######## alu_serial_ctrl ########
[config.mk]
export PLATFORM = sky130hd
export DESIGN_NAME = alu_serial_ctrl
export DESIGN_NICKNAME = d
export VERILOG_FILES = /design/src/rtl/alu_serial_ctrl_pkg.sv /design/src/rtl/alu_top.sv /design/src/rtl/alu_serial_ctrl.sv
export SDC_FILE = /design/constraint.sdc
export NUM_CORES = 1
export LEC_CHECK = 0
export ABC_AREA = 0
export CORE_UTILIZATION = 40
export CTS_CLUSTER_DIAMETER = 80
export CTS_CLUSTER_SIZE = 28
export DETAILED_ROUTE_END_ITERATION = 8
export PLACE_DENSITY = 0.65
export SLEW_MARGIN = 10
export SYNTH_ARGS = -nofsm -noshare
export SYNTH_HDL_FRONTEND = slang
export SYNTH_SLANG_ARGS = --single-unit
[constraint.sdc]
create_clock -name clk_i -period 4.4 [get_ports clk_i]
set_input_delay 0.88 -clock clk_i [delete_from_list [all_inputs] [get_ports clk_i]]
set_output_delay 0.88 -clock clk_i [all_outputs]
set_load 0.05 [all_outputs]
[src/rtl/alu_serial_ctrl_pkg.sv]
// Shared ALU encodings: ctrl codes seen by the CPU decoder, slice op codes and
// serial-controller FSM states.
package alu_serial_ctrl_pkg;

  localparam logic [3:0] CTRL_AND = 4'b0000;
  localparam logic [3:0] CTRL_OR  = 4'b0001;
  localparam logic [3:0] CTRL_ADD = 4'b0010;
  localparam logic [3:0] CTRL_SUB = 4'b0110;
  localparam logic [3:0] CTRL_SLT = 4'b0111;
  localparam logic [3:0] CTRL_NOR = 4'b1100;

  localparam logic [1:0] OP_AND  = 2'b00;
  localparam logic [1:0] OP_OR   = 2'b01;
  localparam logic [1:0] OP_ADD  = 2'b10;
  localparam logic [1:0] OP_LESS = 2'b11;

  localparam logic [1:0] ST_IDLE = 2'b00;
  localparam logic [1:0] ST_RUN  = 2'b01;
  localparam logic [1:0] ST_DONE = 2'b10;

  typedef struct packed {
    logic       a_inv;
    logic       b_inv;
    logic [1:0] op;
  } slice_cfg_t;

  // Per-bit slice controls; unsupported codes fall back to AND (result is forced to 0 later).
  function automatic slice_cfg_t ctrl_decode(input logic [3:0] ctrl);
    slice_cfg_t cfg;
    cfg = '{a_inv: 1'b0, b_inv: 1'b0, op: OP_AND};
    case (ctrl)
      CTRL_OR:  cfg = '{a_inv: 1'b0, b_inv: 1'b0, op: OP_OR};
      CTRL_ADD: cfg = '{a_inv: 1'b0, b_inv: 1'b0, op: OP_ADD};
      CTRL_SUB: cfg = '{a_inv: 1'b0, b_inv: 1'b1, op: OP_ADD};
      CTRL_SLT: cfg = '{a_inv: 1'b0, b_inv: 1'b1, op: OP_LESS};
      CTRL_NOR: cfg = '{a_inv: 1'b1, b_inv: 1'b1, op: OP_AND};
      default:  cfg = '{a_inv: 1'b0, b_inv: 1'b0, op: OP_AND};
    endcase
    return cfg;
  endfunction

  // Initial carry-in: subtract-style operations start with +1.
  function automatic logic ctrl_cin(input logic [3:0] ctrl);
    return (ctrl == CTRL_SUB) || (ctrl == CTRL_SLT);
  endfunction

endpackage

[src/rtl/alu_top.sv]
// 1-bit ALU slice: AND / OR / full-add / less-select, with optional operand inversion.
module alu_top
  import alu_serial_ctrl_pkg::*;
(
  input  logic       src1,
  input  logic       src2,
  input  logic       less,
  input  logic       a_invert,
  input  logic       b_invert,
  input  logic       cin,
  input  logic [1:0] operation,
  output logic       result_c,
  output logic       cout_c,
  output logic       set_c
);

  logic a_eff;
  logic b_eff;

  always_comb begin
    a_eff  = src1 ^ a_invert;
    b_eff  = src2 ^ b_invert;
    set_c  = a_eff ^ b_eff ^ cin;
    cout_c = (a_eff & b_eff) | (a_eff & cin) | (b_eff & cin);
    case (operation)
      OP_AND:  result_c = a_eff & b_eff;
      OP_OR:   result_c = a_eff | b_eff;
      OP_ADD:  result_c = set_c;
      default: result_c = less;
    endcase
  end

endmodule

[src/rtl/alu_serial_ctrl.sv]
// Bit-serial ALU controller: runs a WIDTH-bit operation through one alu_top slice,
// LSB first, one bit per clock, and publishes result/flags on completion.
module alu_serial_ctrl #(
  parameter int unsigned WIDTH = 32
) (
  input  logic             clk_i,
  input  logic             rst_n,
  input  logic             start_i,
  input  logic [3:0]       ctrl_i,
  input  logic [WIDTH-1:0] src1_i,
  input  logic [WIDTH-1:0] src2_i,
  output logic             busy_o,
  output logic             done_o,
  output logic [WIDTH-1:0] result_o,
  output logic             zero_o,
  output logic             cout_o,
  output logic             overflow_o
);
  import alu_serial_ctrl_pkg::*;

  localparam int unsigned CNT_W = $clog2(WIDTH) + 1;
  localparam logic [CNT_W-1:0] LAST_BIT = CNT_W'(WIDTH - 1);

  logic [1:0]       state_q, state_d;
  logic [CNT_W-1:0] cnt_q, cnt_d;
  logic [WIDTH-1:0] a_q, a_d, b_q, b_d;
  logic [3:0]       ctrl_q, ctrl_d;
  logic             carry_q, carry_d;
  logic [WIDTH-2:0] sr_q, sr_d;
  logic             busy_d, done_d, zero_d, cout_d, ovf_d;
  logic [WIDTH-1:0] result_d;

  slice_cfg_t       cfg;
  logic             slice_res, slice_cout, slice_set;
  logic [WIDTH-1:0] fin_res;
  logic             fin_cout, fin_ovf, ovf_raw;
  logic             load;

  assign cfg = ctrl_decode(ctrl_q);

  alu_top u_slice (
    .src1      (a_q[0]),
    .src2      (b_q[0]),
    .less      (1'b0),
    .a_invert  (cfg.a_inv),
    .b_invert  (cfg.b_inv),
    .cin       (carry_q),
    .operation (cfg.op),
    .result_c  (slice_res),
    .cout_c    (slice_cout),
    .set_c     (slice_set)
  );

  // Final result and flags as they stand during the MSB cycle.
  always_comb begin
    ovf_raw  = carry_q ^ slice_cout;
    fin_res  = '0;
    fin_cout = 1'b0;
    fin_ovf  = 1'b0;
    case (ctrl_q)
      CTRL_ADD, CTRL_SUB: begin
        fin_res  = {slice_res, sr_q};
        fin_cout = slice_cout;
        fin_ovf  = ovf_raw;
      end
      CTRL_SLT:                    fin_res = {{(WIDTH-1){1'b0}}, slice_set ^ ovf_raw};
      CTRL_AND, CTRL_OR, CTRL_NOR: fin_res = {slice_res, sr_q};
      default:                     fin_res = '0;
    endcase
  end

  // Next-state and registered-output logic.
  always_comb begin
    state_d  = state_q;
    cnt_d    = cnt_q;
    a_d      = a_q;
    b_d      = b_q;
    ctrl_d   = ctrl_q;
    carry_d  = carry_q;
    sr_d     = sr_q;
    busy_d   = busy_o;
    done_d   = 1'b0;
    result_d = result_o;
    zero_d   = zero_o;
    cout_d   = cout_o;
    ovf_d    = overflow_o;
    load     = 1'b0;

    case (state_q)
      ST_IDLE: load = start_i;
      ST_RUN: begin
        a_d     = a_q >> 1;
        b_d     = b_q >> 1;
        carry_d = slice_cout;
        sr_d    = (WIDTH-1)'({slice_res, sr_q} >> 1);
        cnt_d   = cnt_q + CNT_W'(1);
        if (cnt_q == LAST_BIT) begin
          state_d  = ST_DONE;
          busy_d   = 1'b0;
          done_d   = 1'b1;
          result_d = fin_res;
          zero_d   = (fin_res == '0);
          cout_d   = fin_cout;
          ovf_d    = fin_ovf;
        end
      end
      ST_DONE: begin
        load    = start_i;
        state_d = ST_IDLE;
      end
      default: state_d = ST_IDLE;
    endcase

    // Start only acts outside RUN, so requests during an operation are dropped.
    if (load) begin
      state_d = ST_RUN;
      busy_d  = 1'b1;
      cnt_d   = '0;
      a_d     = src1_i;
      b_d     = src2_i;
      ctrl_d  = ctrl_i;
      carry_d = ctrl_cin(ctrl_i);
      sr_d    = '0;
    end
  end

  always_ff @(posedge clk_i or negedge rst_n) begin
    if (!rst_n) begin
      state_q    <= ST_IDLE;
      cnt_q      <= '0;
      a_q        <= '0;
      b_q        <= '0;
      ctrl_q     <= '0;
      carry_q    <= 1'b0;
      sr_q       <= '0;
      busy_o     <= 1'b0;
      done_o     <= 1'b0;
      result_o   <= '0;
      zero_o     <= 1'b0;
      cout_o     <= 1'b0;
      overflow_o <= 1'b0;
    end else begin
      state_q    <= state_d;
      cnt_q      <= cnt_d;
      a_q        <= a_d;
      b_q        <= b_d;
      ctrl_q     <= ctrl_d;
      carry_q    <= carry_d;
      sr_q       <= sr_d;
      busy_o     <= busy_d;
      done_o     <= done_d;
      result_o   <= result_d;
      zero_o     <= zero_d;
      cout_o     <= cout_d;
      overflow_o <= ovf_d;
    end
  end

endmodule
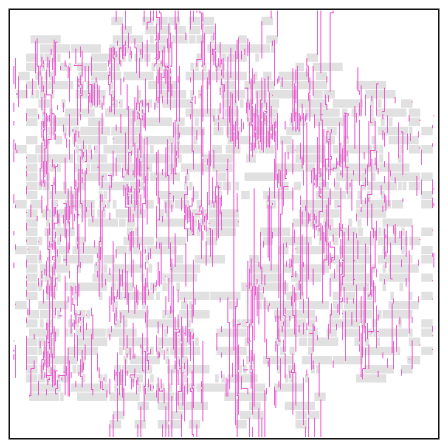
alu_serial_ctrl/met2.png
Cells faint in the background.
wire length on this layer: 6530 um
main direction: vertical
share of all routed wire: 47%
longest straight run: 64.8 um
nets with wire on the layer: 660

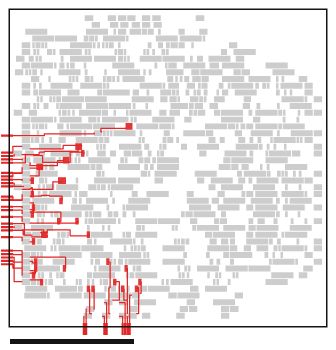
alu_serial_ctrl/port_nets.png
Bar = 50 um.
[red] src2_i | bits: 32 | direction: input | end cells: 32 | buffers: 32 | wire: 617 um

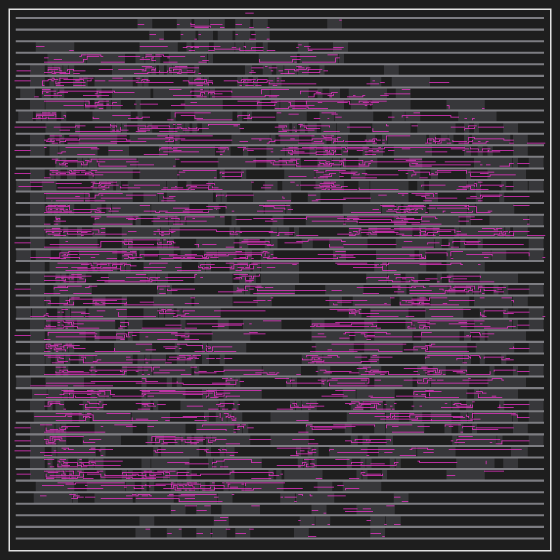
alu_serial_ctrl/met1.png
Supply wires on this layer in grey. Cells faint in the background.
nets with wire on the layer: 726
main direction: horizontal
wire length on this layer: 6380 um
share of all routed wire: 46%
longest straight run: 24.4 um

flip-flops by register name (all words and copies together), names as in the netlist:
register,cells
ctrl_q,4
cout_o,1
overflow_o,1
state_q,2
sr_q,31
b_q,32
zero_o,1
done_o,1
cnt_q,6
busy_o,1
result_o,32
carry_q,1
a_q,32
power by group through the flow:
stage	combinational [mW]	sequential, mW	clock (mW)
finish	1.12	2.03	1.41
detailed placement	1.13	2.04	0
global placement	1.08	2.03	0
CTS	1.14	2.03	1.44
floorplan	0.710	2.09	0
global route	1.26	2.09	1.50
through the flow:
step	area, um^2	std cells	total power, mW	util, %
floorplan	6250	664	2.80	-
global placement	7390	914	3.11	48.6
detailed placement	7390	914	3.18	48.6
CTS	7970	945	4.60	52.4
global route	7970	945	4.84	52.4
finish	7970	945	4.56	52.4
kinds of logic after synthesis:
logic type	count (synthesis)	share of synthesized area [%]
compound gates	120	13.6
xor+xnor	3	0.420
fa+ha+maj	5	1.24
buf+inv	58	4.16
flops	145	58.0
mux	1	0.180
simple gates	332	22.4
tightest hold or removal path, cell delays in order, from the launching register on:
cell	delay [ps]
dfrtp_1	340
nand2_1	50
nand2_1	40
==> flow_metrics.tcl <==
# metrics dict for downstream scripts
set metrics [dict create \
    cts_repair_resize_count 0 \
    critPathLaunch "ctrl_q[1]" \
    place_ws_ps 1680 \
    core_area_um2 15200 \
    inverters 7 \
    synth_top_area_share_pct 58.0 \
    fp_util_pct 41.1 \
    htreeDepth 4 \
    via_per_inst 5.29 \
    regToRegEndpoint "result_o[31]" \
    synthToLayoutAreaGrowth_pct 27.5 \
    async_flop_share_pct 100 \
    grt_max_degree 121 \
    use_met2_pct 29.8 \
    dp_hpwl_um 8680 \
    antenna_found_initial 0 \
    n_antenna_cell 0 \
    hold-path-cell-count 2 \
    cts.clk_slew.worst_paths_ps 50 \
    tap-cell-count 188 \
    finalMaxSlewViolations 0 \
    dr_wl_met3_um 696 \
    setup_viol 0 \
    track_usage_pct 18.3 \
    clockRootBuffer "clkbuf_16" \
    hold_viol 0 \
    met1_usage_pct 23.6 \
    vias 5000 \
    outcome "completed" \
    syn_inst 664 \
    critPathSlowestCell "dfrtp_1" \
    clock_buffers 22 \
    path_delay_family "simple AND/OR/NAND/NOR gates" \
    fin_setup_tns_ps 0 \
    maxCapViolCount 0 \
    met3_usage_pct 4.82 \
    top_area_cell "dfrtp_1" \
    signal_buffers 113 \
    fp.dieW_um 127 \
    edf_count 0 \
    seq_cells 145 \
    fillers 1405 \
    dominant_cells "sequential cells" \
    clock_latency_ps 420 \
    area_share_clock_buf_inv_pct 7.30 \
]

######## mem_copy ########
mem_copy/final_congestion.png
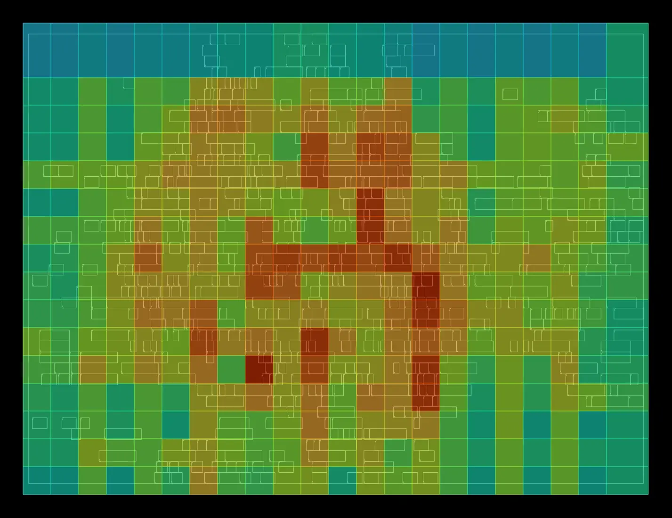
mem_copy/met1.png
Supply wires on this layer in grey. Cells faint in the background.
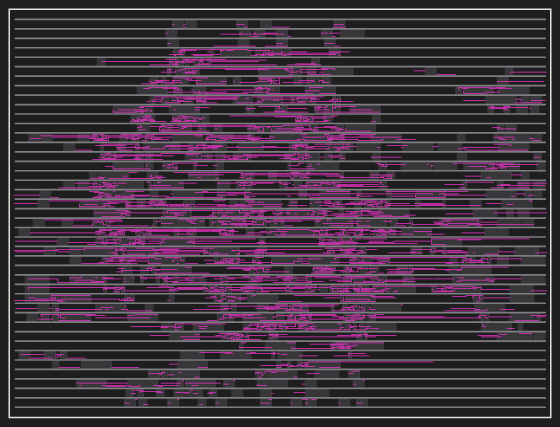
$ cat src/rtl/mem_pkg.sv
// Shared definitions for the word-by-word memory copy engine.
package mem_pkg;

    // Controller states; the numeric values are fixed so other blocks can decode them.
    typedef enum logic [2:0] {
        IDLE    = 3'd0,
        RD_ADDR = 3'd1,
        RD_CAP  = 3'd2,
        WR      = 3'd3,
        DONE    = 3'd4
    } state_e;

endpackage

$ cat src/rtl/mem_copy.sv
// Word-by-word memory copy engine: read src[i], write dst[i], ascending, 3 cycles/word.
// Every output is a flop loaded from the current state, so the memory-bus view of a
// phase appears in the cycle after the state register holds that phase.
module mem_copy
    import mem_pkg::*;
#(
    parameter int DATA_W = 16
) (
    input  logic              clk,
    input  logic              rst,
    input  logic              start,
    input  logic [DATA_W-1:0] src,
    input  logic [DATA_W-1:0] dst,
    input  logic [DATA_W-1:0] len,
    output logic              busy,
    output logic              done,
    output logic              mem_addr_en,
    output logic [DATA_W-1:0] mem_addr,
    output logic              mem_in_en,
    output logic [DATA_W-1:0] mem_in,
    output logic              mem_out_en,
    input  logic [DATA_W-1:0] mem_out
);

    state_e            state_q, state_d;
    logic [DATA_W-1:0] cur_src_q, cur_src_d;
    logic [DATA_W-1:0] cur_dst_q, cur_dst_d;
    logic [DATA_W-1:0] rem_q, rem_d;
    // Data register doubles as the write-data output; it is nonzero only in the write phase.
    logic [DATA_W-1:0] data_q, data_d;
    logic [DATA_W-1:0] addr_q, addr_d;
    logic              busy_q, busy_d;
    logic              done_q, done_d;
    logic              addr_en_q, addr_en_d;
    logic              in_en_q, in_en_d;
    logic              out_en_q, out_en_d;

    // State register.
    always_ff @(posedge clk or negedge rst) begin
        if (!rst) state_q <= IDLE;
        else      state_q <= state_d;
    end

    // Next state, counters and the next value of every output flop.
    always_comb begin
        state_d   = state_q;
        cur_src_d = cur_src_q;
        cur_dst_d = cur_dst_q;
        rem_d     = rem_q;
        data_d    = '0;
        addr_d    = addr_q;
        busy_d    = (state_q != IDLE);
        done_d    = 1'b0;
        addr_en_d = 1'b0;
        in_en_d   = 1'b0;
        out_en_d  = 1'b0;
        unique case (state_q)
            IDLE: begin
                // busy_q still shows the trailing DONE cycle; a start seen then is ignored.
                if (start && !busy_q) begin
                    cur_src_d = src;
                    cur_dst_d = dst;
                    rem_d     = len;
                    state_d   = (len == '0) ? DONE : RD_ADDR;
                end
            end
            RD_ADDR: begin
                addr_d    = cur_src_q;
                addr_en_d = 1'b1;
                out_en_d  = 1'b1;
                state_d   = RD_CAP;
            end
            RD_CAP: begin
                out_en_d  = 1'b1;
                state_d   = WR;
            end
            WR: begin
                // This edge closes the bus read-capture phase: mem_out holds the source word.
                data_d    = mem_out;
                addr_d    = cur_dst_q;
                addr_en_d = 1'b1;
                in_en_d   = 1'b1;
                cur_src_d = cur_src_q + DATA_W'(1);
                cur_dst_d = cur_dst_q + DATA_W'(1);
                rem_d     = rem_q - DATA_W'(1);
                state_d   = (rem_q == DATA_W'(1)) ? DONE : RD_ADDR;
            end
            DONE: begin
                done_d    = 1'b1;
                state_d   = IDLE;
            end
            default: state_d = IDLE;
        endcase
    end

    // Datapath and output flops; reset clears everything so an aborted copy leaves no strobes.
    always_ff @(posedge clk or negedge rst) begin
        if (!rst) begin
            cur_src_q <= '0;
            cur_dst_q <= '0;
            rem_q     <= '0;
            data_q    <= '0;
            addr_q    <= '0;
            busy_q    <= 1'b0;
            done_q    <= 1'b0;
            addr_en_q <= 1'b0;
            in_en_q   <= 1'b0;
            out_en_q  <= 1'b0;
        end else begin
            cur_src_q <= cur_src_d;
            cur_dst_q <= cur_dst_d;
            rem_q     <= rem_d;
            data_q    <= data_d;
            addr_q    <= addr_d;
            busy_q    <= busy_d;
            done_q    <= done_d;
            addr_en_q <= addr_en_d;
            in_en_q   <= in_en_d;
            out_en_q  <= out_en_d;
        end
    end

    assign busy        = busy_q;
    assign done        = done_q;
    assign mem_addr_en = addr_en_q;
    assign mem_addr    = addr_q;
    assign mem_in_en   = in_en_q;
    assign mem_in      = data_q;
    assign mem_out_en  = out_en_q;

endmodule
$ cat config.mk
export PLATFORM = sky130hd
export DESIGN_NAME = mem_copy
export DESIGN_NICKNAME = d
export VERILOG_FILES = /design/src/rtl/mem_pkg.sv /design/src/rtl/mem_copy.sv
export SDC_FILE = /design/constraint.sdc
export NUM_CORES = 1
export LEC_CHECK = 0
export ABC_CLOCK_PERIOD_IN_PS = 1800
export CORE_ASPECT_RATIO = 0.75
export CORE_UTILIZATION = 25
export CTS_BUF_LIST = sky130_fd_sc_hd__clkbuf_4
export CTS_CLUSTER_SIZE = 40
export DETAILED_ROUTE_END_ITERATION = 16
export PLACE_DENSITY = 0.56
export RECOVER_POWER = 50
export SLEW_MARGIN = 40
export SYNTH_ARGS = -nofsm -noshare
export SYNTH_HDL_FRONTEND = slang
export SYNTH_SLANG_ARGS = --single-unit
$ cat constraint.sdc
create_clock -name clk -period 1.8 [get_ports clk]
set_input_delay 0.27 -clock clk [delete_from_list [all_inputs] [get_ports clk]]
set_output_delay 0.27 -clock clk [all_outputs]
set_load 0.1 [all_outputs]
==> flow_metrics.tcl <==
# metrics dict for downstream scripts
set metrics [dict create \
    numCtsBuffers 9 \
    dominant_cells "sequential cells" \
    yosysUniqueCellTypes 53 \
    openroad.warnings 29 \
    timing.final.ws_setup_ps 14.6 \
    fp.dieW_um 155 \
    drt_iter0_drc 326 \
    power_mw 11.8 \
    clock_latency_ps 480 \
    seq_cells 88 \
    nNetsFinal 666 \
    rsz0062_at_grt "true" \
    setup_viol 0 \
    sequentialPower_mw 3.66 \
    p_per_area_nw_per_um2 1860 \
    outcome "completed" \
    fmax_ghz 0.560 \
    synthToLayoutAreaGrowth_pct 44.0 \
    seq_share_pct 34.7 \
    tightest_slew_ps 744 \
    rr_worst_depth 4 \
    r2r_start "rem_q[5]" \
    fp_util_pct 25.9 \
    area_share_nonclk_buffers_pct 24.5 \
    finalMaxSlewViolations 0 \
    grt-ovfl-total 0 \
    area_share_clock_buf_inv_pct 2.31 \
    hold_path_end "mem_in[0]" \
]
## Picture notes: mem_copy/final_congestion.png
met2 usage: 23.6%
Final Core Density: 37.2%

## Picture notes: mem_copy/met1.png
wire length on this layer: 6900 um
share of all routed wire: 50%
main direction: horizontal

metal layers:
layer	GRT usage (%)	wire, um	part of all wire [%]	vias up
li1	-	-	-	1983
met1	23.3	6900	50	1996
met2	23.6	5820	42	154
met3	3.87	895	6.5	14
met4	4.77	223	1.6	0
met5	0	0	0	-
cells by family (layout without fill, tap and decap cells):
group / Yosys count / in the layout / synth area share (%)
mux: 16 / 16 / 3.64
fa+ha+maj: 4 / 4 / 1.14
xor+xnor: 2 / 2 / 0.398
other cells: 0 / 1 / 0
compound gates: 117 / 117 / 17.8
buf+inv: 42 / 182 / 3.81
flops: 88 / 88 / 50.0
simple gates: 191 / 191 / 23.2
worst max path at each step:
stage / from / end
3_3_place_gp: rem_q[8] / rem_q[11]
6_report: rem_q[5] / rem_q[15]
3_5_place_dp: start / rem_q[10]
4_1_cts: rem_q[8] / rem_q[10]
5_1_grt: rem_q[5] / rem_q[15]
2_1_floorplan: rem_q[7] / rem_q[11]
metrics by stage:
step           hold slack, ps  std cells
2_1_floorplan           -25.6        460
3_5_place_dp              225        818
4_1_cts                   227        835
6_report                  317        837
3_3_place_gp              217        818
5_1_grt                   273        836

######## mem_port_arbiter_flat ########
==> config.mk <==
export PLATFORM = sky130hd
export DESIGN_NAME = mem_port_arbiter_flat
export DESIGN_NICKNAME = d
export VERILOG_FILES = /design/src/rtl/mem_port_arbiter_if.sv /design/src/rtl/mem_port_arbiter.sv /design/src/flat_wrapper.sv
export SDC_FILE = /design/constraint.sdc
export NUM_CORES = 1
export LEC_CHECK = 0
export CAP_MARGIN = 20
export CORE_ASPECT_RATIO = 1.1
export CORE_MARGIN = 5
export CORE_UTILIZATION = 30
export DETAILED_ROUTE_END_ITERATION = 6
export PLACE_DENSITY_LB_ADDON = 0.3
export SYNTH_ARGS = -nofsm -noshare
export SYNTH_HDL_FRONTEND = slang
export SYNTH_SLANG_ARGS = --single-unit
==> constraint.sdc <==
create_clock -name clk -period 1.9 [get_ports clk]
set_clock_uncertainty 0.05 [all_clocks]
set_input_delay 0.38 -clock clk [delete_from_list [all_inputs] [get_ports clk]]
set_output_delay 0.38 -clock clk [all_outputs]
set_load 0.005 [all_outputs]
==> src/rtl/mem_port_arbiter_if.sv <==
// Memory-side bus of the unified port: the arbiter is master, the memory is slave.
interface mem_port_arbiter_if #(
  parameter int unsigned AW = 32,
  parameter int unsigned DW = 32
);

  logic          mem_req;
  logic          mem_we;
  logic [AW-1:0] mem_addr;
  logic [DW-1:0] mem_wdata;
  logic [DW-1:0] mem_rdata;
  logic          mem_ack;

  modport master (
    output mem_req,
    output mem_we,
    output mem_addr,
    output mem_wdata,
    input  mem_rdata,
    input  mem_ack
  );

  modport slave (
    input  mem_req,
    input  mem_we,
    input  mem_addr,
    input  mem_wdata,
    output mem_rdata,
    output mem_ack
  );

endinterface

==> src/rtl/mem_port_arbiter.sv <==
// Shares one memory port between instruction fetch and data access.
// Data wins ties; a starvation counter forces a fetch grant after
// STARVE_LIMIT consecutive data grants taken over a waiting fetch.
// rst is asynchronous and active-low.
module mem_port_arbiter #(
  parameter int unsigned AW           = 32,
  parameter int unsigned DW           = 32,
  parameter int unsigned STARVE_LIMIT = 4
) (
  input  logic                    clk,
  input  logic                    rst,

  input  logic                    if_req,
  input  logic [AW-1:0]           if_addr,
  output logic [DW-1:0]           if_rdata,
  output logic                    if_done,

  input  logic                    dm_req,
  input  logic                    dm_we,
  input  logic [AW-1:0]           dm_addr,
  input  logic [DW-1:0]           dm_wdata,
  output logic [DW-1:0]           dm_rdata,
  output logic                    dm_done,

  mem_port_arbiter_if.master      mem,

  output logic                    stall_if,
  output logic                    stall_mem,
  output logic                    busy,
  output logic                    owner
);

  localparam int unsigned CW         = 4;
  localparam logic [CW-1:0] STARVE_MAX = CW'(STARVE_LIMIT);

  typedef enum logic [1:0] {
    ST_IDLE  = 2'd0,
    ST_FETCH = 2'd1,
    ST_DATA  = 2'd2
  } state_e;

  state_e          state_q,     state_d;
  logic [CW-1:0]   starve_q,    starve_d;
  logic            mem_req_q,   mem_req_d;
  logic            mem_we_q,    mem_we_d;
  logic [AW-1:0]   mem_addr_q,  mem_addr_d;
  logic [DW-1:0]   mem_wdata_q, mem_wdata_d;
  logic [DW-1:0]   if_rdata_q,  if_rdata_d;
  logic [DW-1:0]   dm_rdata_q,  dm_rdata_d;
  logic            if_done_q,   if_done_d;
  logic            dm_done_q,   dm_done_d;
  logic            owner_q,     owner_d;

  // A request seen in its own done cycle is the one just served, so it is masked.
  logic if_elig;
  logic dm_elig;
  logic grant_fetch;
  logic grant_data;

  // Arbitration decision, only acted on in IDLE.
  always_comb begin
    if_elig     = if_req & ~if_done_q;
    dm_elig     = dm_req & ~dm_done_q;
    grant_fetch = if_elig & (~dm_elig | (starve_q == STARVE_MAX));
    grant_data  = dm_elig & ~grant_fetch;
  end

  // Next-state and registered-output computation.
  always_comb begin
    state_d     = state_q;
    starve_d    = starve_q;
    mem_req_d   = mem_req_q;
    mem_we_d    = mem_we_q;
    mem_addr_d  = mem_addr_q;
    mem_wdata_d = mem_wdata_q;
    if_rdata_d  = if_rdata_q;
    dm_rdata_d  = dm_rdata_q;
    owner_d     = owner_q;
    if_done_d   = 1'b0;
    dm_done_d   = 1'b0;

    unique case (state_q)
      ST_IDLE: begin
        if (grant_fetch) begin
          state_d    = ST_FETCH;
          mem_req_d  = 1'b1;
          mem_we_d   = 1'b0;
          mem_addr_d = if_addr;
          owner_d    = 1'b0;
          starve_d   = '0;
        end else if (grant_data) begin
          state_d     = ST_DATA;
          mem_req_d   = 1'b1;
          mem_we_d    = dm_we;
          mem_addr_d  = dm_addr;
          mem_wdata_d = dm_wdata;
          owner_d     = 1'b1;
          if (if_elig && (starve_q != STARVE_MAX)) begin
            starve_d = starve_q + CW'(1);
          end
        end
      end

      ST_FETCH: begin
        if (mem.mem_ack) begin
          state_d    = ST_IDLE;
          mem_req_d  = 1'b0;
          if_rdata_d = mem.mem_rdata;
          if_done_d  = 1'b1;
        end
      end

      ST_DATA: begin
        if (mem.mem_ack) begin
          state_d   = ST_IDLE;
          mem_req_d = 1'b0;
          mem_we_d  = 1'b0;
          dm_done_d = 1'b1;
          if (!mem_we_q) begin
            dm_rdata_d = mem.mem_rdata;
          end
        end
      end

      default: begin
        state_d   = ST_IDLE;
        mem_req_d = 1'b0;
        mem_we_d  = 1'b0;
      end
    endcase
  end

  // State and output registers; reset abandons any in-flight access.
  always_ff @(posedge clk or negedge rst) begin
    if (!rst) begin
      state_q     <= ST_IDLE;
      starve_q    <= '0;
      mem_req_q   <= 1'b0;
      mem_we_q    <= 1'b0;
      mem_addr_q  <= '0;
      mem_wdata_q <= '0;
      if_rdata_q  <= '0;
      dm_rdata_q  <= '0;
      if_done_q   <= 1'b0;
      dm_done_q   <= 1'b0;
      owner_q     <= 1'b0;
    end else begin
      state_q     <= state_d;
      starve_q    <= starve_d;
      mem_req_q   <= mem_req_d;
      mem_we_q    <= mem_we_d;
      mem_addr_q  <= mem_addr_d;
      mem_wdata_q <= mem_wdata_d;
      if_rdata_q  <= if_rdata_d;
      dm_rdata_q  <= dm_rdata_d;
      if_done_q   <= if_done_d;
      dm_done_q   <= dm_done_d;
      owner_q     <= owner_d;
    end
  end

  // Output drive; stalls hold a stage until its done pulse.
  always_comb begin
    mem.mem_req   = mem_req_q;
    mem.mem_we    = mem_we_q;
    mem.mem_addr  = mem_addr_q;
    mem.mem_wdata = mem_wdata_q;
    if_rdata      = if_rdata_q;
    if_done       = if_done_q;
    dm_rdata      = dm_rdata_q;
    dm_done       = dm_done_q;
    busy          = mem_req_q;
    owner         = owner_q;
    stall_if      = if_req & ~if_done_q;
    stall_mem     = dm_req & ~dm_done_q;
  end

endmodule

==> src/flat_wrapper.sv <==
// flat-port wrapper written by rule: the top's interface ports become plain ports
module mem_port_arbiter_flat 
#(
  parameter int unsigned AW           = 32,
  parameter int unsigned DW           = 32,
  parameter int unsigned STARVE_LIMIT = 4
)
  (clk, rst, if_req, if_addr, if_rdata, if_done, dm_req, dm_we, dm_addr, dm_wdata, dm_rdata, dm_done, stall_if, stall_mem, busy, owner, mem_mem_req, mem_mem_we, mem_mem_addr, mem_mem_wdata, mem_mem_rdata, mem_mem_ack);
  mem_port_arbiter_if #(.AW(AW), .DW(DW)) mem_i ();
  input  logic clk;
  input  logic rst;
  input  logic if_req;
  input  logic [AW-1:0] if_addr;
  output logic [DW-1:0] if_rdata;
  output logic if_done;
  input  logic dm_req;
  input  logic dm_we;
  input  logic [AW-1:0] dm_addr;
  input  logic [DW-1:0] dm_wdata;
  output logic [DW-1:0] dm_rdata;
  output logic dm_done;
  output logic stall_if;
  output logic stall_mem;
  output logic busy;
  output logic owner;
  output wire logic [$bits(mem_i.mem_req)-1:0] mem_mem_req;
  output wire logic [$bits(mem_i.mem_we)-1:0] mem_mem_we;
  output wire logic [$bits(mem_i.mem_addr)-1:0] mem_mem_addr;
  output wire logic [$bits(mem_i.mem_wdata)-1:0] mem_mem_wdata;
  input wire logic [$bits(mem_i.mem_rdata)-1:0] mem_mem_rdata;
  input wire logic [$bits(mem_i.mem_ack)-1:0] mem_mem_ack;
  assign mem_mem_req = mem_i.mem_req;
  assign mem_mem_we = mem_i.mem_we;
  assign mem_mem_addr = mem_i.mem_addr;
  assign mem_mem_wdata = mem_i.mem_wdata;
  assign mem_i.mem_rdata = mem_mem_rdata;
  assign mem_i.mem_ack = mem_mem_ack;
  mem_port_arbiter #(.AW(AW), .DW(DW), .STARVE_LIMIT(STARVE_LIMIT)) u_core (.clk(clk), .rst(rst), .if_req(if_req), .if_addr(if_addr), .if_rdata(if_rdata), .if_done(if_done), .dm_req(dm_req), .dm_we(dm_we), .dm_addr(dm_addr), .dm_wdata(dm_wdata), .dm_rdata(dm_rdata), .dm_done(dm_done), .mem(mem_i), .stall_if(stall_if), .stall_mem(stall_mem), .busy(busy), .owner(owner));
endmodule
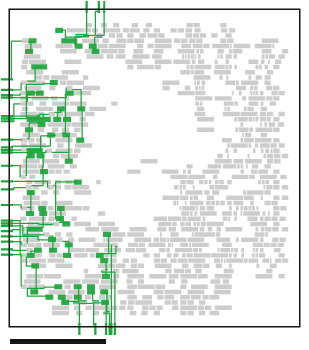
mem_port_arbiter_flat/port_nets.png
Bar = 50 um.
[green] mem_mem_rdata | bits: 32 | direction: input | end cells: 64 | buffers: 32 | wire: 1090 um

==> flow_metrics.tcl <==
# metrics dict for downstream scripts
set metrics [dict create \
    outcome "completed" \
    hold_viol 0 \
    p_per_area_nw_per_um2 1610 \
    row_count 56 \
    fp.dieW_um 150 \
    wl_met2_um 10100 \
    antenna_found_initial 0 \
    period_used_pct 94.2 \
    signal_buffers 303 \
    fillers 1915 \
    pin_count 270 \
    internal-power_mw 11.3 \
    top_area_cell "dfrtp_1" \
    cts_tree "yes" \
    critical_path_arrival_ps 1360 \
    yosysUniqueCellTypes 41 \
    fin_setup_tns_ps 0 \
    cp_cell_sequence "clkdlybuf4s50_1" \
    wl_per_cell_um 18.9 \
    nNetsFinal 911 \
    dieHeight_um 164 \
    switchingPower_mw 5.30 \
    regArea_um2 3480 \
    p_leak_nw 4.17 \
    edf_count 0 \
    drt_iter0_drc 301 \
    comb_area_um2 2700 \
    xor_area_share_pct 0 \
    power-top-group "combinational cells" \
    dp_cells 1042 \
    fmax_ghz 0.559 \
    worst-endpoint-required_ps 1470 \
    slew_headroom_pct 64.2 \
    regToRegEndpoint "u_core.mem.mem_addr[18]" \
    place_congestion 0.827 \
    syn_avg_cell_area_um2 13.3 \
    post_cts_buffers 0 \
    clock_latency_ps 410 \
]
## state kept, by name, indices dropped and copies added (netlist names)
name and cells:
u_core.dm_rdata 32, u_core.if_rdata 32, u_core.mem.mem_addr 32, u_core.mem.mem_wdata 32, u_core.starve_q 4, u_core.state_q 2
u_core.busy 1, u_core.dm_done 1, u_core.if_done 1, u_core.mem.mem_we 1, u_core.owner 1
## cell usage after synthesis, types with 2 or more instances
library cell / instances
inv_1: 6
buf_2: 18
o22ai_1: 32
and2_1: 2
a21oi_1: 5
mux2_2: 66
nor2_1: 33
a2111oi_2: 31
nor3_1: 66
mux2_4: 29
nand2_4: 2
nand3_1: 2
o21ai_0: 4
nand2_2: 2
o32ai_1: 2
buf_12: 3
ha_1: 5
dfrtp_1: 139
nand2b_4: 2
buf_4: 12
buf_6: 4
nand2_1: 5
## stage by stage
step / hold slack [ps] / instance area [um^2]
after global placement: 246 / 9670
final: 379 / 10300
after detailed placement: 251 / 9670
after CTS: 370 / 10300
after global routing: 388 / 10300
after floorplan: 34.4 / 6490

######## warbler_packer_flat ########
$ cat config.mk
export PLATFORM = sky130hd
export DESIGN_NAME = warbler_packer_flat
export DESIGN_NICKNAME = d
export VERILOG_FILES = /design/src/rtl/warbler_pkg.sv /design/src/rtl/warbler_packer_if.sv /design/src/rtl/trng_fifo.sv /design/src/rtl/warbler_packer.sv /design/src/flat_wrapper.sv
export SDC_FILE = /design/constraint.sdc
export NUM_CORES = 1
export LEC_CHECK = 0
export CAP_MARGIN = 30
export CORE_ASPECT_RATIO = 1.1
export CORE_MARGIN = 3
export CORE_UTILIZATION = 40
export CTS_BUF_LIST = sky130_fd_sc_hd__clkbuf_4 sky130_fd_sc_hd__clkbuf_8
export CTS_CLUSTER_DIAMETER = 80
export DETAILED_ROUTE_END_ITERATION = 12
export GPL_ROUTABILITY_DRIVEN = 1
export SYNTH_ARGS = -nofsm -noshare
export SYNTH_HDL_FRONTEND = slang
export SYNTH_SLANG_ARGS = --single-unit
$ cat constraint.sdc
create_clock -name clk -period 3.5 [get_ports clk]
set_input_delay 0.7 -clock clk [delete_from_list [all_inputs] [get_ports clk]]
set_output_delay 0.7 -clock clk [all_outputs]
set_load 0.05 [all_outputs]
$ cat src/rtl/warbler_pkg.sv
// warbler_pkg: shared types and default sizing for the warbler packer.
//   state_e        - collector FSM states (idle, warm-up discard, collect)
//   DEF_*          - default parameter values for the packer and its interface
package warbler_pkg;

  typedef enum logic [1:0] {
    ST_IDLE    = 2'd0,
    ST_WARMUP  = 2'd1,
    ST_COLLECT = 2'd2
  } state_e;

  localparam int DEF_WORD_W     = 32;
  localparam int DEF_FIFO_DEPTH = 4;
  localparam int DEF_WARMUP     = 64;

endpackage

$ cat src/rtl/warbler_packer_if.sv
// warbler_packer_if: bundles the bit-stream input, the word output handshake
// and the status flags of the warbler packer.
//   start, bit_in, bit_ce       - producer side (controller / NLFSR stage)
//   out_data, out_valid,
//   out_ready                   - consumer valid/ready word stream
//   stall, busy, overflow       - status back to the stage controller
// Modports: master drives the bit stream and out_ready; slave is the packer.
interface warbler_packer_if #(
  parameter int WORD_W = warbler_pkg::DEF_WORD_W
);
  logic              start;
  logic              bit_in;
  logic              bit_ce;
  logic [WORD_W-1:0] out_data;
  logic              out_valid;
  logic              out_ready;
  logic              stall;
  logic              busy;
  logic              overflow;

  modport master (
    output start, bit_in, bit_ce, out_ready,
    input  out_data, out_valid, stall, busy, overflow
  );

  modport slave (
    input  start, bit_in, bit_ce, out_ready,
    output out_data, out_valid, stall, busy, overflow
  );
endinterface

$ cat src/rtl/trng_fifo.sv
// trng_fifo: synchronous word FIFO for packed random words.
//   clk, rst   - clock, asynchronous active-high reset
//   flush      - synchronous clear of pointers and count (wins over push/pop)
//   push       - write push_data; accepted when not full or popping this cycle
//   pop        - remove head word; ignored when empty
//   pop_data   - head word, zero while empty
//   full/empty - occupancy flags, count - registered occupancy (0..DEPTH)
module trng_fifo #(
  parameter int WIDTH = 32,
  parameter int DEPTH = 4
) (
  input  logic                     clk,
  input  logic                     rst,
  input  logic                     flush,
  input  logic                     push,
  input  logic [WIDTH-1:0]         push_data,
  input  logic                     pop,
  output logic [WIDTH-1:0]         pop_data,
  output logic                     full,
  output logic                     empty,
  output logic [$clog2(DEPTH):0]   count
);
  localparam int PTR_W = $clog2(DEPTH);

  logic [WIDTH-1:0] mem [DEPTH];
  logic [PTR_W-1:0] wr_ptr, rd_ptr;
  logic             do_push, do_pop;

  assign empty   = (count == '0);
  assign full    = (count == (PTR_W+1)'(DEPTH));
  assign do_pop  = pop && !empty;
  // A full FIFO still takes a word when the head leaves on the same edge.
  assign do_push = push && (!full || do_pop);
  // Masking the head keeps out_data at zero after reset without resetting mem.
  assign pop_data = empty ? '0 : mem[rd_ptr];

  // NOTE: sequential state uses non-blocking assignments so every register
  // samples pre-edge values regardless of statement order.
  always_ff @(posedge clk or posedge rst) begin
    if (rst) begin
      wr_ptr <= '0;
      rd_ptr <= '0;
      count  <= '0;
    end else if (flush) begin
      wr_ptr <= '0;
      rd_ptr <= '0;
      count  <= '0;
    end else begin
      if (do_push) wr_ptr <= wr_ptr + 1'b1;
      if (do_pop)  rd_ptr <= rd_ptr + 1'b1;
      case ({do_push, do_pop})
        2'b10:   count <= count + 1'b1;
        2'b01:   count <= count - 1'b1;
        default: ;
      endcase
    end
  end

  // NOTE: the storage array is deliberately not reset; validity is tracked by
  // count, so a reset here would only cost flops and routing.
  always_ff @(posedge clk) begin
    if (do_push && !flush) mem[wr_ptr] <= push_data;
  end
endmodule

$ cat src/rtl/warbler_packer.sv
// warbler_packer: collects the single-bit warbler output of the NLFSR stage,
// drops WARMUP bits after each start, packs the rest MSB-first into WORD_W
// words and buffers them in a FIFO_DEPTH-word FIFO.
//   clk, rst - clock, asynchronous active-high reset
//   bus      - warbler_packer_if.slave: start/bit_in/bit_ce in, word stream
//              out_data/out_valid/out_ready, status stall/busy/overflow
module warbler_packer
  import warbler_pkg::*;
#(
  parameter int WORD_W     = DEF_WORD_W,
  parameter int FIFO_DEPTH = DEF_FIFO_DEPTH,
  parameter int WARMUP     = DEF_WARMUP
) (
  input  logic            clk,
  input  logic            rst,
  warbler_packer_if.slave bus
);
  localparam int WARM_W = (WARMUP > 0) ? $clog2(WARMUP + 1) : 1;
  localparam int BIT_W  = $clog2(WORD_W);
  localparam int CNT_W  = $clog2(FIFO_DEPTH) + 1;
  localparam logic [WARM_W-1:0] WARM_LAST = WARM_W'((WARMUP > 0) ? WARMUP - 1 : 0);
  localparam logic [BIT_W-1:0]  BIT_LAST  = BIT_W'(WORD_W - 1);
  localparam logic [CNT_W-1:0]  CNT_FULL  = CNT_W'(FIFO_DEPTH);

  state_e             state_q, state_d;
  logic [WARM_W-1:0]  warm_cnt;
  logic [BIT_W-1:0]   bit_cnt;
  logic [WORD_W-1:0]  shift_q;
  logic [WORD_W-1:0]  word_next;
  logic               warm_take, bit_take, word_done, pop;
  logic               overflow_q;
  logic               fifo_full, fifo_empty;
  logic [CNT_W-1:0]   fifo_count;

  always_ff @(posedge clk or posedge rst) begin
    if (rst) state_q <= ST_IDLE;
    else     state_q <= state_d;
  end

  // NOTE: every signal written here gets a default first, so no path leaves
  // one unassigned and no latch is inferred.
  always_comb begin
    state_d   = state_q;
    warm_take = 1'b0;
    bit_take  = 1'b0;
    if (bus.start) begin
      // bit_ce on the start cycle is ignored; collection begins next edge.
      state_d = (WARMUP > 0) ? ST_WARMUP : ST_COLLECT;
    end else begin
      case (state_q)
        ST_WARMUP: begin
          if (bus.bit_ce) begin
            warm_take = 1'b1;
            if (warm_cnt == WARM_LAST) state_d = ST_COLLECT;
          end
        end
        ST_COLLECT: bit_take = bus.bit_ce;
        default:    ;
      endcase
    end
  end

  assign word_next = {shift_q[WORD_W-2:0], bus.bit_in};
  assign word_done = bit_take && (bit_cnt == BIT_LAST);
  assign pop       = bus.out_valid && bus.out_ready;

  always_ff @(posedge clk or posedge rst) begin
    if (rst) begin
      warm_cnt   <= '0;
      bit_cnt    <= '0;
      shift_q    <= '0;
      overflow_q <= 1'b0;
    end else if (bus.start) begin
      warm_cnt   <= '0;
      bit_cnt    <= '0;
      shift_q    <= '0;
      overflow_q <= 1'b0;
    end else begin
      if (warm_take) warm_cnt <= warm_cnt + 1'b1;
      if (bit_take) begin
        shift_q <= word_next;
        // Wrap even when the word is dropped so later words stay aligned.
        bit_cnt <= word_done ? '0 : bit_cnt + 1'b1;
      end
      if (word_done && fifo_full && !pop) overflow_q <= 1'b1;
    end
  end

  trng_fifo #(
    .WIDTH (WORD_W),
    .DEPTH (FIFO_DEPTH)
  ) u_fifo (
    .clk       (clk),
    .rst       (rst),
    .flush     (bus.start),
    .push      (word_done),
    .push_data (word_next),
    .pop       (bus.out_ready),
    .pop_data  (bus.out_data),
    .full      (fifo_full),
    .empty     (fifo_empty),
    .count     (fifo_count)
  );

  assign bus.out_valid = !fifo_empty;
  assign bus.stall     = (fifo_count == CNT_FULL);
  assign bus.busy      = (state_q != ST_IDLE);
  assign bus.overflow  = overflow_q;
endmodule

$ cat src/flat_wrapper.sv
// flat-port wrapper written by rule: the top's interface ports become plain ports
module warbler_packer_flat import warbler_pkg::*;
#(
  parameter int WORD_W     = DEF_WORD_W,
  parameter int FIFO_DEPTH = DEF_FIFO_DEPTH,
  parameter int WARMUP     = DEF_WARMUP
)
  (clk, rst, bus_start, bus_bit_in, bus_bit_ce, bus_out_ready, bus_out_data, bus_out_valid, bus_stall, bus_busy, bus_overflow);
  warbler_packer_if #(.WORD_W(WORD_W)) bus_i ();
  input  logic clk;
  input  logic rst;
  input wire logic [$bits(bus_i.start)-1:0] bus_start;
  input wire logic [$bits(bus_i.bit_in)-1:0] bus_bit_in;
  input wire logic [$bits(bus_i.bit_ce)-1:0] bus_bit_ce;
  input wire logic [$bits(bus_i.out_ready)-1:0] bus_out_ready;
  output wire logic [$bits(bus_i.out_data)-1:0] bus_out_data;
  output wire logic [$bits(bus_i.out_valid)-1:0] bus_out_valid;
  output wire logic [$bits(bus_i.stall)-1:0] bus_stall;
  output wire logic [$bits(bus_i.busy)-1:0] bus_busy;
  output wire logic [$bits(bus_i.overflow)-1:0] bus_overflow;
  assign bus_i.start = bus_start;
  assign bus_i.bit_in = bus_bit_in;
  assign bus_i.bit_ce = bus_bit_ce;
  assign bus_i.out_ready = bus_out_ready;
  assign bus_out_data = bus_i.out_data;
  assign bus_out_valid = bus_i.out_valid;
  assign bus_stall = bus_i.stall;
  assign bus_busy = bus_i.busy;
  assign bus_overflow = bus_i.overflow;
  warbler_packer #(.WORD_W(WORD_W), .FIFO_DEPTH(FIFO_DEPTH), .WARMUP(WARMUP)) u_core (.clk(clk), .rst(rst), .bus(bus_i));
endmodule
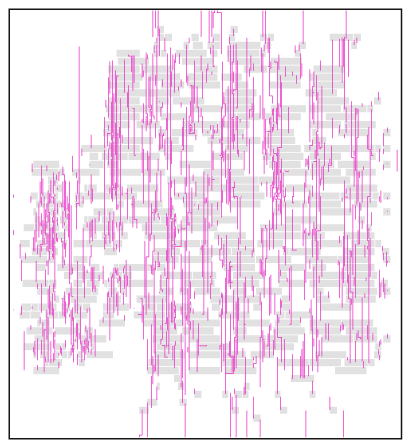
warbler_packer_flat/met2.png
Cells faint in the background.
nets with wire on the layer: 412
share of all routed wire: 51%
longest straight run: 59.8 um

-- cells in the final DEF (no fill, tap or decap), types with 2 or more instances in the layout --
cell and n:
a21oi_1 7, a22o_1 34, and2_1 34, and2_2 4, and3_1 2, buf_12 2, buf_4 39, clkbuf_4 2
clkbuf_8 17, clkdlybuf4s50_1 9, clkinv_4 2, clkinvlp_4 4, dfrtp_1 52, edfxtp_1 128, ha_1 7, inv_1 9
inv_6 3, mux2_2 2, mux2i_1 2, mux4_2 32, nand2_1 8, nand3_1 4, nand4_1 3, nor2_1 13
nor3_1 2, o21ai_0 6, or3_1 3, xnor2_1 5, xor2_1 3
-- flip-flops by register name, summed over array words and instances (netlist names) --
register	cells
u_core.u_fifo.rd_ptr	2
u_core.state_q	2
u_core.bit_cnt	5
u_core.bus.overflow	1
u_core.warm_cnt	7
u_core.u_fifo.count	3
u_core.shift_q	31
u_core.u_fifo.wr_ptr	2
u_core.u_fifo.mem	128
-- report_power, final --
| part | internal (mW) | leakage (nW) | switching (mW) |
|---|---|---|---|
| Combinational | 0.0137 | 0.889 | 0.0319 |
| Sequential | 2.27 | 2.21 | 0.00213 |
| Clock | 0.587 | 0.180 | 0.725 |
==> flow_metrics.tcl <==
# metrics dict for downstream scripts
set metrics [dict create \
    synth_top_area_share_pct 53.4 \
    openroad.warnings 29 \
    p_leak_nw 3.28 \
    fin_setup_tns_ps 0 \
    met1_usage_pct 18.3 \
    fp.dieW_um 134 \
    clockRootBuffer "clkbuf_8" \
    hold_viol 0 \
    fin_util_pct 47.2 \
    synthMuxAreaShare_pct 10.6 \
    numCtsBuffers 17 \
    netlist_area_um2 7200 \
    drtAntennaViolNets 0 \
    r2r_slack_ps 970 \
    outcome "completed" \
    syn_inst 408 \
    yosys_warnings 0 \
]

######## jzjpcc_memory ########
jzjpcc_memory/met1.png
Supply wires on this layer in grey. Cells faint in the background.
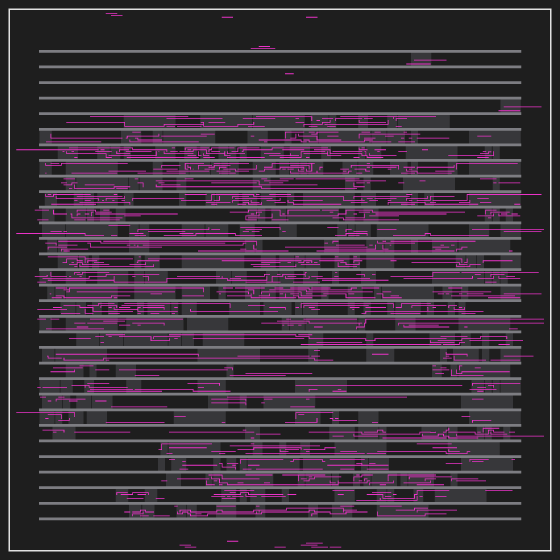
jzjpcc_memory/registers.png
Other sequential cells in the stronger grey, the rest of the logic in the fainter grey.
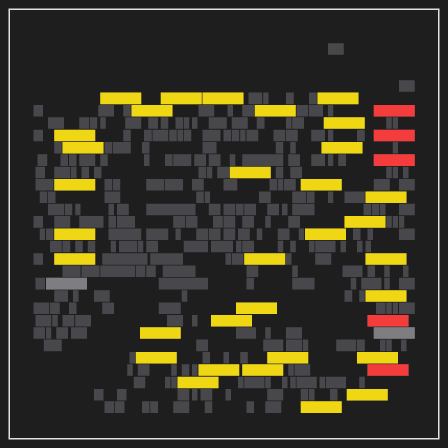
--- src/rtl/jzjpcc_memory.sv ---
// Memory stage of the jzjpcc pipeline: data-memory handshake, load extraction
// and the memory->writeback pipeline register.
module jzjpcc_memory #(
  parameter int DMEM_ADDR_B = 30
) (
  input  logic                   clock,
  input  logic                   reset,
  input  logic [31:0]            aluResult,
  input  logic [4:0]             rdAddr,
  input  logic [1:0]             rdSource,
  input  logic                   rdWriteEnable,
  input  logic                   memoryWriteEnable,
  input  logic [2:0]             funct3,
  input  logic [31:0]            memDataToWrite,
  input  logic [3:0]             memByteMask,
  output logic                   dmemRequest,
  output logic [DMEM_ADDR_B-1:0] dmemAddress,
  output logic                   dmemWriteEnable,
  output logic [31:0]            dmemWriteData,
  output logic [3:0]             dmemByteMask,
  input  logic [31:0]            dmemReadData,
  input  logic                   dmemAck,
  output logic                   stallUpstream,
  output logic [4:0]             wbRdAddr,
  output logic [31:0]            wbRdData,
  output logic                   wbRdWriteEnable
);

  typedef enum logic {IDLE, WAIT} state_t;

  state_t      state_reg, state_next;
  logic        mem_op;
  logic        complete;
  logic [1:0]  off;
  logic [7:0]  byte_lane [4];
  logic [7:0]  sel_byte;
  logic [15:0] sel_half;
  logic [31:0] load_data;
  logic [31:0] rd_value;

  assign mem_op = memoryWriteEnable | (rdSource == 2'b01);
  assign off    = aluResult[1:0];

  // Request side depends only on the held execute-register inputs.
  assign dmemAddress     = aluResult[DMEM_ADDR_B+1:2];
  assign dmemWriteEnable = memoryWriteEnable;
  assign dmemWriteData   = memDataToWrite;
  assign dmemByteMask    = memoryWriteEnable ? memByteMask : 4'b1111;

  genvar gi;
  generate
    for (gi = 0; gi < 4; gi++) begin : g_lane
      assign byte_lane[gi] = dmemReadData[8*gi +: 8];
    end
  endgenerate

  assign sel_byte = byte_lane[off];
  // Halfword loads ignore off[0]: misaligned halves simply read the aligned half.
  assign sel_half = off[1] ? dmemReadData[31:16] : dmemReadData[15:0];

  always_comb begin
    load_data = dmemReadData;
    case (funct3)
      3'b000:  load_data = {{24{sel_byte[7]}}, sel_byte};
      3'b001:  load_data = {{16{sel_half[15]}}, sel_half};
      3'b100:  load_data = {24'h0, sel_byte};
      3'b101:  load_data = {16'h0, sel_half};
      default: load_data = dmemReadData;
    endcase
  end

  assign rd_value = (rdSource == 2'b01) ? load_data : aluResult;

  always_ff @(posedge clock or posedge reset) begin
    if (reset) state_reg <= IDLE;
    else       state_reg <= state_next;
  end

  always_comb begin
    state_next    = state_reg;
    dmemRequest   = 1'b0;
    stallUpstream = 1'b0;
    complete      = 1'b0;
    case (state_reg)
      IDLE: begin
        dmemRequest   = mem_op;
        stallUpstream = mem_op & ~dmemAck;
        complete      = ~mem_op | dmemAck;
        if (mem_op && !dmemAck) state_next = WAIT;
      end
      WAIT: begin
        dmemRequest   = 1'b1;
        stallUpstream = ~dmemAck;
        complete      = dmemAck;
        if (dmemAck) state_next = IDLE;
      end
      default: state_next = IDLE;
    endcase
    if (reset) begin
      dmemRequest   = 1'b0;
      stallUpstream = 1'b0;
    end
  end

  // A cycle without completion sends a bubble; address/data hold their last value.
  always_ff @(posedge clock or posedge reset) begin
    if (reset) begin
      wbRdAddr        <= 5'd0;
      wbRdData        <= 32'd0;
      wbRdWriteEnable <= 1'b0;
    end else if (complete) begin
      wbRdAddr        <= rdAddr;
      wbRdData        <= rd_value;
      wbRdWriteEnable <= rdWriteEnable;
    end else begin
      wbRdWriteEnable <= 1'b0;
    end
  end

endmodule

--- config.mk ---
export PLATFORM = sky130hd
export DESIGN_NAME = jzjpcc_memory
export DESIGN_NICKNAME = d
export VERILOG_FILES = /design/src/rtl/jzjpcc_memory.sv
export SDC_FILE = /design/constraint.sdc
export NUM_CORES = 1
export LEC_CHECK = 0
export ABC_CLOCK_PERIOD_IN_PS = 1400
export CAP_MARGIN = 30
export CELL_PAD_IN_SITES_DETAIL_PLACEMENT = 0
export CELL_PAD_IN_SITES_GLOBAL_PLACEMENT = 1
export CORE_MARGIN = 5
export CORE_UTILIZATION = 43
export CTS_CLUSTER_SIZE = 10
export DETAILED_ROUTE_END_ITERATION = 16
export DONT_BUFFER_PORTS = 1
export PLACE_DENSITY = 0.91
export SETUP_SLACK_MARGIN = 0.02
export SYNTH_ARGS = -nofsm -noshare
export SYNTH_HDL_FRONTEND = slang
export SYNTH_SLANG_ARGS = --single-unit
--- constraint.sdc ---
create_clock -name clock -period 1.4 [get_ports clock]
set_input_delay 0.14 -clock clock [delete_from_list [all_inputs] [get_ports clock]]
set_output_delay 0.14 -clock clock [all_outputs]
set_load 0.02 [all_outputs]
==> flow_metrics.tcl <==
# metrics dict for downstream scripts
set metrics [dict create \
    dr_wl_met3_um 995 \
    wl_met2_um 4680 \
    regMostFlops "wbRdData" \
    top_area_cell "dfrtp_1" \
    outcome "completed" \
    htreeDepth 2 \
    hold_path_end "wbRdData[4]" \
    p_per_area_nw_per_um2 1080 \
    wl_met1_um 3810 \
    grt_most_used_layer "met2" \
    area_share_nonclk_buffers_pct 12.5 \
    track_usage_pct 20.8 \
    min-delay-start "aluResult[4]" \
    vias 2442 \
    dr.pass1.iters 4 \
    crit_type "reg -> reg" \
    start_kind "flip-flop" \
    seq_cells 39 \
    via_per_inst 5.88 \
    sequentialPower_mw 1.56 \
    yosys.stat.seqShare_pct 32.0 \
    inverters 18 \
    syn_inst 365 \
    edf_count 0 \
    clock_buffers 6 \
]
About jzjpcc_memory/met1.png:
share of all routed wire: 40%
wire length on this layer: 3810 um
main direction: horizontal
nets with wire on the layer: 374
longest straight run: 54.7 um

About jzjpcc_memory/registers.png:
[yellow] wbRdData | flops: 32 | where: all over the die
[red] wbRdAddr | flops: 5
not coloured: 2

-- kinds of logic (layout without fill, tap and decap cells) --
| kind of cell | Yosys count | in the layout | share of synthesized area [%] |
|---|---|---|---|
| AOI/OAI and AO/OA | 91 | 91 | 23.3 |
| and+or+nand+nor | 116 | 116 | 17.8 |
| muxes | 11 | 11 | 4.18 |
| DFF | 39 | 39 | 32.0 |
| buffers and inverters | 108 | 62 | 22.8 |
-- metrics by stage --
stage          instance area [um^2]  power, mW  instances  hold slack (ps)  setup TNS, ps
2_1_floorplan                  3060       2.29        365              253              0
3_3_place_gp                   2690       2.12        385              178              0
3_5_place_dp                   2690       2.15        385              182          -28.5
4_1_cts                        3000       3.33        410           0.0237              0
5_1_grt                        3080       3.48        415             2.14           -234
6_report                       3080       3.32        415             2.49              0
-- cell usage after synthesis, types with 10 or more instances --
| library cell | n |
|---|---|
| buf_4 | 68 |
| dfrtp_1 | 39 |
| nand2_1 | 38 |
| nor2_1 | 28 |
| a21oi_1 | 27 |
| inv_1 | 18 |
| nor3_1 | 18 |
| a211oi_1 | 13 |
| clkbuf_1 | 11 |
| a211oi_2 | 10 |
| mux2_2 | 10 |

######## router_ctrl ########
router_ctrl/port_nets.png
Bar = 20 um.
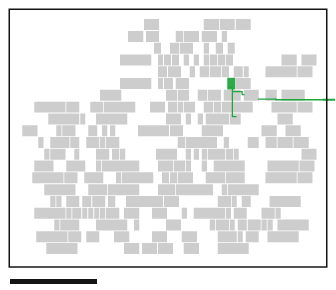
router_ctrl/final_congestion.png
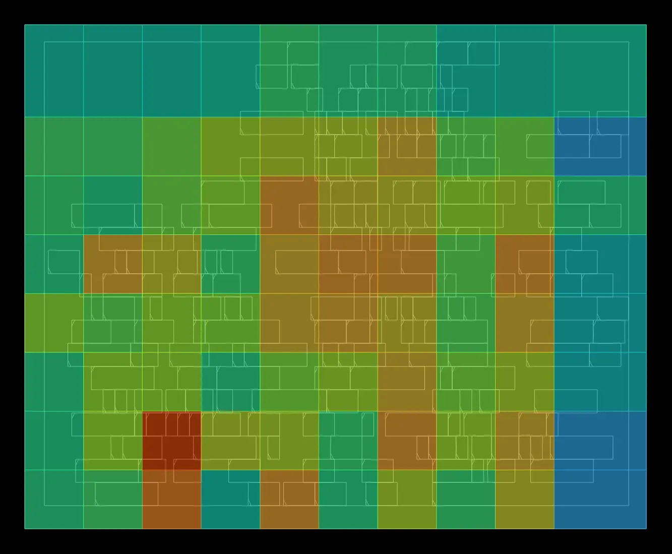
==> src/rtl/router_pkg.sv <==
// Shared types and constants for the 1x3 router control plane.
package router_pkg;
    localparam int NUM_PORTS         = 3;
    localparam int SOFT_RESET_CYCLES = 30;
    localparam int CNT_W             = 5;

    localparam logic [1:0] ADDR_INVALID = 2'b11;

    typedef enum logic [3:0] {
        DECODE_ADDRESS,
        DROP_PKT,
        WAIT_TILL_EMPTY,
        LOAD_FIRST_DATA,
        LOAD_DATA,
        FIFO_FULL_STATE,
        LOAD_AFTER_FULL,
        LOAD_PARITY,
        CHECK_PARITY_ERROR
    } state_e;
endpackage

==> src/rtl/router_soft_rst_timer.sv <==
// Per-port watchdog: pulses soft_reset when a non-empty FIFO sits unread too long.
module router_soft_rst_timer
    import router_pkg::*;
(
    input  logic clock,
    input  logic resetn,
    input  logic vld_i,
    input  logic read_i,
    input  logic empty_i,
    output logic soft_reset_o
);
    logic [CNT_W-1:0] cnt_q;
    logic             pulse_q;
    logic             fire;

    // A read on the threshold cycle wins: no pulse, count restarts.
    assign fire = (cnt_q == CNT_W'(SOFT_RESET_CYCLES - 1)) && vld_i && !read_i;

    always_ff @(posedge clock) begin
        if (!resetn) begin
            cnt_q   <= '0;
            pulse_q <= 1'b0;
        end else begin
            pulse_q <= fire;
            if (read_i || empty_i || pulse_q || fire)
                cnt_q <= '0;
            else if (vld_i)
                cnt_q <= cnt_q + 1'b1;
        end
    end

    assign soft_reset_o = pulse_q;
endmodule

==> src/rtl/router_ctrl.sv <==
// Router control FSM: header decode, register-block strobes, FIFO write enables
// and per-port soft-reset timers.
module router_ctrl
    import router_pkg::*;
(
    input  logic                 clock,
    input  logic                 resetn,
    input  logic                 pkt_valid,
    input  logic [1:0]           data_in,
    input  logic [NUM_PORTS-1:0] fifo_full,
    input  logic [NUM_PORTS-1:0] fifo_empty,
    input  logic [NUM_PORTS-1:0] read_enb,
    input  logic                 parity_done,
    input  logic                 low_pkt_valid,
    output logic                 detect_add,
    output logic                 lfd_state,
    output logic                 ld_state,
    output logic                 laf_state,
    output logic                 full_state,
    output logic                 rst_int_reg,
    output logic                 busy,
    output logic [NUM_PORTS-1:0] write_enb,
    output logic [NUM_PORTS-1:0] vld_out,
    output logic [NUM_PORTS-1:0] soft_reset
);
    state_e               state_q;
    logic [1:0]           addr_q;
    logic [NUM_PORTS-1:0] write_enb_q;
    logic [NUM_PORTS-1:0] write_enb_d;
    logic                 wr;
    logic                 soft_hit;

    assign vld_out = ~fifo_empty;

    genvar p;
    generate
        for (p = 0; p < NUM_PORTS; p++) begin : g_tmr
            router_soft_rst_timer u_tmr (
                .clock        (clock),
                .resetn       (resetn),
                .vld_i        (vld_out[p]),
                .read_i       (read_enb[p]),
                .empty_i      (fifo_empty[p]),
                .soft_reset_o (soft_reset[p])
            );
        end
    endgenerate

    assign detect_add  = (state_q == DECODE_ADDRESS);
    assign lfd_state   = (state_q == LOAD_FIRST_DATA);
    assign ld_state    = (state_q == LOAD_DATA);
    assign laf_state   = (state_q == LOAD_AFTER_FULL);
    assign full_state  = (state_q == FIFO_FULL_STATE);
    assign rst_int_reg = (state_q == CHECK_PARITY_ERROR);
    assign busy        = !(detect_add || ld_state || state_q == DROP_PKT);

    // Strobe lags the state by one cycle to line up with the register block's dout.
    assign wr          = lfd_state || (ld_state && !fifo_full[addr_q]) || laf_state;
    assign write_enb_d = wr ? (NUM_PORTS'(1) << addr_q) : '0;
    assign soft_hit    = soft_reset[addr_q] && !detect_add && state_q != DROP_PKT;

    always_ff @(posedge clock) begin
        if (!resetn) begin
            state_q     <= DECODE_ADDRESS;
            addr_q      <= 2'b00;
            write_enb_q <= '0;
        end else begin
            write_enb_q <= write_enb_d;
            if (detect_add && pkt_valid && data_in != ADDR_INVALID)
                addr_q <= data_in;
            if (soft_hit) begin
                state_q <= DECODE_ADDRESS;
            end else begin
                case (state_q)
                    DECODE_ADDRESS:
                        if (pkt_valid) begin
                            if (data_in == ADDR_INVALID)  state_q <= DROP_PKT;
                            else if (fifo_empty[data_in]) state_q <= LOAD_FIRST_DATA;
                            else                          state_q <= WAIT_TILL_EMPTY;
                        end
                    DROP_PKT:
                        if (!pkt_valid) state_q <= DECODE_ADDRESS;
                    WAIT_TILL_EMPTY:
                        if (fifo_empty[addr_q]) state_q <= LOAD_FIRST_DATA;
                    LOAD_FIRST_DATA:
                        state_q <= LOAD_DATA;
                    LOAD_DATA:
                        if (fifo_full[addr_q]) state_q <= FIFO_FULL_STATE;
                        else if (!pkt_valid)   state_q <= LOAD_PARITY;
                    FIFO_FULL_STATE:
                        if (!fifo_full[addr_q]) state_q <= LOAD_AFTER_FULL;
                    LOAD_AFTER_FULL:
                        if (parity_done)        state_q <= DECODE_ADDRESS;
                        else if (low_pkt_valid) state_q <= LOAD_PARITY;
                        else                    state_q <= LOAD_DATA;
                    LOAD_PARITY:
                        state_q <= CHECK_PARITY_ERROR;
                    CHECK_PARITY_ERROR:
                        if (fifo_full[addr_q]) state_q <= FIFO_FULL_STATE;
                        else                   state_q <= DECODE_ADDRESS;
                    default:
                        state_q <= DECODE_ADDRESS;
                endcase
            end
        end
    end

    assign write_enb = write_enb_q;
endmodule

==> config.mk <==
export PLATFORM = sky130hd
export DESIGN_NAME = router_ctrl
export DESIGN_NICKNAME = d
export VERILOG_FILES = /design/src/rtl/router_pkg.sv /design/src/rtl/router_soft_rst_timer.sv /design/src/rtl/router_ctrl.sv
export SDC_FILE = /design/constraint.sdc
export NUM_CORES = 1
export LEC_CHECK = 0
export CELL_PAD_IN_SITES_DETAIL_PLACEMENT = 0
export CELL_PAD_IN_SITES_GLOBAL_PLACEMENT = 1
export CORE_ASPECT_RATIO = 0.8
export CORE_MARGIN = 2
export CORE_UTILIZATION = 41
export DETAILED_ROUTE_END_ITERATION = 12
export PLACE_DENSITY = 0.88
export SLEW_MARGIN = 5
export SYNTH_ARGS = -nofsm -noshare
export SYNTH_HDL_FRONTEND = slang
export SYNTH_HIERARCHICAL = 1
export SYNTH_SLANG_ARGS = --single-unit
==> constraint.sdc <==
create_clock -name clock -period 3.65 [get_ports clock]
set_input_delay 0.73 -clock clock [delete_from_list [all_inputs] [get_ports clock]]
set_output_delay 0.73 -clock clock [all_outputs]
set_load 0.01 [all_outputs]
==> flow_metrics.tcl <==
# metrics dict for downstream scripts
set metrics [dict create \
    outcome "completed" \
    dp_hpwl_um 2500 \
    compound_area_share_pct 16.0 \
    min-delay-start "g_tmr[1].u_tmr/cnt_q[4]" \
    post_cts_buffers 0 \
    rsz0062_at_grt "false" \
    critical_path_arrival_ps 2100 \
    path_buffers 3 \
    grt-ovfl-total 0 \
    cp_cell_sequence "clkdlybuf4s50_1 > inv_1 > clkdlybuf4s50_1" \
    synth_top_flop_cell "dfxtp_1" \
    yosys.stat.seqShare_pct 34.7 \
    holdWs_ps 530 \
    crit_type "in -> out" \
    dpl_cell_area_um2 1880 \
    fp.dieW_um 72.9 \
    finalMaxSlewViolations 0 \
    maxCapViolCount 0 \
    top_area_cell "dfxtp_1" \
    row_count 20 \
    dr_wl_met3_um 124 \
    htreeDepth 1 \
    crit_fanout 8 \
    yosys_warnings 6 \
    antenna_found_initial 0 \
    synthMuxAreaShare_pct 2.97 \
    async_flop_share_pct 0 \
    n_antenna_cell 0 \
    grt_max_degree 16 \
    vias 1317 \
    clk_path_buf_depth 2 \
    start_kind "input port" \
    ys_sh_adder_pct 4.82 \
    fmax_ghz 0.354 \
    rr_worst_depth 5 \
    dieArea_um2 4310 \
    syn_inst 173 \
    routed.top_layer "met4" \
    ir_drop_uv 218 \
    slew_headroom_pct 56.2 \
]
## Picture notes: router_ctrl/port_nets.png
[green] ld_state | bits: 1 | direction: output | end cells: 1 | buffers: 1 | wire: 27.2 um

## Picture notes: router_ctrl/final_congestion.png
post-detailed-route wirelength per cell: 13.0 um
Total GRT Usage: 15.8%
met3 Use GR: 3.91%
busiest grt layer: met2

## where the power goes
part	total (mW)	switching, mW	internal (mW)
Sequential	0.353	0.0415	0.311
Clock	0.166	0.0880	0.0781
Combinational	0.236	0.113	0.123
Total	0.755	0.242	0.513
## flip-flops by register name, summed over array words and instances, names as in the netlist
signal and flops:
state_q 4, g_tmr.u_tmr/cnt_q 15, addr_q 2, g_tmr.u_tmr/soft_reset_o 3, write_enb 3
## synth_stat cells (all sizes together), types with 2 or more instances
| library cell | count |
|---|---|
| nand4b | 3 |
| o22ai | 2 |
| nand3 | 2 |
| dfxtp | 27 |
| or3 | 2 |
| a211oi | 4 |
| xnor2 | 3 |
| nor4b | 4 |
| nand2b | 2 |
| nor2 | 22 |
| nor3 | 10 |
| a21o | 2 |
| a211o | 2 |
| xor2 | 10 |
| nand4 | 6 |
| ha | 6 |
| nor3b | 2 |
| a21oi | 3 |
| o21ai | 8 |
| nand2 | 12 |
| mux2 | 2 |
| buf | 7 |
| inv | 14 |
| or2 | 2 |
| mux2i | 2 |
## layout make-up
class	instances	area share [%]
multi-input combinational	124	47.8
sequential	27	28.1
timing repair buffer	31	16.2
tap	44	2.87
inverter	14	2.74
clock buffer	4	2.35

######## jtag_tap_multi_dr ########
jtag_tap_multi_dr/met1.png
Supply wires on this layer in grey. Cells faint in the background.
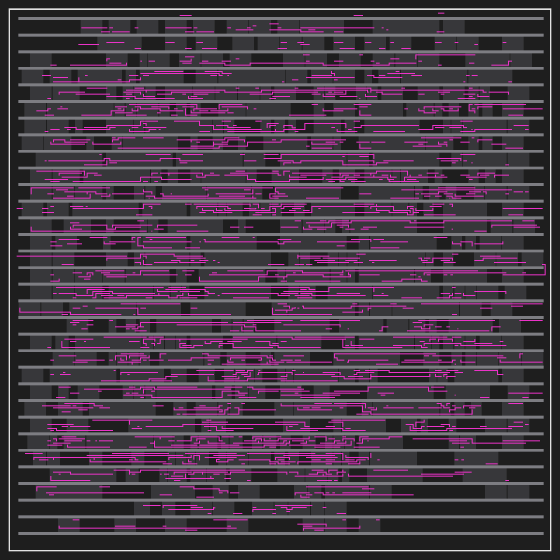
jtag_tap_multi_dr/registers.png
Other sequential cells in the stronger grey, the rest of the logic in the fainter grey.
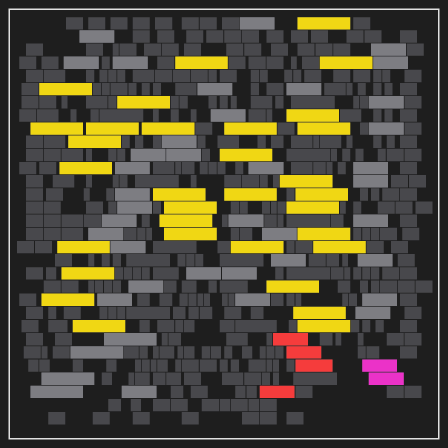
jtag_tap_multi_dr/port_nets.png
Bar = 20 um.
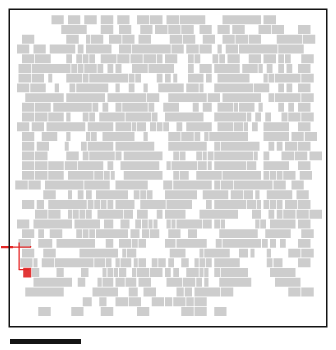
`config.mk`:
```
export PLATFORM = sky130hd
export DESIGN_NAME = jtag_tap_multi_dr
export DESIGN_NICKNAME = d
export VERILOG_FILES = /design/src/rtl/jtag_pkg.sv /design/src/rtl/jtag_tap_fsm.sv /design/src/rtl/jtag_tap_multi_dr.sv
export SDC_FILE = /design/constraint.sdc
export NUM_CORES = 1
export LEC_CHECK = 0
export CAP_MARGIN = 10
export CORE_UTILIZATION = 51
export CTS_BUF_LIST = sky130_fd_sc_hd__clkbuf_16
export CTS_CLUSTER_DIAMETER = 120
export DETAILED_ROUTE_END_ITERATION = 10
export PLACE_DENSITY_LB_ADDON = 0.25
export REMOVE_ABC_BUFFERS = 1
export SYNTH_ARGS = -nofsm -noshare
export SYNTH_HDL_FRONTEND = slang
export SYNTH_SLANG_ARGS = --single-unit
```
`constraint.sdc`:
```
create_clock -name TCLK -period 8.42 [get_ports TCLK]
set_input_delay 2.105 -clock TCLK [delete_from_list [all_inputs] [get_ports TCLK]]
set_output_delay 2.105 -clock TCLK [all_outputs]
set_load 0.03 [all_outputs]
```
`src/rtl/jtag_pkg.sv`:
```
// Shared TAP definitions: fixed 4-bit state encodings and instruction opcodes.
package jtag_pkg;

    typedef enum logic [3:0] {
        TEST_RESET = 4'd0,
        TEST_IDLE  = 4'd1,
        DR_SELECT  = 4'd2,
        DR_CAPTURE = 4'd3,
        DR_SHIFT   = 4'd4,
        DR_EXIT1   = 4'd5,
        DR_PAUSE   = 4'd6,
        DR_EXIT2   = 4'd7,
        DR_UPDATE  = 4'd8,
        IR_SELECT  = 4'd9,
        IR_CAPTURE = 4'd10,
        IR_SHIFT   = 4'd11,
        IR_EXIT1   = 4'd12,
        IR_PAUSE   = 4'd13,
        IR_EXIT2   = 4'd14,
        IR_UPDATE  = 4'd15
    } tap_state_t;

    localparam int          OP_IDCODE    = 1;
    localparam int          OP_USER_BASE = 2;
    // All ones; users truncate to their own IR width.
    localparam logic [31:0] OP_BYPASS    = 32'hFFFF_FFFF;

endpackage

```
`src/rtl/jtag_tap_fsm.sv`:
```
// IEEE 1149.1 TAP state machine: state register plus TMS-driven next-state logic.
module jtag_tap_fsm
    import jtag_pkg::*;
(
    input  logic       TCLK,
    input  logic       TRST,
    input  logic       TMS,
    output tap_state_t state
);

    tap_state_t next_state;

    always_ff @(posedge TCLK) begin
        if (TRST) state <= TEST_RESET;
        else      state <= next_state;
    end

    always_comb begin
        next_state = TEST_RESET;
        case (state)
            TEST_RESET: next_state = TMS ? TEST_RESET : TEST_IDLE;
            TEST_IDLE:  next_state = TMS ? DR_SELECT  : TEST_IDLE;
            DR_SELECT:  next_state = TMS ? IR_SELECT  : DR_CAPTURE;
            DR_CAPTURE: next_state = TMS ? DR_EXIT1   : DR_SHIFT;
            DR_SHIFT:   next_state = TMS ? DR_EXIT1   : DR_SHIFT;
            DR_EXIT1:   next_state = TMS ? DR_UPDATE  : DR_PAUSE;
            DR_PAUSE:   next_state = TMS ? DR_EXIT2   : DR_PAUSE;
            DR_EXIT2:   next_state = TMS ? DR_UPDATE  : DR_SHIFT;
            DR_UPDATE:  next_state = TMS ? DR_SELECT  : TEST_IDLE;
            IR_SELECT:  next_state = TMS ? TEST_RESET : IR_CAPTURE;
            IR_CAPTURE: next_state = TMS ? IR_EXIT1   : IR_SHIFT;
            IR_SHIFT:   next_state = TMS ? IR_EXIT1   : IR_SHIFT;
            IR_EXIT1:   next_state = TMS ? IR_UPDATE  : IR_PAUSE;
            IR_PAUSE:   next_state = TMS ? IR_EXIT2   : IR_PAUSE;
            IR_EXIT2:   next_state = TMS ? IR_UPDATE  : IR_SHIFT;
            IR_UPDATE:  next_state = TMS ? DR_SELECT  : TEST_IDLE;
            default:    next_state = TEST_RESET;
        endcase
    end

endmodule

```
`src/rtl/jtag_tap_multi_dr.sv`:
```
// TAP with a real instruction register selecting BYPASS, IDCODE or one of NUM_USER_DR user registers.
// Define JTAG_TAP_IDCODE_EN to implement IDCODE; otherwise opcode 1 is BYPASS and reset selects BYPASS.
module jtag_tap_multi_dr
    import jtag_pkg::*;
#(
    parameter int          IR_WIDTH    = 4,
    parameter int          DR_WIDTH    = 32,
    parameter int          NUM_USER_DR = 2,
    parameter logic [31:0] IDCODE_VAL  = 32'h1000_0001
) (
    input  logic                          TCLK,
    input  logic                          TRST,
    input  logic                          TMS,
    input  logic                          TDI,
    output logic                          TDO,
    output logic                          TDO_EN,
    output logic [IR_WIDTH-1:0]           ir_value,
    input  logic [NUM_USER_DR*DR_WIDTH-1:0] dr_capture_data,
    output logic [DR_WIDTH-1:0]           dr_update_data,
    output logic [NUM_USER_DR-1:0]        dr_update_valid,
    output logic [3:0]                    tap_state
);

`ifdef JTAG_TAP_IDCODE_EN
    localparam bit                  IDCODE_EN  = 1'b1;
    localparam int                  SR_WIDTH   = (DR_WIDTH > 32) ? DR_WIDTH : 32;
    localparam int                  IDCODE_MSB = 31;
    localparam logic [IR_WIDTH-1:0] IR_RESET   = IR_WIDTH'(OP_IDCODE);
`else
    localparam bit                  IDCODE_EN  = 1'b0;
    localparam int                  SR_WIDTH   = DR_WIDTH;
    localparam int                  IDCODE_MSB = SR_WIDTH - 1;
    localparam logic [IR_WIDTH-1:0] IR_RESET   = IR_WIDTH'(OP_BYPASS);
`endif

    tap_state_t                 state;
    logic [SR_WIDTH-1:0]        dr_sr;
    logic [SR_WIDTH-1:0]        dr_sr_next;
    logic [IR_WIDTH-1:0]        ir_sr;
    logic [IR_WIDTH-1:0]        ir_reg;
    logic                       sel_idcode;
    logic                       sel_user;
    logic [NUM_USER_DR-1:0]     user_onehot;
    logic [DR_WIDTH-1:0]        user_capture;

    jtag_tap_fsm u_fsm (
        .TCLK  (TCLK),
        .TRST  (TRST),
        .TMS   (TMS),
        .state (state)
    );

    // TEST_RESET forces the reset instruction immediately, not one cycle after entry.
    assign ir_value  = (state == TEST_RESET) ? IR_RESET : ir_reg;
    assign tap_state = state;
    assign TDO_EN    = (state == DR_SHIFT) || (state == IR_SHIFT);

    always_comb begin
        sel_idcode   = IDCODE_EN && (ir_value == IR_WIDTH'(OP_IDCODE));
        user_onehot  = '0;
        user_capture = '0;
        for (int k = 0; k < NUM_USER_DR; k++) begin
            if (ir_value == IR_WIDTH'(OP_USER_BASE + k)) begin
                user_onehot[k] = 1'b1;
                user_capture   = dr_capture_data[k*DR_WIDTH +: DR_WIDTH];
            end
        end
        sel_user = |user_onehot;
    end

    // TDI enters at the top of the selected register length; unused upper bits are don't-care.
    always_comb begin
        dr_sr_next = dr_sr;
        case (state)
            DR_CAPTURE: begin
                if (sel_user)        dr_sr_next = SR_WIDTH'(user_capture);
                else if (sel_idcode) dr_sr_next = SR_WIDTH'(IDCODE_VAL);
                else                 dr_sr_next = '0;
            end
            DR_SHIFT: begin
                dr_sr_next = dr_sr >> 1;
                if (sel_user)        dr_sr_next[DR_WIDTH-1]   = TDI;
                else if (sel_idcode) dr_sr_next[IDCODE_MSB]   = TDI;
                else                 dr_sr_next[0]            = TDI;
            end
            default: ;
        endcase
    end

    always_comb begin
        TDO = 1'b0;
        if (state == DR_SHIFT)      TDO = dr_sr[0];
        else if (state == IR_SHIFT) TDO = ir_sr[0];
    end

    always_ff @(posedge TCLK) begin
        dr_sr <= dr_sr_next;
        case (state)
            IR_CAPTURE: ir_sr <= IR_WIDTH'(1);
            IR_SHIFT:   ir_sr <= {TDI, ir_sr[IR_WIDTH-1:1]};
            default: ;
        endcase
    end

    always_ff @(posedge TCLK) begin
        if (TRST) begin
            ir_reg          <= IR_RESET;
            dr_update_data  <= '0;
            dr_update_valid <= '0;
        end else begin
            dr_update_valid <= '0;
            if (state == TEST_RESET)     ir_reg <= IR_RESET;
            else if (state == IR_UPDATE) ir_reg <= ir_sr;
            if ((state == DR_UPDATE) && sel_user) begin
                dr_update_data  <= dr_sr[DR_WIDTH-1:0];
                dr_update_valid <= user_onehot;
            end
        end
    end

endmodule

```
==> flow_metrics.tcl <==
# metrics dict for downstream scripts
set metrics [dict create \
    critPathLaunch "u_fsm.state[0]" \
    path_delay_family "buffers and inverters" \
    yosys.stat.seqShare_pct 50.4 \
    use_met2_pct 40.6 \
    start_kind "flip-flop" \
    cts_repair_resize_count 0 \
    dp_cells 557 \
    crit_type "reg -> out" \
    rsz0062_at_grt "false" \
    cts_tree "yes" \
    antenna_found_initial 0 \
    drc 0 \
    portBuffers 111 \
    grt_pass1_vias 2879 \
    p_per_area_nw_per_um2 160 \
    endpoint "TDO" \
    clock_latency_ps 330 \
    period_used_pct 56.9 \
    ys_sh_adder_pct 0 \
    power_mw 0.837 \
    dieArea_um2 7820 \
    wl_met2_um 4670 \
    yosysCellCount 381 \
    drt-total-wl_um 9340 \
    rr_worst_depth 3 \
    slew_headroom_pct 27.8 \
    post_cts_buffers 0 \
    grt_pass1_wl_um 14200 \
    r2r_start "u_fsm.state[0]" \
    outcome "completed" \
    syn_inst 381 \
    pin_count 112 \
]
About jtag_tap_multi_dr/met1.png:
main direction: horizontal
wire length on this layer: 3930 um
share of all routed wire: 42%
nets with wire on the layer: 459
longest straight run: 29.0 um

About jtag_tap_multi_dr/registers.png:
[yellow] dr_sr | flops: 32
[red] ir_reg | flops: 4
[magenta] dr_update_valid | flops: 2

About jtag_tap_multi_dr/port_nets.png:
[red] TDO_EN | bits: 1 | direction: output | end cells: 1 | buffers: 1 | wire: 15.7 um

placed cells by master, fill, tap and decap left out, types with 2 or more instances in the layout:
master and n:
nand2b_1 4, o21ai_0 34, nand3_1 42, o31ai_1 12, nor2_1 6, clkinv_2 2
nand2_1 39, nor3_1 2, edfxtp_1 36, and2_1 3, o21a_1 2, buf_4 5
inv_1 5, mux2i_1 34, a21oi_1 34, a31oi_1 3, or2_2 6, clkbuf_16 11
a21o_1 2, clkdlybuf4s50_1 111, dfxtp_1 41, a221oi_1 2, o31ai_2 18
worst min-delay path, stage by stage, from the launching register on:
cell,delay (ps)
dfxtp_1,300
o21ai_0,60
a21oi_1,60
final cells by class:
cell class	instances	area (um^2)	share of cell area [%]
tap	99	124	2.37
sequential	78	1920	36.8
timing repair buffer	116	1150	22.0
multi-input combinational	261	1720	33.0
clock buffer	11	275	5.27
inverter	3	11.3	0.215
clock inverter	5	21.3	0.407
power breakdown:
group | leakage [nW] | switching (mW) | total [mW] | internal, mW
sequential | 0.674 | 0.00521 | 0.403 | 0.398
combinational | 1.11 | 0.0210 | 0.0572 | 0.0362
clock | 0.156 | 0.146 | 0.377 | 0.231
total | 1.94 | 0.172 | 0.837 | 0.665

######## phys_free_list ########
**src/rtl/phys_free_list.sv**
```systemverilog
// Circular-FIFO free list of physical register tags with INIT fill and a single checkpoint/restore.
// Optional macro FREELIST_DUP_CHECK_EN adds an in-list bitmap and the err_double_free_o flag.
module phys_free_list #(
  parameter int PHYS_REGS = 128,
  parameter int ARCH_REGS = 32,
  parameter int TAG_W     = $clog2(PHYS_REGS),
  parameter int DEPTH     = PHYS_REGS - ARCH_REGS
) (
  input  logic             clk,
  input  logic             rst_n,
  input  logic             alloc_req_i,
  output logic             alloc_grant_o,
  output logic [TAG_W-1:0] alloc_tag_o,
  input  logic             rel_valid_i,
  input  logic [TAG_W-1:0] rel_tag_i,
  input  logic             ckpt_save_i,
  input  logic             flush_i,
  output logic             ready_o,
  output logic [TAG_W-1:0] free_count_o,
  output logic             empty_o,
  output logic             err_overflow_o,
`ifdef FREELIST_DUP_CHECK_EN
  output logic             err_double_free_o,
`endif
  output logic             state_o
);

  localparam int PTR_W = (DEPTH > 1) ? $clog2(DEPTH) : 1;

  typedef enum logic {S_INIT = 1'b0, S_RUN = 1'b1} state_t;

  state_t           state_q, state_d;
  logic [PTR_W-1:0] init_cnt_q, init_cnt_d;
  logic [PTR_W-1:0] head_q, head_d, tail_q, tail_d, snap_head_q, snap_head_d;
  logic [TAG_W-1:0] count_q, count_d, snap_count_q, snap_count_d;
  logic [TAG_W-1:0] rel_since_q, rel_since_d;
  logic             err_ovf_q, err_ovf_d;
  logic [TAG_W-1:0] mem_q [DEPTH];

  logic             run, full, dup_hit, rel_try, rel_ok;
  logic [PTR_W-1:0] head_upd;
  logic [TAG_W-1:0] count_upd, rel_since_upd, restore_cnt;
  logic [TAG_W:0]   restore_sum;
  logic             mem_we;
  logic [PTR_W-1:0] mem_waddr;
  logic [TAG_W-1:0] mem_wdata;

  function automatic logic [PTR_W-1:0] ptr_inc(input logic [PTR_W-1:0] p);
    return (p == PTR_W'(DEPTH - 1)) ? '0 : p + 1'b1;
  endfunction

  // Handshake: a tag is consumed only when alloc_grant_o is high at the rising edge;
  // alloc_tag_o is meaningful only in that cycle. Releases are fire-and-forget.
  assign run           = (state_q == S_RUN);
  assign full          = (count_q == TAG_W'(DEPTH));
  assign empty_o       = (count_q == '0);
  assign alloc_grant_o = alloc_req_i & run & ~empty_o & ~flush_i;
  assign alloc_tag_o   = mem_q[head_q];
  assign ready_o       = run;
  assign free_count_o  = count_q;
  assign err_overflow_o = err_ovf_q;
  assign state_o       = state_q;

  assign rel_try   = run & rel_valid_i;
  assign rel_ok    = rel_try & ~full & ~dup_hit;
  assign head_upd  = alloc_grant_o ? ptr_inc(head_q) : head_q;
  assign count_upd = count_q + TAG_W'(rel_ok) - TAG_W'(alloc_grant_o);
  assign rel_since_upd = (rel_ok && rel_since_q != TAG_W'(DEPTH)) ? rel_since_q + 1'b1 : rel_since_q;
  // Restored count can exceed the physical capacity if released tags overlapped the rewound region.
  assign restore_sum = {1'b0, snap_count_q} + {1'b0, rel_since_upd};
  assign restore_cnt = (restore_sum > (TAG_W+1)'(DEPTH)) ? TAG_W'(DEPTH) : restore_sum[TAG_W-1:0];

  always_comb begin
    state_d     = state_q;
    init_cnt_d  = init_cnt_q;
    head_d      = head_q;
    tail_d      = tail_q;
    count_d     = count_q;
    snap_head_d = snap_head_q;
    snap_count_d = snap_count_q;
    rel_since_d = rel_since_q;
    err_ovf_d   = err_ovf_q;
    mem_we      = 1'b0;
    mem_waddr   = tail_q;
    mem_wdata   = rel_tag_i;
    case (state_q)
      S_INIT: begin
        mem_we     = 1'b1;
        mem_waddr  = init_cnt_q;
        mem_wdata  = TAG_W'(ARCH_REGS) + TAG_W'(init_cnt_q);
        init_cnt_d = init_cnt_q + 1'b1;
        if (init_cnt_q == PTR_W'(DEPTH - 1)) begin
          init_cnt_d = '0;
          tail_d     = '0;
          count_d    = TAG_W'(DEPTH);
          state_d    = S_RUN;
        end
      end
      default: begin
        if (rel_ok) begin
          mem_we = 1'b1;
          tail_d = ptr_inc(tail_q);
        end
        if (rel_try && full) err_ovf_d = 1'b1;
        if (flush_i) begin
          head_d      = snap_head_q;
          count_d     = restore_cnt;
          rel_since_d = rel_since_upd;
        end else begin
          head_d  = head_upd;
          count_d = count_upd;
          if (ckpt_save_i) begin
            snap_head_d  = head_upd;
            snap_count_d = count_upd;
            rel_since_d  = '0;
          end else begin
            rel_since_d = rel_since_upd;
          end
        end
      end
    endcase
  end

  always_ff @(posedge clk or negedge rst_n) begin
    if (!rst_n) begin
      state_q      <= S_INIT;
      init_cnt_q   <= '0;
      head_q       <= '0;
      tail_q       <= '0;
      count_q      <= '0;
      snap_head_q  <= '0;
      snap_count_q <= '0;
      rel_since_q  <= '0;
      err_ovf_q    <= 1'b0;
    end else begin
      state_q      <= state_d;
      init_cnt_q   <= init_cnt_d;
      head_q       <= head_d;
      tail_q       <= tail_d;
      count_q      <= count_d;
      snap_head_q  <= snap_head_d;
      snap_count_q <= snap_count_d;
      rel_since_q  <= rel_since_d;
      err_ovf_q    <= err_ovf_d;
    end
  end

  always_ff @(posedge clk) begin
    if (mem_we) mem_q[mem_waddr] <= mem_wdata;
  end

`ifdef FREELIST_DUP_CHECK_EN
  logic [PHYS_REGS-1:0] in_list_q, in_list_d, snap_list_q, snap_list_d;
  logic                 err_dbl_q, err_dbl_d;

  // Tag 0 is the hard-wired x0 mapping and must never enter the list.
  assign dup_hit           = in_list_q[rel_tag_i] | (rel_tag_i == '0);
  assign err_double_free_o = err_dbl_q;

  always_comb begin
    in_list_d   = in_list_q;
    snap_list_d = snap_list_q;
    err_dbl_d   = err_dbl_q;
    if (state_q == S_INIT) begin
      in_list_d[TAG_W'(ARCH_REGS) + TAG_W'(init_cnt_q)] = 1'b1;
    end else begin
      if (rel_try && dup_hit) err_dbl_d = 1'b1;
      if (alloc_grant_o) in_list_d[alloc_tag_o] = 1'b0;
      if (rel_ok) begin
        in_list_d[rel_tag_i]   = 1'b1;
        snap_list_d[rel_tag_i] = 1'b1;
      end
      if (flush_i) in_list_d = snap_list_d;
      else if (ckpt_save_i) snap_list_d = in_list_d;
    end
  end

  always_ff @(posedge clk or negedge rst_n) begin
    if (!rst_n) begin
      in_list_q   <= '0;
      snap_list_q <= '0;
      err_dbl_q   <= 1'b0;
    end else begin
      in_list_q   <= in_list_d;
      snap_list_q <= snap_list_d;
      err_dbl_q   <= err_dbl_d;
    end
  end
`else
  assign dup_hit = 1'b0;
`endif

endmodule

```
**config.mk**
```make
export PLATFORM = sky130hd
export DESIGN_NAME = phys_free_list
export DESIGN_NICKNAME = d
export VERILOG_FILES = /design/src/rtl/phys_free_list.sv
export SDC_FILE = /design/constraint.sdc
export NUM_CORES = 1
export LEC_CHECK = 0
export CAP_MARGIN = 20
export CORE_MARGIN = 8
export CORE_UTILIZATION = 52
export CTS_CLUSTER_SIZE = 12
export DETAILED_ROUTE_END_ITERATION = 8
export GPL_TIMING_DRIVEN = 0
export PLACE_DENSITY = 0.67
export SKIP_LAST_GASP = 1
export SYNTH_ARGS = -nofsm -noshare
export SYNTH_HDL_FRONTEND = slang
export SYNTH_SLANG_ARGS = --single-unit
```
**constraint.sdc**
```tcl
create_clock -name clk -period 15.8 [get_ports clk]
set_input_delay 3.16 -clock clk [delete_from_list [all_inputs] [get_ports clk]]
set_output_delay 3.16 -clock clk [all_outputs]
set_load 0.005 [all_outputs]
```
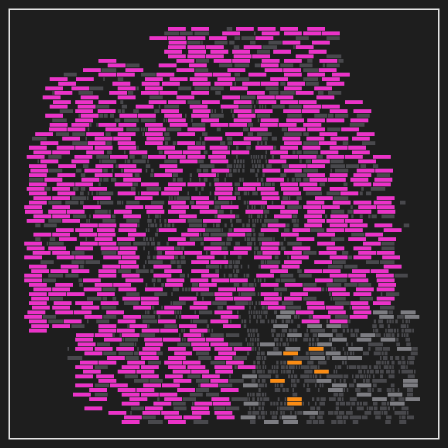
phys_free_list/registers.png
Other sequential cells in the stronger grey, the rest of the logic in the fainter grey.
[magenta] mem_q | flops: 672 | where: all over the die
[orange] init_cnt_q | flops: 7
not coloured: 44

==> flow_metrics.tcl <==
# metrics dict for downstream scripts
set metrics [dict create \
    path_common_cell "buf_2" \
    fp_util_pct 52.5 \
    finalNonFillerCells 2596 \
    drtAntennaViolNets 0 \
    syn_inst 1674 \
    grt_max_degree 97 \
    n_antenna_cell 0 \
    fin_setup_tns_ps 0 \
    yosysCellCount 1674 \
    max_stage_delay_ps 940 \
    tightest_slew_ps 1200 \
    stdcell_area_um2 33400 \
    skew_ps 22.9 \
    path_buffers 4 \
    worst-endpoint-required_ps 12640 \
    outcome "completed" \
    dieArea_um2 64900 \
    clk_path_buf_depth 3 \
    regToRegEndpoint "mem_q[64][2]" \
    cts.sinks 723 \
    min-delay-start "err_overflow_o" \
    hold-path-cell-count 1 \
    largest_reg_flops 672 \
    antenna_found_initial 3 \
    clockRootBuffer "clkbuf_16" \
    drt-total-wl_um 80300 \
    lay_top_count "edfxtp_1" \
    hold_path_end "err_overflow_o" \
    place_congestion 0.934 \
    slew_headroom_pct 19.7 \
    path_delay_family "buffers and inverters" \
    comb_power_share_pct 0.6 \
    critical_path_arrival_ps 5010 \
    cp_cell_sequence "buf_2 > buf_2 > buf_1 > mux2i_1 > a21oi_1 > nand2_1 > o31ai_1 > clkdlybuf4s50_1" \
    r2r_slack_ps 11420 \
    holdWs_ps 464 \
    pin_count 32 \
    regMostFlops "mem_q" \
    top_area_cell "edfxtp_1" \
]
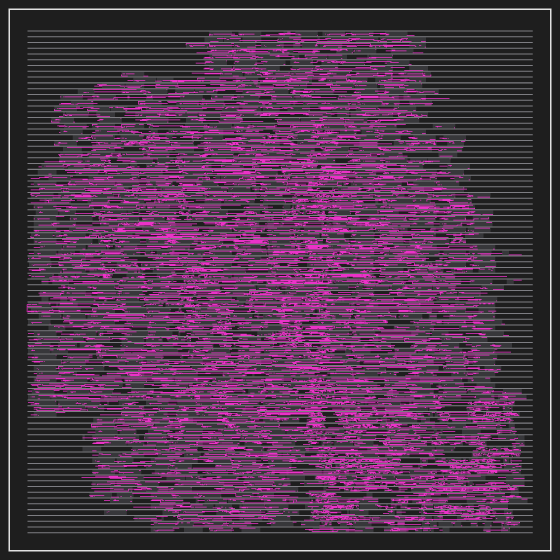
phys_free_list/met1.png
Supply wires on this layer in grey. Cells faint in the background.
share of all routed wire: 39%
main direction: horizontal
wire length on this layer: 31.2 mm

==> area by class of cell <==
class	count	area, um^2	area share (%)
flip-flops and latches	723	21500	64.3
plain buffers	82	419	1.26
repair buffers	43	554	1.66
inverters	32	120	0.360
clock inverters	29	178	0.532
well taps	756	946	2.83
clock buffers	94	2010	6.03
multi-input cells	837	7690	23.0
==> cell families after synthesis <==
logic type               Yosys count  synth area share [%]
flip-flops                       723                  72.4
AND/OR/NAND/NOR                  346                  5.19
multiplexers                     239                  14.1
AND-OR/OR-AND                    206                  4.73
buffers and inverters            114                  1.82
adder cells (fa/ha/maj)           24                  1.06
XOR/XNOR                          22                 0.650
==> power by group through the flow <==
stage	Sequential (mW)	Clock, mW	Combinational [mW]
finish	2.07	1.63	0.0221
floorplan	2.11	0	0.0117
CTS	2.07	1.64	0.0223
global route	2.07	1.71	0.0250
global placement	2.11	0	0.0210
detailed placement	2.11	0	0.0221
==> per-layer routing <==
metal,up-vias,global-route usage (%),wire (um)
met5,-,0,23
li1,6956,-,-
met2,1095,38.3,36600
met1,8664,35.1,31200
met3,197,5.61,8980
met4,2,9.78,3410

######## pulse_gen_multi ########
**src/rtl/pulse_gen_multi.sv**
```systemverilog
// pulse_gen_multi
//   Multi-channel programmable pulse generator. Each channel runs its own
//   IDLE/RUN state machine. It produces a pulse train with a programmable period
//   and high time, in either periodic or one-shot mode. Each channel also
//   produces an end-of-period tick.
//
// Ports:
//   clk      system clock
//   reset    synchronous, active-high reset
//   enable   [CHANNELS]        per-channel run enable (level)
//   oneshot  [CHANNELS]        0 = periodic, 1 = one-shot (sampled in IDLE)
//   start    [CHANNELS]        one-shot trigger strobe
//   period   [CHANNELS*CNT_W]  per-channel period, channel i at [i*CNT_W +: CNT_W]
//   width    [CHANNELS*CNT_W]  per-channel high time, same packing
//   pulse    [CHANNELS]        registered pulse outputs
//   tick     [CHANNELS]        registered strobe on the last cycle of each period
//   busy     [CHANNELS]        channel is in RUN
module pulse_gen_multi #(
  parameter int CHANNELS = 4,
  parameter int CNT_W    = 16
) (
  input  logic                      clk,
  input  logic                      reset,
  input  logic [CHANNELS-1:0]       enable,
  input  logic [CHANNELS-1:0]       oneshot,
  input  logic [CHANNELS-1:0]       start,
  input  logic [CHANNELS*CNT_W-1:0] period,
  input  logic [CHANNELS*CNT_W-1:0] width,
  output logic [CHANNELS-1:0]       pulse,
  output logic [CHANNELS-1:0]       tick,
  output logic [CHANNELS-1:0]       busy
);

  typedef enum logic {IDLE = 1'b0, RUN = 1'b1} state_t;

  localparam logic [CNT_W-1:0] ONE = {{(CNT_W-1){1'b0}}, 1'b1};

  // A programmed period of 0 behaves as a period of 1.
  function automatic logic [CNT_W-1:0] eff_period(input logic [CNT_W-1:0] p);
    return (p == '0) ? ONE : p;
  endfunction

  for (genvar i = 0; i < CHANNELS; i++) begin : g_ch
    state_t           state, state_nxt;
    logic             os_mode, os_mode_nxt;
    logic [CNT_W-1:0] cnt, cnt_nxt;
    logic [CNT_W-1:0] act_p, act_p_nxt;
    logic [CNT_W-1:0] act_w, act_w_nxt;
    logic [CNT_W-1:0] cfg_p, cfg_w;
    logic             pulse_q, tick_q, busy_q;
    logic             pulse_nxt, tick_nxt, busy_nxt;
    logic             run_nxt;

    assign cfg_p = period[i*CNT_W +: CNT_W];
    assign cfg_w = width[i*CNT_W +: CNT_W];

    always_comb begin
      state_nxt   = state;
      os_mode_nxt = os_mode;
      cnt_nxt     = cnt;
      act_p_nxt   = act_p;
      act_w_nxt   = act_w;
      case (state)
        IDLE: begin
          // The mode is latched here, so toggling oneshot during RUN has no effect.
          if (enable[i] && (!oneshot[i] || start[i])) begin
            state_nxt   = RUN;
            os_mode_nxt = oneshot[i];
            cnt_nxt     = '0;
            act_p_nxt   = cfg_p;
            act_w_nxt   = cfg_w;
          end
        end
        RUN: begin
          if (!enable[i]) begin
            state_nxt = IDLE;
            cnt_nxt   = '0;
          end else if (cnt == eff_period(act_p) - ONE) begin
            cnt_nxt = '0;
            if (os_mode) begin
              state_nxt = IDLE;
            end else begin
              // Config is reloaded only at a period boundary, so a period is never truncated.
              act_p_nxt = cfg_p;
              act_w_nxt = cfg_w;
            end
          end else begin
            cnt_nxt = cnt + ONE;
          end
        end
        default: state_nxt = IDLE;
      endcase
    end

    // The outputs are computed from the next-state values. This lets them appear
    // in the cycle right after the load edge and still come straight from flops.
    assign run_nxt   = (state_nxt == RUN);
    assign busy_nxt  = run_nxt;
    assign pulse_nxt = run_nxt && (cnt_nxt < act_w_nxt);
    assign tick_nxt  = run_nxt && (cnt_nxt == eff_period(act_p_nxt) - ONE);

    // ---- register stage: state, counters and outputs ----
    always_ff @(posedge clk) begin
      if (reset) begin
        state   <= IDLE;
        os_mode <= 1'b0;
        cnt     <= '0;
        act_p   <= '0;
        act_w   <= '0;
        pulse_q <= 1'b0;
        tick_q  <= 1'b0;
        busy_q  <= 1'b0;
      end else begin
        state   <= state_nxt;
        os_mode <= os_mode_nxt;
        cnt     <= cnt_nxt;
        act_p   <= act_p_nxt;
        act_w   <= act_w_nxt;
        pulse_q <= pulse_nxt;
        tick_q  <= tick_nxt;
        busy_q  <= busy_nxt;
      end
    end

    assign pulse[i] = pulse_q;
    assign tick[i]  = tick_q;
    assign busy[i]  = busy_q;
  end

endmodule

```
**config.mk**
```make
export PLATFORM = sky130hd
export DESIGN_NAME = pulse_gen_multi
export DESIGN_NICKNAME = d
export VERILOG_FILES = /design/src/rtl/pulse_gen_multi.sv
export SDC_FILE = /design/constraint.sdc
export NUM_CORES = 1
export LEC_CHECK = 0
export CORE_ASPECT_RATIO = 1.4
export CORE_MARGIN = 4
export CORE_UTILIZATION = 30
export DETAILED_ROUTE_END_ITERATION = 6
export GPL_TIMING_DRIVEN = 0
export SKIP_LAST_GASP = 1
export SYNTH_ARGS = -nofsm -noshare
export SYNTH_HDL_FRONTEND = slang
export SYNTH_SLANG_ARGS = --single-unit
```
**constraint.sdc**
```tcl
create_clock -name clk -period 11.9 [get_ports clk]
set_clock_uncertainty 0.1 [all_clocks]
set_input_delay 1.785 -clock clk [delete_from_list [all_inputs] [get_ports clk]]
set_output_delay 1.785 -clock clk [all_outputs]
set_load 0.02 [all_outputs]
```
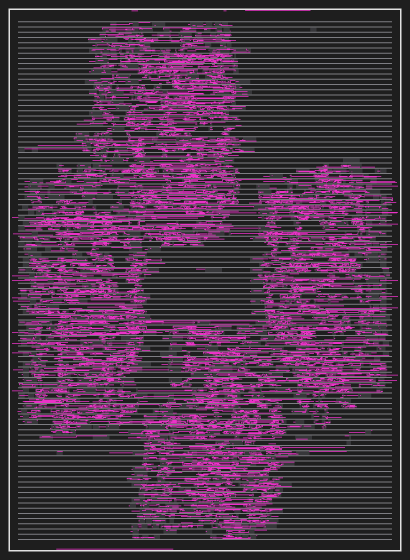
pulse_gen_multi/met1.png
Supply wires on this layer in grey. Cells faint in the background.
longest straight run: 60.7 um
wire length on this layer: 22.1 mm
nets with wire on the layer: 2271
share of all routed wire: 39%

==> flow_metrics.tcl <==
# metrics dict for downstream scripts
set metrics [dict create \
    top_cells_by_area "dfxtp_1 26%, mux2i_1 8.8%, nor2_1 6.2%, ha_1 5.6%, xnor2_1 5.5%" \
    via_per_inst 5.39 \
    stdcell_area_um2 19300 \
    nNetsFinal 2397 \
    clk_path_buf_depth 3 \
    path_common_cell "nand4_1" \
    crit_fanout 10 \
    outcome "completed" \
    slew_headroom_pct 6.30 \
    fp_util_pct 30.4 \
    post_cts_buffers 0 \
    vias 15697 \
    row_count 99 \
    antenna_found_initial 0 \
    yosysUniqueCellTypes 92 \
    yosys_warnings 0 \
    timing.final.ws_setup_ps 3280 \
    fmax_ghz 0.116 \
    dp_cells 2861 \
    grt_max_degree 14 \
    grt_pass1_wl_um 86800 \
    fin_setup_tns_ps 0 \
    hold_buffers 0 \
    top_area_cell "dfxtp_1" \
    track_usage_pct 18.9 \
    fillers 5471 \
    p_per_area_nw_per_um2 120 \
    htreeDepth 1 \
    clock_latency_ps 570 \
    cts_repair_resize_count 0 \
    ys_chip_area_um2 16000 \
    yosysCellCount 2003 \
    worst-endpoint-required_ps 12200 \
    met1_usage_pct 20.9 \
    cts.clk_slew.worst_paths_ps 60 \
]
==> flip-flops by register name, summed over array words and instances, names as in the netlist <==
signal,flops
g_ch.act_p,64
g_ch.act_w,64
g_ch.busy_q,4
g_ch.cnt,64
g_ch.os_mode,4
g_ch.pulse_q,4
g_ch.tick_q,4
==> metal layers <==
metal | up-vias | wire length [um]
met3 | 159 | 2710
met4 | 0 | 3310
met5 | - | 0
li1 | 7574 | -
met2 | 525 | 28600
met1 | 7439 | 22100
==> final cells by class <==
class,instances,area share (%)
multi-input cells,1614,57.0
flip-flops and latches,208,21.6
repair buffers,151,7.83
well taps,707,4.58
clock buffers,31,3.79
plain buffers,112,2.75
inverters,69,1.34
clock inverters,19,1.17
==> kinds of logic after synthesis <==
kind of cell	share of synthesized area, %
and+or+nand+nor	27.9
buffers and inverters	4.95
DFF	26.1
adders and majority gates	5.65
AOI/OAI and AO/OA	15.7
xor gates and xnor gates	9.78
muxes	9.91
==> report_power, final <==
part | total (mW) | switching, mW | internal (mW)
sequential | 0.757 | 0.0275 | 0.729
combinational | 0.679 | 0.391 | 0.288
clock | 0.887 | 0.356 | 0.531

######## user_event_queue_flat ########
user_event_queue_flat/met2.png
Cells faint in the background.
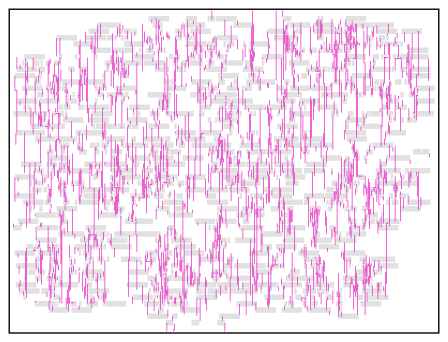
user_event_queue_flat/port_nets.png
Bar = 50 um.
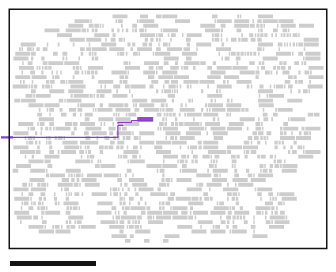
==> src/rtl/user_event_queue_if.sv <==
// Event stream between the input stage and the game logic: show-ahead head
// event, not-empty flag, pop request and the dropped-event pulse.
interface user_event_queue_if;
    logic [2:0] user_event_o;
    logic       user_event_ready_o;
    logic       user_event_rd_req_i;
    logic       overflow_o;

    modport master (
        output user_event_o,
        output user_event_ready_o,
        output overflow_o,
        input  user_event_rd_req_i
    );

    modport slave (
        input  user_event_o,
        input  user_event_ready_o,
        input  overflow_o,
        output user_event_rd_req_i
    );
endinterface

==> src/rtl/user_event_queue.sv <==
// Player button front end: synchronise, debounce, press edge detection,
// autorepeat on left/right/down, one pending flag per source, a fixed-priority
// arbiter and a small show-ahead FIFO feeding the game logic.
module user_event_queue #(
    parameter int DEBOUNCE_CYCLES   = 250000,
    parameter int AUTOREPEAT_DELAY  = 12500000,
    parameter int AUTOREPEAT_PERIOD = 5000000,
    parameter int FIFO_DEPTH        = 4
) (
    input  logic clk_i,
    input  logic rst_i,
    input  logic btn_left_i,
    input  logic btn_right_i,
    input  logic btn_down_i,
    input  logic btn_rotate_i,
    input  logic btn_new_game_i,
    user_event_queue_if.master evt
);
    localparam logic [2:0] EV_LEFT     = 3'd1;
    localparam logic [2:0] EV_RIGHT    = 3'd2;
    localparam logic [2:0] EV_DOWN     = 3'd3;
    localparam logic [2:0] EV_ROTATE   = 3'd4;
    localparam logic [2:0] EV_NEW_GAME = 3'd5;

    localparam int NSRC         = 5;
    localparam int NREP         = 3;
    localparam int SRC_LEFT     = 0;
    localparam int SRC_RIGHT    = 1;
    localparam int SRC_DOWN     = 2;
    localparam int SRC_ROTATE   = 3;
    localparam int SRC_NEW_GAME = 4;

    localparam int DB_W   = $clog2(DEBOUNCE_CYCLES + 1);
    localparam int RP_MAX = (AUTOREPEAT_DELAY > AUTOREPEAT_PERIOD) ? AUTOREPEAT_DELAY : AUTOREPEAT_PERIOD;
    localparam int RP_W   = $clog2(RP_MAX + 1);
    localparam int PTR_W  = $clog2(FIFO_DEPTH);
    localparam int CNT_W  = PTR_W + 1;

    logic [NSRC-1:0] btn_raw;
    logic [NSRC-1:0] sync1_q, sync1_d;
    logic [NSRC-1:0] sync2_q, sync2_d;
    logic [NSRC-1:0] stable_q, stable_d;
    logic [NSRC-1:0] stable_prev_q, stable_prev_d;
    logic [DB_W-1:0] db_cnt_q [NSRC];
    logic [DB_W-1:0] db_cnt_d [NSRC];
    logic [RP_W-1:0] rep_cnt_q [NREP];
    logic [RP_W-1:0] rep_cnt_d [NREP];
    logic [NREP-1:0] rep_phase_q, rep_phase_d;
    logic [NSRC-1:0] pending_q, pending_d;
    logic            overflow_q, overflow_d;
    logic [2:0]      mem_q [FIFO_DEPTH];
    logic [2:0]      mem_d [FIFO_DEPTH];
    logic [PTR_W-1:0] wr_ptr_q, wr_ptr_d;
    logic [PTR_W-1:0] rd_ptr_q, rd_ptr_d;
    logic [CNT_W-1:0] count_q, count_d;

    logic [NSRC-1:0] press;
    logic [NREP-1:0] rep_req;
    logic [NSRC-1:0] req;
    logic [NSRC-1:0] grant;
    logic [NSRC-1:0] clear;
    logic [2:0]      push_code;
    logic            pop;
    logic            push;
    logic            can_push;

    assign btn_raw = {btn_new_game_i, btn_rotate_i, btn_down_i, btn_right_i, btn_left_i};

    // Two-stage synchroniser for the asynchronous button inputs.
    always_comb begin
        sync1_d = btn_raw;
        sync2_d = sync1_q;
    end

    // Debounce: stable level flips only after the synced level has disagreed with it for DEBOUNCE_CYCLES cycles in a row.
    always_comb begin
        stable_d      = stable_q;
        stable_prev_d = stable_q;
        for (int i = 0; i < NSRC; i++) begin
            db_cnt_d[i] = '0;
            if (sync2_q[i] != stable_q[i]) begin
                if (db_cnt_q[i] == DB_W'(DEBOUNCE_CYCLES - 1)) begin
                    stable_d[i] = ~stable_q[i];
                end else begin
                    db_cnt_d[i] = db_cnt_q[i] + DB_W'(1);
                end
            end
        end
        press = stable_q & ~stable_prev_q;
    end

    // Autorepeat for the movement buttons: first repeat after the initial delay, then one per period until release.
    always_comb begin
        rep_phase_d = rep_phase_q;
        rep_req     = '0;
        for (int i = 0; i < NREP; i++) begin
            rep_cnt_d[i] = '0;
            if (!stable_q[i]) begin
                rep_phase_d[i] = 1'b0;
            end else if (rep_cnt_q[i] == (rep_phase_q[i] ? RP_W'(AUTOREPEAT_PERIOD) : RP_W'(AUTOREPEAT_DELAY))) begin
                rep_req[i]     = 1'b1;
                rep_cnt_d[i]   = RP_W'(1);
                rep_phase_d[i] = 1'b1;
            end else begin
                rep_cnt_d[i] = rep_cnt_q[i] + RP_W'(1);
            end
        end
        req = press | {{(NSRC - NREP){1'b0}}, rep_req};
    end

    // Pending flags, fixed-priority arbitration and the FIFO push/pop bookkeeping.
    always_comb begin
        grant     = '0;
        push_code = 3'd0;
        if (pending_q[SRC_NEW_GAME]) begin
            grant[SRC_NEW_GAME] = 1'b1;
            push_code           = EV_NEW_GAME;
        end else if (pending_q[SRC_ROTATE]) begin
            grant[SRC_ROTATE] = 1'b1;
            push_code         = EV_ROTATE;
        end else if (pending_q[SRC_LEFT]) begin
            grant[SRC_LEFT] = 1'b1;
            push_code       = EV_LEFT;
        end else if (pending_q[SRC_RIGHT]) begin
            grant[SRC_RIGHT] = 1'b1;
            push_code        = EV_RIGHT;
        end else if (pending_q[SRC_DOWN]) begin
            grant[SRC_DOWN] = 1'b1;
            push_code       = EV_DOWN;
        end

        pop      = evt.user_event_rd_req_i && (count_q != '0);
        can_push = (count_q != CNT_W'(FIFO_DEPTH)) || pop;
        push     = can_push && (pending_q != '0);
        clear    = push ? grant : '0;

        pending_d  = (pending_q & ~clear) | req;
        overflow_d = |(req & pending_q & ~clear);

        mem_d = mem_q;
        if (push) begin
            mem_d[wr_ptr_q] = push_code;
        end
        wr_ptr_d = push ? wr_ptr_q + PTR_W'(1) : wr_ptr_q;
        rd_ptr_d = pop  ? rd_ptr_q + PTR_W'(1) : rd_ptr_q;

        count_d = count_q;
        if (push && !pop) begin
            count_d = count_q + CNT_W'(1);
        end else if (pop && !push) begin
            count_d = count_q - CNT_W'(1);
        end
    end

    // State register for every stage, cleared asynchronously by reset.
    always_ff @(posedge clk_i or posedge rst_i) begin
        if (rst_i) begin
            sync1_q       <= '0;
            sync2_q       <= '0;
            stable_q      <= '0;
            stable_prev_q <= '0;
            db_cnt_q      <= '{default: '0};
            rep_cnt_q     <= '{default: '0};
            rep_phase_q   <= '0;
            pending_q     <= '0;
            overflow_q    <= 1'b0;
            mem_q         <= '{default: '0};
            wr_ptr_q      <= '0;
            rd_ptr_q      <= '0;
            count_q       <= '0;
        end else begin
            sync1_q       <= sync1_d;
            sync2_q       <= sync2_d;
            stable_q      <= stable_d;
            stable_prev_q <= stable_prev_d;
            db_cnt_q      <= db_cnt_d;
            rep_cnt_q     <= rep_cnt_d;
            rep_phase_q   <= rep_phase_d;
            pending_q     <= pending_d;
            overflow_q    <= overflow_d;
            mem_q         <= mem_d;
            wr_ptr_q      <= wr_ptr_d;
            rd_ptr_q      <= rd_ptr_d;
            count_q       <= count_d;
        end
    end

    assign evt.user_event_o       = (count_q != '0) ? mem_q[rd_ptr_q] : 3'd0;
    assign evt.user_event_ready_o = (count_q != '0);
    assign evt.overflow_o         = overflow_q;

endmodule

==> src/flat_wrapper.sv <==
// flat-port wrapper written by rule: the top's interface ports become plain ports
module user_event_queue_flat 
#(
    parameter int DEBOUNCE_CYCLES   = 250000,
    parameter int AUTOREPEAT_DELAY  = 12500000,
    parameter int AUTOREPEAT_PERIOD = 5000000,
    parameter int FIFO_DEPTH        = 4
)
  (clk_i, rst_i, btn_left_i, btn_right_i, btn_down_i, btn_rotate_i, btn_new_game_i, evt_user_event_o, evt_user_event_ready_o, evt_overflow_o, evt_user_event_rd_req_i);
  user_event_queue_if evt_i ();
  input  logic clk_i;
  input  logic rst_i;
  input  logic btn_left_i;
  input  logic btn_right_i;
  input  logic btn_down_i;
  input  logic btn_rotate_i;
  input  logic btn_new_game_i;
  output wire logic [$bits(evt_i.user_event_o)-1:0] evt_user_event_o;
  output wire logic [$bits(evt_i.user_event_ready_o)-1:0] evt_user_event_ready_o;
  output wire logic [$bits(evt_i.overflow_o)-1:0] evt_overflow_o;
  input wire logic [$bits(evt_i.user_event_rd_req_i)-1:0] evt_user_event_rd_req_i;
  assign evt_user_event_o = evt_i.user_event_o;
  assign evt_user_event_ready_o = evt_i.user_event_ready_o;
  assign evt_overflow_o = evt_i.overflow_o;
  assign evt_i.user_event_rd_req_i = evt_user_event_rd_req_i;
  user_event_queue #(.DEBOUNCE_CYCLES(DEBOUNCE_CYCLES), .AUTOREPEAT_DELAY(AUTOREPEAT_DELAY), .AUTOREPEAT_PERIOD(AUTOREPEAT_PERIOD), .FIFO_DEPTH(FIFO_DEPTH)) u_core (.clk_i(clk_i), .rst_i(rst_i), .btn_left_i(btn_left_i), .btn_right_i(btn_right_i), .btn_down_i(btn_down_i), .btn_rotate_i(btn_rotate_i), .btn_new_game_i(btn_new_game_i), .evt(evt_i));
endmodule
==> config.mk <==
export PLATFORM = sky130hd
export DESIGN_NAME = user_event_queue_flat
export DESIGN_NICKNAME = d
export VERILOG_FILES = /design/src/rtl/user_event_queue_if.sv /design/src/rtl/user_event_queue.sv /design/src/flat_wrapper.sv
export SDC_FILE = /design/constraint.sdc
export NUM_CORES = 1
export LEC_CHECK = 0
export CAP_MARGIN = 20
export CELL_PAD_IN_SITES_DETAIL_PLACEMENT = 0
export CELL_PAD_IN_SITES_GLOBAL_PLACEMENT = 1
export CORE_ASPECT_RATIO = 0.75
export CORE_MARGIN = 1
export CORE_UTILIZATION = 40
export DETAILED_ROUTE_END_ITERATION = 16
export HOLD_SLACK_MARGIN = 0.08
export PLACE_DENSITY_LB_ADDON = 0.15
export SYNTH_ARGS = -nofsm -noshare
export SYNTH_HDL_FRONTEND = slang
export SYNTH_SLANG_ARGS = --single-unit
==> constraint.sdc <==
create_clock -name clk_i -period 6.9 [get_ports clk_i]
set_input_delay 1.38 -clock clk_i [delete_from_list [all_inputs] [get_ports clk_i]]
set_output_delay 1.38 -clock clk_i [all_outputs]
set_load 0.02 [all_outputs]
==> flow_metrics.tcl <==
# metrics dict for downstream scripts
set metrics [dict create \
    largest_reg_flops 90 \
    place_ws_ps 2900 \
    logic_gates 726 \
    async_flop_share_pct 100 \
    fin_setup_tns_ps 0 \
    wl_met2_um 7340 \
    outcome "completed" \
    start_kind "flip-flop" \
    dr_wl_met3_um 592 \
    path_delay_family "multiplexers" \
    finalMaxSlewViolations 0 \
    fp_util_pct 41.1 \
    drt-total-wl_um 18800 \
    comb_power_share_pct 8.1 \
    yosysCellCount 988 \
]
About user_event_queue_flat/met2.png:
longest straight run: 49.0 um
share of all routed wire: 39%
wire length on this layer: 7340 um
main direction: vertical
nets with wire on the layer: 759

About user_event_queue_flat/port_nets.png:
[purple] evt_overflow_o | bits: 1 | direction: output | end cells: 1 | buffers: 1 | wire: 94.5 um

-- kinds of logic after synthesis --
logic type / share of synthesized area, %
and+or+nand+nor: 24.9
DFF: 53.0
xor gates and xnor gates: 13.6
buffers and inverters: 2.13
AOI/OAI and AO/OA: 2.95
adders and majority gates: 2.22
muxes: 1.25
-- power groups by stage --
| stage | clock network [mW] | registers [mW] | logic [mW] |
|---|---|---|---|
| 6_report | 1.28 | 1.34 | 0.232 |
| 2_1_floorplan | 0 | 1.34 | 0.179 |
| 5_1_grt | 1.38 | 1.35 | 0.267 |
| 3_5_place_dp | 0 | 1.36 | 0.239 |
| 4_1_cts | 1.32 | 1.34 | 0.239 |
| 3_3_place_gp | 0 | 1.36 | 0.237 |
-- metrics by stage --
| stage | total power, mW | instance area (um^2) | util [%] |
|---|---|---|---|
| floorplan | 1.52 | 9920 | - |
| global placement | 1.60 | 10400 | 43.0 |
| detailed placement | 1.60 | 10400 | 43.0 |
| CTS | 2.90 | 11200 | 46.3 |
| global route | 3.00 | 11200 | 46.3 |
| finish | 2.85 | 11200 | 46.3 |

######## latch_bank_wr_seq ########
latch_bank_wr_seq/port_nets.png
Bar = 20 um.
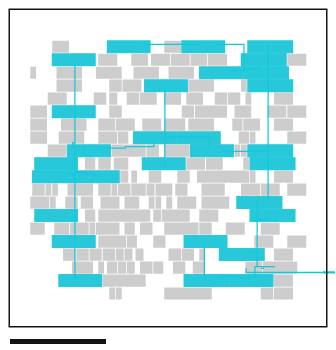
latch_bank_wr_seq/met1.png
Supply wires on this layer in grey. Cells faint in the background.
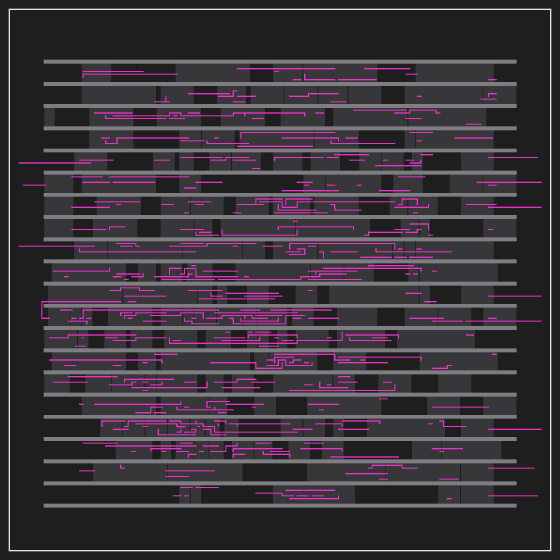
File: src/rtl/latch_seq_pkg.sv
// latch_seq_pkg
// Shared types and helpers for the latch bank write sequencer.
//   state_e      : sequencer state encoding
//   clog2        : ceiling log2, never less than 1 (usable for port widths)
//   count_width  : width of the shared down-counter for a given timing set
//   COUNT_W      : counter width for the default timing (1/2/1)
package latch_seq_pkg;

    typedef enum logic [2:0] {
        StIdle,
        StWSetup,
        StWOpen,
        StWHold,
        StCPulse,
        StCRec,
        StDone
    } state_e;

    function automatic int unsigned clog2(input int unsigned v);
        int unsigned r;
        r = 0;
        for (int unsigned i = 0; i < 31; i++) begin
            if ((32'd1 << i) < v) r = i + 1;
        end
        return (r == 0) ? 1 : r;
    endfunction

    function automatic int unsigned count_width(input int unsigned s,
                                                input int unsigned p,
                                                input int unsigned h);
        int unsigned m;
        m = s;
        if (p > m) m = p;
        if (h > m) m = h;
        return clog2(m + 1);
    endfunction

    localparam int unsigned COUNT_W = count_width(1, 2, 1);

endpackage

File: src/rtl/latch_seq_timer.sv
// latch_seq_timer
// Loadable down-counter shared by every timed sequencer state. A phase of N
// cycles is started by loading N-1; zero rises on the phase's last cycle.
// Ports:
//   CLK      : clock, rising edge
//   RESETB   : asynchronous active-low reset (count -> 0)
//   load     : load load_val on the next edge (wins over decrement)
//   load_val : value to load
//   zero     : count is zero
module latch_seq_timer
    import latch_seq_pkg::*;
#(
    parameter int unsigned CW = COUNT_W
) (
    input  logic          CLK,
    input  logic          RESETB,
    input  logic          load,
    input  logic [CW-1:0] load_val,
    output logic          zero
);

    logic [CW-1:0] cnt_q, cnt_d;

    always_comb begin
        cnt_d = cnt_q;
        if (load) begin
            cnt_d = load_val;
        end else if (cnt_q != '0) begin
            cnt_d = cnt_q - CW'(1);
        end
    end

    always_ff @(posedge CLK or negedge RESETB) begin
        if (!RESETB) begin
            cnt_q <= '0;
        end else begin
            cnt_q <= cnt_d;
        end
    end

    assign zero = (cnt_q == '0);

endmodule

File: src/rtl/latch_bank_wr_seq.sv
// latch_bank_wr_seq
// Turns four-phase write / clear-all requests into timed controls for a bank
// of NWORDS x WIDTH negative-gate, active-low-reset latches. Every output is
// a flop, so gate and reset nets never glitch.
// Ports:
//   CLK, RESETB     : clock (rising) and asynchronous active-low reset
//   wr_req          : write request (level), wr_addr/wr_data sampled in idle
//   wr_ack, wr_err  : write done (held until wr_req drops); err = bad address
//   clr_req/clr_ack : clear-all request / done (four-phase)
//   lat_d           : shared latch data bus
//   lat_gaten       : per-word gate, active low
//   lat_resetb      : per-word latch reset, active low
//   busy            : sequencer not idle
module latch_bank_wr_seq
    import latch_seq_pkg::*;
#(
    parameter int unsigned NWORDS    = 8,
    parameter int unsigned WIDTH     = 8,
    parameter int unsigned SETUP_CYC = 1,
    parameter int unsigned PULSE_CYC = 2,
    parameter int unsigned HOLD_CYC  = 1
) (
    input  logic                       CLK,
    input  logic                       RESETB,
    input  logic                       wr_req,
    input  logic [clog2(NWORDS)-1:0]   wr_addr,
    input  logic [WIDTH-1:0]           wr_data,
    output logic                       wr_ack,
    output logic                       wr_err,
    input  logic                       clr_req,
    output logic                       clr_ack,
    output logic [WIDTH-1:0]           lat_d,
    output logic [NWORDS-1:0]          lat_gaten,
    output logic [NWORDS-1:0]          lat_resetb,
    output logic                       busy
);

    localparam int unsigned AW = clog2(NWORDS);
    localparam int unsigned CW = count_width(SETUP_CYC, PULSE_CYC, HOLD_CYC);

    localparam logic [CW-1:0] SETUP_LD = CW'(SETUP_CYC - 1);
    localparam logic [CW-1:0] PULSE_LD = CW'(PULSE_CYC - 1);
    localparam logic [CW-1:0] HOLD_LD  = CW'(HOLD_CYC - 1);
    localparam logic [AW:0]   NW_LIM   = (AW + 1)'(NWORDS);

    state_e          state_q, state_d;
    logic [AW-1:0]   addr_q, addr_d;
    logic            is_clr_q, is_clr_d;
    logic            tmr_load;
    logic [CW-1:0]   tmr_val;
    logic            tmr_zero;
    logic            addr_ok;

    logic [WIDTH-1:0]  lat_d_d;
    logic [NWORDS-1:0] gaten_d;
    logic [NWORDS-1:0] resetb_d;
    logic              wr_ack_d, wr_err_d, clr_ack_d, busy_d;

    latch_seq_timer #(
        .CW (CW)
    ) u_timer (
        .CLK      (CLK),
        .RESETB   (RESETB),
        .load     (tmr_load),
        .load_val (tmr_val),
        .zero     (tmr_zero)
    );

    // Non-power-of-two banks leave addresses with no latch behind them.
    assign addr_ok = ({1'b0, addr_q} < NW_LIM);

    // Next-state logic
    always_comb begin
        state_d  = state_q;
        addr_d   = addr_q;
        is_clr_d = is_clr_q;
        tmr_load = 1'b0;
        tmr_val  = '0;
        lat_d_d  = lat_d;
        unique case (state_q)
            StIdle: begin
                if (clr_req) begin
                    state_d  = StCPulse;
                    is_clr_d = 1'b1;
                    tmr_load = 1'b1;
                    tmr_val  = PULSE_LD;
                end else if (wr_req) begin
                    state_d  = StWSetup;
                    is_clr_d = 1'b0;
                    addr_d   = wr_addr;
                    lat_d_d  = wr_data;
                    tmr_load = 1'b1;
                    tmr_val  = SETUP_LD;
                end
            end
            StWSetup: begin
                if (tmr_zero) begin
                    state_d  = StWOpen;
                    tmr_load = 1'b1;
                    tmr_val  = PULSE_LD;
                end
            end
            StWOpen: begin
                if (tmr_zero) begin
                    state_d  = StWHold;
                    tmr_load = 1'b1;
                    tmr_val  = HOLD_LD;
                end
            end
            StWHold: begin
                if (tmr_zero) state_d = StDone;
            end
            StCPulse: begin
                if (tmr_zero) begin
                    state_d  = StCRec;
                    tmr_load = 1'b1;
                    tmr_val  = HOLD_LD;
                end
            end
            StCRec: begin
                if (tmr_zero) state_d = StDone;
            end
            StDone: begin
                // Only the serviced request's handshake matters here.
                if (is_clr_q ? !clr_req : !wr_req) state_d = StIdle;
            end
            default: state_d = StIdle;
        endcase
    end

    // Output decode from the next state, so the flops present each phase's
    // controls during exactly the cycles that phase occupies.
    always_comb begin
        gaten_d  = '1;
        resetb_d = '1;
        for (int unsigned i = 0; i < NWORDS; i++) begin
            if (state_d == StWOpen && addr_ok && addr_q == AW'(i)) gaten_d[i] = 1'b0;
        end
        if (state_d == StCPulse) resetb_d = '0;
        wr_ack_d  = (state_d == StDone) && !is_clr_d;
        wr_err_d  = (state_d == StDone) && !is_clr_d && !addr_ok;
        clr_ack_d = (state_d == StDone) && is_clr_d;
        busy_d    = (state_d != StIdle);
    end

    // Reset holds the whole array clear and every gate closed.
    always_ff @(posedge CLK or negedge RESETB) begin
        if (!RESETB) begin
            state_q    <= StIdle;
            addr_q     <= '0;
            is_clr_q   <= 1'b0;
            lat_d      <= '0;
            lat_gaten  <= '1;
            lat_resetb <= '0;
            wr_ack     <= 1'b0;
            wr_err     <= 1'b0;
            clr_ack    <= 1'b0;
            busy       <= 1'b0;
        end else begin
            state_q    <= state_d;
            addr_q     <= addr_d;
            is_clr_q   <= is_clr_d;
            lat_d      <= lat_d_d;
            lat_gaten  <= gaten_d;
            lat_resetb <= resetb_d;
            wr_ack     <= wr_ack_d;
            wr_err     <= wr_err_d;
            clr_ack    <= clr_ack_d;
            busy       <= busy_d;
        end
    end

endmodule

File: config.mk
export PLATFORM = sky130hd
export DESIGN_NAME = latch_bank_wr_seq
export DESIGN_NICKNAME = d
export VERILOG_FILES = /design/src/rtl/latch_seq_pkg.sv /design/src/rtl/latch_seq_timer.sv /design/src/rtl/latch_bank_wr_seq.sv
export SDC_FILE = /design/constraint.sdc
export NUM_CORES = 1
export LEC_CHECK = 0
export CORE_MARGIN = 4
export CORE_UTILIZATION = 42
export DETAILED_ROUTE_END_ITERATION = 10
export MAX_ROUTING_LAYER = met4
export PLACE_DENSITY_LB_ADDON = 0.05
export SETUP_SLACK_MARGIN = 0.05
export SYNTH_ARGS = -nofsm -noshare
export SYNTH_HDL_FRONTEND = slang
export SYNTH_SLANG_ARGS = --single-unit
File: constraint.sdc
create_clock -name CLK -period 1.3 [get_ports CLK]
set_input_delay 0.325 -clock CLK [delete_from_list [all_inputs] [get_ports CLK]]
set_output_delay 0.325 -clock CLK [all_outputs]
set_load 0.03 [all_outputs]
==> flow_metrics.tcl <==
# metrics dict for downstream scripts
set metrics [dict create \
    clockRootBuffer "clkbuf_4" \
    timing.final.ws_setup_ps -45.8 \
    signal_buffers 67 \
    grt-ovfl-total 0 \
    outcome "finished, violations left" \
    p_sw_share_pct 39.3 \
    grt_max_degree 30 \
    top_area_cell "dfrtp_1" \
    wl_per_cell_um 14.8 \
    setup_viol 29 \
    dominant_cells "sequential cells" \
    edf_count 0 \
    violations "setup timing" \
    clock_buffers 5 \
    lay_top_count "buf_6" \
    met1_usage_pct 18.9 \
    hold_buffers 0 \
    clock_latency_ps 340 \
    synth-simple-area-share_pct 14.6 \
    yosys.stat.seqShare_pct 51.8 \
    yosys_warnings 0 \
]
## Picture notes: latch_bank_wr_seq/port_nets.png
[cyan] RESETB | bits: 1 | direction: input | end cells: 29 | buffers: 2 | wire: 225 um

## Picture notes: latch_bank_wr_seq/met1.png
wire length on this layer: 1280 um
share of all routed wire: 39%

path summary, 6_finish.rpt:
kind | from | end | cells after the start
max | state_q[2] | lat_d[6] | 4
min | RESETB | addr_q[2] | 2
max reg2reg | state_q[2] | lat_d[6] | 4
min reg2reg | addr_q[0] | lat_gaten[7] | 1
max in group asynchronous | RESETB | lat_gaten[4] | 2
min in group CLK | wr_req | is_clr_q | 4
power groups by stage:
stage | sequential (mW) | combinational (mW) | clock (mW)
3_5_place_dp | 1.55 | 2.95 | 0
3_3_place_gp | 1.54 | 2.88 | 0
5_1_grt | 1.67 | 3.89 | 0.995
2_1_floorplan | 1.94 | 1.70 | 0
6_report | 1.61 | 3.61 | 0.941
4_1_cts | 1.57 | 3.24 | 0.952
through the flow:
stage	power (mW)	utilization (%)	hold slack, ps	setup TNS [ps]
2_1_floorplan	3.64	-	29.4	0
3_3_place_gp	4.42	59.6	501	-7080
3_5_place_dp	4.50	59.6	497	-8070
4_1_cts	5.76	66.6	335	-565
5_1_grt	6.55	70.8	329	-2670
6_report	6.16	70.8	330	-796

######## cache_arbiter ########
cache_arbiter/met1.png
Supply wires on this layer in grey. Cells faint in the background.
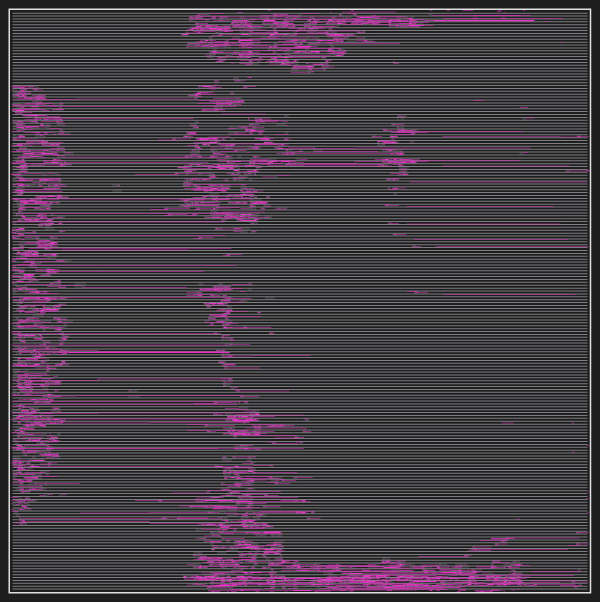
cache_arbiter/met2.png
Cells faint in the background.
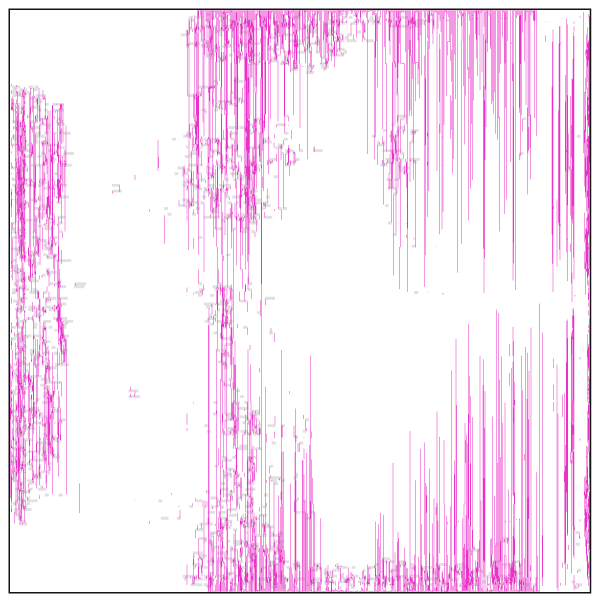
`src/rtl/cache_arbiter_pkg.sv`:
```
// Shared types and the grant-selection helper for the L1 -> pmem arbiter.
package cache_arbiter_pkg;

  localparam int S_LINE = 256;
  localparam int S_ADDR = 32;

  typedef enum logic [1:0] {
    IDLE    = 2'd0,
    SERVE_I = 2'd1,
    SERVE_D = 2'd2
  } arb_state_t;

  typedef enum logic {
    ARB_ICACHE = 1'b0,
    ARB_DCACHE = 1'b1
  } arb_src_t;

  // Lone requester wins; on a tie the side that did not win last time goes.
  function automatic arb_src_t arb_pick(input logic i_req, input logic d_req,
                                        input arb_src_t last);
    if (d_req && (!i_req || last == ARB_ICACHE)) return ARB_DCACHE;
    return ARB_ICACHE;
  endfunction

endpackage

```
`src/rtl/cache_arbiter.sv`:
```
// Two-way arbiter between icache/dcache line requests and the single
// cacheline-adaptor port; memory outputs come only from latched state.
module cache_arbiter
  import cache_arbiter_pkg::*;
#(
  parameter int s_line = S_LINE,
  parameter int s_addr = S_ADDR
) (
  input  logic              clk,
  input  logic              rst_n,
  input  logic              i_pmem_read,
  input  logic [s_addr-1:0] i_pmem_address,
  output logic              i_pmem_resp,
  output logic [s_line-1:0] i_pmem_rdata,
  input  logic              d_pmem_read,
  input  logic              d_pmem_write,
  input  logic [s_addr-1:0] d_pmem_address,
  input  logic [s_line-1:0] d_pmem_wdata,
  output logic              d_pmem_resp,
  output logic [s_line-1:0] d_pmem_rdata,
  output logic              mem_read,
  output logic              mem_write,
  output logic [s_addr-1:0] mem_address,
  output logic [s_line-1:0] mem_wdata,
  input  logic              mem_resp,
  input  logic [s_line-1:0] mem_rdata
);

  arb_state_t        r_state;
  arb_src_t          r_last;
  logic [s_addr-1:0] r_addr;
  logic [s_line-1:0] r_wdata;
  logic              r_write;

  arb_state_t        w_next;
  arb_src_t          w_pick;
  logic              w_i_req;
  logic              w_d_req;
  logic              w_grant;
  logic              w_busy;

  always_comb begin
    w_i_req     = i_pmem_read;
    w_d_req     = d_pmem_read | d_pmem_write;
    w_pick      = arb_pick(w_i_req, w_d_req, r_last);
    w_grant     = 1'b0;
    w_next      = r_state;
    i_pmem_resp = 1'b0;
    d_pmem_resp = 1'b0;
    case (r_state)
      IDLE: begin
        if (w_i_req || w_d_req) begin
          w_grant = 1'b1;
          w_next  = (w_pick == ARB_DCACHE) ? SERVE_D : SERVE_I;
        end
      end
      SERVE_I: begin
        if (mem_resp) begin
          i_pmem_resp = 1'b1;
          w_next      = IDLE;
        end
      end
      SERVE_D: begin
        if (mem_resp) begin
          d_pmem_resp = 1'b1;
          w_next      = IDLE;
        end
      end
      default: w_next = IDLE;
    endcase
  end

  always_ff @(posedge clk) begin
    if (!rst_n) begin
      r_state <= IDLE;
      r_last  <= ARB_ICACHE;
      r_addr  <= '0;
      r_wdata <= '0;
      r_write <= 1'b0;
    end else begin
      r_state <= w_next;
      if (w_grant) begin
        r_last <= w_pick;
        if (w_pick == ARB_DCACHE) begin
          r_addr  <= d_pmem_address;
          r_wdata <= d_pmem_wdata;
          // A simultaneous read+write is illegal; the write is the one kept.
          r_write <= d_pmem_write;
        end else begin
          r_addr  <= i_pmem_address;
          r_wdata <= '0;
          r_write <= 1'b0;
        end
      end
    end
  end

  assign w_busy       = (r_state == SERVE_I) || (r_state == SERVE_D);
  assign mem_read     = w_busy & ~r_write;
  assign mem_write    = w_busy & r_write;
  assign mem_address  = r_addr;
  assign mem_wdata    = r_wdata;
  assign i_pmem_rdata = mem_rdata;
  assign d_pmem_rdata = mem_rdata;

  a_no_dual_op: assert property (@(posedge clk) disable iff (!rst_n)
                                 !(d_pmem_read && d_pmem_write));

endmodule

```
`config.mk`:
```
export PLATFORM = sky130hd
export DESIGN_NAME = cache_arbiter
export DESIGN_NICKNAME = d
export VERILOG_FILES = /design/src/rtl/cache_arbiter_pkg.sv /design/src/rtl/cache_arbiter.sv
export SDC_FILE = /design/constraint.sdc
export NUM_CORES = 1
export LEC_CHECK = 0
export CORE_AREA = 2 2 543 545
export DETAILED_ROUTE_END_ITERATION = 12
export DIE_AREA = 0 0 545 547
export GPL_ROUTABILITY_DRIVEN = 0
export PLACE_DENSITY = 0.3
export SYNTH_ARGS = -nofsm -noshare
export SYNTH_HDL_FRONTEND = slang
export SYNTH_SLANG_ARGS = --single-unit
```
`constraint.sdc`:
```
create_clock -name clk -period 3.5 [get_ports clk]
set_input_delay 1.05 -clock clk [delete_from_list [all_inputs] [get_ports clk]]
set_output_delay 1.05 -clock clk [all_outputs]
set_load 0.03 [all_outputs]
```
==> flow_metrics.tcl <==
# metrics dict for downstream scripts
set metrics [dict create \
    grt_pass1_vias 12610 \
    dieHeight_um 547 \
    clock_latency_ps 660 \
    period_needed_ps 3330 \
    cp-end-kind "output pin" \
    syn_avg_cell_area_um2 9.31 \
    n_antenna_cell 5 \
    signal_buffers 647 \
    numCtsBuffers 45 \
    async_flop_share_pct 0 \
    crit_type "reg -> out" \
    critical_path_arrival_ps 2280 \
    synth_nets 2188 \
    htreeDepth 2 \
    outcome "completed" \
    timing.final.ws_setup_ps 169 \
    synth_top_area_share_pct 39.2 \
    finalNonFillerCells 5611 \
]
## Picture notes: cache_arbiter/met1.png
wire length on this layer: 35.4 mm
share of all routed wire: 23%
nets with wire on the layer: 1834
longest straight run: 222 um
main direction: horizontal

## Picture notes: cache_arbiter/met2.png
longest straight run: 348 um
main direction: vertical
share of all routed wire: 47%
wire length on this layer: 73.0 mm

## how the worst min path moves through the flow
stage / start / end / slack, ps
floorplan: r_state[1] / r_state[1] / 460
global placement: r_state[0] / r_state[0] / 480
detailed placement: r_state[1] / r_state[1] / 490
CTS: r_state[1] / r_state[1] / 510
global route: mem_wdata[140] / mem_wdata[140] / 530
finish: r_state[1] / r_state[1] / 510
## cell families after synthesis
group                    after synthesis  synth area share, %
AND/OR/NAND/NOR                      332                 12.8
buffers and inverters                646                 29.7
adder cells (fa/ha/maj)                3                0.252
flip-flops                           292                 39.2
AND-OR/OR-AND                        330                 18.1
## layer usage
layer,GRT usage (%),up-vias
li1,-,5222
met5,0.257,-
met3,12.7,239
met2,16.7,1393
met1,6.49,5525
met4,2.73,4
## power by group
group	internal, mW	leakage (nW)	switching (mW)
Combinational	1.67	3.61	2.66
Clock	2.75	0.731	2.02
Sequential	3.76	2.40	0.283
Total	8.18	6.75	4.97
## registers in the layout, indices dropped and copies added, names as in the netlist
signal,count
r_write,1
r_last,1
mem_address,32
r_state,2
mem_wdata,256

######## radix4_stage_feeder ########
<file path="config.mk">
export PLATFORM = sky130hd
export DESIGN_NAME = radix4_stage_feeder
export DESIGN_NICKNAME = d
export VERILOG_FILES = /design/src/rtl/ntt_pkg.sv /design/src/rtl/pingpong_bank.sv /design/src/rtl/radix4_stage_feeder.sv
export SDC_FILE = /design/constraint.sdc
export NUM_CORES = 1
export LEC_CHECK = 0
export CORE_MARGIN = 2
export CORE_UTILIZATION = 35
export DETAILED_ROUTE_END_ITERATION = 8
export PLACE_DENSITY_LB_ADDON = 0.3
export SYNTH_ARGS = -nofsm -noshare
export SYNTH_HDL_FRONTEND = slang
export SYNTH_HIERARCHICAL = 1
export SYNTH_SLANG_ARGS = --single-unit
</file>
<file path="constraint.sdc">
create_clock -name clk -period 3.35 [get_ports clk]
set_input_delay 0.335 -clock clk [delete_from_list [all_inputs] [get_ports clk]]
set_output_delay 0.335 -clock clk [all_outputs]
set_load 0.005 [all_outputs]
</file>
<file path="src/rtl/ntt_pkg.sv">
// Shared definitions for the NTT front end: parameter defaults, the
// feeder read-FSM encoding and the twiddle exponent helper.
package ntt_pkg;

    localparam int N_DEF      = 17;
    localparam int PTS_DEF    = 16;
    localparam int LOGPTS_DEF = 4;
    localparam int NUM_LANES  = 4;

    typedef enum logic {
        IDLE  = 1'b0,
        ISSUE = 1'b1
    } rd_state_e;

    // (k*j) mod PTS built from shift-adds; k only ever spans the four lanes
    function automatic logic [LOGPTS_DEF-1:0] tw_exp(input logic [1:0] k,
                                                     input logic [LOGPTS_DEF-1:0] j);
        logic [LOGPTS_DEF-1:0] r;
        r = '0;
        if (k[0]) r = r + j;
        if (k[1]) r = r + {j[LOGPTS_DEF-2:0], 1'b0};
        return r;
    endfunction

endpackage

</file>
<file path="src/rtl/pingpong_bank.sv">
// Two PTS-word banks with a single write port and a four-lane read port
// that fetches words grp, grp+S, grp+2S, grp+3S of the selected bank.
module pingpong_bank
    import ntt_pkg::*;
#(
    parameter int N      = N_DEF,
    parameter int PTS    = PTS_DEF,
    parameter int LOGPTS = LOGPTS_DEF
) (
    input  logic                            clk,
    input  logic                            wr_en,
    input  logic                            wr_bank,
    input  logic [LOGPTS-1:0]               wr_idx,
    input  logic [N-1:0]                    wr_data,
    input  logic                            rd_bank,
    input  logic [LOGPTS-1:0]               rd_grp,
    output logic [NUM_LANES-1:0][N-1:0]     rd_data
);

    localparam int S = PTS / NUM_LANES;

    logic [N-1:0] mem [2][PTS];

    // Contents are deliberately left unreset; full flags gate their use.
    always_ff @(posedge clk) begin
        if (wr_en) mem[wr_bank][wr_idx] <= wr_data;
    end

    for (genvar l = 0; l < NUM_LANES; l++) begin : g_lane
        localparam logic [LOGPTS-1:0] OFS = LOGPTS'(l * S);
        logic [LOGPTS-1:0] addr;
        assign addr       = rd_grp + OFS;
        assign rd_data[l] = mem[rd_bank][addr];
    end

endmodule

</file>
<file path="src/rtl/radix4_stage_feeder.sv">
// Ping-pong block buffer feeding radix-4 DIF first-stage butterfly groups:
// serial coefficients in, four stride-S operands plus twiddle exponents out.
module radix4_stage_feeder
    import ntt_pkg::*;
#(
    parameter int N      = N_DEF,
    parameter int PTS    = PTS_DEF,
    parameter int LOGPTS = LOGPTS_DEF
) (
    input  logic              clk,
    input  logic              rst,
    input  logic [N-1:0]      in_data,
    input  logic              in_valid,
    output logic              in_ready,
    output logic [N-1:0]      a0,
    output logic [N-1:0]      a1,
    output logic [N-1:0]      a2,
    output logic [N-1:0]      a3,
    output logic [LOGPTS-1:0] e0,
    output logic [LOGPTS-1:0] e1,
    output logic [LOGPTS-1:0] e2,
    output logic [LOGPTS-1:0] e3,
    output logic              out_valid,
    input  logic              out_ready,
    output logic              out_last
);

    localparam int S = PTS / NUM_LANES;
    localparam logic [LOGPTS-1:0] IDX_LAST = LOGPTS'(PTS - 1);
    localparam logic [LOGPTS-1:0] GRP_LAST = LOGPTS'(S - 1);
    localparam logic [LOGPTS-1:0] ONE      = LOGPTS'(1);

    logic [1:0]        full_q, full_d;
    logic              wr_bank_q, rd_bank_q;
    logic [LOGPTS-1:0] wr_idx_q, grp_q;
    rd_state_e         state_q, state_d;

    logic wr_fire, wr_done, rd_fire, rd_done;
    logic [NUM_LANES-1:0][N-1:0] lane_data;

    assign in_ready = !full_q[wr_bank_q];
    assign wr_fire  = in_valid && in_ready;
    assign wr_done  = wr_fire && (wr_idx_q == IDX_LAST);
    assign rd_fire  = out_valid && out_ready;
    assign rd_done  = rd_fire && (grp_q == GRP_LAST);

    // Fill and release always target different banks, so both may land together.
    always_comb begin
        full_d = full_q;
        if (wr_done) full_d[wr_bank_q] = 1'b1;
        if (rd_done) full_d[rd_bank_q] = 1'b0;
    end

    always_comb begin
        state_d   = state_q;
        out_valid = 1'b0;
        case (state_q)
            IDLE: begin
                if (full_q[rd_bank_q]) state_d = ISSUE;
            end
            ISSUE: begin
                out_valid = 1'b1;
                if (out_ready && (grp_q == GRP_LAST)) state_d = IDLE;
            end
            default: state_d = IDLE;
        endcase
    end

    always_ff @(posedge clk) begin
        if (rst) begin
            full_q    <= '0;
            wr_bank_q <= 1'b0;
            rd_bank_q <= 1'b0;
            wr_idx_q  <= '0;
            grp_q     <= '0;
            state_q   <= IDLE;
        end else begin
            full_q  <= full_d;
            state_q <= state_d;
            if (wr_fire) begin
                wr_idx_q <= wr_done ? '0 : wr_idx_q + ONE;
                if (wr_done) wr_bank_q <= ~wr_bank_q;
            end
            if (rd_fire) begin
                grp_q <= rd_done ? '0 : grp_q + ONE;
                if (rd_done) rd_bank_q <= ~rd_bank_q;
            end
        end
    end

    pingpong_bank #(
        .N      (N),
        .PTS    (PTS),
        .LOGPTS (LOGPTS)
    ) u_bank (
        .clk     (clk),
        .wr_en   (wr_fire),
        .wr_bank (wr_bank_q),
        .wr_idx  (wr_idx_q),
        .wr_data (in_data),
        .rd_bank (rd_bank_q),
        .rd_grp  (grp_q),
        .rd_data (lane_data)
    );

    assign a0 = lane_data[0];
    assign a1 = lane_data[1];
    assign a2 = lane_data[2];
    assign a3 = lane_data[3];

    // grp < S keeps 3*grp below PTS except where truncation gives the wanted mod
    assign e0 = '0;
    assign e1 = grp_q;
    assign e2 = {grp_q[LOGPTS-2:0], 1'b0};
    assign e3 = e1 + e2;

    assign out_last = out_valid && (grp_q == GRP_LAST);

    a_issue_has_data: assert property (@(posedge clk) disable iff (rst)
        (state_q == ISSUE) |-> full_q[rd_bank_q]);

    a_hold_under_stall: assert property (@(posedge clk) disable iff (rst)
        (out_valid && !out_ready) |=> (out_valid && $stable(grp_q) && $stable(rd_bank_q)));

endmodule

</file>
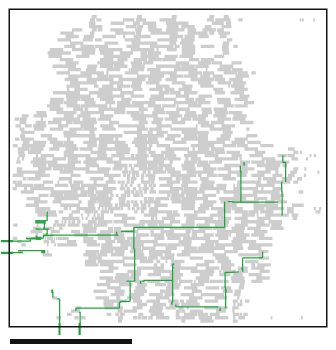
radix4_stage_feeder/port_nets.png
Bar = 100 um.
[green] e3 | bits: 4 | direction: output | end cells: 4 | buffers: 5 | wire: 744 um

==> flow_metrics.tcl <==
# metrics dict for downstream scripts
set metrics [dict create \
    outcome "finished, violations left" \
    violations "setup timing" \
    dieArea_um2 67500 \
    pin_count 108 \
    holdWs_ps 423 \
    syn_avg_cell_area_um2 22.9 \
    row_count 93 \
    setup_viol 6 \
    crit_type "reg -> out" \
    drive_above_1_share_pct 45.4 \
    cts.sinks 557 \
    edf_count 544 \
    post_cts_buffers 45 \
    htreeDepth 2 \
    timing.final.ws_setup_ps -43.4 \
    path_common_cell "buf_12" \
    top_cells_by_area "edfxtp_1 71%, mux4_2 20%, mux2_2 3.3%, dfxtp_1 1.1%, nor2_1 0.69%" \
    yosysUniqueCellTypes 37 \
    synth_top_area_share_pct 71.3 \
    critical_path_arrival_ps 3060 \
    drt_iter0_drc 1201 \
    synth_top_flop_cell "edfxtp_1" \
    fin_setup_tns_ps -143 \
    maxCapViolCount 0 \
    clock_latency_ps 610 \
    synthTopCellsByCount "544 x edfxtp_1, 204 x mux4_2, 68 x mux2_2" \
    ys_sh_adder_pct 0.306 \
    hold_viol 0 \
    ir_drop_uv 388 \
    top_cell "edfxtp_1" \
    p_sw_share_pct 20.1 \
]
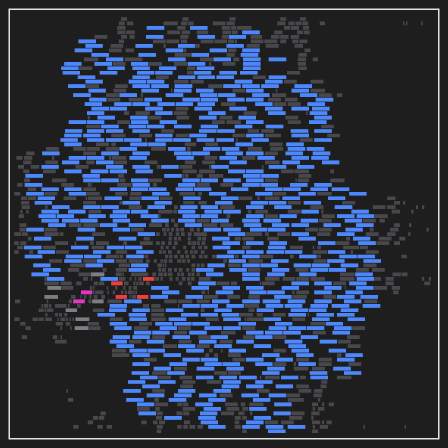
radix4_stage_feeder/registers.png
Other sequential cells in the stronger grey, the rest of the logic in the fainter grey.
[blue] u_bank/mem | flops: 544
[red] wr_idx_q | flops: 4
[magenta] full_q | flops: 2
not coloured: 7

## tightest hold or removal path: cells and delay by family
kind,cells,cell delay [ps]
buf+inv,1,480
compound gates,1,50
simple gates,1,100
## final timing paths
| path | startpoint | to | slack [ps] | depth (start not counted) |
|---|---|---|---|---|
| max | rd_bank_q | a1[7] | -40 | 10 |
| min | in_valid | wr_idx_q[0] | 420 | 3 |
| max reg2reg | wr_bank_q | u_bank/mem[1][93] | 720 | 6 |
| min reg2reg | full_q[1] | state_q | 550 | 2 |
## routing by layer
layer  part of all wire (%)  global-route usage (%)
met5                      0                       0
met4                    2.5                    4.90
met3                    5.7                    3.23
met2                     49                    28.4
met1                     42                    23.3
## area by class of cell
type,count,area (um^2)
timing repair buffer,239,2590
inverter,9,33.8
fill,5501,36300
clock inverter,37,279
clock buffer,66,1440
tap,855,1070
multi-input combinational,375,6200
sequential,557,16600
antenna,1,2.50
## flip-flops by register name, summed over array words and instances, names as in the netlist
| signal | flops |
|---|---|
| e1 | 4 |
| full_q | 2 |
| rd_bank_q | 1 |
| state_q | 1 |
| u_bank/mem | 544 |
| wr_bank_q | 1 |
| wr_idx_q | 4 |

######## dispatch_queue ########
dispatch_queue/met2.png
Cells faint in the background.
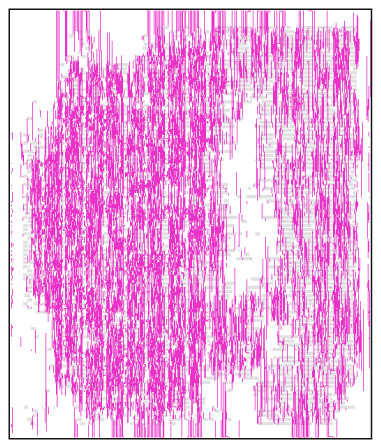
dispatch_queue/met1.png
Supply wires on this layer in grey. Cells faint in the background.
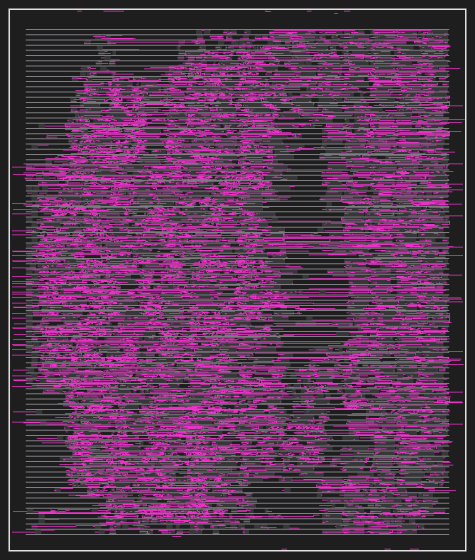
dispatch_queue/port_nets.png
Bar = 50 um.
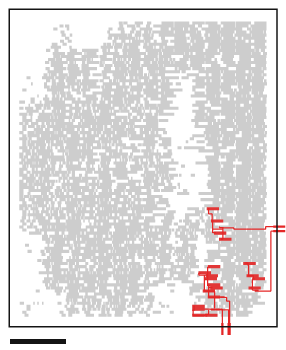
--- src/rtl/dispatch_queue_pkg.sv ---
// Shared dispatch header: field-width macros, tag encodings and the queue entry record.
// Every dispatch file imports this package and relies on the macros defined here.
//
// Macros:
//   `OPER_T, `ADDR_T, `WORD_T, `REGTAG_T, `REGADDR_T  instruction field types
// Constants (regtag encodings):
//   UNLOCKED    operand value is final
//   ALU_MASTER  waiting on ALU_MASTER result (en_mw0/write_data0)
//   ALU_SALVER  waiting on ALU_SALVER result (en_mw1/write_data1)
//   LOAD_STORE  waiting on LOAD_STORE result (en_mw2/write_data2)
//   BRANCH_SEL  reserved for branch resolution; never touched by the snoop
`ifndef DISPATCH_DEFS_SVH
`define DISPATCH_DEFS_SVH
`define OPER_T    logic [5:0]
`define ADDR_T    logic [31:0]
`define WORD_T    logic [31:0]
`define REGTAG_T  logic [2:0]
`define REGADDR_T logic [4:0]
`endif

package dispatch_queue_pkg;

  localparam `REGTAG_T UNLOCKED   = 3'd0;
  localparam `REGTAG_T ALU_MASTER = 3'd1;
  localparam `REGTAG_T ALU_SALVER = 3'd2;
  localparam `REGTAG_T LOAD_STORE = 3'd3;
  localparam `REGTAG_T BRANCH_SEL = 3'd4;

  typedef struct packed {
    `OPER_T    op;
    `ADDR_T    pc;
    `WORD_T    imm;
    `WORD_T    datax;
    `WORD_T    datay;
    `REGTAG_T  tagx;
    `REGTAG_T  tagy;
    `REGTAG_T  tagw;
    `REGADDR_T addrw;
  } entry_t;

endpackage

--- src/rtl/dispatch_snoop.sv ---
// Single-operand result snoop. A tag waiting on a producer that broadcasts this cycle is
// unlocked and its data replaced by the broadcast value. UNLOCKED and BRANCH_SEL tags pass
// through untouched.
//
// Ports:
//   tag_i, data_i                 operand tag and data before the snoop
//   en_mw0_i..en_mw2_i            broadcast enables (ALU_MASTER, ALU_SALVER, LOAD_STORE)
//   write_data0_i..write_data2_i  broadcast values
//   tag_o, data_o                 operand tag and data after the snoop
module dispatch_snoop
  import dispatch_queue_pkg::*;
(
  input  `REGTAG_T tag_i,
  input  `WORD_T   data_i,
  input  logic     en_mw0_i,
  input  logic     en_mw1_i,
  input  logic     en_mw2_i,
  input  `WORD_T   write_data0_i,
  input  `WORD_T   write_data1_i,
  input  `WORD_T   write_data2_i,
  output `REGTAG_T tag_o,
  output `WORD_T   data_o
);

  always_comb begin
    tag_o  = tag_i;
    data_o = data_i;
    if (tag_i != UNLOCKED && tag_i != BRANCH_SEL) begin
      // Producer tags are distinct, so at most one branch can hit.
      if (en_mw0_i && tag_i == ALU_MASTER) begin
        tag_o  = UNLOCKED;
        data_o = write_data0_i;
      end else if (en_mw1_i && tag_i == ALU_SALVER) begin
        tag_o  = UNLOCKED;
        data_o = write_data1_i;
      end else if (en_mw2_i && tag_i == LOAD_STORE) begin
        tag_o  = UNLOCKED;
        data_o = write_data2_i;
      end
    end
  end

endmodule

--- src/rtl/dispatch_queue.sv ---
// Dispatch queue: circular FIFO between decoder and allocator. Stored and incoming operands
// are snooped against the three result broadcasts every cycle so that entries pick up results
// while they wait.
//
// Optional feature: define DISPATCH_BYPASS_EN to present an instruction pushed into an empty
// queue on the head outputs in the same cycle; if the allocator takes it that cycle it is not
// written to the queue.
//
// Ports:
//   clk, rst                 clock, asynchronous active-low reset
//   push_en_in + fields      decoder offer (op/pc/imm/datax/datay/tagx/tagy/tagw/addrw)
//   full_out, count_out      occupancy status
//   valid_out + *0_out       head entry to the allocator (all zero when not valid)
//   issue0_in                allocator accepted the head
//   flush_in                 branch redirect, drop every entry
//   en_mw0..2, write_data0..2 result broadcasts (ALU_MASTER, ALU_SALVER, LOAD_STORE)
module dispatch_queue
  import dispatch_queue_pkg::*;
#(
  parameter int unsigned DEPTH = 4
) (
  input  logic                   clk,
  input  logic                   rst,
  input  logic                   push_en_in,
  input  `OPER_T                 op_in,
  input  `ADDR_T                 pc_in,
  input  `WORD_T                 imm_in,
  input  `WORD_T                 datax_in,
  input  `WORD_T                 datay_in,
  input  `REGTAG_T               tagx_in,
  input  `REGTAG_T               tagy_in,
  input  `REGTAG_T               tagw_in,
  input  `REGADDR_T              addrw_in,
  output logic                   full_out,
  output logic                   valid_out,
  output `OPER_T                 op0_out,
  output `ADDR_T                 pc0_out,
  output `WORD_T                 imm0_out,
  output `WORD_T                 datax0_out,
  output `WORD_T                 datay0_out,
  output `REGTAG_T               tagx0_out,
  output `REGTAG_T               tagy0_out,
  output `REGTAG_T               tagw0_out,
  output `REGADDR_T              addrw0_out,
  input  logic                   issue0_in,
  input  logic                   flush_in,
  input  logic                   en_mw0,
  input  logic                   en_mw1,
  input  logic                   en_mw2,
  input  `WORD_T                 write_data0,
  input  `WORD_T                 write_data1,
  input  `WORD_T                 write_data2,
  output logic [$clog2(DEPTH):0] count_out
);

  localparam int unsigned PtrW = $clog2(DEPTH);
  localparam int unsigned CntW = PtrW + 1;

  logic [PtrW-1:0] head_q, head_d, tail_q, tail_d;
  logic [CntW-1:0] count_q, count_d;

  entry_t mem_q   [DEPTH];
  entry_t mem_snp [DEPTH];
  entry_t in_raw, in_snp, head_ent, head_vis;

  `REGTAG_T snp_tagx [DEPTH];
  `REGTAG_T snp_tagy [DEPTH];
  `REGTAG_T snp_tagw [DEPTH];
  `WORD_T   snp_datax [DEPTH];
  `WORD_T   snp_datay [DEPTH];
  `WORD_T   unused_wdata [DEPTH];  // tagw carries no data
  `REGTAG_T in_tagx, in_tagy, in_tagw;
  `WORD_T   in_datax, in_datay, unused_in_wdata;

  logic full, valid, do_push, do_pop;

  assign in_raw = '{op: op_in, pc: pc_in, imm: imm_in, datax: datax_in, datay: datay_in,
                    tagx: tagx_in, tagy: tagy_in, tagw: tagw_in, addrw: addrw_in};

  // Snoop on every stored entry
  for (genvar i = 0; i < DEPTH; i++) begin : g_ent
    dispatch_snoop u_snoop_x (
      .tag_i(mem_q[i].tagx), .data_i(mem_q[i].datax),
      .en_mw0_i(en_mw0), .en_mw1_i(en_mw1), .en_mw2_i(en_mw2),
      .write_data0_i(write_data0), .write_data1_i(write_data1), .write_data2_i(write_data2),
      .tag_o(snp_tagx[i]), .data_o(snp_datax[i])
    );
    dispatch_snoop u_snoop_y (
      .tag_i(mem_q[i].tagy), .data_i(mem_q[i].datay),
      .en_mw0_i(en_mw0), .en_mw1_i(en_mw1), .en_mw2_i(en_mw2),
      .write_data0_i(write_data0), .write_data1_i(write_data1), .write_data2_i(write_data2),
      .tag_o(snp_tagy[i]), .data_o(snp_datay[i])
    );
    dispatch_snoop u_snoop_w (
      .tag_i(mem_q[i].tagw), .data_i('0),
      .en_mw0_i(en_mw0), .en_mw1_i(en_mw1), .en_mw2_i(en_mw2),
      .write_data0_i(write_data0), .write_data1_i(write_data1), .write_data2_i(write_data2),
      .tag_o(snp_tagw[i]), .data_o(unused_wdata[i])
    );
  end

  // Snoop on the incoming instruction
  dispatch_snoop u_snoop_in_x (
    .tag_i(tagx_in), .data_i(datax_in),
    .en_mw0_i(en_mw0), .en_mw1_i(en_mw1), .en_mw2_i(en_mw2),
    .write_data0_i(write_data0), .write_data1_i(write_data1), .write_data2_i(write_data2),
    .tag_o(in_tagx), .data_o(in_datax)
  );
  dispatch_snoop u_snoop_in_y (
    .tag_i(tagy_in), .data_i(datay_in),
    .en_mw0_i(en_mw0), .en_mw1_i(en_mw1), .en_mw2_i(en_mw2),
    .write_data0_i(write_data0), .write_data1_i(write_data1), .write_data2_i(write_data2),
    .tag_o(in_tagy), .data_o(in_datay)
  );
  dispatch_snoop u_snoop_in_w (
    .tag_i(tagw_in), .data_i('0),
    .en_mw0_i(en_mw0), .en_mw1_i(en_mw1), .en_mw2_i(en_mw2),
    .write_data0_i(write_data0), .write_data1_i(write_data1), .write_data2_i(write_data2),
    .tag_o(in_tagw), .data_o(unused_in_wdata)
  );

  always_comb begin
    for (int i = 0; i < DEPTH; i++) begin
      mem_snp[i]       = mem_q[i];
      mem_snp[i].tagx  = snp_tagx[i];
      mem_snp[i].datax = snp_datax[i];
      mem_snp[i].tagy  = snp_tagy[i];
      mem_snp[i].datay = snp_datay[i];
      mem_snp[i].tagw  = snp_tagw[i];
    end
    in_snp       = in_raw;
    in_snp.tagx  = in_tagx;
    in_snp.datax = in_datax;
    in_snp.tagy  = in_tagy;
    in_snp.datay = in_datay;
    in_snp.tagw  = in_tagw;
  end

  // Full is judged on registered state only, so a pop cannot make room for a same-cycle push.
  assign full   = (count_q == CntW'(DEPTH));
  assign do_pop = issue0_in && (count_q != '0);

`ifdef DISPATCH_BYPASS_EN
  logic bypass;
  assign bypass  = (count_q == '0) && push_en_in && !flush_in;
  // A bypassed instruction taken by the allocator never occupies an entry.
  assign do_push = push_en_in && !full && !(bypass && issue0_in);
`else
  assign do_push = push_en_in && !full;
`endif

  always_comb begin
    head_ent = mem_q[head_q];
    valid    = (count_q != '0);
`ifdef DISPATCH_BYPASS_EN
    if (bypass) begin
      head_ent = in_snp;
      valid    = 1'b1;
    end
`endif
    head_vis = valid ? head_ent : '0;
  end

  assign valid_out  = valid;
  assign full_out   = full;
  assign count_out  = count_q;
  assign op0_out    = head_vis.op;
  assign pc0_out    = head_vis.pc;
  assign imm0_out   = head_vis.imm;
  assign datax0_out = head_vis.datax;
  assign datay0_out = head_vis.datay;
  assign tagx0_out  = head_vis.tagx;
  assign tagy0_out  = head_vis.tagy;
  assign tagw0_out  = head_vis.tagw;
  assign addrw0_out = head_vis.addrw;

  always_comb begin
    head_d  = head_q;
    tail_d  = tail_q;
    count_d = count_q;
    if (flush_in) begin
      head_d  = '0;
      tail_d  = '0;
      count_d = '0;
    end else begin
      if (do_push) tail_d = tail_q + 1'b1;
      if (do_pop)  head_d = head_q + 1'b1;
      case ({do_push, do_pop})
        2'b10:   count_d = count_q + 1'b1;
        2'b01:   count_d = count_q - 1'b1;
        default: count_d = count_q;
      endcase
    end
  end

  always_ff @(posedge clk or negedge rst) begin
    if (!rst) begin
      head_q  <= '0;
      tail_q  <= '0;
      count_q <= '0;
    end else begin
      head_q  <= head_d;
      tail_q  <= tail_d;
      count_q <= count_d;
    end
  end

  // Storage has no reset; every entry is rewritten with its snooped value each cycle.
  always_ff @(posedge clk) begin
    for (int i = 0; i < DEPTH; i++) begin
      if (do_push && (tail_q == PtrW'(i))) mem_q[i] <= in_snp;
      else                                 mem_q[i] <= mem_snp[i];
    end
  end

endmodule

--- config.mk ---
export PLATFORM = sky130hd
export DESIGN_NAME = dispatch_queue
export DESIGN_NICKNAME = d
export VERILOG_FILES = /design/src/rtl/dispatch_queue_pkg.sv /design/src/rtl/dispatch_snoop.sv /design/src/rtl/dispatch_queue.sv
export SDC_FILE = /design/constraint.sdc
export NUM_CORES = 1
export LEC_CHECK = 0
export CORE_ASPECT_RATIO = 1.2
export CORE_MARGIN = 8
export CORE_UTILIZATION = 57
export DETAILED_ROUTE_END_ITERATION = 10
export PLACE_DENSITY = 0.89
export SYNTH_ARGS = -nofsm -noshare
export SYNTH_HDL_FRONTEND = slang
export SYNTH_SLANG_ARGS = --single-unit
--- constraint.sdc ---
create_clock -name clk -period 4.85 [get_ports clk]
set_input_delay 0.97 -clock clk [delete_from_list [all_inputs] [get_ports clk]]
set_output_delay 0.97 -clock clk [all_outputs]
set_load 0.01 [all_outputs]
==> flow_metrics.tcl <==
# metrics dict for downstream scripts
set metrics [dict create \
    holdWs_ps 592 \
    met1_usage_pct 38.7 \
    period_used_pct 85.9 \
    dp_cells 3550 \
    fillers 3845 \
    start_kind "flip-flop" \
    place_congestion 0.895 \
    seq_share_pct 44.8 \
    yosys_warnings 0 \
    comb_area_share_pct 35.4 \
    fp_util_pct 57.7 \
    syn_inst 2624 \
    grt_pass1_vias 26305 \
    async_flop_share_pct 1.17 \
    setup_viol 0 \
    crit_type "reg -> out" \
    clock_latency_ps 640 \
    tap-cell-count 792 \
    maxCapViolCount 0 \
    grt_most_used_layer "met2" \
    critical_path_arrival_ps 3200 \
    p_per_area_nw_per_um2 497 \
    dp_hpwl_um 67900 \
    hp-class "in -> async" \
    post_cts_buffers 0 \
    drc 1 \
    use_met2_pct 51.0 \
    fmax_ghz 0.240 \
    row_count 97 \
    htreeDepth 2 \
    stdcell_area_um2 40100 \
    track_usage_pct 31.7 \
    grt-ovfl-total 0 \
    syn_avg_cell_area_um2 12.8 \
    via_per_inst 6.94 \
    violations "DRC" \
    routed.top_layer "met5" \
    core_area_um2 58400 \
    dpl_cell_area_um2 38000 \
    p_sw_share_pct 32.6 \
    internal-power_mw 13.4 \
    edf_count 592 \
    outcome "finished, violations left" \
    signal_buffers 467 \
]
Notes on dispatch_queue/met2.png above:
share of all routed wire: 47%
wire length on this layer: 51.2 mm
nets with wire on the layer: 2762
main direction: vertical
longest straight run: 77.7 um

Notes on dispatch_queue/met1.png above:
nets with wire on the layer: 2874
longest straight run: 51.1 um

Notes on dispatch_queue/port_nets.png above:
[red] addrw_in | bits: 5 | direction: input | end cells: 20 | buffers: 5 | wire: 445 um

kinds of logic after synthesis:
kind of cell	count (synthesis)	synth area share, %
muxes	415	17.9
buffers and inverters	377	5.55
AOI/OAI and AO/OA	683	15.0
adders and majority gates	5	0.208
xor gates and xnor gates	4	0.104
DFF	599	53.3
and+or+nand+nor	541	7.94
power groups by stage:
| stage | sequential (mW) | combinational (mW) | clock, mW |
|---|---|---|---|
| after global routing | 7.19 | 8.34 | 5.08 |
| after floorplan | 7.11 | 4.45 | 0 |
| after detailed placement | 7.23 | 7.85 | 0 |
| final | 7.13 | 7.93 | 4.87 |
| after CTS | 7.13 | 7.92 | 4.87 |
| after global placement | 7.15 | 7.66 | 0 |
path summary, 6_finish.rpt:
kind                         startpoint      endpoint  slack, ps  depth (start not counted)
setup / recovery           count_out[0]  imm0_out[10]        680                          4
hold / removal                      rst     head_q[1]        590                          1
setup reg to reg           count_out[0]  mem_q[0][55]       1860                          6
hold reg to reg               tail_q[1]     tail_q[1]        600                          2
max in group asynchronous           rst     head_q[0]       3990                          1
min in group clk              tail_q[1]     tail_q[1]        600                          2
sequential cells by signal, indices dropped and copies added (netlist names):
signal / cells
mem_q: 592
count_out: 3
head_q: 2
tail_q: 2

######## uart_rx_sink_flat ########
uart_rx_sink_flat/registers.png
Other sequential cells in the stronger grey, the rest of the logic in the fainter grey.
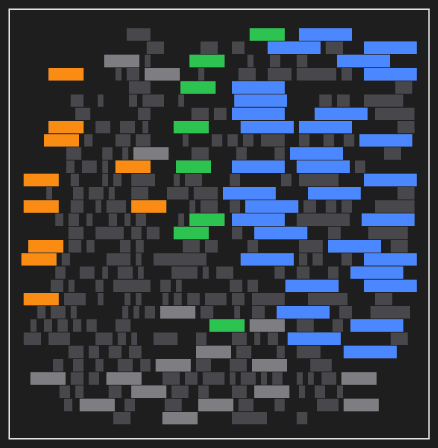
uart_rx_sink_flat/port_nets.png
Bar = 20 um.
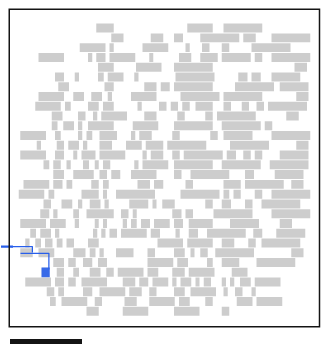
### src/rtl/uart_rx_sink_if.sv
// Byte stream out of the UART receiver FIFO: valid/ready handshake.
interface uart_rx_sink_if;
    logic [7:0] oDATA;
    logic       oVALID;
    logic       iREADY;

    modport master (output oDATA, output oVALID, input iREADY);
    modport slave  (input oDATA, input oVALID, output iREADY);
endinterface

### src/rtl/uart_rx_sink.sv
// 8N1 UART receiver feeding a 4-entry byte FIFO, with sticky framing-error
// and overflow flags. Bit timing counts from the synchronized start edge.
module uart_rx_sink #(
    parameter int unsigned CLKS_PER_BIT = 868
) (
    input  logic           iCLK,
    input  logic           iRST,
    input  logic           UART_RXD,
    uart_rx_sink_if.master out_if,
    output logic           oFERR,
    output logic           oOVF,
    output logic           oBUSY
);
    localparam int unsigned HALF = CLKS_PER_BIT >> 1;
    localparam int unsigned CW   = $clog2(CLKS_PER_BIT);
    localparam logic [CW-1:0] CNT_BIT  = CW'(CLKS_PER_BIT - 1);
    localparam logic [CW-1:0] CNT_HALF = CW'(HALF - 1);

    typedef enum logic [2:0] {
        ST_IDLE,
        ST_START,
        ST_DATA,
        ST_STOP,
        ST_BREAK
    } state_t;

    logic          sync1_q;
    logic          rxs_q;
    state_t        state_q;
    logic [CW-1:0] cnt_q;
    logic [2:0]    bit_q;
    logic [7:0]    sh_q;
    logic          ferr_q;

    logic [7:0]    mem_q [4];
    logic [1:0]    wr_ptr_q, wr_ptr_d;
    logic [1:0]    rd_ptr_q, rd_ptr_d;
    logic [2:0]    count_q, count_d;
    logic          ovf_q;

    logic          push;
    logic          pop;
    logic          wr_en;
    logic          ovf_set;

    // Two-flop synchronizer on the asynchronous serial line (idles high).
    always_ff @(posedge iCLK) begin
        if (iRST) begin
            sync1_q <= 1'b1;
            rxs_q   <= 1'b1;
        end else begin
            sync1_q <= UART_RXD;
            rxs_q   <= sync1_q;
        end
    end

    // Receiver FSM: every timed state acts on the cycle its counter hits zero.
    always_ff @(posedge iCLK) begin
        if (iRST) begin
            state_q <= ST_IDLE;
            cnt_q   <= '0;
            bit_q   <= '0;
            sh_q    <= '0;
            ferr_q  <= 1'b0;
        end else begin
            if (cnt_q != '0) begin
                cnt_q <= cnt_q - CW'(1);
            end
            case (state_q)
                ST_IDLE: begin
                    if (!rxs_q) begin
                        state_q <= ST_START;
                        cnt_q   <= CNT_HALF;
                    end
                end
                ST_START: begin
                    if (cnt_q == '0) begin
                        if (!rxs_q) begin
                            state_q <= ST_DATA;
                            cnt_q   <= CNT_BIT;
                            bit_q   <= '0;
                        end else begin
                            state_q <= ST_IDLE;
                        end
                    end
                end
                ST_DATA: begin
                    if (cnt_q == '0) begin
                        sh_q  <= {rxs_q, sh_q[7:1]};
                        cnt_q <= CNT_BIT;
                        bit_q <= bit_q + 3'd1;
                        if (bit_q == 3'd7) begin
                            state_q <= ST_STOP;
                        end
                    end
                end
                ST_STOP: begin
                    if (cnt_q == '0) begin
                        if (rxs_q) begin
                            state_q <= ST_IDLE;
                        end else begin
                            ferr_q  <= 1'b1;
                            state_q <= ST_BREAK;
                        end
                    end
                end
                ST_BREAK: begin
                    if (rxs_q) begin
                        state_q <= ST_IDLE;
                    end
                end
                default: state_q <= ST_IDLE;
            endcase
        end
    end

    // A good stop bit hands the assembled byte to the FIFO on the same edge.
    assign push = (state_q == ST_STOP) && (cnt_q == '0) && rxs_q;

    // FIFO next-state: a pop frees the slot a full-FIFO push needs.
    always_comb begin
        pop      = (count_q != 3'd0) && out_if.iREADY;
        wr_en    = push && ((count_q != 3'd4) || pop);
        ovf_set  = push && (count_q == 3'd4) && !pop;
        count_d  = count_q + {2'b00, wr_en} - {2'b00, pop};
        wr_ptr_d = wr_ptr_q + {1'b0, wr_en};
        rd_ptr_d = rd_ptr_q + {1'b0, pop};
    end

    // FIFO storage, pointers and sticky overflow flag.
    always_ff @(posedge iCLK) begin
        if (iRST) begin
            for (int unsigned i = 0; i < 4; i++) begin
                mem_q[i] <= '0;
            end
            wr_ptr_q <= '0;
            rd_ptr_q <= '0;
            count_q  <= '0;
            ovf_q    <= 1'b0;
        end else begin
            if (wr_en) begin
                mem_q[wr_ptr_q] <= sh_q;
            end
            wr_ptr_q <= wr_ptr_d;
            rd_ptr_q <= rd_ptr_d;
            count_q  <= count_d;
            ovf_q    <= ovf_q | ovf_set;
        end
    end

    assign out_if.oDATA  = mem_q[rd_ptr_q];
    assign out_if.oVALID = (count_q != 3'd0);
    assign oFERR         = ferr_q;
    assign oOVF          = ovf_q;
    assign oBUSY         = (state_q != ST_IDLE);
endmodule

### src/flat_wrapper.sv
// flat-port wrapper written by rule: the top's interface ports become plain ports
module uart_rx_sink_flat 
#(
    parameter int unsigned CLKS_PER_BIT = 868
)
  (iCLK, iRST, UART_RXD, oFERR, oOVF, oBUSY, out_if_oDATA, out_if_oVALID, out_if_iREADY);
  uart_rx_sink_if out_if_i ();
  input  logic iCLK;
  input  logic iRST;
  input  logic UART_RXD;
  output logic oFERR;
  output logic oOVF;
  output logic oBUSY;
  output wire logic [$bits(out_if_i.oDATA)-1:0] out_if_oDATA;
  output wire logic [$bits(out_if_i.oVALID)-1:0] out_if_oVALID;
  input wire logic [$bits(out_if_i.iREADY)-1:0] out_if_iREADY;
  assign out_if_oDATA = out_if_i.oDATA;
  assign out_if_oVALID = out_if_i.oVALID;
  assign out_if_i.iREADY = out_if_iREADY;
  uart_rx_sink #(.CLKS_PER_BIT(CLKS_PER_BIT)) u_core (.iCLK(iCLK), .iRST(iRST), .UART_RXD(UART_RXD), .out_if(out_if_i), .oFERR(oFERR), .oOVF(oOVF), .oBUSY(oBUSY));
endmodule
### config.mk
export PLATFORM = sky130hd
export DESIGN_NAME = uart_rx_sink_flat
export DESIGN_NICKNAME = d
export VERILOG_FILES = /design/src/rtl/uart_rx_sink_if.sv /design/src/rtl/uart_rx_sink.sv /design/src/flat_wrapper.sv
export SDC_FILE = /design/constraint.sdc
export NUM_CORES = 1
export LEC_CHECK = 0
export CAP_MARGIN = 15
export CELL_PAD_IN_SITES_DETAIL_PLACEMENT = 1
export CELL_PAD_IN_SITES_GLOBAL_PLACEMENT = 1
export CORE_AREA = 2 2 84 86
export CTS_CLUSTER_DIAMETER = 30
export CTS_CLUSTER_SIZE = 30
export DETAILED_ROUTE_END_ITERATION = 8
export DIE_AREA = 0 0 86 88
export PLACE_DENSITY = 0.75
export SYNTH_ARGS = -nofsm -noshare
export SYNTH_HDL_FRONTEND = slang
export SYNTH_SLANG_ARGS = --single-unit
### constraint.sdc
create_clock -name iCLK -period 3.3 [get_ports iCLK]
set_input_delay 0.495 -clock iCLK [delete_from_list [all_inputs] [get_ports iCLK]]
set_output_delay 0.495 -clock iCLK [all_outputs]
set_load 0.01 [all_outputs]
==> flow_metrics.tcl <==
# metrics dict for downstream scripts
set metrics [dict create \
    tightest_slew_ps 604 \
    async_flop_share_pct 0 \
    skew_ps 10.4 \
    drtAntennaViolNets 0 \
    slew_headroom_pct 59.7 \
    drive_above_1_share_pct 20.1 \
    pg_clk_mw 0.753 \
    yosys.stat.seqShare_pct 53.6 \
    track_usage_pct 18.9 \
    yosysCellCount 262 \
    clock_latency_ps 350 \
    min-delay-start "u_core.sync1_q" \
    vias 2038 \
    syn_inst 262 \
    cts.clk_slew.worst_paths_ps 80 \
    setup_viol 0 \
    compound_area_share_pct 6.30 \
    xor_area_share_pct 1.70 \
    numCtsBuffers 9 \
    path_delay_family "simple AND/OR/NAND/NOR gates" \
    outcome "completed" \
    p_sw_share_pct 31.8 \
    clockRootBuffer "clkbuf_8" \
    dp_hpwl_um 4280 \
    seqPwrFrac_pct 41.3 \
    critPathSlowestCell "or3b_1" \
]
## Picture notes: uart_rx_sink_flat/registers.png
[green] u_core.sh_q | flops: 8
[orange] u_core.cnt_q | flops: 10
[blue] u_core.mem_q | flops: 32
not coloured: 17

## Picture notes: uart_rx_sink_flat/port_nets.png
[blue] oBUSY | bits: 1 | direction: output | end cells: 1 | buffers: 1 | wire: 19.5 um

area by class of cell:
type,count,area [um^2]
clock buffer,9,124
clock inverter,7,92.6
fill,696,3080
inverter,10,37.5
multi-input combinational,173,1350
sequential,67,1660
tap,80,100
timing repair buffer,22,203
layer usage:
metal / up-vias / global-route usage, % / part of all wire, %
met3: 10 / 4.52 / 3.2
met1: 1016 / 22.0 / 45
met4: 0 / 9.52 / 1.9
met2: 29 / 32.7 / 50
met5: - / 0 / 0
li1: 983 / - / -
Yosys cell counts, types with 3 or more instances:
master,instances,area (um^2)
nand2b_1,3,18.8
xnor2_1,5,43.8
mux4_2,8,180
clkbuf_1,8,30.0
edfxtp_1,32,961
mux2i_1,10,100
o21ai_0,5,25.0
or2_2,6,37.5
or3_1,4,25.0
inv_1,9,33.8
dfxtp_1,35,701
nor2_1,25,93.8
and2_1,25,156
nand2_1,7,26.3
ha_1,8,100
nor3_1,7,35.0
and2_2,8,60.1
nor2b_1,6,37.5
a21oi_1,5,25.0
nand3b_1,3,22.5

######## dcim_shift_accumulator_flat ########
dcim_shift_accumulator_flat/port_nets.png
Bar = 50 um.
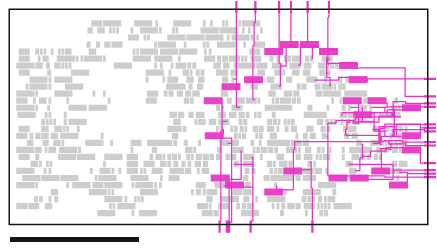
dcim_shift_accumulator_flat/final_congestion.png
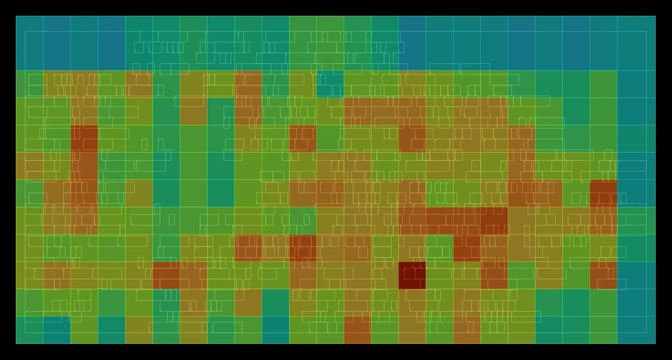
dcim_shift_accumulator_flat/met2.png
Cells faint in the background.
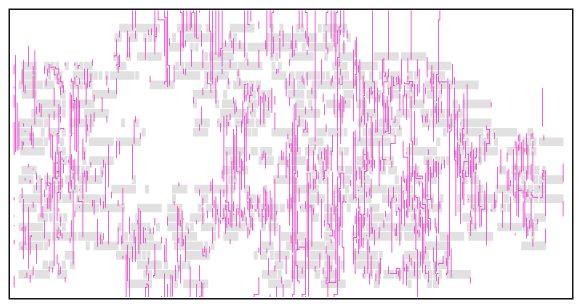
==> src/rtl/dcim_pkg.sv <==
// Shared constants, derived-width helpers and the accumulator FSM state type
// for the DCIM column shift-accumulate path.
package dcim_pkg;

    localparam int DCIM_PP_W     = 12;
    localparam int DCIM_NUM_ROWS = 8;
    localparam int DCIM_IN_BITS  = 8;

    function automatic int sum_w(input int pp_w, input int num_rows);
        return pp_w + $clog2(num_rows);
    endfunction

    // One guard bit above the fully shifted sum keeps the signed mode exact.
    function automatic int acc_w(input int sum_w_v, input int in_bits);
        return sum_w_v + in_bits + 1;
    endfunction

    typedef enum logic [1:0] {
        ST_IDLE  = 2'd0,
        ST_ACCUM = 2'd1,
        ST_DONE  = 2'd2
    } acc_state_t;

endpackage

==> src/rtl/dcim_shift_accumulator_if.sv <==
// Partial-product input and result output handshake bundle of the
// shift-accumulate stage; the slave modport is the accumulator side.
interface dcim_shift_accumulator_if
    import dcim_pkg::*;
#(
    parameter int NUM_ROWS = DCIM_NUM_ROWS,
    parameter int PP_W     = DCIM_PP_W,
    parameter int ACC_W    = acc_w(sum_w(DCIM_PP_W, DCIM_NUM_ROWS), DCIM_IN_BITS)
);

    logic                     pp_valid;
    logic                     pp_ready;
    logic [NUM_ROWS*PP_W-1:0] pp_data;
    logic                     res_valid;
    logic                     res_ready;
    logic [ACC_W-1:0]         res_data;
    logic                     busy;

    modport master (
        output pp_valid, pp_data, res_ready,
        input  pp_ready, res_valid, res_data, busy
    );

    modport slave (
        input  pp_valid, pp_data, res_ready,
        output pp_ready, res_valid, res_data, busy
    );

endinterface

==> src/rtl/dcim_adder_tree.sv <==
// Combinational pairwise reduction of NUM_ROWS unsigned PP_W operands into a
// SUM_W-bit sum that cannot overflow.
module dcim_adder_tree
    import dcim_pkg::*;
#(
    parameter int NUM_ROWS = DCIM_NUM_ROWS,
    parameter int PP_W     = DCIM_PP_W,
    parameter int SUM_W    = sum_w(PP_W, NUM_ROWS)
) (
    input  logic [NUM_ROWS*PP_W-1:0] operands_i,
    output logic [SUM_W-1:0]         sum_o
);

    logic [SUM_W-1:0] part_s [NUM_ROWS];

    // Each pass halves the live operand count; slot 0 ends up holding the root.
    always_comb begin
        for (int r = 0; r < NUM_ROWS; r++) begin
            part_s[r] = {{(SUM_W-PP_W){1'b0}}, operands_i[r*PP_W +: PP_W]};
        end
        for (int w = NUM_ROWS / 2; w >= 1; w = w / 2) begin
            for (int i = 0; i < w; i++) begin
                part_s[i] = part_s[2*i] + part_s[2*i+1];
            end
        end
    end

    assign sum_o = part_s[0];

endmodule

==> src/rtl/dcim_shift_accumulator.sv <==
// Bit-serial shift-accumulate stage: folds IN_BITS bit-plane sums MSB first
// and hands the column dot product out over a valid/ready handshake.
// Optional macro DCIM_SIGNED_ACT_EN: two's-complement activations (MSB plane negated).
module dcim_shift_accumulator
    import dcim_pkg::*;
#(
    parameter int NUM_ROWS = DCIM_NUM_ROWS,
    parameter int PP_W     = DCIM_PP_W,
    parameter int IN_BITS  = DCIM_IN_BITS,
    parameter int SUM_W    = sum_w(PP_W, NUM_ROWS),
    parameter int ACC_W    = acc_w(SUM_W, IN_BITS)
) (
    input  logic                     clk,
    input  logic                     rst,
    dcim_shift_accumulator_if.slave  bus
);

    localparam int CNT_W = $clog2(IN_BITS + 1);

    acc_state_t       state_q;
    acc_state_t       state_d;
    logic [ACC_W-1:0] acc_q;
    logic [ACC_W-1:0] acc_d;
    logic [CNT_W-1:0] cnt_q;
    logic [CNT_W-1:0] cnt_d;

    logic [SUM_W-1:0] sum_s;
    logic [ACC_W-1:0] sum_ext_s;
    logic [ACC_W-1:0] first_plane_s;
    logic             pp_ready_s;
    logic             res_valid_s;
    logic             busy_s;
    logic             pp_xfer_s;
    logic             res_xfer_s;
    logic             last_plane_s;

    dcim_adder_tree #(
        .NUM_ROWS (NUM_ROWS),
        .PP_W     (PP_W),
        .SUM_W    (SUM_W)
    ) u_adder_tree (
        .operands_i (bus.pp_data),
        .sum_o      (sum_s)
    );

    assign sum_ext_s = {{(ACC_W-SUM_W){1'b0}}, sum_s};
`ifdef DCIM_SIGNED_ACT_EN
    assign first_plane_s = {ACC_W{1'b0}} - sum_ext_s;
`else
    assign first_plane_s = sum_ext_s;
`endif

    assign pp_xfer_s    = bus.pp_valid && pp_ready_s;
    assign res_xfer_s   = res_valid_s && bus.res_ready;
    assign last_plane_s = (cnt_q == CNT_W'(IN_BITS - 1));

    // State, accumulator and plane counter registers.
    always_ff @(posedge clk) begin
        if (rst) begin
            state_q <= ST_IDLE;
            acc_q   <= {ACC_W{1'b0}};
            cnt_q   <= {CNT_W{1'b0}};
        end else begin
            state_q <= state_d;
            acc_q   <= acc_d;
            cnt_q   <= cnt_d;
        end
    end

    // Next-state logic.
    always_comb begin
        state_d = state_q;
        case (state_q)
            ST_IDLE: begin
                if (pp_xfer_s) state_d = ST_ACCUM;
                else           state_d = ST_IDLE;
            end
            ST_ACCUM: begin
                if (pp_xfer_s && last_plane_s) state_d = ST_DONE;
                else                           state_d = ST_ACCUM;
            end
            ST_DONE: begin
                if (res_xfer_s) state_d = ST_IDLE;
                else            state_d = ST_DONE;
            end
            default: state_d = ST_IDLE;
        endcase
    end

    // Datapath update; bubbles leave acc and cnt untouched.
    always_comb begin
        acc_d = acc_q;
        cnt_d = cnt_q;
        case (state_q)
            ST_IDLE: begin
                if (pp_xfer_s) begin
                    acc_d = first_plane_s;
                    cnt_d = CNT_W'(1);
                end else begin
                    cnt_d = {CNT_W{1'b0}};
                end
            end
            ST_ACCUM: begin
                if (pp_xfer_s) begin
                    acc_d = (acc_q << 1) + sum_ext_s;
                    cnt_d = cnt_q + CNT_W'(1);
                end else begin
                    acc_d = acc_q;
                end
            end
            ST_DONE: begin
                if (res_xfer_s) cnt_d = {CNT_W{1'b0}};
                else            cnt_d = cnt_q;
            end
            default: begin
                acc_d = {ACC_W{1'b0}};
                cnt_d = {CNT_W{1'b0}};
            end
        endcase
    end

    // Handshake outputs are pure state decodes, so res_ready never reaches pp_ready.
    always_comb begin
        pp_ready_s  = 1'b0;
        res_valid_s = 1'b0;
        busy_s      = 1'b0;
        case (state_q)
            ST_IDLE: begin
                pp_ready_s = 1'b1;
            end
            ST_ACCUM: begin
                pp_ready_s = 1'b1;
                busy_s     = 1'b1;
            end
            ST_DONE: begin
                res_valid_s = 1'b1;
                busy_s      = 1'b1;
            end
            default: begin
                pp_ready_s = 1'b0;
            end
        endcase
    end

    assign bus.pp_ready  = pp_ready_s;
    assign bus.res_valid = res_valid_s;
    assign bus.busy      = busy_s;
    assign bus.res_data  = acc_q;

endmodule

==> src/flat_wrapper.sv <==
// flat-port wrapper written by rule: the top's interface ports become plain ports
module dcim_shift_accumulator_flat import dcim_pkg::*;
#(
    parameter int NUM_ROWS = DCIM_NUM_ROWS,
    parameter int PP_W     = DCIM_PP_W,
    parameter int IN_BITS  = DCIM_IN_BITS,
    parameter int SUM_W    = sum_w(PP_W, NUM_ROWS),
    parameter int ACC_W    = acc_w(SUM_W, IN_BITS)
)
  (clk, rst, bus_pp_valid, bus_pp_data, bus_res_ready, bus_pp_ready, bus_res_valid, bus_res_data, bus_busy);
  dcim_shift_accumulator_if #(.NUM_ROWS(NUM_ROWS), .PP_W(PP_W), .ACC_W(ACC_W)) bus_i ();
  input  logic clk;
  input  logic rst;
  input wire logic [$bits(bus_i.pp_valid)-1:0] bus_pp_valid;
  input wire logic [$bits(bus_i.pp_data)-1:0] bus_pp_data;
  input wire logic [$bits(bus_i.res_ready)-1:0] bus_res_ready;
  output wire logic [$bits(bus_i.pp_ready)-1:0] bus_pp_ready;
  output wire logic [$bits(bus_i.res_valid)-1:0] bus_res_valid;
  output wire logic [$bits(bus_i.res_data)-1:0] bus_res_data;
  output wire logic [$bits(bus_i.busy)-1:0] bus_busy;
  assign bus_i.pp_valid = bus_pp_valid;
  assign bus_i.pp_data = bus_pp_data;
  assign bus_i.res_ready = bus_res_ready;
  assign bus_pp_ready = bus_i.pp_ready;
  assign bus_res_valid = bus_i.res_valid;
  assign bus_res_data = bus_i.res_data;
  assign bus_busy = bus_i.busy;
  dcim_shift_accumulator #(.NUM_ROWS(NUM_ROWS), .PP_W(PP_W), .IN_BITS(IN_BITS), .SUM_W(SUM_W), .ACC_W(ACC_W)) u_core (.clk(clk), .rst(rst), .bus(bus_i));
endmodule
==> config.mk <==
export PLATFORM = sky130hd
export DESIGN_NAME = dcim_shift_accumulator_flat
export DESIGN_NICKNAME = d
export VERILOG_FILES = /design/src/rtl/dcim_pkg.sv /design/src/rtl/dcim_shift_accumulator_if.sv /design/src/rtl/dcim_adder_tree.sv /design/src/rtl/dcim_shift_accumulator.sv /design/src/flat_wrapper.sv
export SDC_FILE = /design/constraint.sdc
export NUM_CORES = 1
export LEC_CHECK = 0
export CORE_ASPECT_RATIO = 0.5
export CORE_MARGIN = 2
export CORE_UTILIZATION = 40
export CTS_CLUSTER_SIZE = 30
export DETAILED_ROUTE_END_ITERATION = 10
export DONT_BUFFER_PORTS = 1
export PLACE_DENSITY = 0.6
export SKIP_LAST_GASP = 1
export SLEW_MARGIN = 20
export SYNTH_ARGS = -nofsm -noshare
export SYNTH_HDL_FRONTEND = slang
export SYNTH_SLANG_ARGS = --single-unit
==> constraint.sdc <==
create_clock -name clk -period 21.5 [get_ports clk]
set_input_delay 4.3 -clock clk [delete_from_list [all_inputs] [get_ports clk]]
set_output_delay 4.3 -clock clk [all_outputs]
set_load 0.005 [all_outputs]
==> flow_metrics.tcl <==
# metrics dict for downstream scripts
set metrics [dict create \
    outcome "completed" \
    synthMuxAreaShare_pct 1.67 \
    ys_sh_adder_pct 37.3 \
    area_share_nonclk_buffers_pct 0.285 \
    logic_gates 440 \
    yosysUniqueCellTypes 58 \
    lay_top_count "inv_1" \
    path_common_cell "fa_1" \
    routed.top_layer "met4" \
    logic_family "adder cells" \
    place_congestion 0.825 \
    pin_count 127 \
    antenna_found_initial 0 \
    tightest_slew_ps 706 \
    yosys.stat.seqShare_pct 12.1 \
    start_kind "input port" \
    mostFrequentLayoutCells "106 x inv_1, 60 x fa_1, 52 x ha_1, 47 x nand2_1, 34 x nor2_1" \
    setup_viol 0 \
    dieArea_um2 13400 \
    largest_reg_flops 24 \
    grt_max_degree 25 \
    wl_per_cell_um 15.5 \
    critical_path_arrival_ps 11150 \
    min-delay-start "u_core.cnt_q[1]" \
    fp_util_pct 41.5 \
    dr.pass1.iters 5 \
    portBuffers 0 \
    endpoint "u_core.bus.res_data[18]" \
    netlist_area_um2 4960 \
    n_antenna_cell 0 \
    crit_type "in -> reg" \
    synthToLayoutAreaGrowth_pct 6.41 \
    dpl_cell_area_um2 5110 \
    finalNonFillerCells 751 \
    clockRootBuffer "clkbuf_16" \
]
Notes on dcim_shift_accumulator_flat/port_nets.png above:
[magenta] bus_res_data | bits: 24 | direction: output | end cells: 24 | buffers: 0 | wire: 1080 um

Notes on dcim_shift_accumulator_flat/final_congestion.png above:
Final Core Density: 44.2%
met2 usage: 28.6%

Notes on dcim_shift_accumulator_flat/met2.png above:
wire length on this layer: 4840 um
share of all routed wire: 42%
main direction: vertical
longest straight run: 37.4 um

==> cells in the mapped netlist, types with 2 or more instances <==
library cell,instances,area share [%]
nand3b_1,2,0.30
a221oi_1,6,1.1
fa_1,60,24
o21a_1,9,1.4
a32oi_1,4,0.71
a31oi_1,6,0.76
and3_1,8,1.0
inv_1,106,8.0
nand3_1,9,0.91
ha_1,52,13
or4_1,2,0.30
xor2_1,4,0.71
nor3_1,21,2.1
and2_1,5,0.63
a211o_1,2,0.35
o211ai_1,3,0.45
mux2i_1,6,1.2
a211oi_1,8,1.2
nor2_1,34,2.6
o21ai_0,27,2.7
nor2b_1,3,0.38
xnor2_1,25,4.4
a22oi_1,3,0.45
a21boi_0,2,0.30
or3_1,4,0.50
o31a_1,4,0.71
nand4_1,9,1.1
buf_2,4,0.40
o21bai_1,3,0.45
dfxtp_1,30,12
o221ai_1,2,0.35
nor4_1,2,0.25
clkbuf_1,10,0.76
nand2_1,47,3.6
a31o_2,2,0.35
nand2b_1,6,0.76
a21o_1,11,1.7
a21oi_1,30,3.0
o41ai_1,2,0.35

######## pipa_pulse_interface ########
[src/rtl/agc_pipa_pkg.sv]
// Shared types and helpers for the PIPA pulse interface.
package agc_pipa_pkg;

  typedef enum logic [1:0] {AX_X, AX_Y, AX_Z} axis_e;

  localparam int unsigned PIPA_CNT_W_DEF = 4;

  // Largest magnitude a signed pending counter of width w may hold.
  function automatic int pend_limit(input int unsigned w);
    return (1 <<< (w - 1)) - 1;
  endfunction

  function automatic int sat_add(input int a, input int b, input int lim);
    int s;
    s = a + b;
    if (s > lim) return lim;
    if (s < -lim) return -lim;
    return s;
  endfunction

endpackage

[src/rtl/pipa_axis_channel.sv]
// One PIPA axis: synchroniser, edge detect, pending counter, sample decision.
// Optional silence counter enabled by PIPA_SILENCE_DETECT_EN.
module pipa_axis_channel
  import agc_pipa_pkg::*;
#(
  parameter int unsigned CNT_W         = PIPA_CNT_W_DEF,
  parameter int unsigned SYNC_STAGES   = 2,
  parameter int unsigned SILENCE_LIMIT = 8
) (
  input  logic                    clk,
  input  logic                    rst_n,
  input  logic                    p_raw,
  input  logic                    m_raw,
  input  logic                    sample,
  output logic                    p_n,
  output logic                    m_n,
  output logic signed [CNT_W-1:0] pend,
  output logic                    fail_evt
);

  logic [SYNC_STAGES-1:0] p_sync_q, p_sync_d, m_sync_q, m_sync_d;
  logic                   p_prev_q, m_prev_q;
  logic                   p_edge_q, p_edge_d, m_edge_q, m_edge_d;
  logic signed [CNT_W-1:0] pend_q, pend_d;
  logic                   p_n_q, p_n_d, m_n_q, m_n_d;
  logic signed [31:0]     cur_s, step_s, sum_s, sat_s;
  logic                   contra, ovf, sil_fail;

  always_comb begin
    p_sync_d = {p_sync_q[SYNC_STAGES-2:0], p_raw};
    m_sync_d = {m_sync_q[SYNC_STAGES-2:0], m_raw};
    p_edge_d = p_sync_q[SYNC_STAGES-1] & ~p_prev_q;
    m_edge_d = m_sync_q[SYNC_STAGES-1] & ~m_prev_q;
  end

  // Decision uses pre-update pend; edge delta and consumption are summed
  // before saturation so a simultaneous edge and sample never overflow.
  always_comb begin
    cur_s  = {{(32-CNT_W){pend_q[CNT_W-1]}}, pend_q};
    contra = p_edge_q & m_edge_q;
    step_s = '0;
    if (p_edge_q && !m_edge_q) step_s = step_s + 32'sd1;
    if (m_edge_q && !p_edge_q) step_s = step_s - 32'sd1;
    if (sample && cur_s > 0)   step_s = step_s - 32'sd1;
    if (sample && cur_s < 0)   step_s = step_s + 32'sd1;
    sum_s  = cur_s + step_s;
    sat_s  = sat_add(cur_s, step_s, pend_limit(CNT_W));
    ovf    = (sat_s != sum_s);
    pend_d = CNT_W'(sat_s);
    p_n_d  = p_n_q;
    m_n_d  = m_n_q;
    if (sample) begin
      p_n_d = ~(cur_s > 0);
      m_n_d = ~(cur_s < 0);
    end
  end

`ifdef PIPA_SILENCE_DETECT_EN
  localparam int unsigned SIL_W = $clog2(SILENCE_LIMIT + 1);
  logic [SIL_W-1:0] sil_q, sil_d;
  logic             any_edge;

  always_comb begin
    any_edge = p_edge_q | m_edge_q;
    sil_d    = sil_q;
    if (any_edge)
      sil_d = '0;
    else if (sample && sil_q != SIL_W'(SILENCE_LIMIT))
      sil_d = sil_q + 1'b1;
    sil_fail = sample & ~any_edge & (sil_d == SIL_W'(SILENCE_LIMIT));
  end

  always_ff @(posedge clk or negedge rst_n) begin
    if (!rst_n) sil_q <= '0;
    else        sil_q <= sil_d;
  end
`else
  assign sil_fail = 1'b0;
`endif

  always_ff @(posedge clk or negedge rst_n) begin
    if (!rst_n) begin
      p_sync_q <= '0;
      m_sync_q <= '0;
      p_prev_q <= 1'b0;
      m_prev_q <= 1'b0;
      p_edge_q <= 1'b0;
      m_edge_q <= 1'b0;
      pend_q   <= '0;
      p_n_q    <= 1'b1;
      m_n_q    <= 1'b1;
    end else begin
      p_sync_q <= p_sync_d;
      m_sync_q <= m_sync_d;
      p_prev_q <= p_sync_q[SYNC_STAGES-1];
      m_prev_q <= m_sync_q[SYNC_STAGES-1];
      p_edge_q <= p_edge_d;
      m_edge_q <= m_edge_d;
      pend_q   <= pend_d;
      p_n_q    <= p_n_d;
      m_n_q    <= m_n_d;
    end
  end

  assign p_n      = p_n_q;
  assign m_n      = m_n_q;
  assign pend     = pend_q;
  assign fail_evt = contra | ovf | sil_fail;

endmodule

[src/rtl/pipa_pulse_interface.sv]
// PIPA pulse interface: three axis channels plus sticky PIPAFL alarm.
// Silence detection is built in when PIPA_SILENCE_DETECT_EN is defined.
module pipa_pulse_interface
  import agc_pipa_pkg::*;
#(
  parameter int unsigned CNT_W         = PIPA_CNT_W_DEF,
  parameter int unsigned SYNC_STAGES   = 2,
  parameter int unsigned SILENCE_LIMIT = 8
) (
  input  logic                    clk,
  input  logic                    rst_n,
  input  logic                    PIPAXp_raw,
  input  logic                    PIPAXm_raw,
  input  logic                    PIPAYp_raw,
  input  logic                    PIPAYm_raw,
  input  logic                    PIPAZp_raw,
  input  logic                    PIPAZm_raw,
  input  logic                    PIPSAM,
  input  logic                    FLCLR,
  output logic                    PIPAXp_,
  output logic                    PIPAXm_,
  output logic                    PIPAYp_,
  output logic                    PIPAYm_,
  output logic                    PIPAZp_,
  output logic                    PIPAZm_,
  output logic                    PIPAFL,
  output logic signed [CNT_W-1:0] PEND_X,
  output logic signed [CNT_W-1:0] PEND_Y,
  output logic signed [CNT_W-1:0] PEND_Z
);

  logic [2:0]              raw_p, raw_m, req_p_n, req_m_n, fail_evt;
  logic signed [CNT_W-1:0] pend [3];
  logic                    pipafl_q, pipafl_d;

  assign raw_p[AX_X] = PIPAXp_raw;
  assign raw_m[AX_X] = PIPAXm_raw;
  assign raw_p[AX_Y] = PIPAYp_raw;
  assign raw_m[AX_Y] = PIPAYm_raw;
  assign raw_p[AX_Z] = PIPAZp_raw;
  assign raw_m[AX_Z] = PIPAZm_raw;

  for (genvar a = 0; a < 3; a++) begin : g_axis
    pipa_axis_channel #(
      .CNT_W         (CNT_W),
      .SYNC_STAGES   (SYNC_STAGES),
      .SILENCE_LIMIT (SILENCE_LIMIT)
    ) u_chan (
      .clk      (clk),
      .rst_n    (rst_n),
      .p_raw    (raw_p[a]),
      .m_raw    (raw_m[a]),
      .sample   (PIPSAM),
      .p_n      (req_p_n[a]),
      .m_n      (req_m_n[a]),
      .pend     (pend[a]),
      .fail_evt (fail_evt[a])
    );
  end

  // A fail event in the same cycle as FLCLR keeps the alarm set.
  always_comb begin
    pipafl_d = pipafl_q;
    if (FLCLR)     pipafl_d = 1'b0;
    if (|fail_evt) pipafl_d = 1'b1;
  end

  always_ff @(posedge clk or negedge rst_n) begin
    if (!rst_n) pipafl_q <= 1'b0;
    else        pipafl_q <= pipafl_d;
  end

  assign PIPAXp_ = req_p_n[AX_X];
  assign PIPAXm_ = req_m_n[AX_X];
  assign PIPAYp_ = req_p_n[AX_Y];
  assign PIPAYm_ = req_m_n[AX_Y];
  assign PIPAZp_ = req_p_n[AX_Z];
  assign PIPAZm_ = req_m_n[AX_Z];
  assign PIPAFL  = pipafl_q;
  assign PEND_X  = pend[AX_X];
  assign PEND_Y  = pend[AX_Y];
  assign PEND_Z  = pend[AX_Z];

endmodule

[config.mk]
export PLATFORM = sky130hd
export DESIGN_NAME = pipa_pulse_interface
export DESIGN_NICKNAME = d
export VERILOG_FILES = /design/src/rtl/agc_pipa_pkg.sv /design/src/rtl/pipa_axis_channel.sv /design/src/rtl/pipa_pulse_interface.sv
export SDC_FILE = /design/constraint.sdc
export NUM_CORES = 1
export LEC_CHECK = 0
export CAP_MARGIN = 10
export CELL_PAD_IN_SITES_DETAIL_PLACEMENT = 2
export CELL_PAD_IN_SITES_GLOBAL_PLACEMENT = 2
export CORE_ASPECT_RATIO = 0.6
export CORE_MARGIN = 1
export CORE_UTILIZATION = 42
export DETAILED_ROUTE_END_ITERATION = 16
export PLACE_DENSITY_LB_ADDON = 0.1
export SLEW_MARGIN = 20
export SYNTH_ARGS = -nofsm -noshare
export SYNTH_HDL_FRONTEND = slang
export SYNTH_SLANG_ARGS = --single-unit
export TNS_END_PERCENT = 10
[constraint.sdc]
create_clock -name clk -period 14 [get_ports clk]
set_clock_uncertainty 0.2 [all_clocks]
set_input_delay 2.1 -clock clk [delete_from_list [all_inputs] [get_ports clk]]
set_output_delay 2.1 -clock clk [all_outputs]
set_load 0.005 [all_outputs]
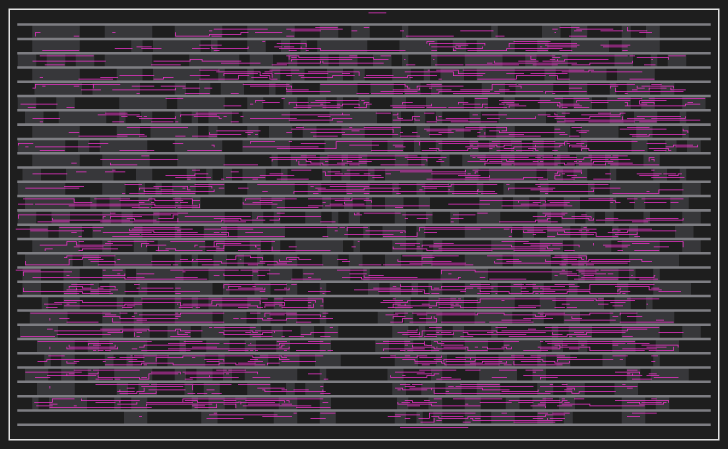
pipa_pulse_interface/met1.png
Supply wires on this layer in grey. Cells faint in the background.
share of all routed wire: 52%
nets with wire on the layer: 507
longest straight run: 38.2 um
wire length on this layer: 6770 um
main direction: horizontal

==> flow_metrics.tcl <==
# metrics dict for downstream scripts
set metrics [dict create \
    finalNonFillerCells 613 \
    drc 0 \
    netlist_area_um2 4440 \
    switchingPower_mw 0.673 \
    cts_tree "yes" \
    post_cts_buffers 0 \
    seqPwrFrac_pct 14.5 \
    fin_setup_tns_ps 0 \
    dpl_cell_area_um2 4820 \
    syn_avg_cell_area_um2 9.74 \
    ys_sh_adder_pct 30.0 \
    comb_power_share_pct 76.0 \
    setup_viol 0 \
    dp_hpwl_um 10400 \
    xor_area_share_pct 3.35 \
    synth_top_flop_cell "dfrtp_1" \
    outcome "completed" \
    yosys.stat.seqShare_pct 24.4 \
    start_kind "input port" \
    antenna_found_initial 0 \
    endpoint "PIPAFL" \
    wl_per_cell_um 21.4 \
    hold-path-cell-count 0 \
    cp-end-kind "flip-flop" \
]
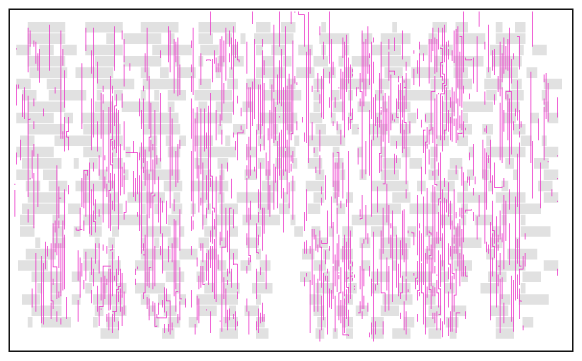
pipa_pulse_interface/met2.png
Cells faint in the background.
share of all routed wire: 45%
longest straight run: 36.0 um
main direction: vertical

-- state kept, by name, summed over array words and instances, names as in the netlist, 3 cells and up --
register                cells
g_axis.u_chan.pend         12
g_axis.u_chan.m_sync_q      6
g_axis.u_chan.p_sync_q      6
g_axis.u_chan.m_edge_q      3
g_axis.u_chan.m_n           3
g_axis.u_chan.m_prev_q      3
g_axis.u_chan.p_edge_q      3
g_axis.u_chan.p_n           3
g_axis.u_chan.p_prev_q      3
-- area by class of cell --
cell class,count,area share (%)
inverter,41,3.09
clock inverter,2,0.277
timing repair buffer,29,5.68
multi-input combinational,357,63.0
clock buffer,6,2.79
tap,135,3.39
sequential,43,21.8
-- power by group through the flow --
stage | logic [mW] | clock network, mW | registers (mW)
2_1_floorplan | 0.672 | 0 | 0.180
3_3_place_gp | 0.895 | 0 | 0.185
3_5_place_dp | 0.951 | 0 | 0.188
4_1_cts | 0.966 | 0.125 | 0.186
5_1_grt | 1.06 | 0.129 | 0.191
6_report | 0.974 | 0.122 | 0.185
-- metal layers --
metal	part of all wire (%)	GRT usage (%)	up-vias
met5	0	0	-
li1	-	-	1662
met2	45	40.1	78
met3	3.0	3.33	9
met1	52	37.2	1917
met4	0.45	3.15	0

######## rf_2p_fifo_ctrl ########
File: src/rtl/rf_2p_fifo_ctrl.sv
`timescale 1ns/1ps
// Valid/ready FIFO controller driving a 2-port RF macro, with a 2-entry registered output buffer hiding the 1-cycle read latency.
// Latency: push at t -> o_dval at t+3; push stalls when the RF is full; pop-side stall is absorbed by the output buffer.
module rf_2p_fifo_ctrl #(
    parameter int WORDWD = 12,
    parameter int DWD    = 16,
    parameter int AWD    = $clog2(WORDWD),
    parameter int SIZE   = 1,
    parameter int CWD    = $clog2(WORDWD + 3)
) (
    input  logic                     i_clk,
    input  logic                     i_rst_n,
    input  logic                     i_clear,
    input  logic                     i_dval,
    output logic                     o_drdy,
    input  logic [SIZE-1:0][DWD-1:0] i_data,
    output logic                     o_dval,
    input  logic                     i_drdy,
    output logic [SIZE-1:0][DWD-1:0] o_data,
    output logic [CWD-1:0]           o_count,
    output logic                     o_rf_read,
    output logic                     o_rf_write,
    output logic [AWD-1:0]           o_rf_raddr,
    output logic [AWD-1:0]           o_rf_waddr,
    output logic [SIZE-1:0][DWD-1:0] o_rf_wdata,
    input  logic [SIZE-1:0][DWD-1:0] i_rf_rdata
);

    typedef logic [SIZE-1:0][DWD-1:0] word_t;

    logic [AWD-1:0] wptr_q, wptr_d;
    logic [AWD-1:0] rptr_q, rptr_d;
    logic [CWD-1:0] rf_cnt_q, rf_cnt_d;
    logic [CWD-1:0] count_q, count_d;
    logic           inflight_q, inflight_d;
    logic [1:0]     ob_cnt_q, ob_cnt_d;
    word_t          ob0_q, ob0_d;
    word_t          ob1_q, ob1_d;

    logic push_hs;
    logic pop_hs;
    logic rd_en;

    function automatic logic [AWD-1:0] ptr_inc(input logic [AWD-1:0] p);
        return (p == AWD'(WORDWD - 1)) ? '0 : p + AWD'(1);
    endfunction

    assign o_drdy  = !i_clear && (rf_cnt_q < CWD'(WORDWD));
    assign o_dval  = (ob_cnt_q != 2'd0);
    assign push_hs = i_rst_n && i_dval && o_drdy;
    assign pop_hs  = o_dval && i_drdy;

    // Issue a read only if the word will have a buffer slot when it lands.
    assign rd_en = i_rst_n && (rf_cnt_q != '0)
                 && ((3'(ob_cnt_q) + 3'(inflight_q)) < (3'd2 + 3'(pop_hs)));

    assign o_rf_read  = rd_en;
    assign o_rf_write = push_hs;
    assign o_rf_raddr = rptr_q;
    assign o_rf_waddr = wptr_q;
    assign o_rf_wdata = i_data;
    assign o_data     = ob0_q;
    assign o_count    = count_q;

    always_comb begin
        wptr_d     = wptr_q;
        rptr_d     = rptr_q;
        rf_cnt_d   = rf_cnt_q + CWD'(push_hs) - CWD'(rd_en);
        inflight_d = rd_en;
        ob_cnt_d   = ob_cnt_q;
        ob0_d      = ob0_q;
        ob1_d      = ob1_q;
        if (push_hs) begin
            wptr_d = ptr_inc(wptr_q);
        end
        if (rd_en) begin
            rptr_d = ptr_inc(rptr_q);
        end
        if (pop_hs) begin
            ob_cnt_d = ob_cnt_q - 2'd1;
            if (ob_cnt_q == 2'd2) begin
                ob0_d = ob1_q;
            end
        end
        // Landing word goes to the first slot left free after this cycle's pop.
        if (inflight_q) begin
            if (ob_cnt_d == 2'd0) begin
                ob0_d = i_rf_rdata;
            end else begin
                ob1_d = i_rf_rdata;
            end
            ob_cnt_d = ob_cnt_d + 2'd1;
        end
        count_d = rf_cnt_d + CWD'(inflight_d) + CWD'(ob_cnt_d);
    end

    always_ff @(posedge i_clk) begin
        if (!i_rst_n || i_clear) begin
            wptr_q     <= '0;
            rptr_q     <= '0;
            rf_cnt_q   <= '0;
            count_q    <= '0;
            inflight_q <= 1'b0;
            ob_cnt_q   <= 2'd0;
        end else begin
            wptr_q     <= wptr_d;
            rptr_q     <= rptr_d;
            rf_cnt_q   <= rf_cnt_d;
            count_q    <= count_d;
            inflight_q <= inflight_d;
            ob_cnt_q   <= ob_cnt_d;
        end
    end

    always_ff @(posedge i_clk) begin
        ob0_q <= ob0_d;
        ob1_q <= ob1_d;
    end

`ifndef SYNTHESIS
    a_no_same_addr: assert property (@(posedge i_clk) disable iff (!i_rst_n)
        (o_rf_read && o_rf_write) |-> (o_rf_raddr != o_rf_waddr));
`endif

endmodule

File: config.mk
export PLATFORM = sky130hd
export DESIGN_NAME = rf_2p_fifo_ctrl
export DESIGN_NICKNAME = d
export VERILOG_FILES = /design/src/rtl/rf_2p_fifo_ctrl.sv
export SDC_FILE = /design/constraint.sdc
export NUM_CORES = 1
export LEC_CHECK = 0
export ABC_AREA = 0
export CAP_MARGIN = 25
export CELL_PAD_IN_SITES_DETAIL_PLACEMENT = 0
export CELL_PAD_IN_SITES_GLOBAL_PLACEMENT = 2
export CORE_ASPECT_RATIO = 1.2
export CORE_UTILIZATION = 25
export CTS_CLUSTER_SIZE = 20
export DETAILED_ROUTE_END_ITERATION = 10
export PLACE_DENSITY_LB_ADDON = 0.25
export SKIP_LAST_GASP = 1
export SYNTH_ARGS = -nofsm -noshare
export SYNTH_HDL_FRONTEND = slang
export SYNTH_SLANG_ARGS = --single-unit
File: constraint.sdc
create_clock -name i_clk -period 3.7 [get_ports i_clk]
set_input_delay 0.74 -clock i_clk [delete_from_list [all_inputs] [get_ports i_clk]]
set_output_delay 0.74 -clock i_clk [all_outputs]
set_load 0.03 [all_outputs]
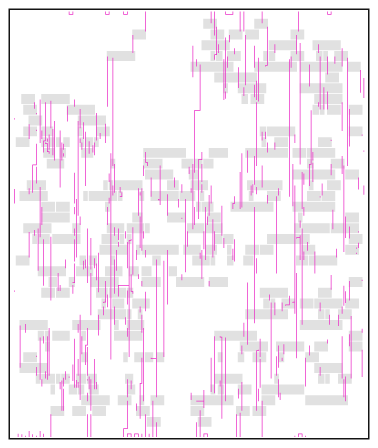
rf_2p_fifo_ctrl/met2.png
Cells faint in the background.
wire length on this layer: 2110 um
share of all routed wire: 46%
nets with wire on the layer: 258
longest straight run: 52.0 um
main direction: vertical

==> flow_metrics.tcl <==
# metrics dict for downstream scripts
set metrics [dict create \
    outcome "completed" \
    lay_top_count "clkdlybuf4s50_1" \
    cts_tree "yes" \
    power_mw 1.98 \
    pin_count 85 \
    finalMaxSlewViolations 0 \
    wl_per_cell_um 12.0 \
    synthMuxAreaShare_pct 9.42 \
    fin_setup_tns_ps 0 \
    fin_util_pct 33.3 \
    place_ws_ps -24.9 \
    dieArea_um2 9790 \
    hold-path-cell-count 2 \
    top_cells_by_area "dfxtp_1 30%, edfxtp_1 20%, mux2i_1 8.9%, ha_1 8.0%, buf_4 5.1%" \
    cp_cell_sequence "clkdlybuf4s50_1 > or3b_1 > a221oi_4 > buf_4 > clkdlybuf4s50_1" \
    timing.final.ws_setup_ps 187 \
    cts.sinks 51 \
    stdcell_area_um2 3030 \
    period_needed_ps 3510 \
    comb_power_share_pct 42.9 \
    cts_repair_resize_count 0 \
    dp_cells 375 \
    switchingPower_mw 0.714 \
    crit_type "in -> out" \
    grt-ovfl-total 0 \
    synthTopCellsByCount "35 x dfxtp_1, 21 x mux2i_1, 20 x nand2_1" \
    clk_path_buf_depth 2 \
]
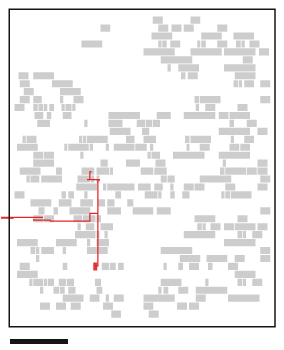
rf_2p_fifo_ctrl/port_nets.png
Bar = 20 um.
[red] o_rf_write | bits: 1 | direction: output | end cells: 1 | buffers: 1 | wire: 74.7 um

power by group through the flow:
stage / Clock [mW] / Sequential [mW] / Combinational [mW]
2_1_floorplan: 0 / 0.945 / 0.391
3_3_place_gp: 0 / 0.761 / 0.865
3_5_place_dp: 0 / 0.760 / 0.858
4_1_cts: 0.409 / 0.748 / 0.865
5_1_grt: 0.426 / 0.764 / 0.943
6_report: 0.386 / 0.744 / 0.849
critical path, delay by kind of cell:
family	cells	cell delay [ps]
and+or+nand+nor	1	400
buffers and inverters	3	1370
AOI/OAI and AO/OA	1	250
cell type report:
class	count	area, um^2	share of cell area (%)
Clock buffer	5	68.8	2.27
Clock inverter	2	37.5	1.24
Inverter	15	56.3	1.86
Multi-Input combinational cell	131	967	32.0
Sequential cell	51	1180	39.0
Tap cell	120	150	4.96
Timing Repair Buffer	58	566	18.7
layer usage:
metal	up-vias	track usage [%]	share of wire, %
met5	-	0	0
met4	0	3.23	0.92
met3	4	3.09	5.2
met2	50	17.0	46
met1	731	12.6	48
li1	806	-	-
registers in the layout, summed over array words and instances, names as in the netlist:
signal and flops:
ob_cnt_q 2, o_data 16, o_rf_waddr 4, inflight_q 1, o_rf_raddr 4, o_count 4, rf_cnt_q 4, ob1_q 16

######## uart_tx ########
uart_tx/port_nets.png
Bar = 20 um.
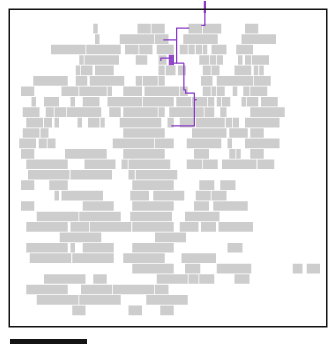
uart_tx/final_congestion.png
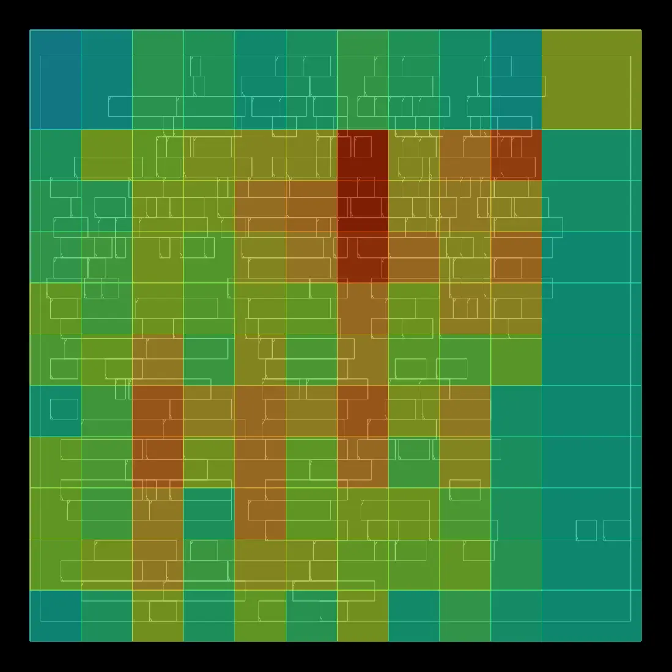
uart_tx/met1.png
Supply wires on this layer in grey. Cells faint in the background.
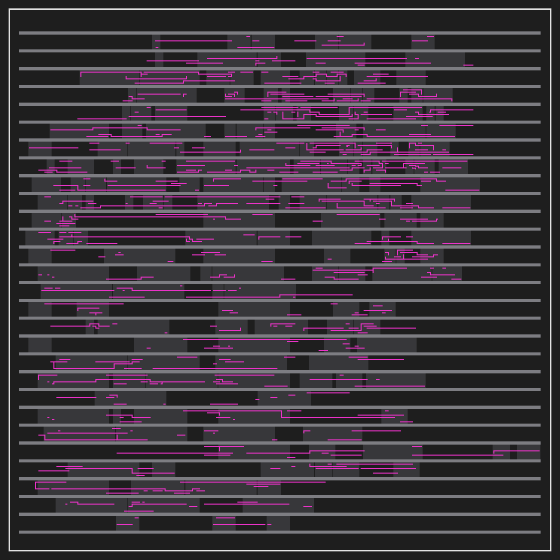
<file path="src/rtl/uart_pkg.sv">
// uart_pkg: types and link timing shared by the UART transmitter and receiver.
// Both ends of the link take their bit period from here.
package uart_pkg;

    localparam int UART_DATA_BITS    = 8;
    localparam int UART_CLKS_PER_BIT = 16;
    localparam int UART_RX_MID_TICK  = UART_CLKS_PER_BIT / 2;

    typedef enum logic [1:0] {
        IDLE,
        START,
        DATA,
        STOP
    } uart_tx_state_t;

endpackage

</file>
<file path="src/rtl/uart_tx_fifo.sv">
// uart_tx_fifo: small show-ahead synchronous FIFO feeding the UART transmitter.
// Writes while full and reads while empty are dropped.
module uart_tx_fifo #(
    parameter int DEPTH = 4,
    parameter int WIDTH = 8
) (
    input  logic                       clk,
    input  logic                       reset,
    input  logic                       wr_en,
    input  logic [WIDTH-1:0]           wr_data,
    input  logic                       rd_en,
    output logic [WIDTH-1:0]           rd_data,
    output logic [$clog2(DEPTH+1)-1:0] count,
    output logic                       full,
    output logic                       empty
);

    localparam int AW = $clog2(DEPTH);
    localparam int CW = $clog2(DEPTH + 1);

    logic [WIDTH-1:0] mem [DEPTH];
    logic [AW-1:0]    wr_ptr;
    logic [AW-1:0]    rd_ptr;
    logic             do_wr;
    logic             do_rd;

    assign full    = count == CW'(DEPTH);
    assign empty   = count == '0;
    assign do_wr   = wr_en && !full;
    assign do_rd   = rd_en && !empty;
    assign rd_data = mem[rd_ptr];

    always_ff @(posedge clk) begin
        if (do_wr) begin
            mem[wr_ptr] <= wr_data;
        end
    end

    // Pointers wrap naturally because DEPTH is a power of two.
    always_ff @(posedge clk or negedge reset) begin
        if (!reset) begin
            wr_ptr <= '0;
            rd_ptr <= '0;
            count  <= '0;
        end else begin
            if (do_wr) begin
                wr_ptr <= wr_ptr + AW'(1);
            end
            if (do_rd) begin
                rd_ptr <= rd_ptr + AW'(1);
            end
            count <= count + CW'(do_wr) - CW'(do_rd);
        end
    end

endmodule

</file>
<file path="src/rtl/uart_tx.sv">
// uart_tx: buffered UART transmitter, 8N1/8N2 framing, LSB first.
// The line is registered and moves on the same edge as the state change.
module uart_tx
    import uart_pkg::*;
#(
    parameter int CLKS_PER_BIT = UART_CLKS_PER_BIT,
    parameter int DEPTH        = 4,
    parameter int STOP_BITS    = 1
) (
    input  logic                       clk,
    input  logic                       reset,
    input  logic [UART_DATA_BITS-1:0]  in_data,
    input  logic                       in_valid,
    output logic                       in_ready,
    output logic                       tx,
    output logic                       busy,
    output logic [$clog2(DEPTH+1)-1:0] fifo_count
);

    localparam int TW = $clog2(STOP_BITS * CLKS_PER_BIT);
    localparam logic [TW-1:0] BIT_END  = TW'(CLKS_PER_BIT - 1);
    localparam logic [TW-1:0] STOP_END = TW'(STOP_BITS * CLKS_PER_BIT - 1);

    uart_tx_state_t            state;
    logic [TW-1:0]             tick;
    logic [2:0]                bit_idx;
    logic [UART_DATA_BITS-1:0] shreg;
    logic [UART_DATA_BITS-1:0] head;
    logic                      full;
    logic                      empty;
    logic                      pop;
    logic                      bit_done;
    logic                      stop_done;

    assign bit_done  = tick == BIT_END;
    assign stop_done = tick == STOP_END;
    assign pop       = !empty && (state == IDLE || (state == STOP && stop_done));
    assign in_ready  = !full;
    assign busy      = state != IDLE;

    uart_tx_fifo #(
        .DEPTH (DEPTH),
        .WIDTH (UART_DATA_BITS)
    ) u_fifo (
        .clk     (clk),
        .reset   (reset),
        .wr_en   (in_valid),
        .wr_data (in_data),
        .rd_en   (pop),
        .rd_data (head),
        .count   (fifo_count),
        .full    (full),
        .empty   (empty)
    );

    always_ff @(posedge clk or negedge reset) begin
        if (!reset) begin
            state   <= IDLE;
            tick    <= '0;
            bit_idx <= '0;
            shreg   <= '0;
            tx      <= 1'b1;
        end else begin
            unique case (state)
                IDLE: begin
                    if (pop) begin
                        state <= START;
                        tick  <= '0;
                        shreg <= head;
                        tx    <= 1'b0;
                    end
                end
                START: begin
                    if (bit_done) begin
                        state   <= DATA;
                        tick    <= '0;
                        bit_idx <= '0;
                        tx      <= shreg[0];
                    end else begin
                        tick <= tick + TW'(1);
                    end
                end
                DATA: begin
                    if (bit_done) begin
                        tick    <= '0;
                        bit_idx <= bit_idx + 3'd1;
                        shreg   <= shreg >> 1;
                        if (bit_idx == 3'd7) begin
                            state <= STOP;
                            tx    <= 1'b1;
                        end else begin
                            tx <= shreg[1];
                        end
                    end else begin
                        tick <= tick + TW'(1);
                    end
                end
                STOP: begin
                    if (stop_done) begin
                        tick <= '0;
                        // Chain straight into the next start bit when data is queued.
                        if (pop) begin
                            state <= START;
                            shreg <= head;
                            tx    <= 1'b0;
                        end else begin
                            state <= IDLE;
                            tx    <= 1'b1;
                        end
                    end else begin
                        tick <= tick + TW'(1);
                    end
                end
                default: begin
                    state <= IDLE;
                    tx    <= 1'b1;
                end
            endcase
        end
    end

endmodule

</file>
<file path="config.mk">
export PLATFORM = sky130hd
export DESIGN_NAME = uart_tx
export DESIGN_NICKNAME = d
export VERILOG_FILES = /design/src/rtl/uart_pkg.sv /design/src/rtl/uart_tx_fifo.sv /design/src/rtl/uart_tx.sv
export SDC_FILE = /design/constraint.sdc
export NUM_CORES = 1
export LEC_CHECK = 0
export CORE_UTILIZATION = 40
export DETAILED_ROUTE_END_ITERATION = 16
export GPL_ROUTABILITY_DRIVEN = 0
export PLACE_DENSITY = 0.68
export SETUP_SLACK_MARGIN = 0.05
export SLEW_MARGIN = 10
export SYNTH_ARGS = -nofsm -noshare
export SYNTH_HDL_FRONTEND = slang
export SYNTH_SLANG_ARGS = --single-unit
</file>
<file path="constraint.sdc">
create_clock -name clk -period 3.7 [get_ports clk]
set_input_delay 1.11 -clock clk [delete_from_list [all_inputs] [get_ports clk]]
set_output_delay 1.11 -clock clk [all_outputs]
set_load 0.02 [all_outputs]
</file>
==> flow_metrics.tcl <==
# metrics dict for downstream scripts
set metrics [dict create \
    cts_repair_resize_count 0 \
    vias 1411 \
    drive_above_1_share_pct 23.0 \
    drtAntennaViolNets 0 \
    fp.dieW_um 82.4 \
    n_antenna_cell 0 \
    ir_drop_uv 398 \
    core_area_um2 6060 \
    synth_top_area_share_pct 37.2 \
    rr_worst_depth 11 \
    clock_latency_ps 330 \
    start_kind "flip-flop" \
    via_per_inst 5.21 \
    netlist_area_um2 2580 \
    wl_met2_um 2040 \
    top_cells_by_area "edfxtp_1 37%, dfrtp_1 23%, mux2_2 7.8%, mux4_2 7.0%, ha_1 6.8%" \
    period_used_pct 80.0 \
    drt-total-wl_um 4190 \
    ys_sh_adder_pct 7.55 \
    critPathLaunch "state[0]" \
    outcome "completed" \
    p_leak_nw 1.15 \
    clockRootBuffer "clkbuf_8" \
    crit_type "reg -> out" \
    htreeDepth 3 \
    critical_path_arrival_ps 1850 \
    min-delay-start "bit_idx[1]" \
    edf_count 32 \
    power_mw 2.43 \
    drt_iter0_drc 115 \
    dr_wl_met3_um 117 \
]
## Picture notes: uart_tx/port_nets.png
[purple] busy | bits: 1 | direction: output | end cells: 1 | buffers: 1 | wire: 52.6 um

## Picture notes: uart_tx/final_congestion.png
Final Core Density: 49.1%
met2 usage: 23.0%

## Picture notes: uart_tx/met1.png
wire length on this layer: 1940 um
nets with wire on the layer: 195

worst max-delay path, cell delays in order, from the launching register on:
cell and delay [ps]:
dfrtp_1 380, inv_1 110, ha_1 300, inv_2 130, clkdlybuf4s50_1 610
sequential cells by signal (all words and copies together) (netlist names):
name           count
u_fifo.wr_ptr      2
u_fifo.count       3
bit_idx            3
tx                 1
tick               4
u_fifo.rd_ptr      2
u_fifo.mem        32
state              2
shreg              8
worst max-delay path by stage:
stage | slack (ps) | to | depth (start not counted)
4_1_cts | 730 | busy | 4
3_3_place_gp | 880 | u_fifo.count[2] | 7
3_5_place_dp | 850 | u_fifo.count[2] | 7
6_report | 740 | busy | 4
2_1_floorplan | 1370 | u_fifo.count[2] | 11
5_1_grt | 610 | busy | 4
where the power goes:
part	leakage (nW)	internal (mW)	switching, mW
combinational	0.471	0.486	0.421
clock	0.0801	0.239	0.226
sequential	0.598	0.885	0.170
layout make-up:
| type | count | area, um^2 |
|---|---|---|
| tap | 75 | 93.8 |
| inverter | 9 | 33.8 |
| multi-input combinational | 97 | 937 |
| clock inverter | 4 | 22.5 |
| timing repair buffer | 17 | 168 |
| clock buffer | 12 | 135 |
| fill | 517 | 3080 |
| sequential | 57 | 1590 |

######## uart_rx_byte ########
## config.mk

```make
export PLATFORM = sky130hd
export DESIGN_NAME = uart_rx_byte
export DESIGN_NICKNAME = d
export VERILOG_FILES = /design/src/rtl/uart_rx_byte.sv
export SDC_FILE = /design/constraint.sdc
export NUM_CORES = 1
export LEC_CHECK = 0
export ABC_AREA = 1
export CORE_MARGIN = 5
export CORE_UTILIZATION = 61
export CTS_BUF_LIST = sky130_fd_sc_hd__clkbuf_4
export CTS_CLUSTER_SIZE = 30
export DETAILED_ROUTE_END_ITERATION = 10
export PLACE_DENSITY = 0.94
export SYNTH_ARGS = -nofsm -noshare
export SYNTH_HDL_FRONTEND = slang
export SYNTH_SLANG_ARGS = --single-unit
export TNS_END_PERCENT = 1
```

## constraint.sdc

```tcl
create_clock -name clk_27mhz -period 3.05 [get_ports clk_27mhz]
set_input_delay 0.61 -clock clk_27mhz [delete_from_list [all_inputs] [get_ports clk_27mhz]]
set_output_delay 0.61 -clock clk_27mhz [all_outputs]
set_load 0.1 [all_outputs]
```

## src/rtl/uart_rx_byte.sv

```systemverilog
// -----------------------------------------------------------------------------
// uart_rx_byte
//
// 8N1 UART receiver for the serial monitor link. The asynchronous uart_rx pin
// is brought into the clk_27mhz domain through a two-flop synchroniser. A small
// FSM finds the start bit, confirms it half a bit later, samples eight data
// bits (LSB first) and the stop bit at mid-bit. It then hands the byte to a
// single-entry valid/ready output register.
//
// Ports
//   clk_27mhz  in   system clock
//   rst        in   synchronous, active-high reset
//   uart_rx    in   asynchronous serial line, idle high
//   rx_data    out  received byte, meaningful while rx_valid=1
//   rx_valid   out  rx_data holds a byte not yet accepted
//   rx_ready   in   consumer takes rx_data on a clock edge with rx_valid=1
//   rx_busy    out  FSM is anywhere other than IDLE
//   frame_err  out  one-cycle pulse: stop bit sampled low, byte discarded
//   overrun    out  one-cycle pulse: good byte dropped, output register full
// -----------------------------------------------------------------------------
module uart_rx_byte #(
  parameter int unsigned CLKS_PER_BIT = 234  // clk_27mhz cycles per bit, >= 4
) (
  input  logic       clk_27mhz,
  input  logic       rst,
  input  logic       uart_rx,
  output logic [7:0] rx_data,
  output logic       rx_valid,
  input  logic       rx_ready,
  output logic       rx_busy,
  output logic       frame_err,
  output logic       overrun
);

  localparam int unsigned HALF_BIT = CLKS_PER_BIT / 2;
  localparam int unsigned CNT_W    = $clog2(CLKS_PER_BIT);

  localparam logic [CNT_W-1:0] CNT_HALF_LAST = CNT_W'(HALF_BIT - 1);
  localparam logic [CNT_W-1:0] CNT_BIT_LAST  = CNT_W'(CLKS_PER_BIT - 1);
  localparam logic [CNT_W-1:0] CNT_ONE       = CNT_W'(1);

  typedef enum logic [2:0] {
    S_IDLE,
    S_START,
    S_DATA,
    S_STOP,
    S_WAIT_IDLE
  } state_e;

  // ---------------------------------------------------------------------------
  // Synchroniser. Both stages reset high so that reset never looks like a
  // start bit.
  // ---------------------------------------------------------------------------
  logic sync_meta_q;
  logic rx_s_q;

  // NOTE: clocked state always uses non-blocking assignments so every flop
  // samples the pre-edge value of the others; blocking here would collapse
  // the two synchroniser stages into one.
  always_ff @(posedge clk_27mhz) begin
    if (rst) begin
      sync_meta_q <= 1'b1;
      rx_s_q      <= 1'b1;
    end else begin
      sync_meta_q <= uart_rx;
      rx_s_q      <= sync_meta_q;
    end
  end

  // ---------------------------------------------------------------------------
  // Receive FSM with registered outputs
  // ---------------------------------------------------------------------------
  state_e           state_q;
  logic [CNT_W-1:0] cnt_q;
  logic [2:0]       bit_idx_q;
  logic [7:0]       shift_q;
  logic [7:0]       shift_d;
  logic [7:0]       data_q;
  logic             valid_q;
  logic             busy_q;
  logic             frame_err_q;
  logic             overrun_q;

  // LSB arrives first: shift right and bring the new bit in at the MSB, so
  // after eight samples bit 0 of the byte sits in shift_q[0].
  assign shift_d = {rx_s_q, shift_q[7:1]};

  always_ff @(posedge clk_27mhz) begin
    if (rst) begin
      state_q     <= S_IDLE;
      cnt_q       <= '0;
      bit_idx_q   <= '0;
      shift_q     <= '0;
      data_q      <= '0;
      valid_q     <= 1'b0;
      busy_q      <= 1'b0;
      frame_err_q <= 1'b0;
      overrun_q   <= 1'b0;
    end else begin
      // Error flags are single-cycle pulses unless re-asserted below.
      frame_err_q <= 1'b0;
      overrun_q   <= 1'b0;

      // Consumer handshake. A delivery in S_STOP below overrides this in
      // the same cycle, giving accept-and-refill with no bubble.
      if (valid_q && rx_ready) begin
        valid_q <= 1'b0;
      end

      unique case (state_q)
        S_IDLE: begin
          if (!rx_s_q) begin
            state_q <= S_START;
            cnt_q   <= '0;
            busy_q  <= 1'b1;
          end
        end

        S_START: begin
          if (cnt_q == CNT_HALF_LAST) begin
            cnt_q <= '0;
            if (!rx_s_q) begin
              state_q   <= S_DATA;
              bit_idx_q <= '0;
            end else begin
              // Line went high again before mid-start-bit: treat it as a glitch.
              state_q <= S_IDLE;
              busy_q  <= 1'b0;
            end
          end else begin
            cnt_q <= cnt_q + CNT_ONE;
          end
        end

        S_DATA: begin
          if (cnt_q == CNT_BIT_LAST) begin
            shift_q   <= shift_d;
            cnt_q     <= '0;
            bit_idx_q <= bit_idx_q + 3'd1;
            if (bit_idx_q == 3'd7) begin
              state_q <= S_STOP;
            end
          end else begin
            cnt_q <= cnt_q + CNT_ONE;
          end
        end

        S_STOP: begin
          if (cnt_q == CNT_BIT_LAST) begin
            cnt_q <= '0;
            if (rx_s_q) begin
              state_q <= S_IDLE;
              busy_q  <= 1'b0;
              if (!valid_q || rx_ready) begin
                data_q  <= shift_q;
                valid_q <= 1'b1;
              end else begin
                overrun_q <= 1'b1;
              end
            end else begin
              // Bad stop bit: drop the byte and wait for the line to go
              // high, so a break is not decoded as a run of 0x00 frames.
              frame_err_q <= 1'b1;
              state_q     <= S_WAIT_IDLE;
            end
          end else begin
            cnt_q <= cnt_q + CNT_ONE;
          end
        end

        S_WAIT_IDLE: begin
          if (rx_s_q) begin
            state_q <= S_IDLE;
            busy_q  <= 1'b0;
          end
        end

        default: begin
          state_q <= S_IDLE;
          cnt_q   <= '0;
          busy_q  <= 1'b0;
        end
      endcase
    end
  end

  assign rx_data   = data_q;
  assign rx_valid  = valid_q;
  assign rx_busy   = busy_q;
  assign frame_err = frame_err_q;
  assign overrun   = overrun_q;

endmodule

```

==> flow_metrics.tcl <==
# metrics dict for downstream scripts
set metrics [dict create \
    outcome "completed" \
    sequentialPower_mw 0.541 \
    syn_avg_cell_area_um2 7.49 \
    logic_gates 149 \
    cts.sinks 36 \
    p_per_area_nw_per_um2 637 \
    via_per_inst 5.29 \
    yosys_register_bits 36 \
    regArea_um2 721 \
    logic_family "simple AND/OR/NAND/NOR gates" \
    area_share_nonclk_buffers_pct 6.41 \
    path_buffers 2 \
    regToRegEndpoint "cnt_q[6]" \
    worst-endpoint-required_ps 3320 \
    clockRootBuffer "clkbuf_4" \
    drive_above_1_share_pct 16.5 \
    min-delay-start "sync_meta_q" \
    yosys_warnings 0 \
]
-- synth_stat cells (2+ instances only) --
master and n:
inv_1 32, nand4_1 5, buf_6 2, o21ai_1 4, ha_1 5, clkbuf_1 2
inv_2 3, nor3_1 5, nor2_1 24, nand2_1 37, a21oi_1 23, a21oi_2 2
or2_2 3, buf_4 2, nand2_2 5, o21ai_2 2, o21ai_0 16, dfxtp_1 36
nand3_1 11
-- flip-flops by register name, summed over array words and instances, names as in the netlist, 3 cells and up --
name / flops
bit_idx_q: 3
cnt_q: 8
rx_data: 8
shift_q: 8
state_q: 3
-- layout by cell type, fill, tap and decap left out, types with 3 or more instances in the layout --
master and instances:
buf_4 12, ha_1 5, o21ai_0 16, nor2_1 24, nand2_1 37, nand2_2 5, nor3_1 5, dfxtp_1 36
inv_1 32, clkbuf_4 6, a21oi_1 23, nand4_1 5, nand3_1 11, inv_2 3, or2_2 3, clkdlybuf4s50_1 3
o21ai_1 4
-- stage by stage --
step | cells | power, mW
after floorplan | 227 | 0.823
after detailed placement | 266 | 0.856
after CTS | 274 | 1.20
final | 274 | 1.19
after global placement | 266 | 0.851
after global routing | 274 | 1.26
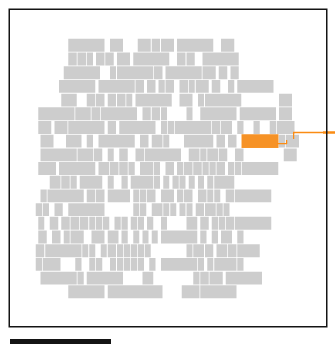
uart_rx_byte/port_nets.png
Bar = 20 um.
[orange] frame_err | bits: 1 | direction: output | end cells: 1 | buffers: 1 | wire: 9.50 um

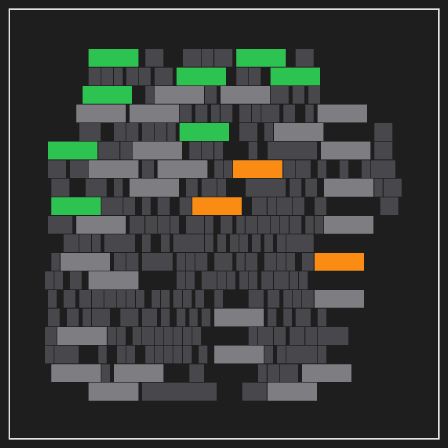
uart_rx_byte/registers.png
Other sequential cells in the stronger grey, the rest of the logic in the fainter grey.
[orange] state_q | flops: 3
[green] rx_data | flops: 8
not coloured: 25


######## theta_d_accumulator ########
theta_d_accumulator/met2.png
Cells faint in the background.
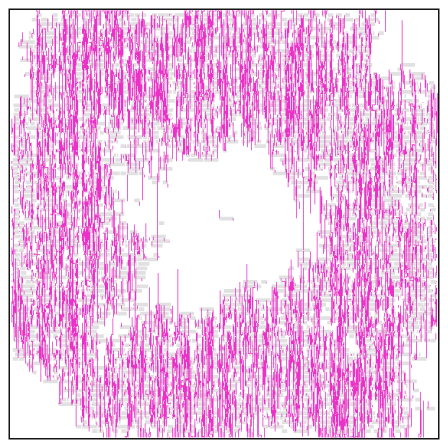
theta_d_accumulator/met1.png
Supply wires on this layer in grey. Cells faint in the background.
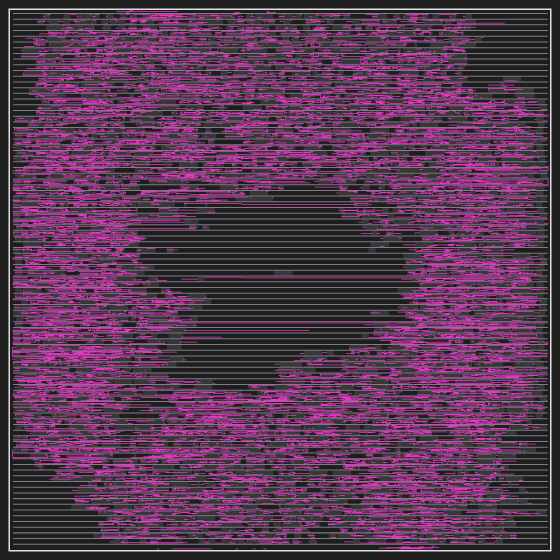
`src/rtl/theta_d_accumulator.sv`:
```
// Keccak-f[1600] theta front end: serial lane intake, column parity
// accumulation and theta D generation behind valid/ready handshakes.
module theta_d_accumulator #(
  parameter int W = 64
) (
  input  logic         clk,
  input  logic         rst_n,
  input  logic         clear,
  input  logic         in_valid,
  output logic         in_ready,
  input  logic [W-1:0] in_lane,
  output logic         out_valid,
  input  logic         out_ready,
  output logic [W-1:0] out_D0,
  output logic [W-1:0] out_D1,
  output logic [W-1:0] out_D2,
  output logic [W-1:0] out_D3,
  output logic [W-1:0] out_D4,
  output logic [4:0]   lane_cnt
);

  localparam logic [0:0] ACCUM = 1'b0;
  localparam logic [0:0] HOLD  = 1'b1;

  logic [0:0]   state_q;
  logic [W-1:0] c_q [5];
  logic [W-1:0] d_q [5];
  logic [W-1:0] cn  [5];
  logic [W-1:0] d_n [5];
  logic [2:0]   col_q;
  logic [4:0]   cnt_q;
  logic         accept;
  logic         last;

  function automatic logic [W-1:0] rotl1(
    input logic [W-1:0] v
  );
    return {v[W-2:0], v[W-1]};
  endfunction

  assign in_ready  = (state_q == ACCUM);
  assign out_valid = (state_q == HOLD);
  assign accept    = in_valid && in_ready;
  assign last      = (cnt_q == 5'd24);
  assign lane_cnt  = cnt_q;

  // Parities including the lane on the bus, used for the final D load
  always_comb begin
    for (int x = 0; x < 5; x++) begin
      cn[x] = c_q[x];
      if (col_q == 3'(x))
        cn[x] = c_q[x] ^ in_lane;
    end
    for (int x = 0; x < 5; x++)
      d_n[x] = cn[(x + 4) % 5] ^ rotl1(cn[(x + 1) % 5]);
  end

  always_ff @(posedge clk or negedge rst_n) begin
    if (!rst_n) begin
      state_q <= ACCUM;
      col_q   <= '0;
      cnt_q   <= '0;
      for (int x = 0; x < 5; x++) begin
        c_q[x] <= '0;
        d_q[x] <= '0;
      end
    end else if (clear) begin
      state_q <= ACCUM;
      col_q   <= '0;
      cnt_q   <= '0;
      for (int x = 0; x < 5; x++)
        c_q[x] <= '0;
    end else begin
      unique case (state_q)
        ACCUM: begin
          if (accept) begin
            if (last) begin
              state_q <= HOLD;
              col_q   <= '0;
              cnt_q   <= '0;
              for (int x = 0; x < 5; x++) begin
                c_q[x] <= '0;
                d_q[x] <= d_n[x];
              end
            end else begin
              for (int x = 0; x < 5; x++)
                c_q[x] <= cn[x];
              cnt_q <= cnt_q + 5'd1;
              col_q <= (col_q == 3'd4) ? 3'd0 : col_q + 3'd1;
            end
          end
        end
        HOLD: begin
          if (out_ready)
            state_q <= ACCUM;
        end
        default: state_q <= ACCUM;
      endcase
    end
  end

  assign out_D0 = d_q[0];
  assign out_D1 = d_q[1];
  assign out_D2 = d_q[2];
  assign out_D3 = d_q[3];
  assign out_D4 = d_q[4];

endmodule
```
`config.mk`:
```
export PLATFORM = sky130hd
export DESIGN_NAME = theta_d_accumulator
export DESIGN_NICKNAME = d
export VERILOG_FILES = /design/src/rtl/theta_d_accumulator.sv
export SDC_FILE = /design/constraint.sdc
export NUM_CORES = 1
export LEC_CHECK = 0
export CORE_UTILIZATION = 50
export DETAILED_ROUTE_END_ITERATION = 7
export PLACE_DENSITY = 0.77
export SLEW_MARGIN = 10
export SYNTH_ARGS = -nofsm -noshare
export SYNTH_HDL_FRONTEND = slang
export SYNTH_SLANG_ARGS = --single-unit
export TNS_END_PERCENT = 20
```
`constraint.sdc`:
```
create_clock -name clk -period 3.3 [get_ports clk]
set_clock_uncertainty 0.1 [all_clocks]
set_input_delay 0.825 -clock clk [delete_from_list [all_inputs] [get_ports clk]]
set_output_delay 0.825 -clock clk [all_outputs]
set_load 0.03 [all_outputs]
```
==> flow_metrics.tcl <==
# metrics dict for downstream scripts
set metrics [dict create \
    period_needed_ps 2890 \
    hold_viol 0 \
    syn_inst 3147 \
    fin_setup_tns_ps 0 \
    lay_top_count "dfrtp_1" \
    r2r_start "col_q[0]" \
    ir_drop_uv 329 \
    power_frac_clock_pct 42.6 \
    clock_latency_ps 600 \
    clockRootBuffer "clkbuf_16" \
    xor_area_share_pct 17.2 \
    finalNonFillerCells 4399 \
    ys_chip_area_um2 32600 \
    worst-endpoint-required_ps 2370 \
    outcome "completed" \
    synthToLayoutAreaGrowth_pct 21.4 \
    htreeDepth 3 \
    maxCapViolCount 0 \
    start_kind "flip-flop" \
    cts_repair_resize_count 0 \
]
## Picture notes: theta_d_accumulator/met2.png
longest straight run: 61.0 um
wire length on this layer: 39.3 mm
share of all routed wire: 49%
main direction: vertical

## Picture notes: theta_d_accumulator/met1.png
longest straight run: 104 um
wire length on this layer: 35.2 mm

[metal layers]
metal,GRT usage (%),vias up
met5,0,-
met4,6.10,0
met3,5.67,113
met2,40.0,563
met1,33.3,11457
li1,-,11056
[area by class of cell]
cell class	instances	share of cell area [%]
timing repair buffer	481	12.8
clock inverter	26	0.822
tap	855	2.70
multi-input combinational	2284	37.3
sequential	649	41.1
clock buffer	97	5.19
inverter	6	0.0569
antenna	1	0.00632
[worst min-delay path by stage]
stage	from	endpoint	slack, ps	cells after the start
floorplan	c_q[127]	c_q[127]	370	2
global placement	c_q[28]	c_q[28]	380	2
detailed placement	c_q[86]	c_q[86]	390	2
CTS	rst_n	out_D1[52]	90	1
global route	rst_n	out_D1[52]	100	1
finish	rst_n	out_D4[52]	100	1
[flip-flops by register name (all words and copies together) (netlist names)]
signal and flops:
col_q 3, c_q 320, out_valid 1, out_D0 64, out_D1 64, out_D3 64, lane_cnt 5, out_D2 64
out_D4 64
[power by group through the flow]
stage,Clock (mW),Sequential (mW),Combinational [mW]
finish,8.14,8.33,2.66
detailed placement,0,8.47,2.66
CTS,8.28,8.33,2.69
global route,8.58,8.35,2.88
global placement,0,8.46,2.64
floorplan,0,8.59,1.58

######## avalon_stream_burst_writer ########
===== src/rtl/avalon_stream_burst_writer.sv =====
// ---------------------------------------------------------------------------
// avalon_stream_burst_writer
//
// Purpose:
//   Avalon-MM burst write host. Buffers a valid/ready stream of 32-bit words
//   in an internal FIFO and writes them out as Avalon write bursts at
//   consecutive word addresses, starting at a programmed byte base address.
//   A one-cycle done pulse marks the acceptance of the last beat.
//
// Optional feature (compile-time macro BURST_ALIGN_EN):
//   When defined, no burst crosses a (4*MAXB)-byte aligned boundary, so an
//   unaligned base produces a short first burst followed by aligned bursts.
//   When undefined, bursts are simply min(MAXB, words remaining).
//
// Ports:
//   clk, reset_n       clock (rising edge), asynchronous active-low reset
//   start              launch pulse, sampled only in IDLE
//   base_addr          byte start address, bits [1:0] forced to zero
//   length             number of words to write
//   busy, done         status: busy during a transfer, done one-cycle pulse
//   s_valid/s_ready    stream handshake, s_data is the stream word
//   avm_*              Avalon-MM burst write host signals
//   dbg_state          current FSM state (0 IDLE, 1 FILL, 2 BURST, 3 DONE)
//
// Handshake semantics:
//   Stream: a word moves when s_valid && s_ready in the same cycle; s_ready
//   depends only on internal registers, never on s_valid.
//   Avalon: a beat is accepted when avm_write && !avm_waitrequest; while
//   waitrequest is high every avm_* output is held stable.
// ---------------------------------------------------------------------------
module avalon_stream_burst_writer #(
  parameter int ADDR_W       = 32,
  parameter int BURSTCOUNT_W = 4,
  parameter int FIFO_AW      = 4,
  parameter int LEN_W        = 16
) (
  input  logic                    clk,
  input  logic                    reset_n,
  input  logic                    start,
  input  logic [ADDR_W-1:0]       base_addr,
  input  logic [LEN_W-1:0]        length,
  output logic                    busy,
  output logic                    done,
  input  logic                    s_valid,
  input  logic [31:0]             s_data,
  output logic                    s_ready,
  output logic [ADDR_W-1:0]       avm_address,
  output logic                    avm_write,
  output logic [31:0]             avm_writedata,
  output logic [3:0]              avm_byteenable,
  output logic [BURSTCOUNT_W-1:0] avm_burstcount,
  input  logic                    avm_waitrequest,
  output logic [1:0]              dbg_state
);

  localparam int MAXB  = 2 ** (BURSTCOUNT_W - 1);
  localparam int DEPTH = 2 ** FIFO_AW;

  typedef enum logic [1:0] {
    IDLE  = 2'd0,
    FILL  = 2'd1,
    BURST = 2'd2,
    DONE  = 2'd3
  } state_t;

  state_t                  state_q, state_d;
  logic                    busy_q, busy_d;
  logic                    done_q, done_d;
  logic [LEN_W-1:0]        acc_left_q, acc_left_d;
  logic [LEN_W-1:0]        wr_left_q, wr_left_d;
  logic [ADDR_W-1:0]       next_addr_q, next_addr_d;
  logic [ADDR_W-1:0]       address_q, address_d;
  logic                    write_q, write_d;
  logic [31:0]             writedata_q, writedata_d;
  logic [BURSTCOUNT_W-1:0] burstcount_q, burstcount_d;
  logic [BURSTCOUNT_W-1:0] beats_left_q, beats_left_d;
  logic [FIFO_AW-1:0]      wr_ptr_q, wr_ptr_d;
  logic [FIFO_AW-1:0]      rd_ptr_q, rd_ptr_d;
  logic [FIFO_AW:0]        count_q, count_d;

  logic [31:0]             mem [DEPTH];
  logic                    push;
  logic                    pop;
  logic                    fifo_full;
  logic [FIFO_AW-1:0]      rd_idx_nxt;
  logic [LEN_W-1:0]        n_len;
`ifdef BURST_ALIGN_EN
  logic [LEN_W-1:0]        room;
`endif

  assign fifo_full  = (count_q == (FIFO_AW+1)'(DEPTH));
  assign s_ready    = busy_q && (acc_left_q != '0) && !fifo_full;
  assign push       = s_valid && s_ready;
  assign pop        = (state_q == BURST) && write_q && !avm_waitrequest;
  assign rd_idx_nxt = rd_ptr_q + FIFO_AW'(1);

  // Size of the next burst.
  always_comb begin
    n_len = (wr_left_q < LEN_W'(MAXB)) ? wr_left_q : LEN_W'(MAXB);
`ifdef BURST_ALIGN_EN
    // Words left before the next (4*MAXB)-byte boundary.
    room = LEN_W'(MAXB) - LEN_W'(next_addr_q[2 +: BURSTCOUNT_W-1]);
    if (room < n_len) begin
      n_len = room;
    end
`endif
  end

  always_comb begin
    state_d      = state_q;
    busy_d       = busy_q;
    done_d       = 1'b0;
    acc_left_d   = acc_left_q;
    wr_left_d    = wr_left_q;
    next_addr_d  = next_addr_q;
    address_d    = address_q;
    write_d      = write_q;
    writedata_d  = writedata_q;
    burstcount_d = burstcount_q;
    beats_left_d = beats_left_q;
    wr_ptr_d     = wr_ptr_q;
    rd_ptr_d     = rd_ptr_q;
    count_d      = count_q;

    // FIFO bookkeeping; simultaneous push and pop leave occupancy unchanged.
    if (push) begin
      wr_ptr_d   = wr_ptr_q + FIFO_AW'(1);
      acc_left_d = acc_left_q - LEN_W'(1);
    end
    if (pop) begin
      rd_ptr_d = rd_idx_nxt;
    end
    unique case ({push, pop})
      2'b10:   count_d = count_q + (FIFO_AW+1)'(1);
      2'b01:   count_d = count_q - (FIFO_AW+1)'(1);
      default: count_d = count_q;
    endcase

    unique case (state_q)
      IDLE: begin
        if (start) begin
          if (length != '0) begin
            next_addr_d = base_addr & ~(ADDR_W'(3));
            acc_left_d  = length;
            wr_left_d   = length;
            busy_d      = 1'b1;
            state_d     = FILL;
          end else begin
            done_d = 1'b1;
          end
        end
      end

      FILL: begin
        // Only launch once the whole burst is buffered, so the burst never
        // has to stall on the stream side.
        if (LEN_W'(count_q) >= n_len) begin
          address_d    = next_addr_q;
          burstcount_d = BURSTCOUNT_W'(n_len);
          beats_left_d = BURSTCOUNT_W'(n_len);
          writedata_d  = mem[rd_ptr_q];
          write_d      = 1'b1;
          state_d      = BURST;
        end
      end

      BURST: begin
        if (pop) begin
          wr_left_d = wr_left_q - LEN_W'(1);
          if (beats_left_q == BURSTCOUNT_W'(1)) begin
            write_d     = 1'b0;
            next_addr_d = next_addr_q + (ADDR_W'(burstcount_q) << 2);
            if (wr_left_q == LEN_W'(1)) begin
              done_d  = 1'b1;
              busy_d  = 1'b0;
              state_d = DONE;
            end else begin
              state_d = FILL;
            end
          end else begin
            beats_left_d = beats_left_q - BURSTCOUNT_W'(1);
            writedata_d  = mem[rd_idx_nxt];
          end
        end
      end

      DONE: begin
        state_d = IDLE;
      end

      default: state_d = IDLE;
    endcase
  end

  always_ff @(posedge clk or negedge reset_n) begin
    if (!reset_n) begin
      state_q      <= IDLE;
      busy_q       <= 1'b0;
      done_q       <= 1'b0;
      acc_left_q   <= '0;
      wr_left_q    <= '0;
      next_addr_q  <= '0;
      address_q    <= '0;
      write_q      <= 1'b0;
      writedata_q  <= '0;
      burstcount_q <= '0;
      beats_left_q <= '0;
      wr_ptr_q     <= '0;
      rd_ptr_q     <= '0;
      count_q      <= '0;
    end else begin
      state_q      <= state_d;
      busy_q       <= busy_d;
      done_q       <= done_d;
      acc_left_q   <= acc_left_d;
      wr_left_q    <= wr_left_d;
      next_addr_q  <= next_addr_d;
      address_q    <= address_d;
      write_q      <= write_d;
      writedata_q  <= writedata_d;
      burstcount_q <= burstcount_d;
      beats_left_q <= beats_left_d;
      wr_ptr_q     <= wr_ptr_d;
      rd_ptr_q     <= rd_ptr_d;
      count_q      <= count_d;
    end
  end

  // FIFO storage needs no reset: occupancy is tracked by count_q.
  always_ff @(posedge clk) begin
    if (push) begin
      mem[wr_ptr_q] <= s_data;
    end
  end

  assign busy           = busy_q;
  assign done           = done_q;
  assign avm_address    = address_q;
  assign avm_write      = write_q;
  assign avm_writedata  = writedata_q;
  assign avm_byteenable = 4'hF;
  assign avm_burstcount = burstcount_q;
  assign dbg_state      = state_q;

endmodule

===== config.mk =====
export PLATFORM = sky130hd
export DESIGN_NAME = avalon_stream_burst_writer
export DESIGN_NICKNAME = d
export VERILOG_FILES = /design/src/rtl/avalon_stream_burst_writer.sv
export SDC_FILE = /design/constraint.sdc
export NUM_CORES = 1
export LEC_CHECK = 0
export CORE_MARGIN = 4
export CORE_UTILIZATION = 58
export CTS_CLUSTER_SIZE = 40
export DETAILED_ROUTE_END_ITERATION = 6
export DONT_BUFFER_PORTS = 1
export GPL_ROUTABILITY_DRIVEN = 0
export PLACE_DENSITY = 0.76
export SYNTH_ARGS = -nofsm -noshare
export SYNTH_HDL_FRONTEND = slang
export SYNTH_SLANG_ARGS = --single-unit

===== constraint.sdc =====
create_clock -name clk -period 4.4 [get_ports clk]
set_input_delay 1.1 -clock clk [delete_from_list [all_inputs] [get_ports clk]]
set_output_delay 1.1 -clock clk [all_outputs]
set_load 0.01 [all_outputs]

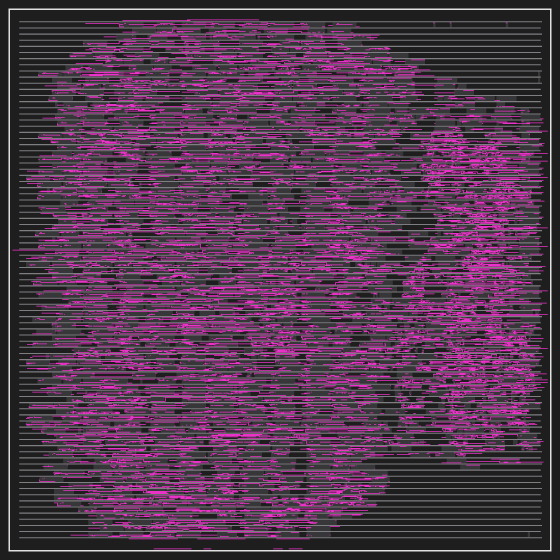
avalon_stream_burst_writer/met1.png
Supply wires on this layer in grey. Cells faint in the background.
wire length on this layer: 27.5 mm
main direction: horizontal

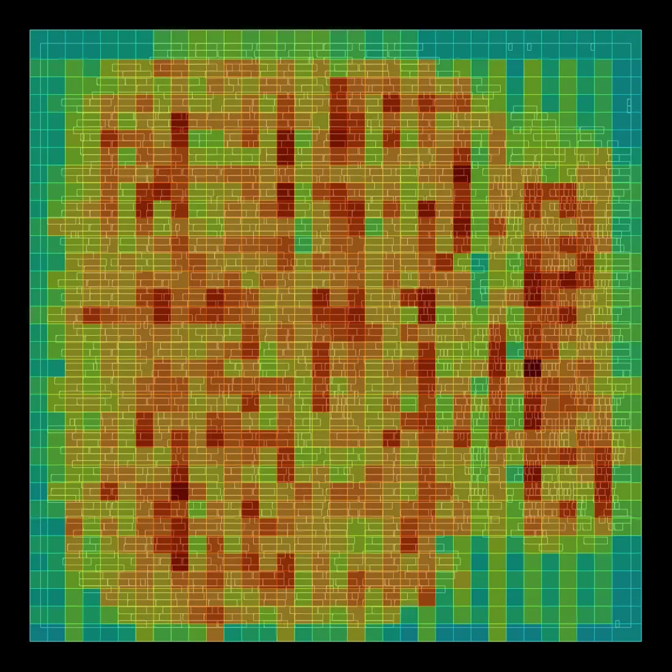
avalon_stream_burst_writer/final_congestion.png
met2 usage: 46.0%
Final Core Density: 65.0%
busiest grt layer: met2
met3 Use GR: 6.41%
met1 GRT Util: 36.1%

==> flow_metrics.tcl <==
# metrics dict for downstream scripts
set metrics [dict create \
    outcome "completed" \
    clock_latency_ps 610 \
    dominant_cells "sequential cells" \
    pg_clk_mw 5.83 \
    grt_pass1_wl_um 117000 \
    comb_power_share_pct 31.2 \
    switchingPower_mw 6.86 \
    lay_top_count "edfxtp_1" \
    top_area_cell "edfxtp_1" \
    clk_path_buf_depth 3 \
    via_per_inst 7.12 \
    openroad.warnings 39 \
    sequentialPower_mw 9.00 \
    r2r_slack_ps 530 \
    synthToLayoutAreaGrowth_pct 10.7 \
    regArea_um2 19100 \
    slew_headroom_pct 33.2 \
    wl_met2_um 38600 \
    dp_hpwl_um 44500 \
    drtAntennaViolNets 0 \
    largest_reg_flops 512 \
    rsz0062_at_grt "false" \
    edf_count 512 \
    mostFrequentLayoutCells "512 x edfxtp_1, 317 x mux4_2, 146 x dfrtp_1, 76 x nand2_1, 72 x clkbuf_16" \
    logic_gates 934 \
    path_common_cell "or3_1" \
    n_antenna_cell 3 \
    clockRootBuffer "clkbuf_16" \
    power_frac_clock_pct 27.1 \
    critical_path_arrival_ps 4340 \
    cts.clk_slew.worst_paths_ps 60 \
    wl_per_cell_um 30.8 \
    maxCapViolCount 0 \
    drive_above_1_share_pct 29.6 \
    crit_type "reg -> reg" \
    grt_max_degree 151 \
    seq_share_pct 55.8 \
    seqPwrFrac_pct 41.7 \
]
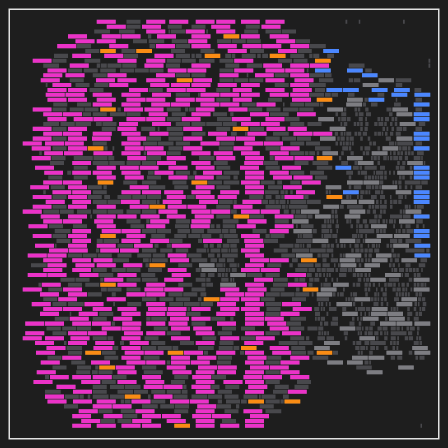
avalon_stream_burst_writer/registers.png
Other sequential cells in the stronger grey, the rest of the logic in the fainter grey.
[orange] avm_writedata | flops: 32
[blue] avm_address | flops: 30
[magenta] mem | flops: 512

## Yosys cell counts, types with 16 or more instances
cell	n
nand2_1	76
mux2_2	16
a21oi_1	68
nand3_1	33
nor3_1	20
edfxtp_1	512
buf_2	27
nor2_1	48
clkbuf_1	59
ha_1	23
o21ai_1	21
o21ai_0	41
mux4_2	317
a221o_1	31
inv_1	24
dfrtp_1	150
nor2b_1	36
buf_4	16
## stage by stage
step           utilization [%]  power, mW
2_1_floorplan                -       14.0
3_3_place_gp              60.7       15.6
3_5_place_dp              60.7       15.8
4_1_cts                   65.0       21.7
5_1_grt                   65.0       22.6
6_report                  65.0       21.6
## kinds of logic after synthesis
| group | after synthesis | share of synthesized area [%] |
|---|---|---|
| AND/OR/NAND/NOR | 281 | 4.59 |
| multiplexers | 352 | 24.3 |
| XOR/XNOR | 29 | 0.820 |
| other | 2 | 0.0242 |
| adder cells (fa/ha/maj) | 25 | 1.06 |
| flip-flops | 662 | 61.7 |
| AND-OR/OR-AND | 240 | 5.11 |
| buffers and inverters | 149 | 2.40 |

######## c_table_build ########
[src/rtl/c_table_build.sv]
// FM-index C-table builder: counts a 2-bit symbol stream, forms the exclusive prefix sums
// C[s], and serves registered lookups on NUM_CH independent channels. The host may also load C directly.
module c_table_build #(
    parameter int DATA_W = 8,
    parameter int NUM_CH = 2
) (
    input  logic                     clk,
    input  logic                     rst,
    input  logic                     start,
    input  logic                     sym_valid,
    input  logic [1:0]               sym_in,
    input  logic                     sym_last,
    input  logic                     wr_en,
    input  logic [1:0]               wr_addr,
    input  logic [DATA_W-1:0]        wr_data,
    input  logic [NUM_CH-1:0]        lk_ce,
    input  logic [2*NUM_CH-1:0]      lk_sym,
    output logic [DATA_W*NUM_CH-1:0] lk_data,
    output logic [NUM_CH-1:0]        lk_valid,
    output logic                     ready,
    output logic                     busy,
    output logic                     overflow,
    output logic [DATA_W-1:0]        total
);

    typedef enum logic [1:0] {S_IDLE, S_COUNT, S_PREFIX, S_READY} state_t;

    state_t                    r_state;
    state_t                    w_next;
    logic [DATA_W-1:0]         r_cnt [4];
    logic [DATA_W-1:0]         r_c   [4];
    logic [DATA_W-1:0]         r_total;
    logic [DATA_W-1:0]         r_sum;
    logic [1:0]                r_idx;
    logic                      r_ovf;
    logic [DATA_W*NUM_CH-1:0]  r_lk_data;
    logic [NUM_CH-1:0]         r_lk_valid;
    logic                      w_ready;
    logic                      w_busy;
    logic                      w_host_ok;
    logic                      w_start_ok;
    logic                      w_wr_ok;
    logic                      w_cnt_en;
    logic [DATA_W:0]           w_cnt_inc;
    logic [DATA_W:0]           w_tot_inc;
    logic [DATA_W:0]           w_sum_add;

    // Saturating add; MSB of the result flags that saturation occurred.
    function automatic logic [DATA_W:0] sat_add(input logic [DATA_W-1:0] a,
                                                input logic [DATA_W-1:0] b);
        logic [DATA_W:0] s;
        s = {1'b0, a} + {1'b0, b};
        if (s[DATA_W])
            return {1'b1, {DATA_W{1'b1}}};
        return {1'b0, s[DATA_W-1:0]};
    endfunction

    always_ff @(posedge clk or posedge rst) begin
        if (rst)
            r_state <= S_IDLE;
        else
            r_state <= w_next;
    end

    always_comb begin
        w_next = r_state;
        case (r_state)
            S_IDLE, S_READY: begin
                if (start)
                    w_next = S_COUNT;
                else if (wr_en)
                    w_next = S_READY;
            end
            S_COUNT:  if (sym_valid && sym_last) w_next = S_PREFIX;
            S_PREFIX: if (r_idx == 2'd3) w_next = S_READY;
            default:  w_next = S_IDLE;
        endcase
    end

    always_comb begin
        w_ready    = (r_state == S_READY);
        w_busy     = (r_state == S_COUNT) || (r_state == S_PREFIX);
        w_host_ok  = (r_state == S_IDLE) || (r_state == S_READY);
        w_start_ok = start && w_host_ok;
        w_wr_ok    = wr_en && !start && w_host_ok;
        w_cnt_en   = (r_state == S_COUNT) && sym_valid;
    end

    assign w_cnt_inc = sat_add(r_cnt[sym_in], DATA_W'(1));
    assign w_tot_inc = sat_add(r_total, DATA_W'(1));
    assign w_sum_add = sat_add(r_sum, r_cnt[r_idx]);

    always_ff @(posedge clk or posedge rst) begin
        if (rst) begin
            for (int i = 0; i < 4; i++) begin
                r_cnt[i] <= '0;
                r_c[i]   <= '0;
            end
            r_total <= '0;
            r_sum   <= '0;
            r_idx   <= '0;
            r_ovf   <= 1'b0;
        end else if (w_start_ok) begin
            for (int i = 0; i < 4; i++) begin
                r_cnt[i] <= '0;
                r_c[i]   <= '0;
            end
            r_total <= '0;
            r_sum   <= '0;
            r_idx   <= '0;
            r_ovf   <= 1'b0;
        end else if (w_wr_ok) begin
            r_c[wr_addr] <= wr_data;
        end else if (w_cnt_en) begin
            r_cnt[sym_in] <= w_cnt_inc[DATA_W-1:0];
            r_total       <= w_tot_inc[DATA_W-1:0];
            r_ovf         <= r_ovf | w_cnt_inc[DATA_W] | w_tot_inc[DATA_W];
        end else if (r_state == S_PREFIX) begin
            // Exclusive prefix: C[i] takes the sum of all smaller symbols.
            r_c[r_idx] <= r_sum;
            r_sum      <= w_sum_add[DATA_W-1:0];
            r_ovf      <= r_ovf | w_sum_add[DATA_W];
            r_idx      <= r_idx + 2'd1;
        end
    end

    // Lookups read the table before any same-cycle host write lands.
    always_ff @(posedge clk or posedge rst) begin
        if (rst) begin
            r_lk_data  <= '0;
            r_lk_valid <= '0;
        end else begin
            for (int k = 0; k < NUM_CH; k++) begin
                r_lk_valid[k] <= w_ready && lk_ce[k];
                r_lk_data[DATA_W*k +: DATA_W] <= (w_ready && lk_ce[k]) ? r_c[lk_sym[2*k +: 2]] : '0;
            end
        end
    end

    assign lk_data  = r_lk_data;
    assign lk_valid = r_lk_valid;
    assign ready    = w_ready;
    assign busy     = w_busy;
    assign overflow = r_ovf;
    assign total    = r_total;

endmodule

[config.mk]
export PLATFORM = sky130hd
export DESIGN_NAME = c_table_build
export DESIGN_NICKNAME = d
export VERILOG_FILES = /design/src/rtl/c_table_build.sv
export SDC_FILE = /design/constraint.sdc
export NUM_CORES = 1
export LEC_CHECK = 0
export ABC_AREA = 1
export CAP_MARGIN = 20
export CORE_ASPECT_RATIO = 0.6
export CORE_UTILIZATION = 30
export DETAILED_ROUTE_END_ITERATION = 8
export GPL_ROUTABILITY_DRIVEN = 0
export PLACE_DENSITY = 0.45
export SYNTH_ARGS = -nofsm -noshare
export SYNTH_HDL_FRONTEND = slang
export SYNTH_SLANG_ARGS = --single-unit
[constraint.sdc]
create_clock -name clk -period 4.8 [get_ports clk]
set_input_delay 1.2 -clock clk [delete_from_list [all_inputs] [get_ports clk]]
set_output_delay 1.2 -clock clk [all_outputs]
set_load 0.02 [all_outputs]
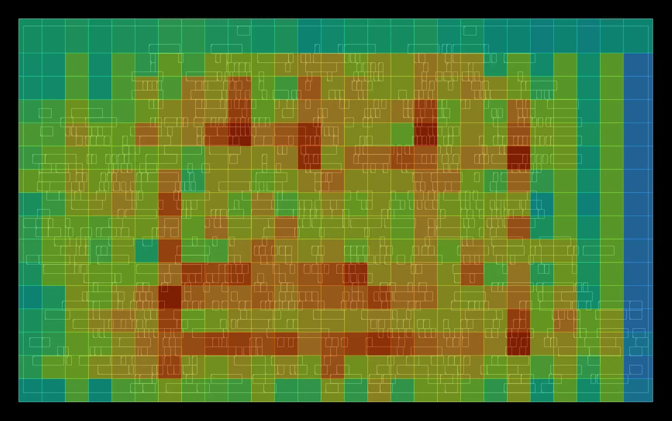
c_table_build/final_congestion.png
post-detailed-route wirelength per cell: 17.8 um
busiest grt layer: met1

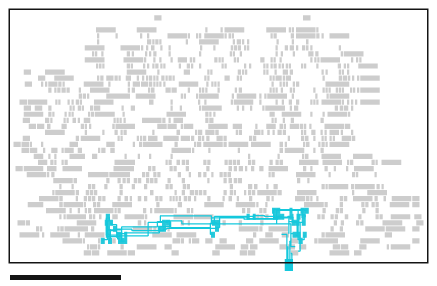
c_table_build/port_nets.png
Bar = 50 um.
[cyan] lk_sym | bits: 4 | direction: input | end cells: 40 | buffers: 4 | wire: 576 um

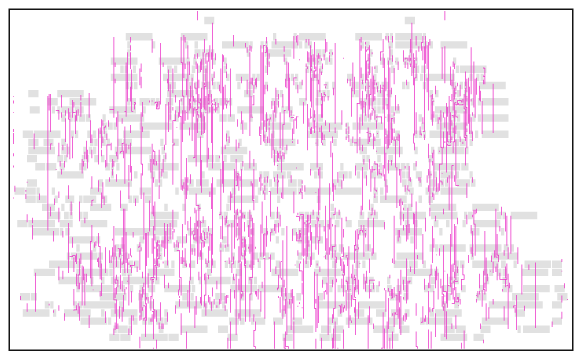
c_table_build/met2.png
Cells faint in the background.
longest straight run: 44.9 um
main direction: vertical

==> flow_metrics.tcl <==
# metrics dict for downstream scripts
set metrics [dict create \
    track_usage_pct 20.8 \
    synth_nets 903 \
    compound_area_share_pct 22.7 \
    grt_max_degree 56 \
    drc 0 \
    grt_pass1_wl_um 33400 \
    post_cts_buffers 0 \
    seq_share_pct 34.9 \
    power_frac_clock_pct 19.8 \
    mostFrequentLayoutCells "226 x nand2_1, 134 x o21ai_0, 106 x a21oi_1, 103 x dfrtp_1, 79 x inv_1" \
    comb_area_um2 3190 \
    top_area_cell "dfrtp_1" \
    crit_type "in -> reg" \
    comb_area_share_pct 43.2 \
    outcome "completed" \
    worst-endpoint-required_ps 5050 \
    tap-cell-count 273 \
    timing.final.ws_setup_ps 1280 \
    p_leak_nw 3.49 \
    ys_sh_adder_pct 3.93 \
]
==> critical path: cells and delay by family <==
kind / cells / cell delay [ps]
adder cells (fa/ha/maj): 1 / 240
buffers and inverters: 2 / 1180
AND/OR/NAND/NOR: 8 / 1140
==> state kept, by name, indices dropped and copies added, names as in the netlist, 2 cells and up <==
register	flops
r_state	2
total	8
r_idx	2
lk_data	16
r_cnt	32
r_c	32
r_sum	8
lk_valid	2
==> layer usage <==
| metal | track usage [%] | vias up |
|---|---|---|
| li1 | - | 2934 |
| met3 | 5.23 | 15 |
| met5 | 0 | - |
| met2 | 23.5 | 235 |
| met4 | 4.12 | 0 |
| met1 | 36.2 | 2787 |
==> path summary, 6_finish.rpt <==
path                            startpoint        end  slack (ps)  cells past startpoint
worst max register to register    r_idx[1]   r_sum[6]        1490                     13
worst min-delay path              r_cnt[3]   r_cnt[3]         510                      2
min in group asynchronous              rst    r_c[31]        1280                      2
worst max-delay path             sym_in[1]  r_cnt[30]        1280                     11
max in group asynchronous              rst  r_cnt[15]        2780                      3
worst min register to register    r_cnt[3]   r_cnt[3]         510                      2


==> screenshots <==
Met1 routing.
Supply wires on this layer in grey. Cells faint in the background.
Plate I
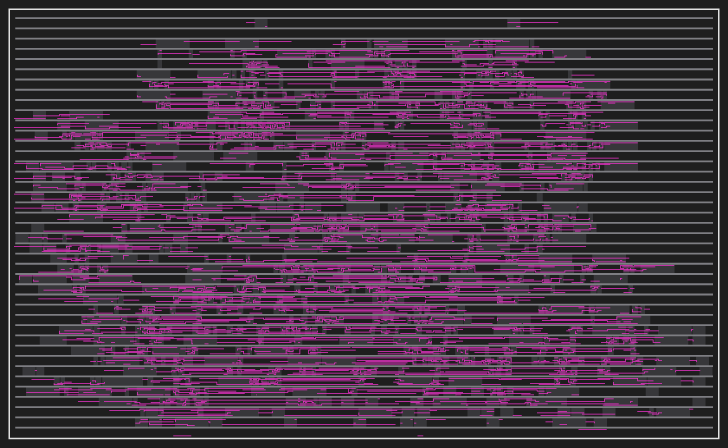
Plate II
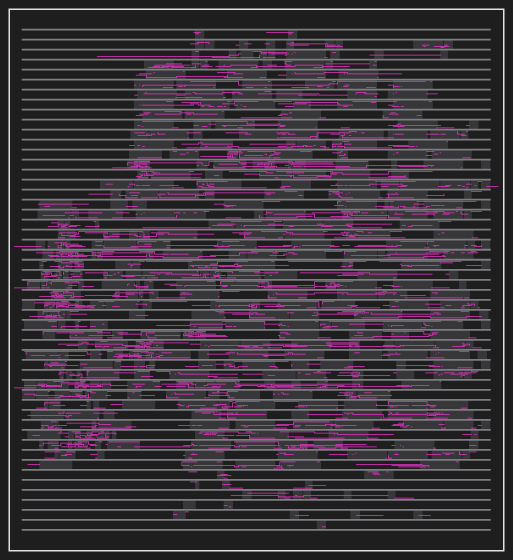
Plate III
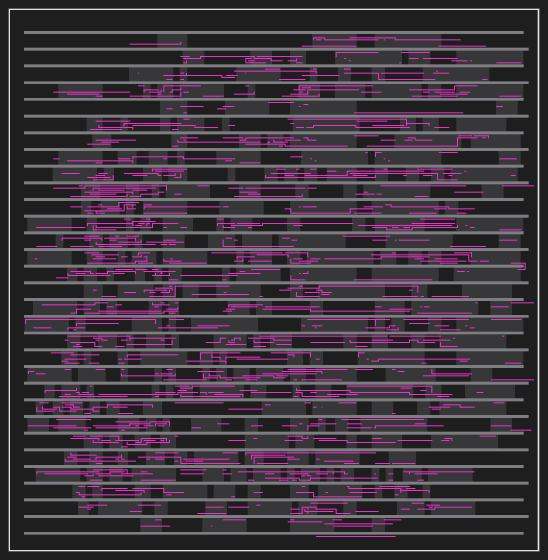
Plate IV
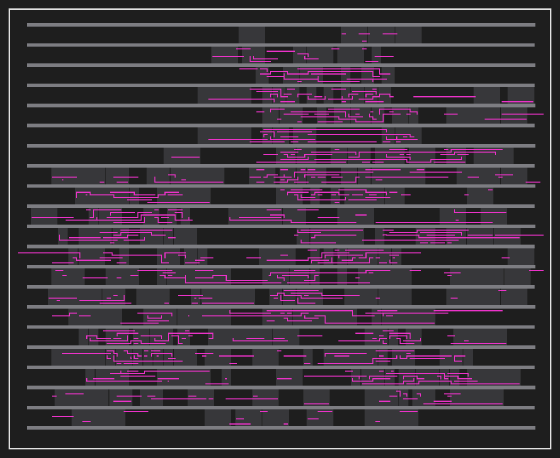
Plate V
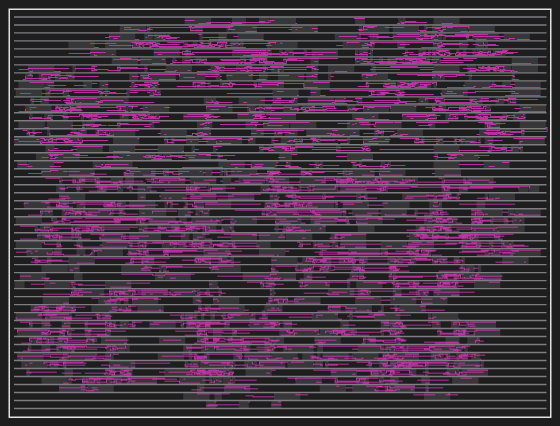
Plate VI
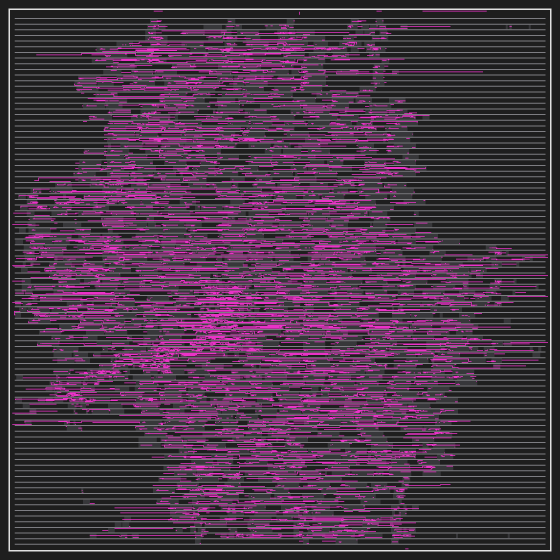
Plate III is uart_rx_sink_flat.
Plate V is user_event_queue_flat.
Plate II is warbler_packer_flat.
Plate IV is router_ctrl.
Plate I is c_table_build.
Plate VI is radix4_stage_feeder.


==> layout pictures side by side <==
Routing congestion.
picture 1
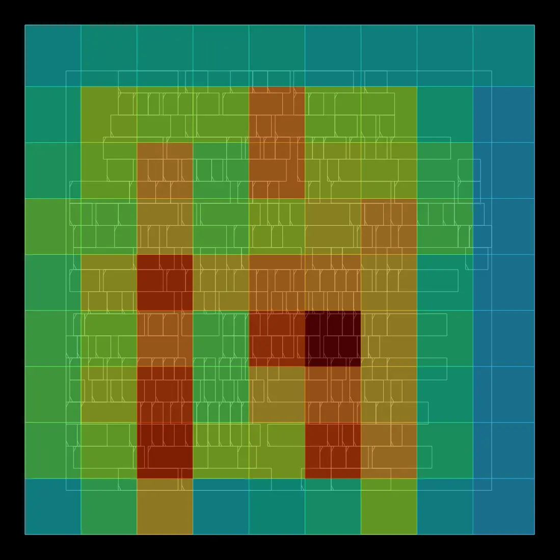
picture 2
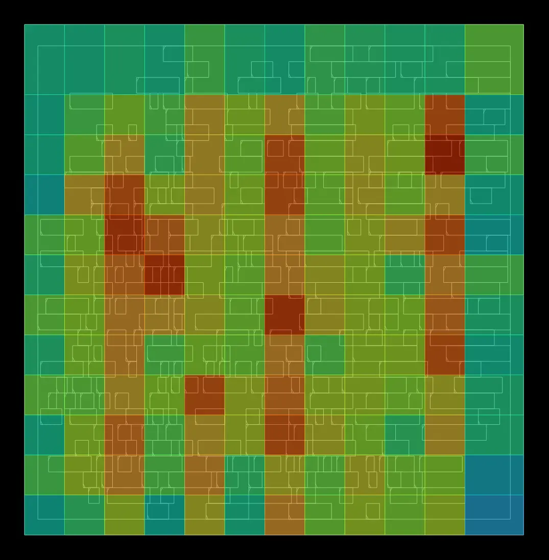
picture 3
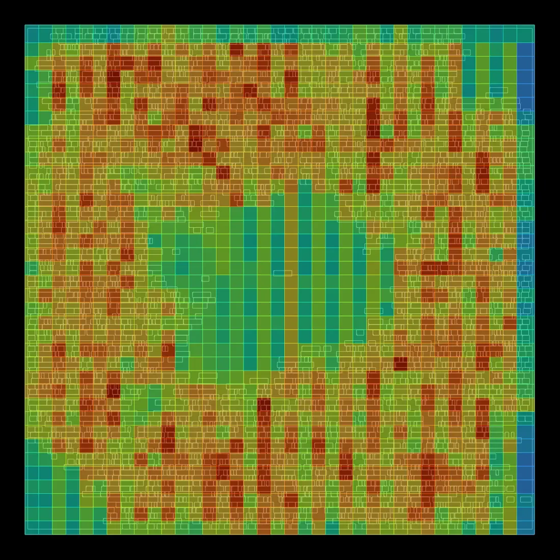
picture 4
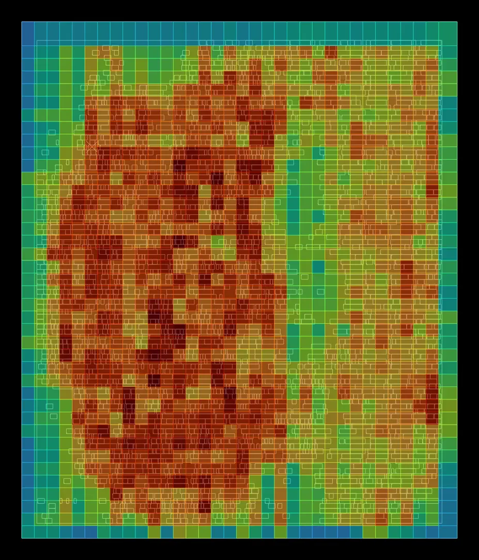
picture 5
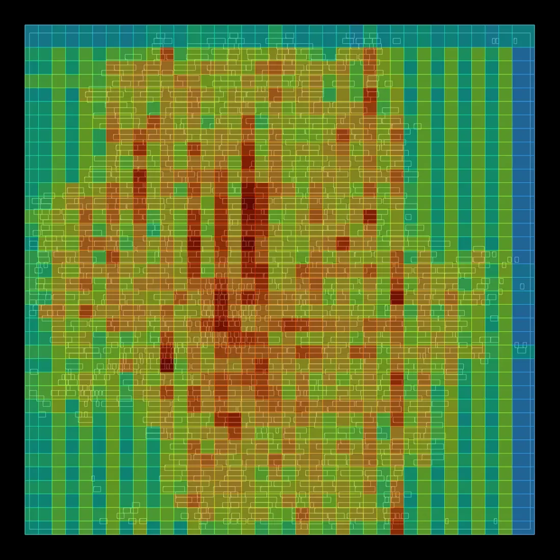
radix4_stage_feeder -> picture 5
uart_rx_byte -> picture 1
uart_rx_sink_flat -> picture 2
dispatch_queue -> picture 4
theta_d_accumulator -> picture 3
Of these, highest track usage: picture 4
Of these, least wire per cell: picture 1

No activity file was given, so power comes from the tool's default toggle rates.
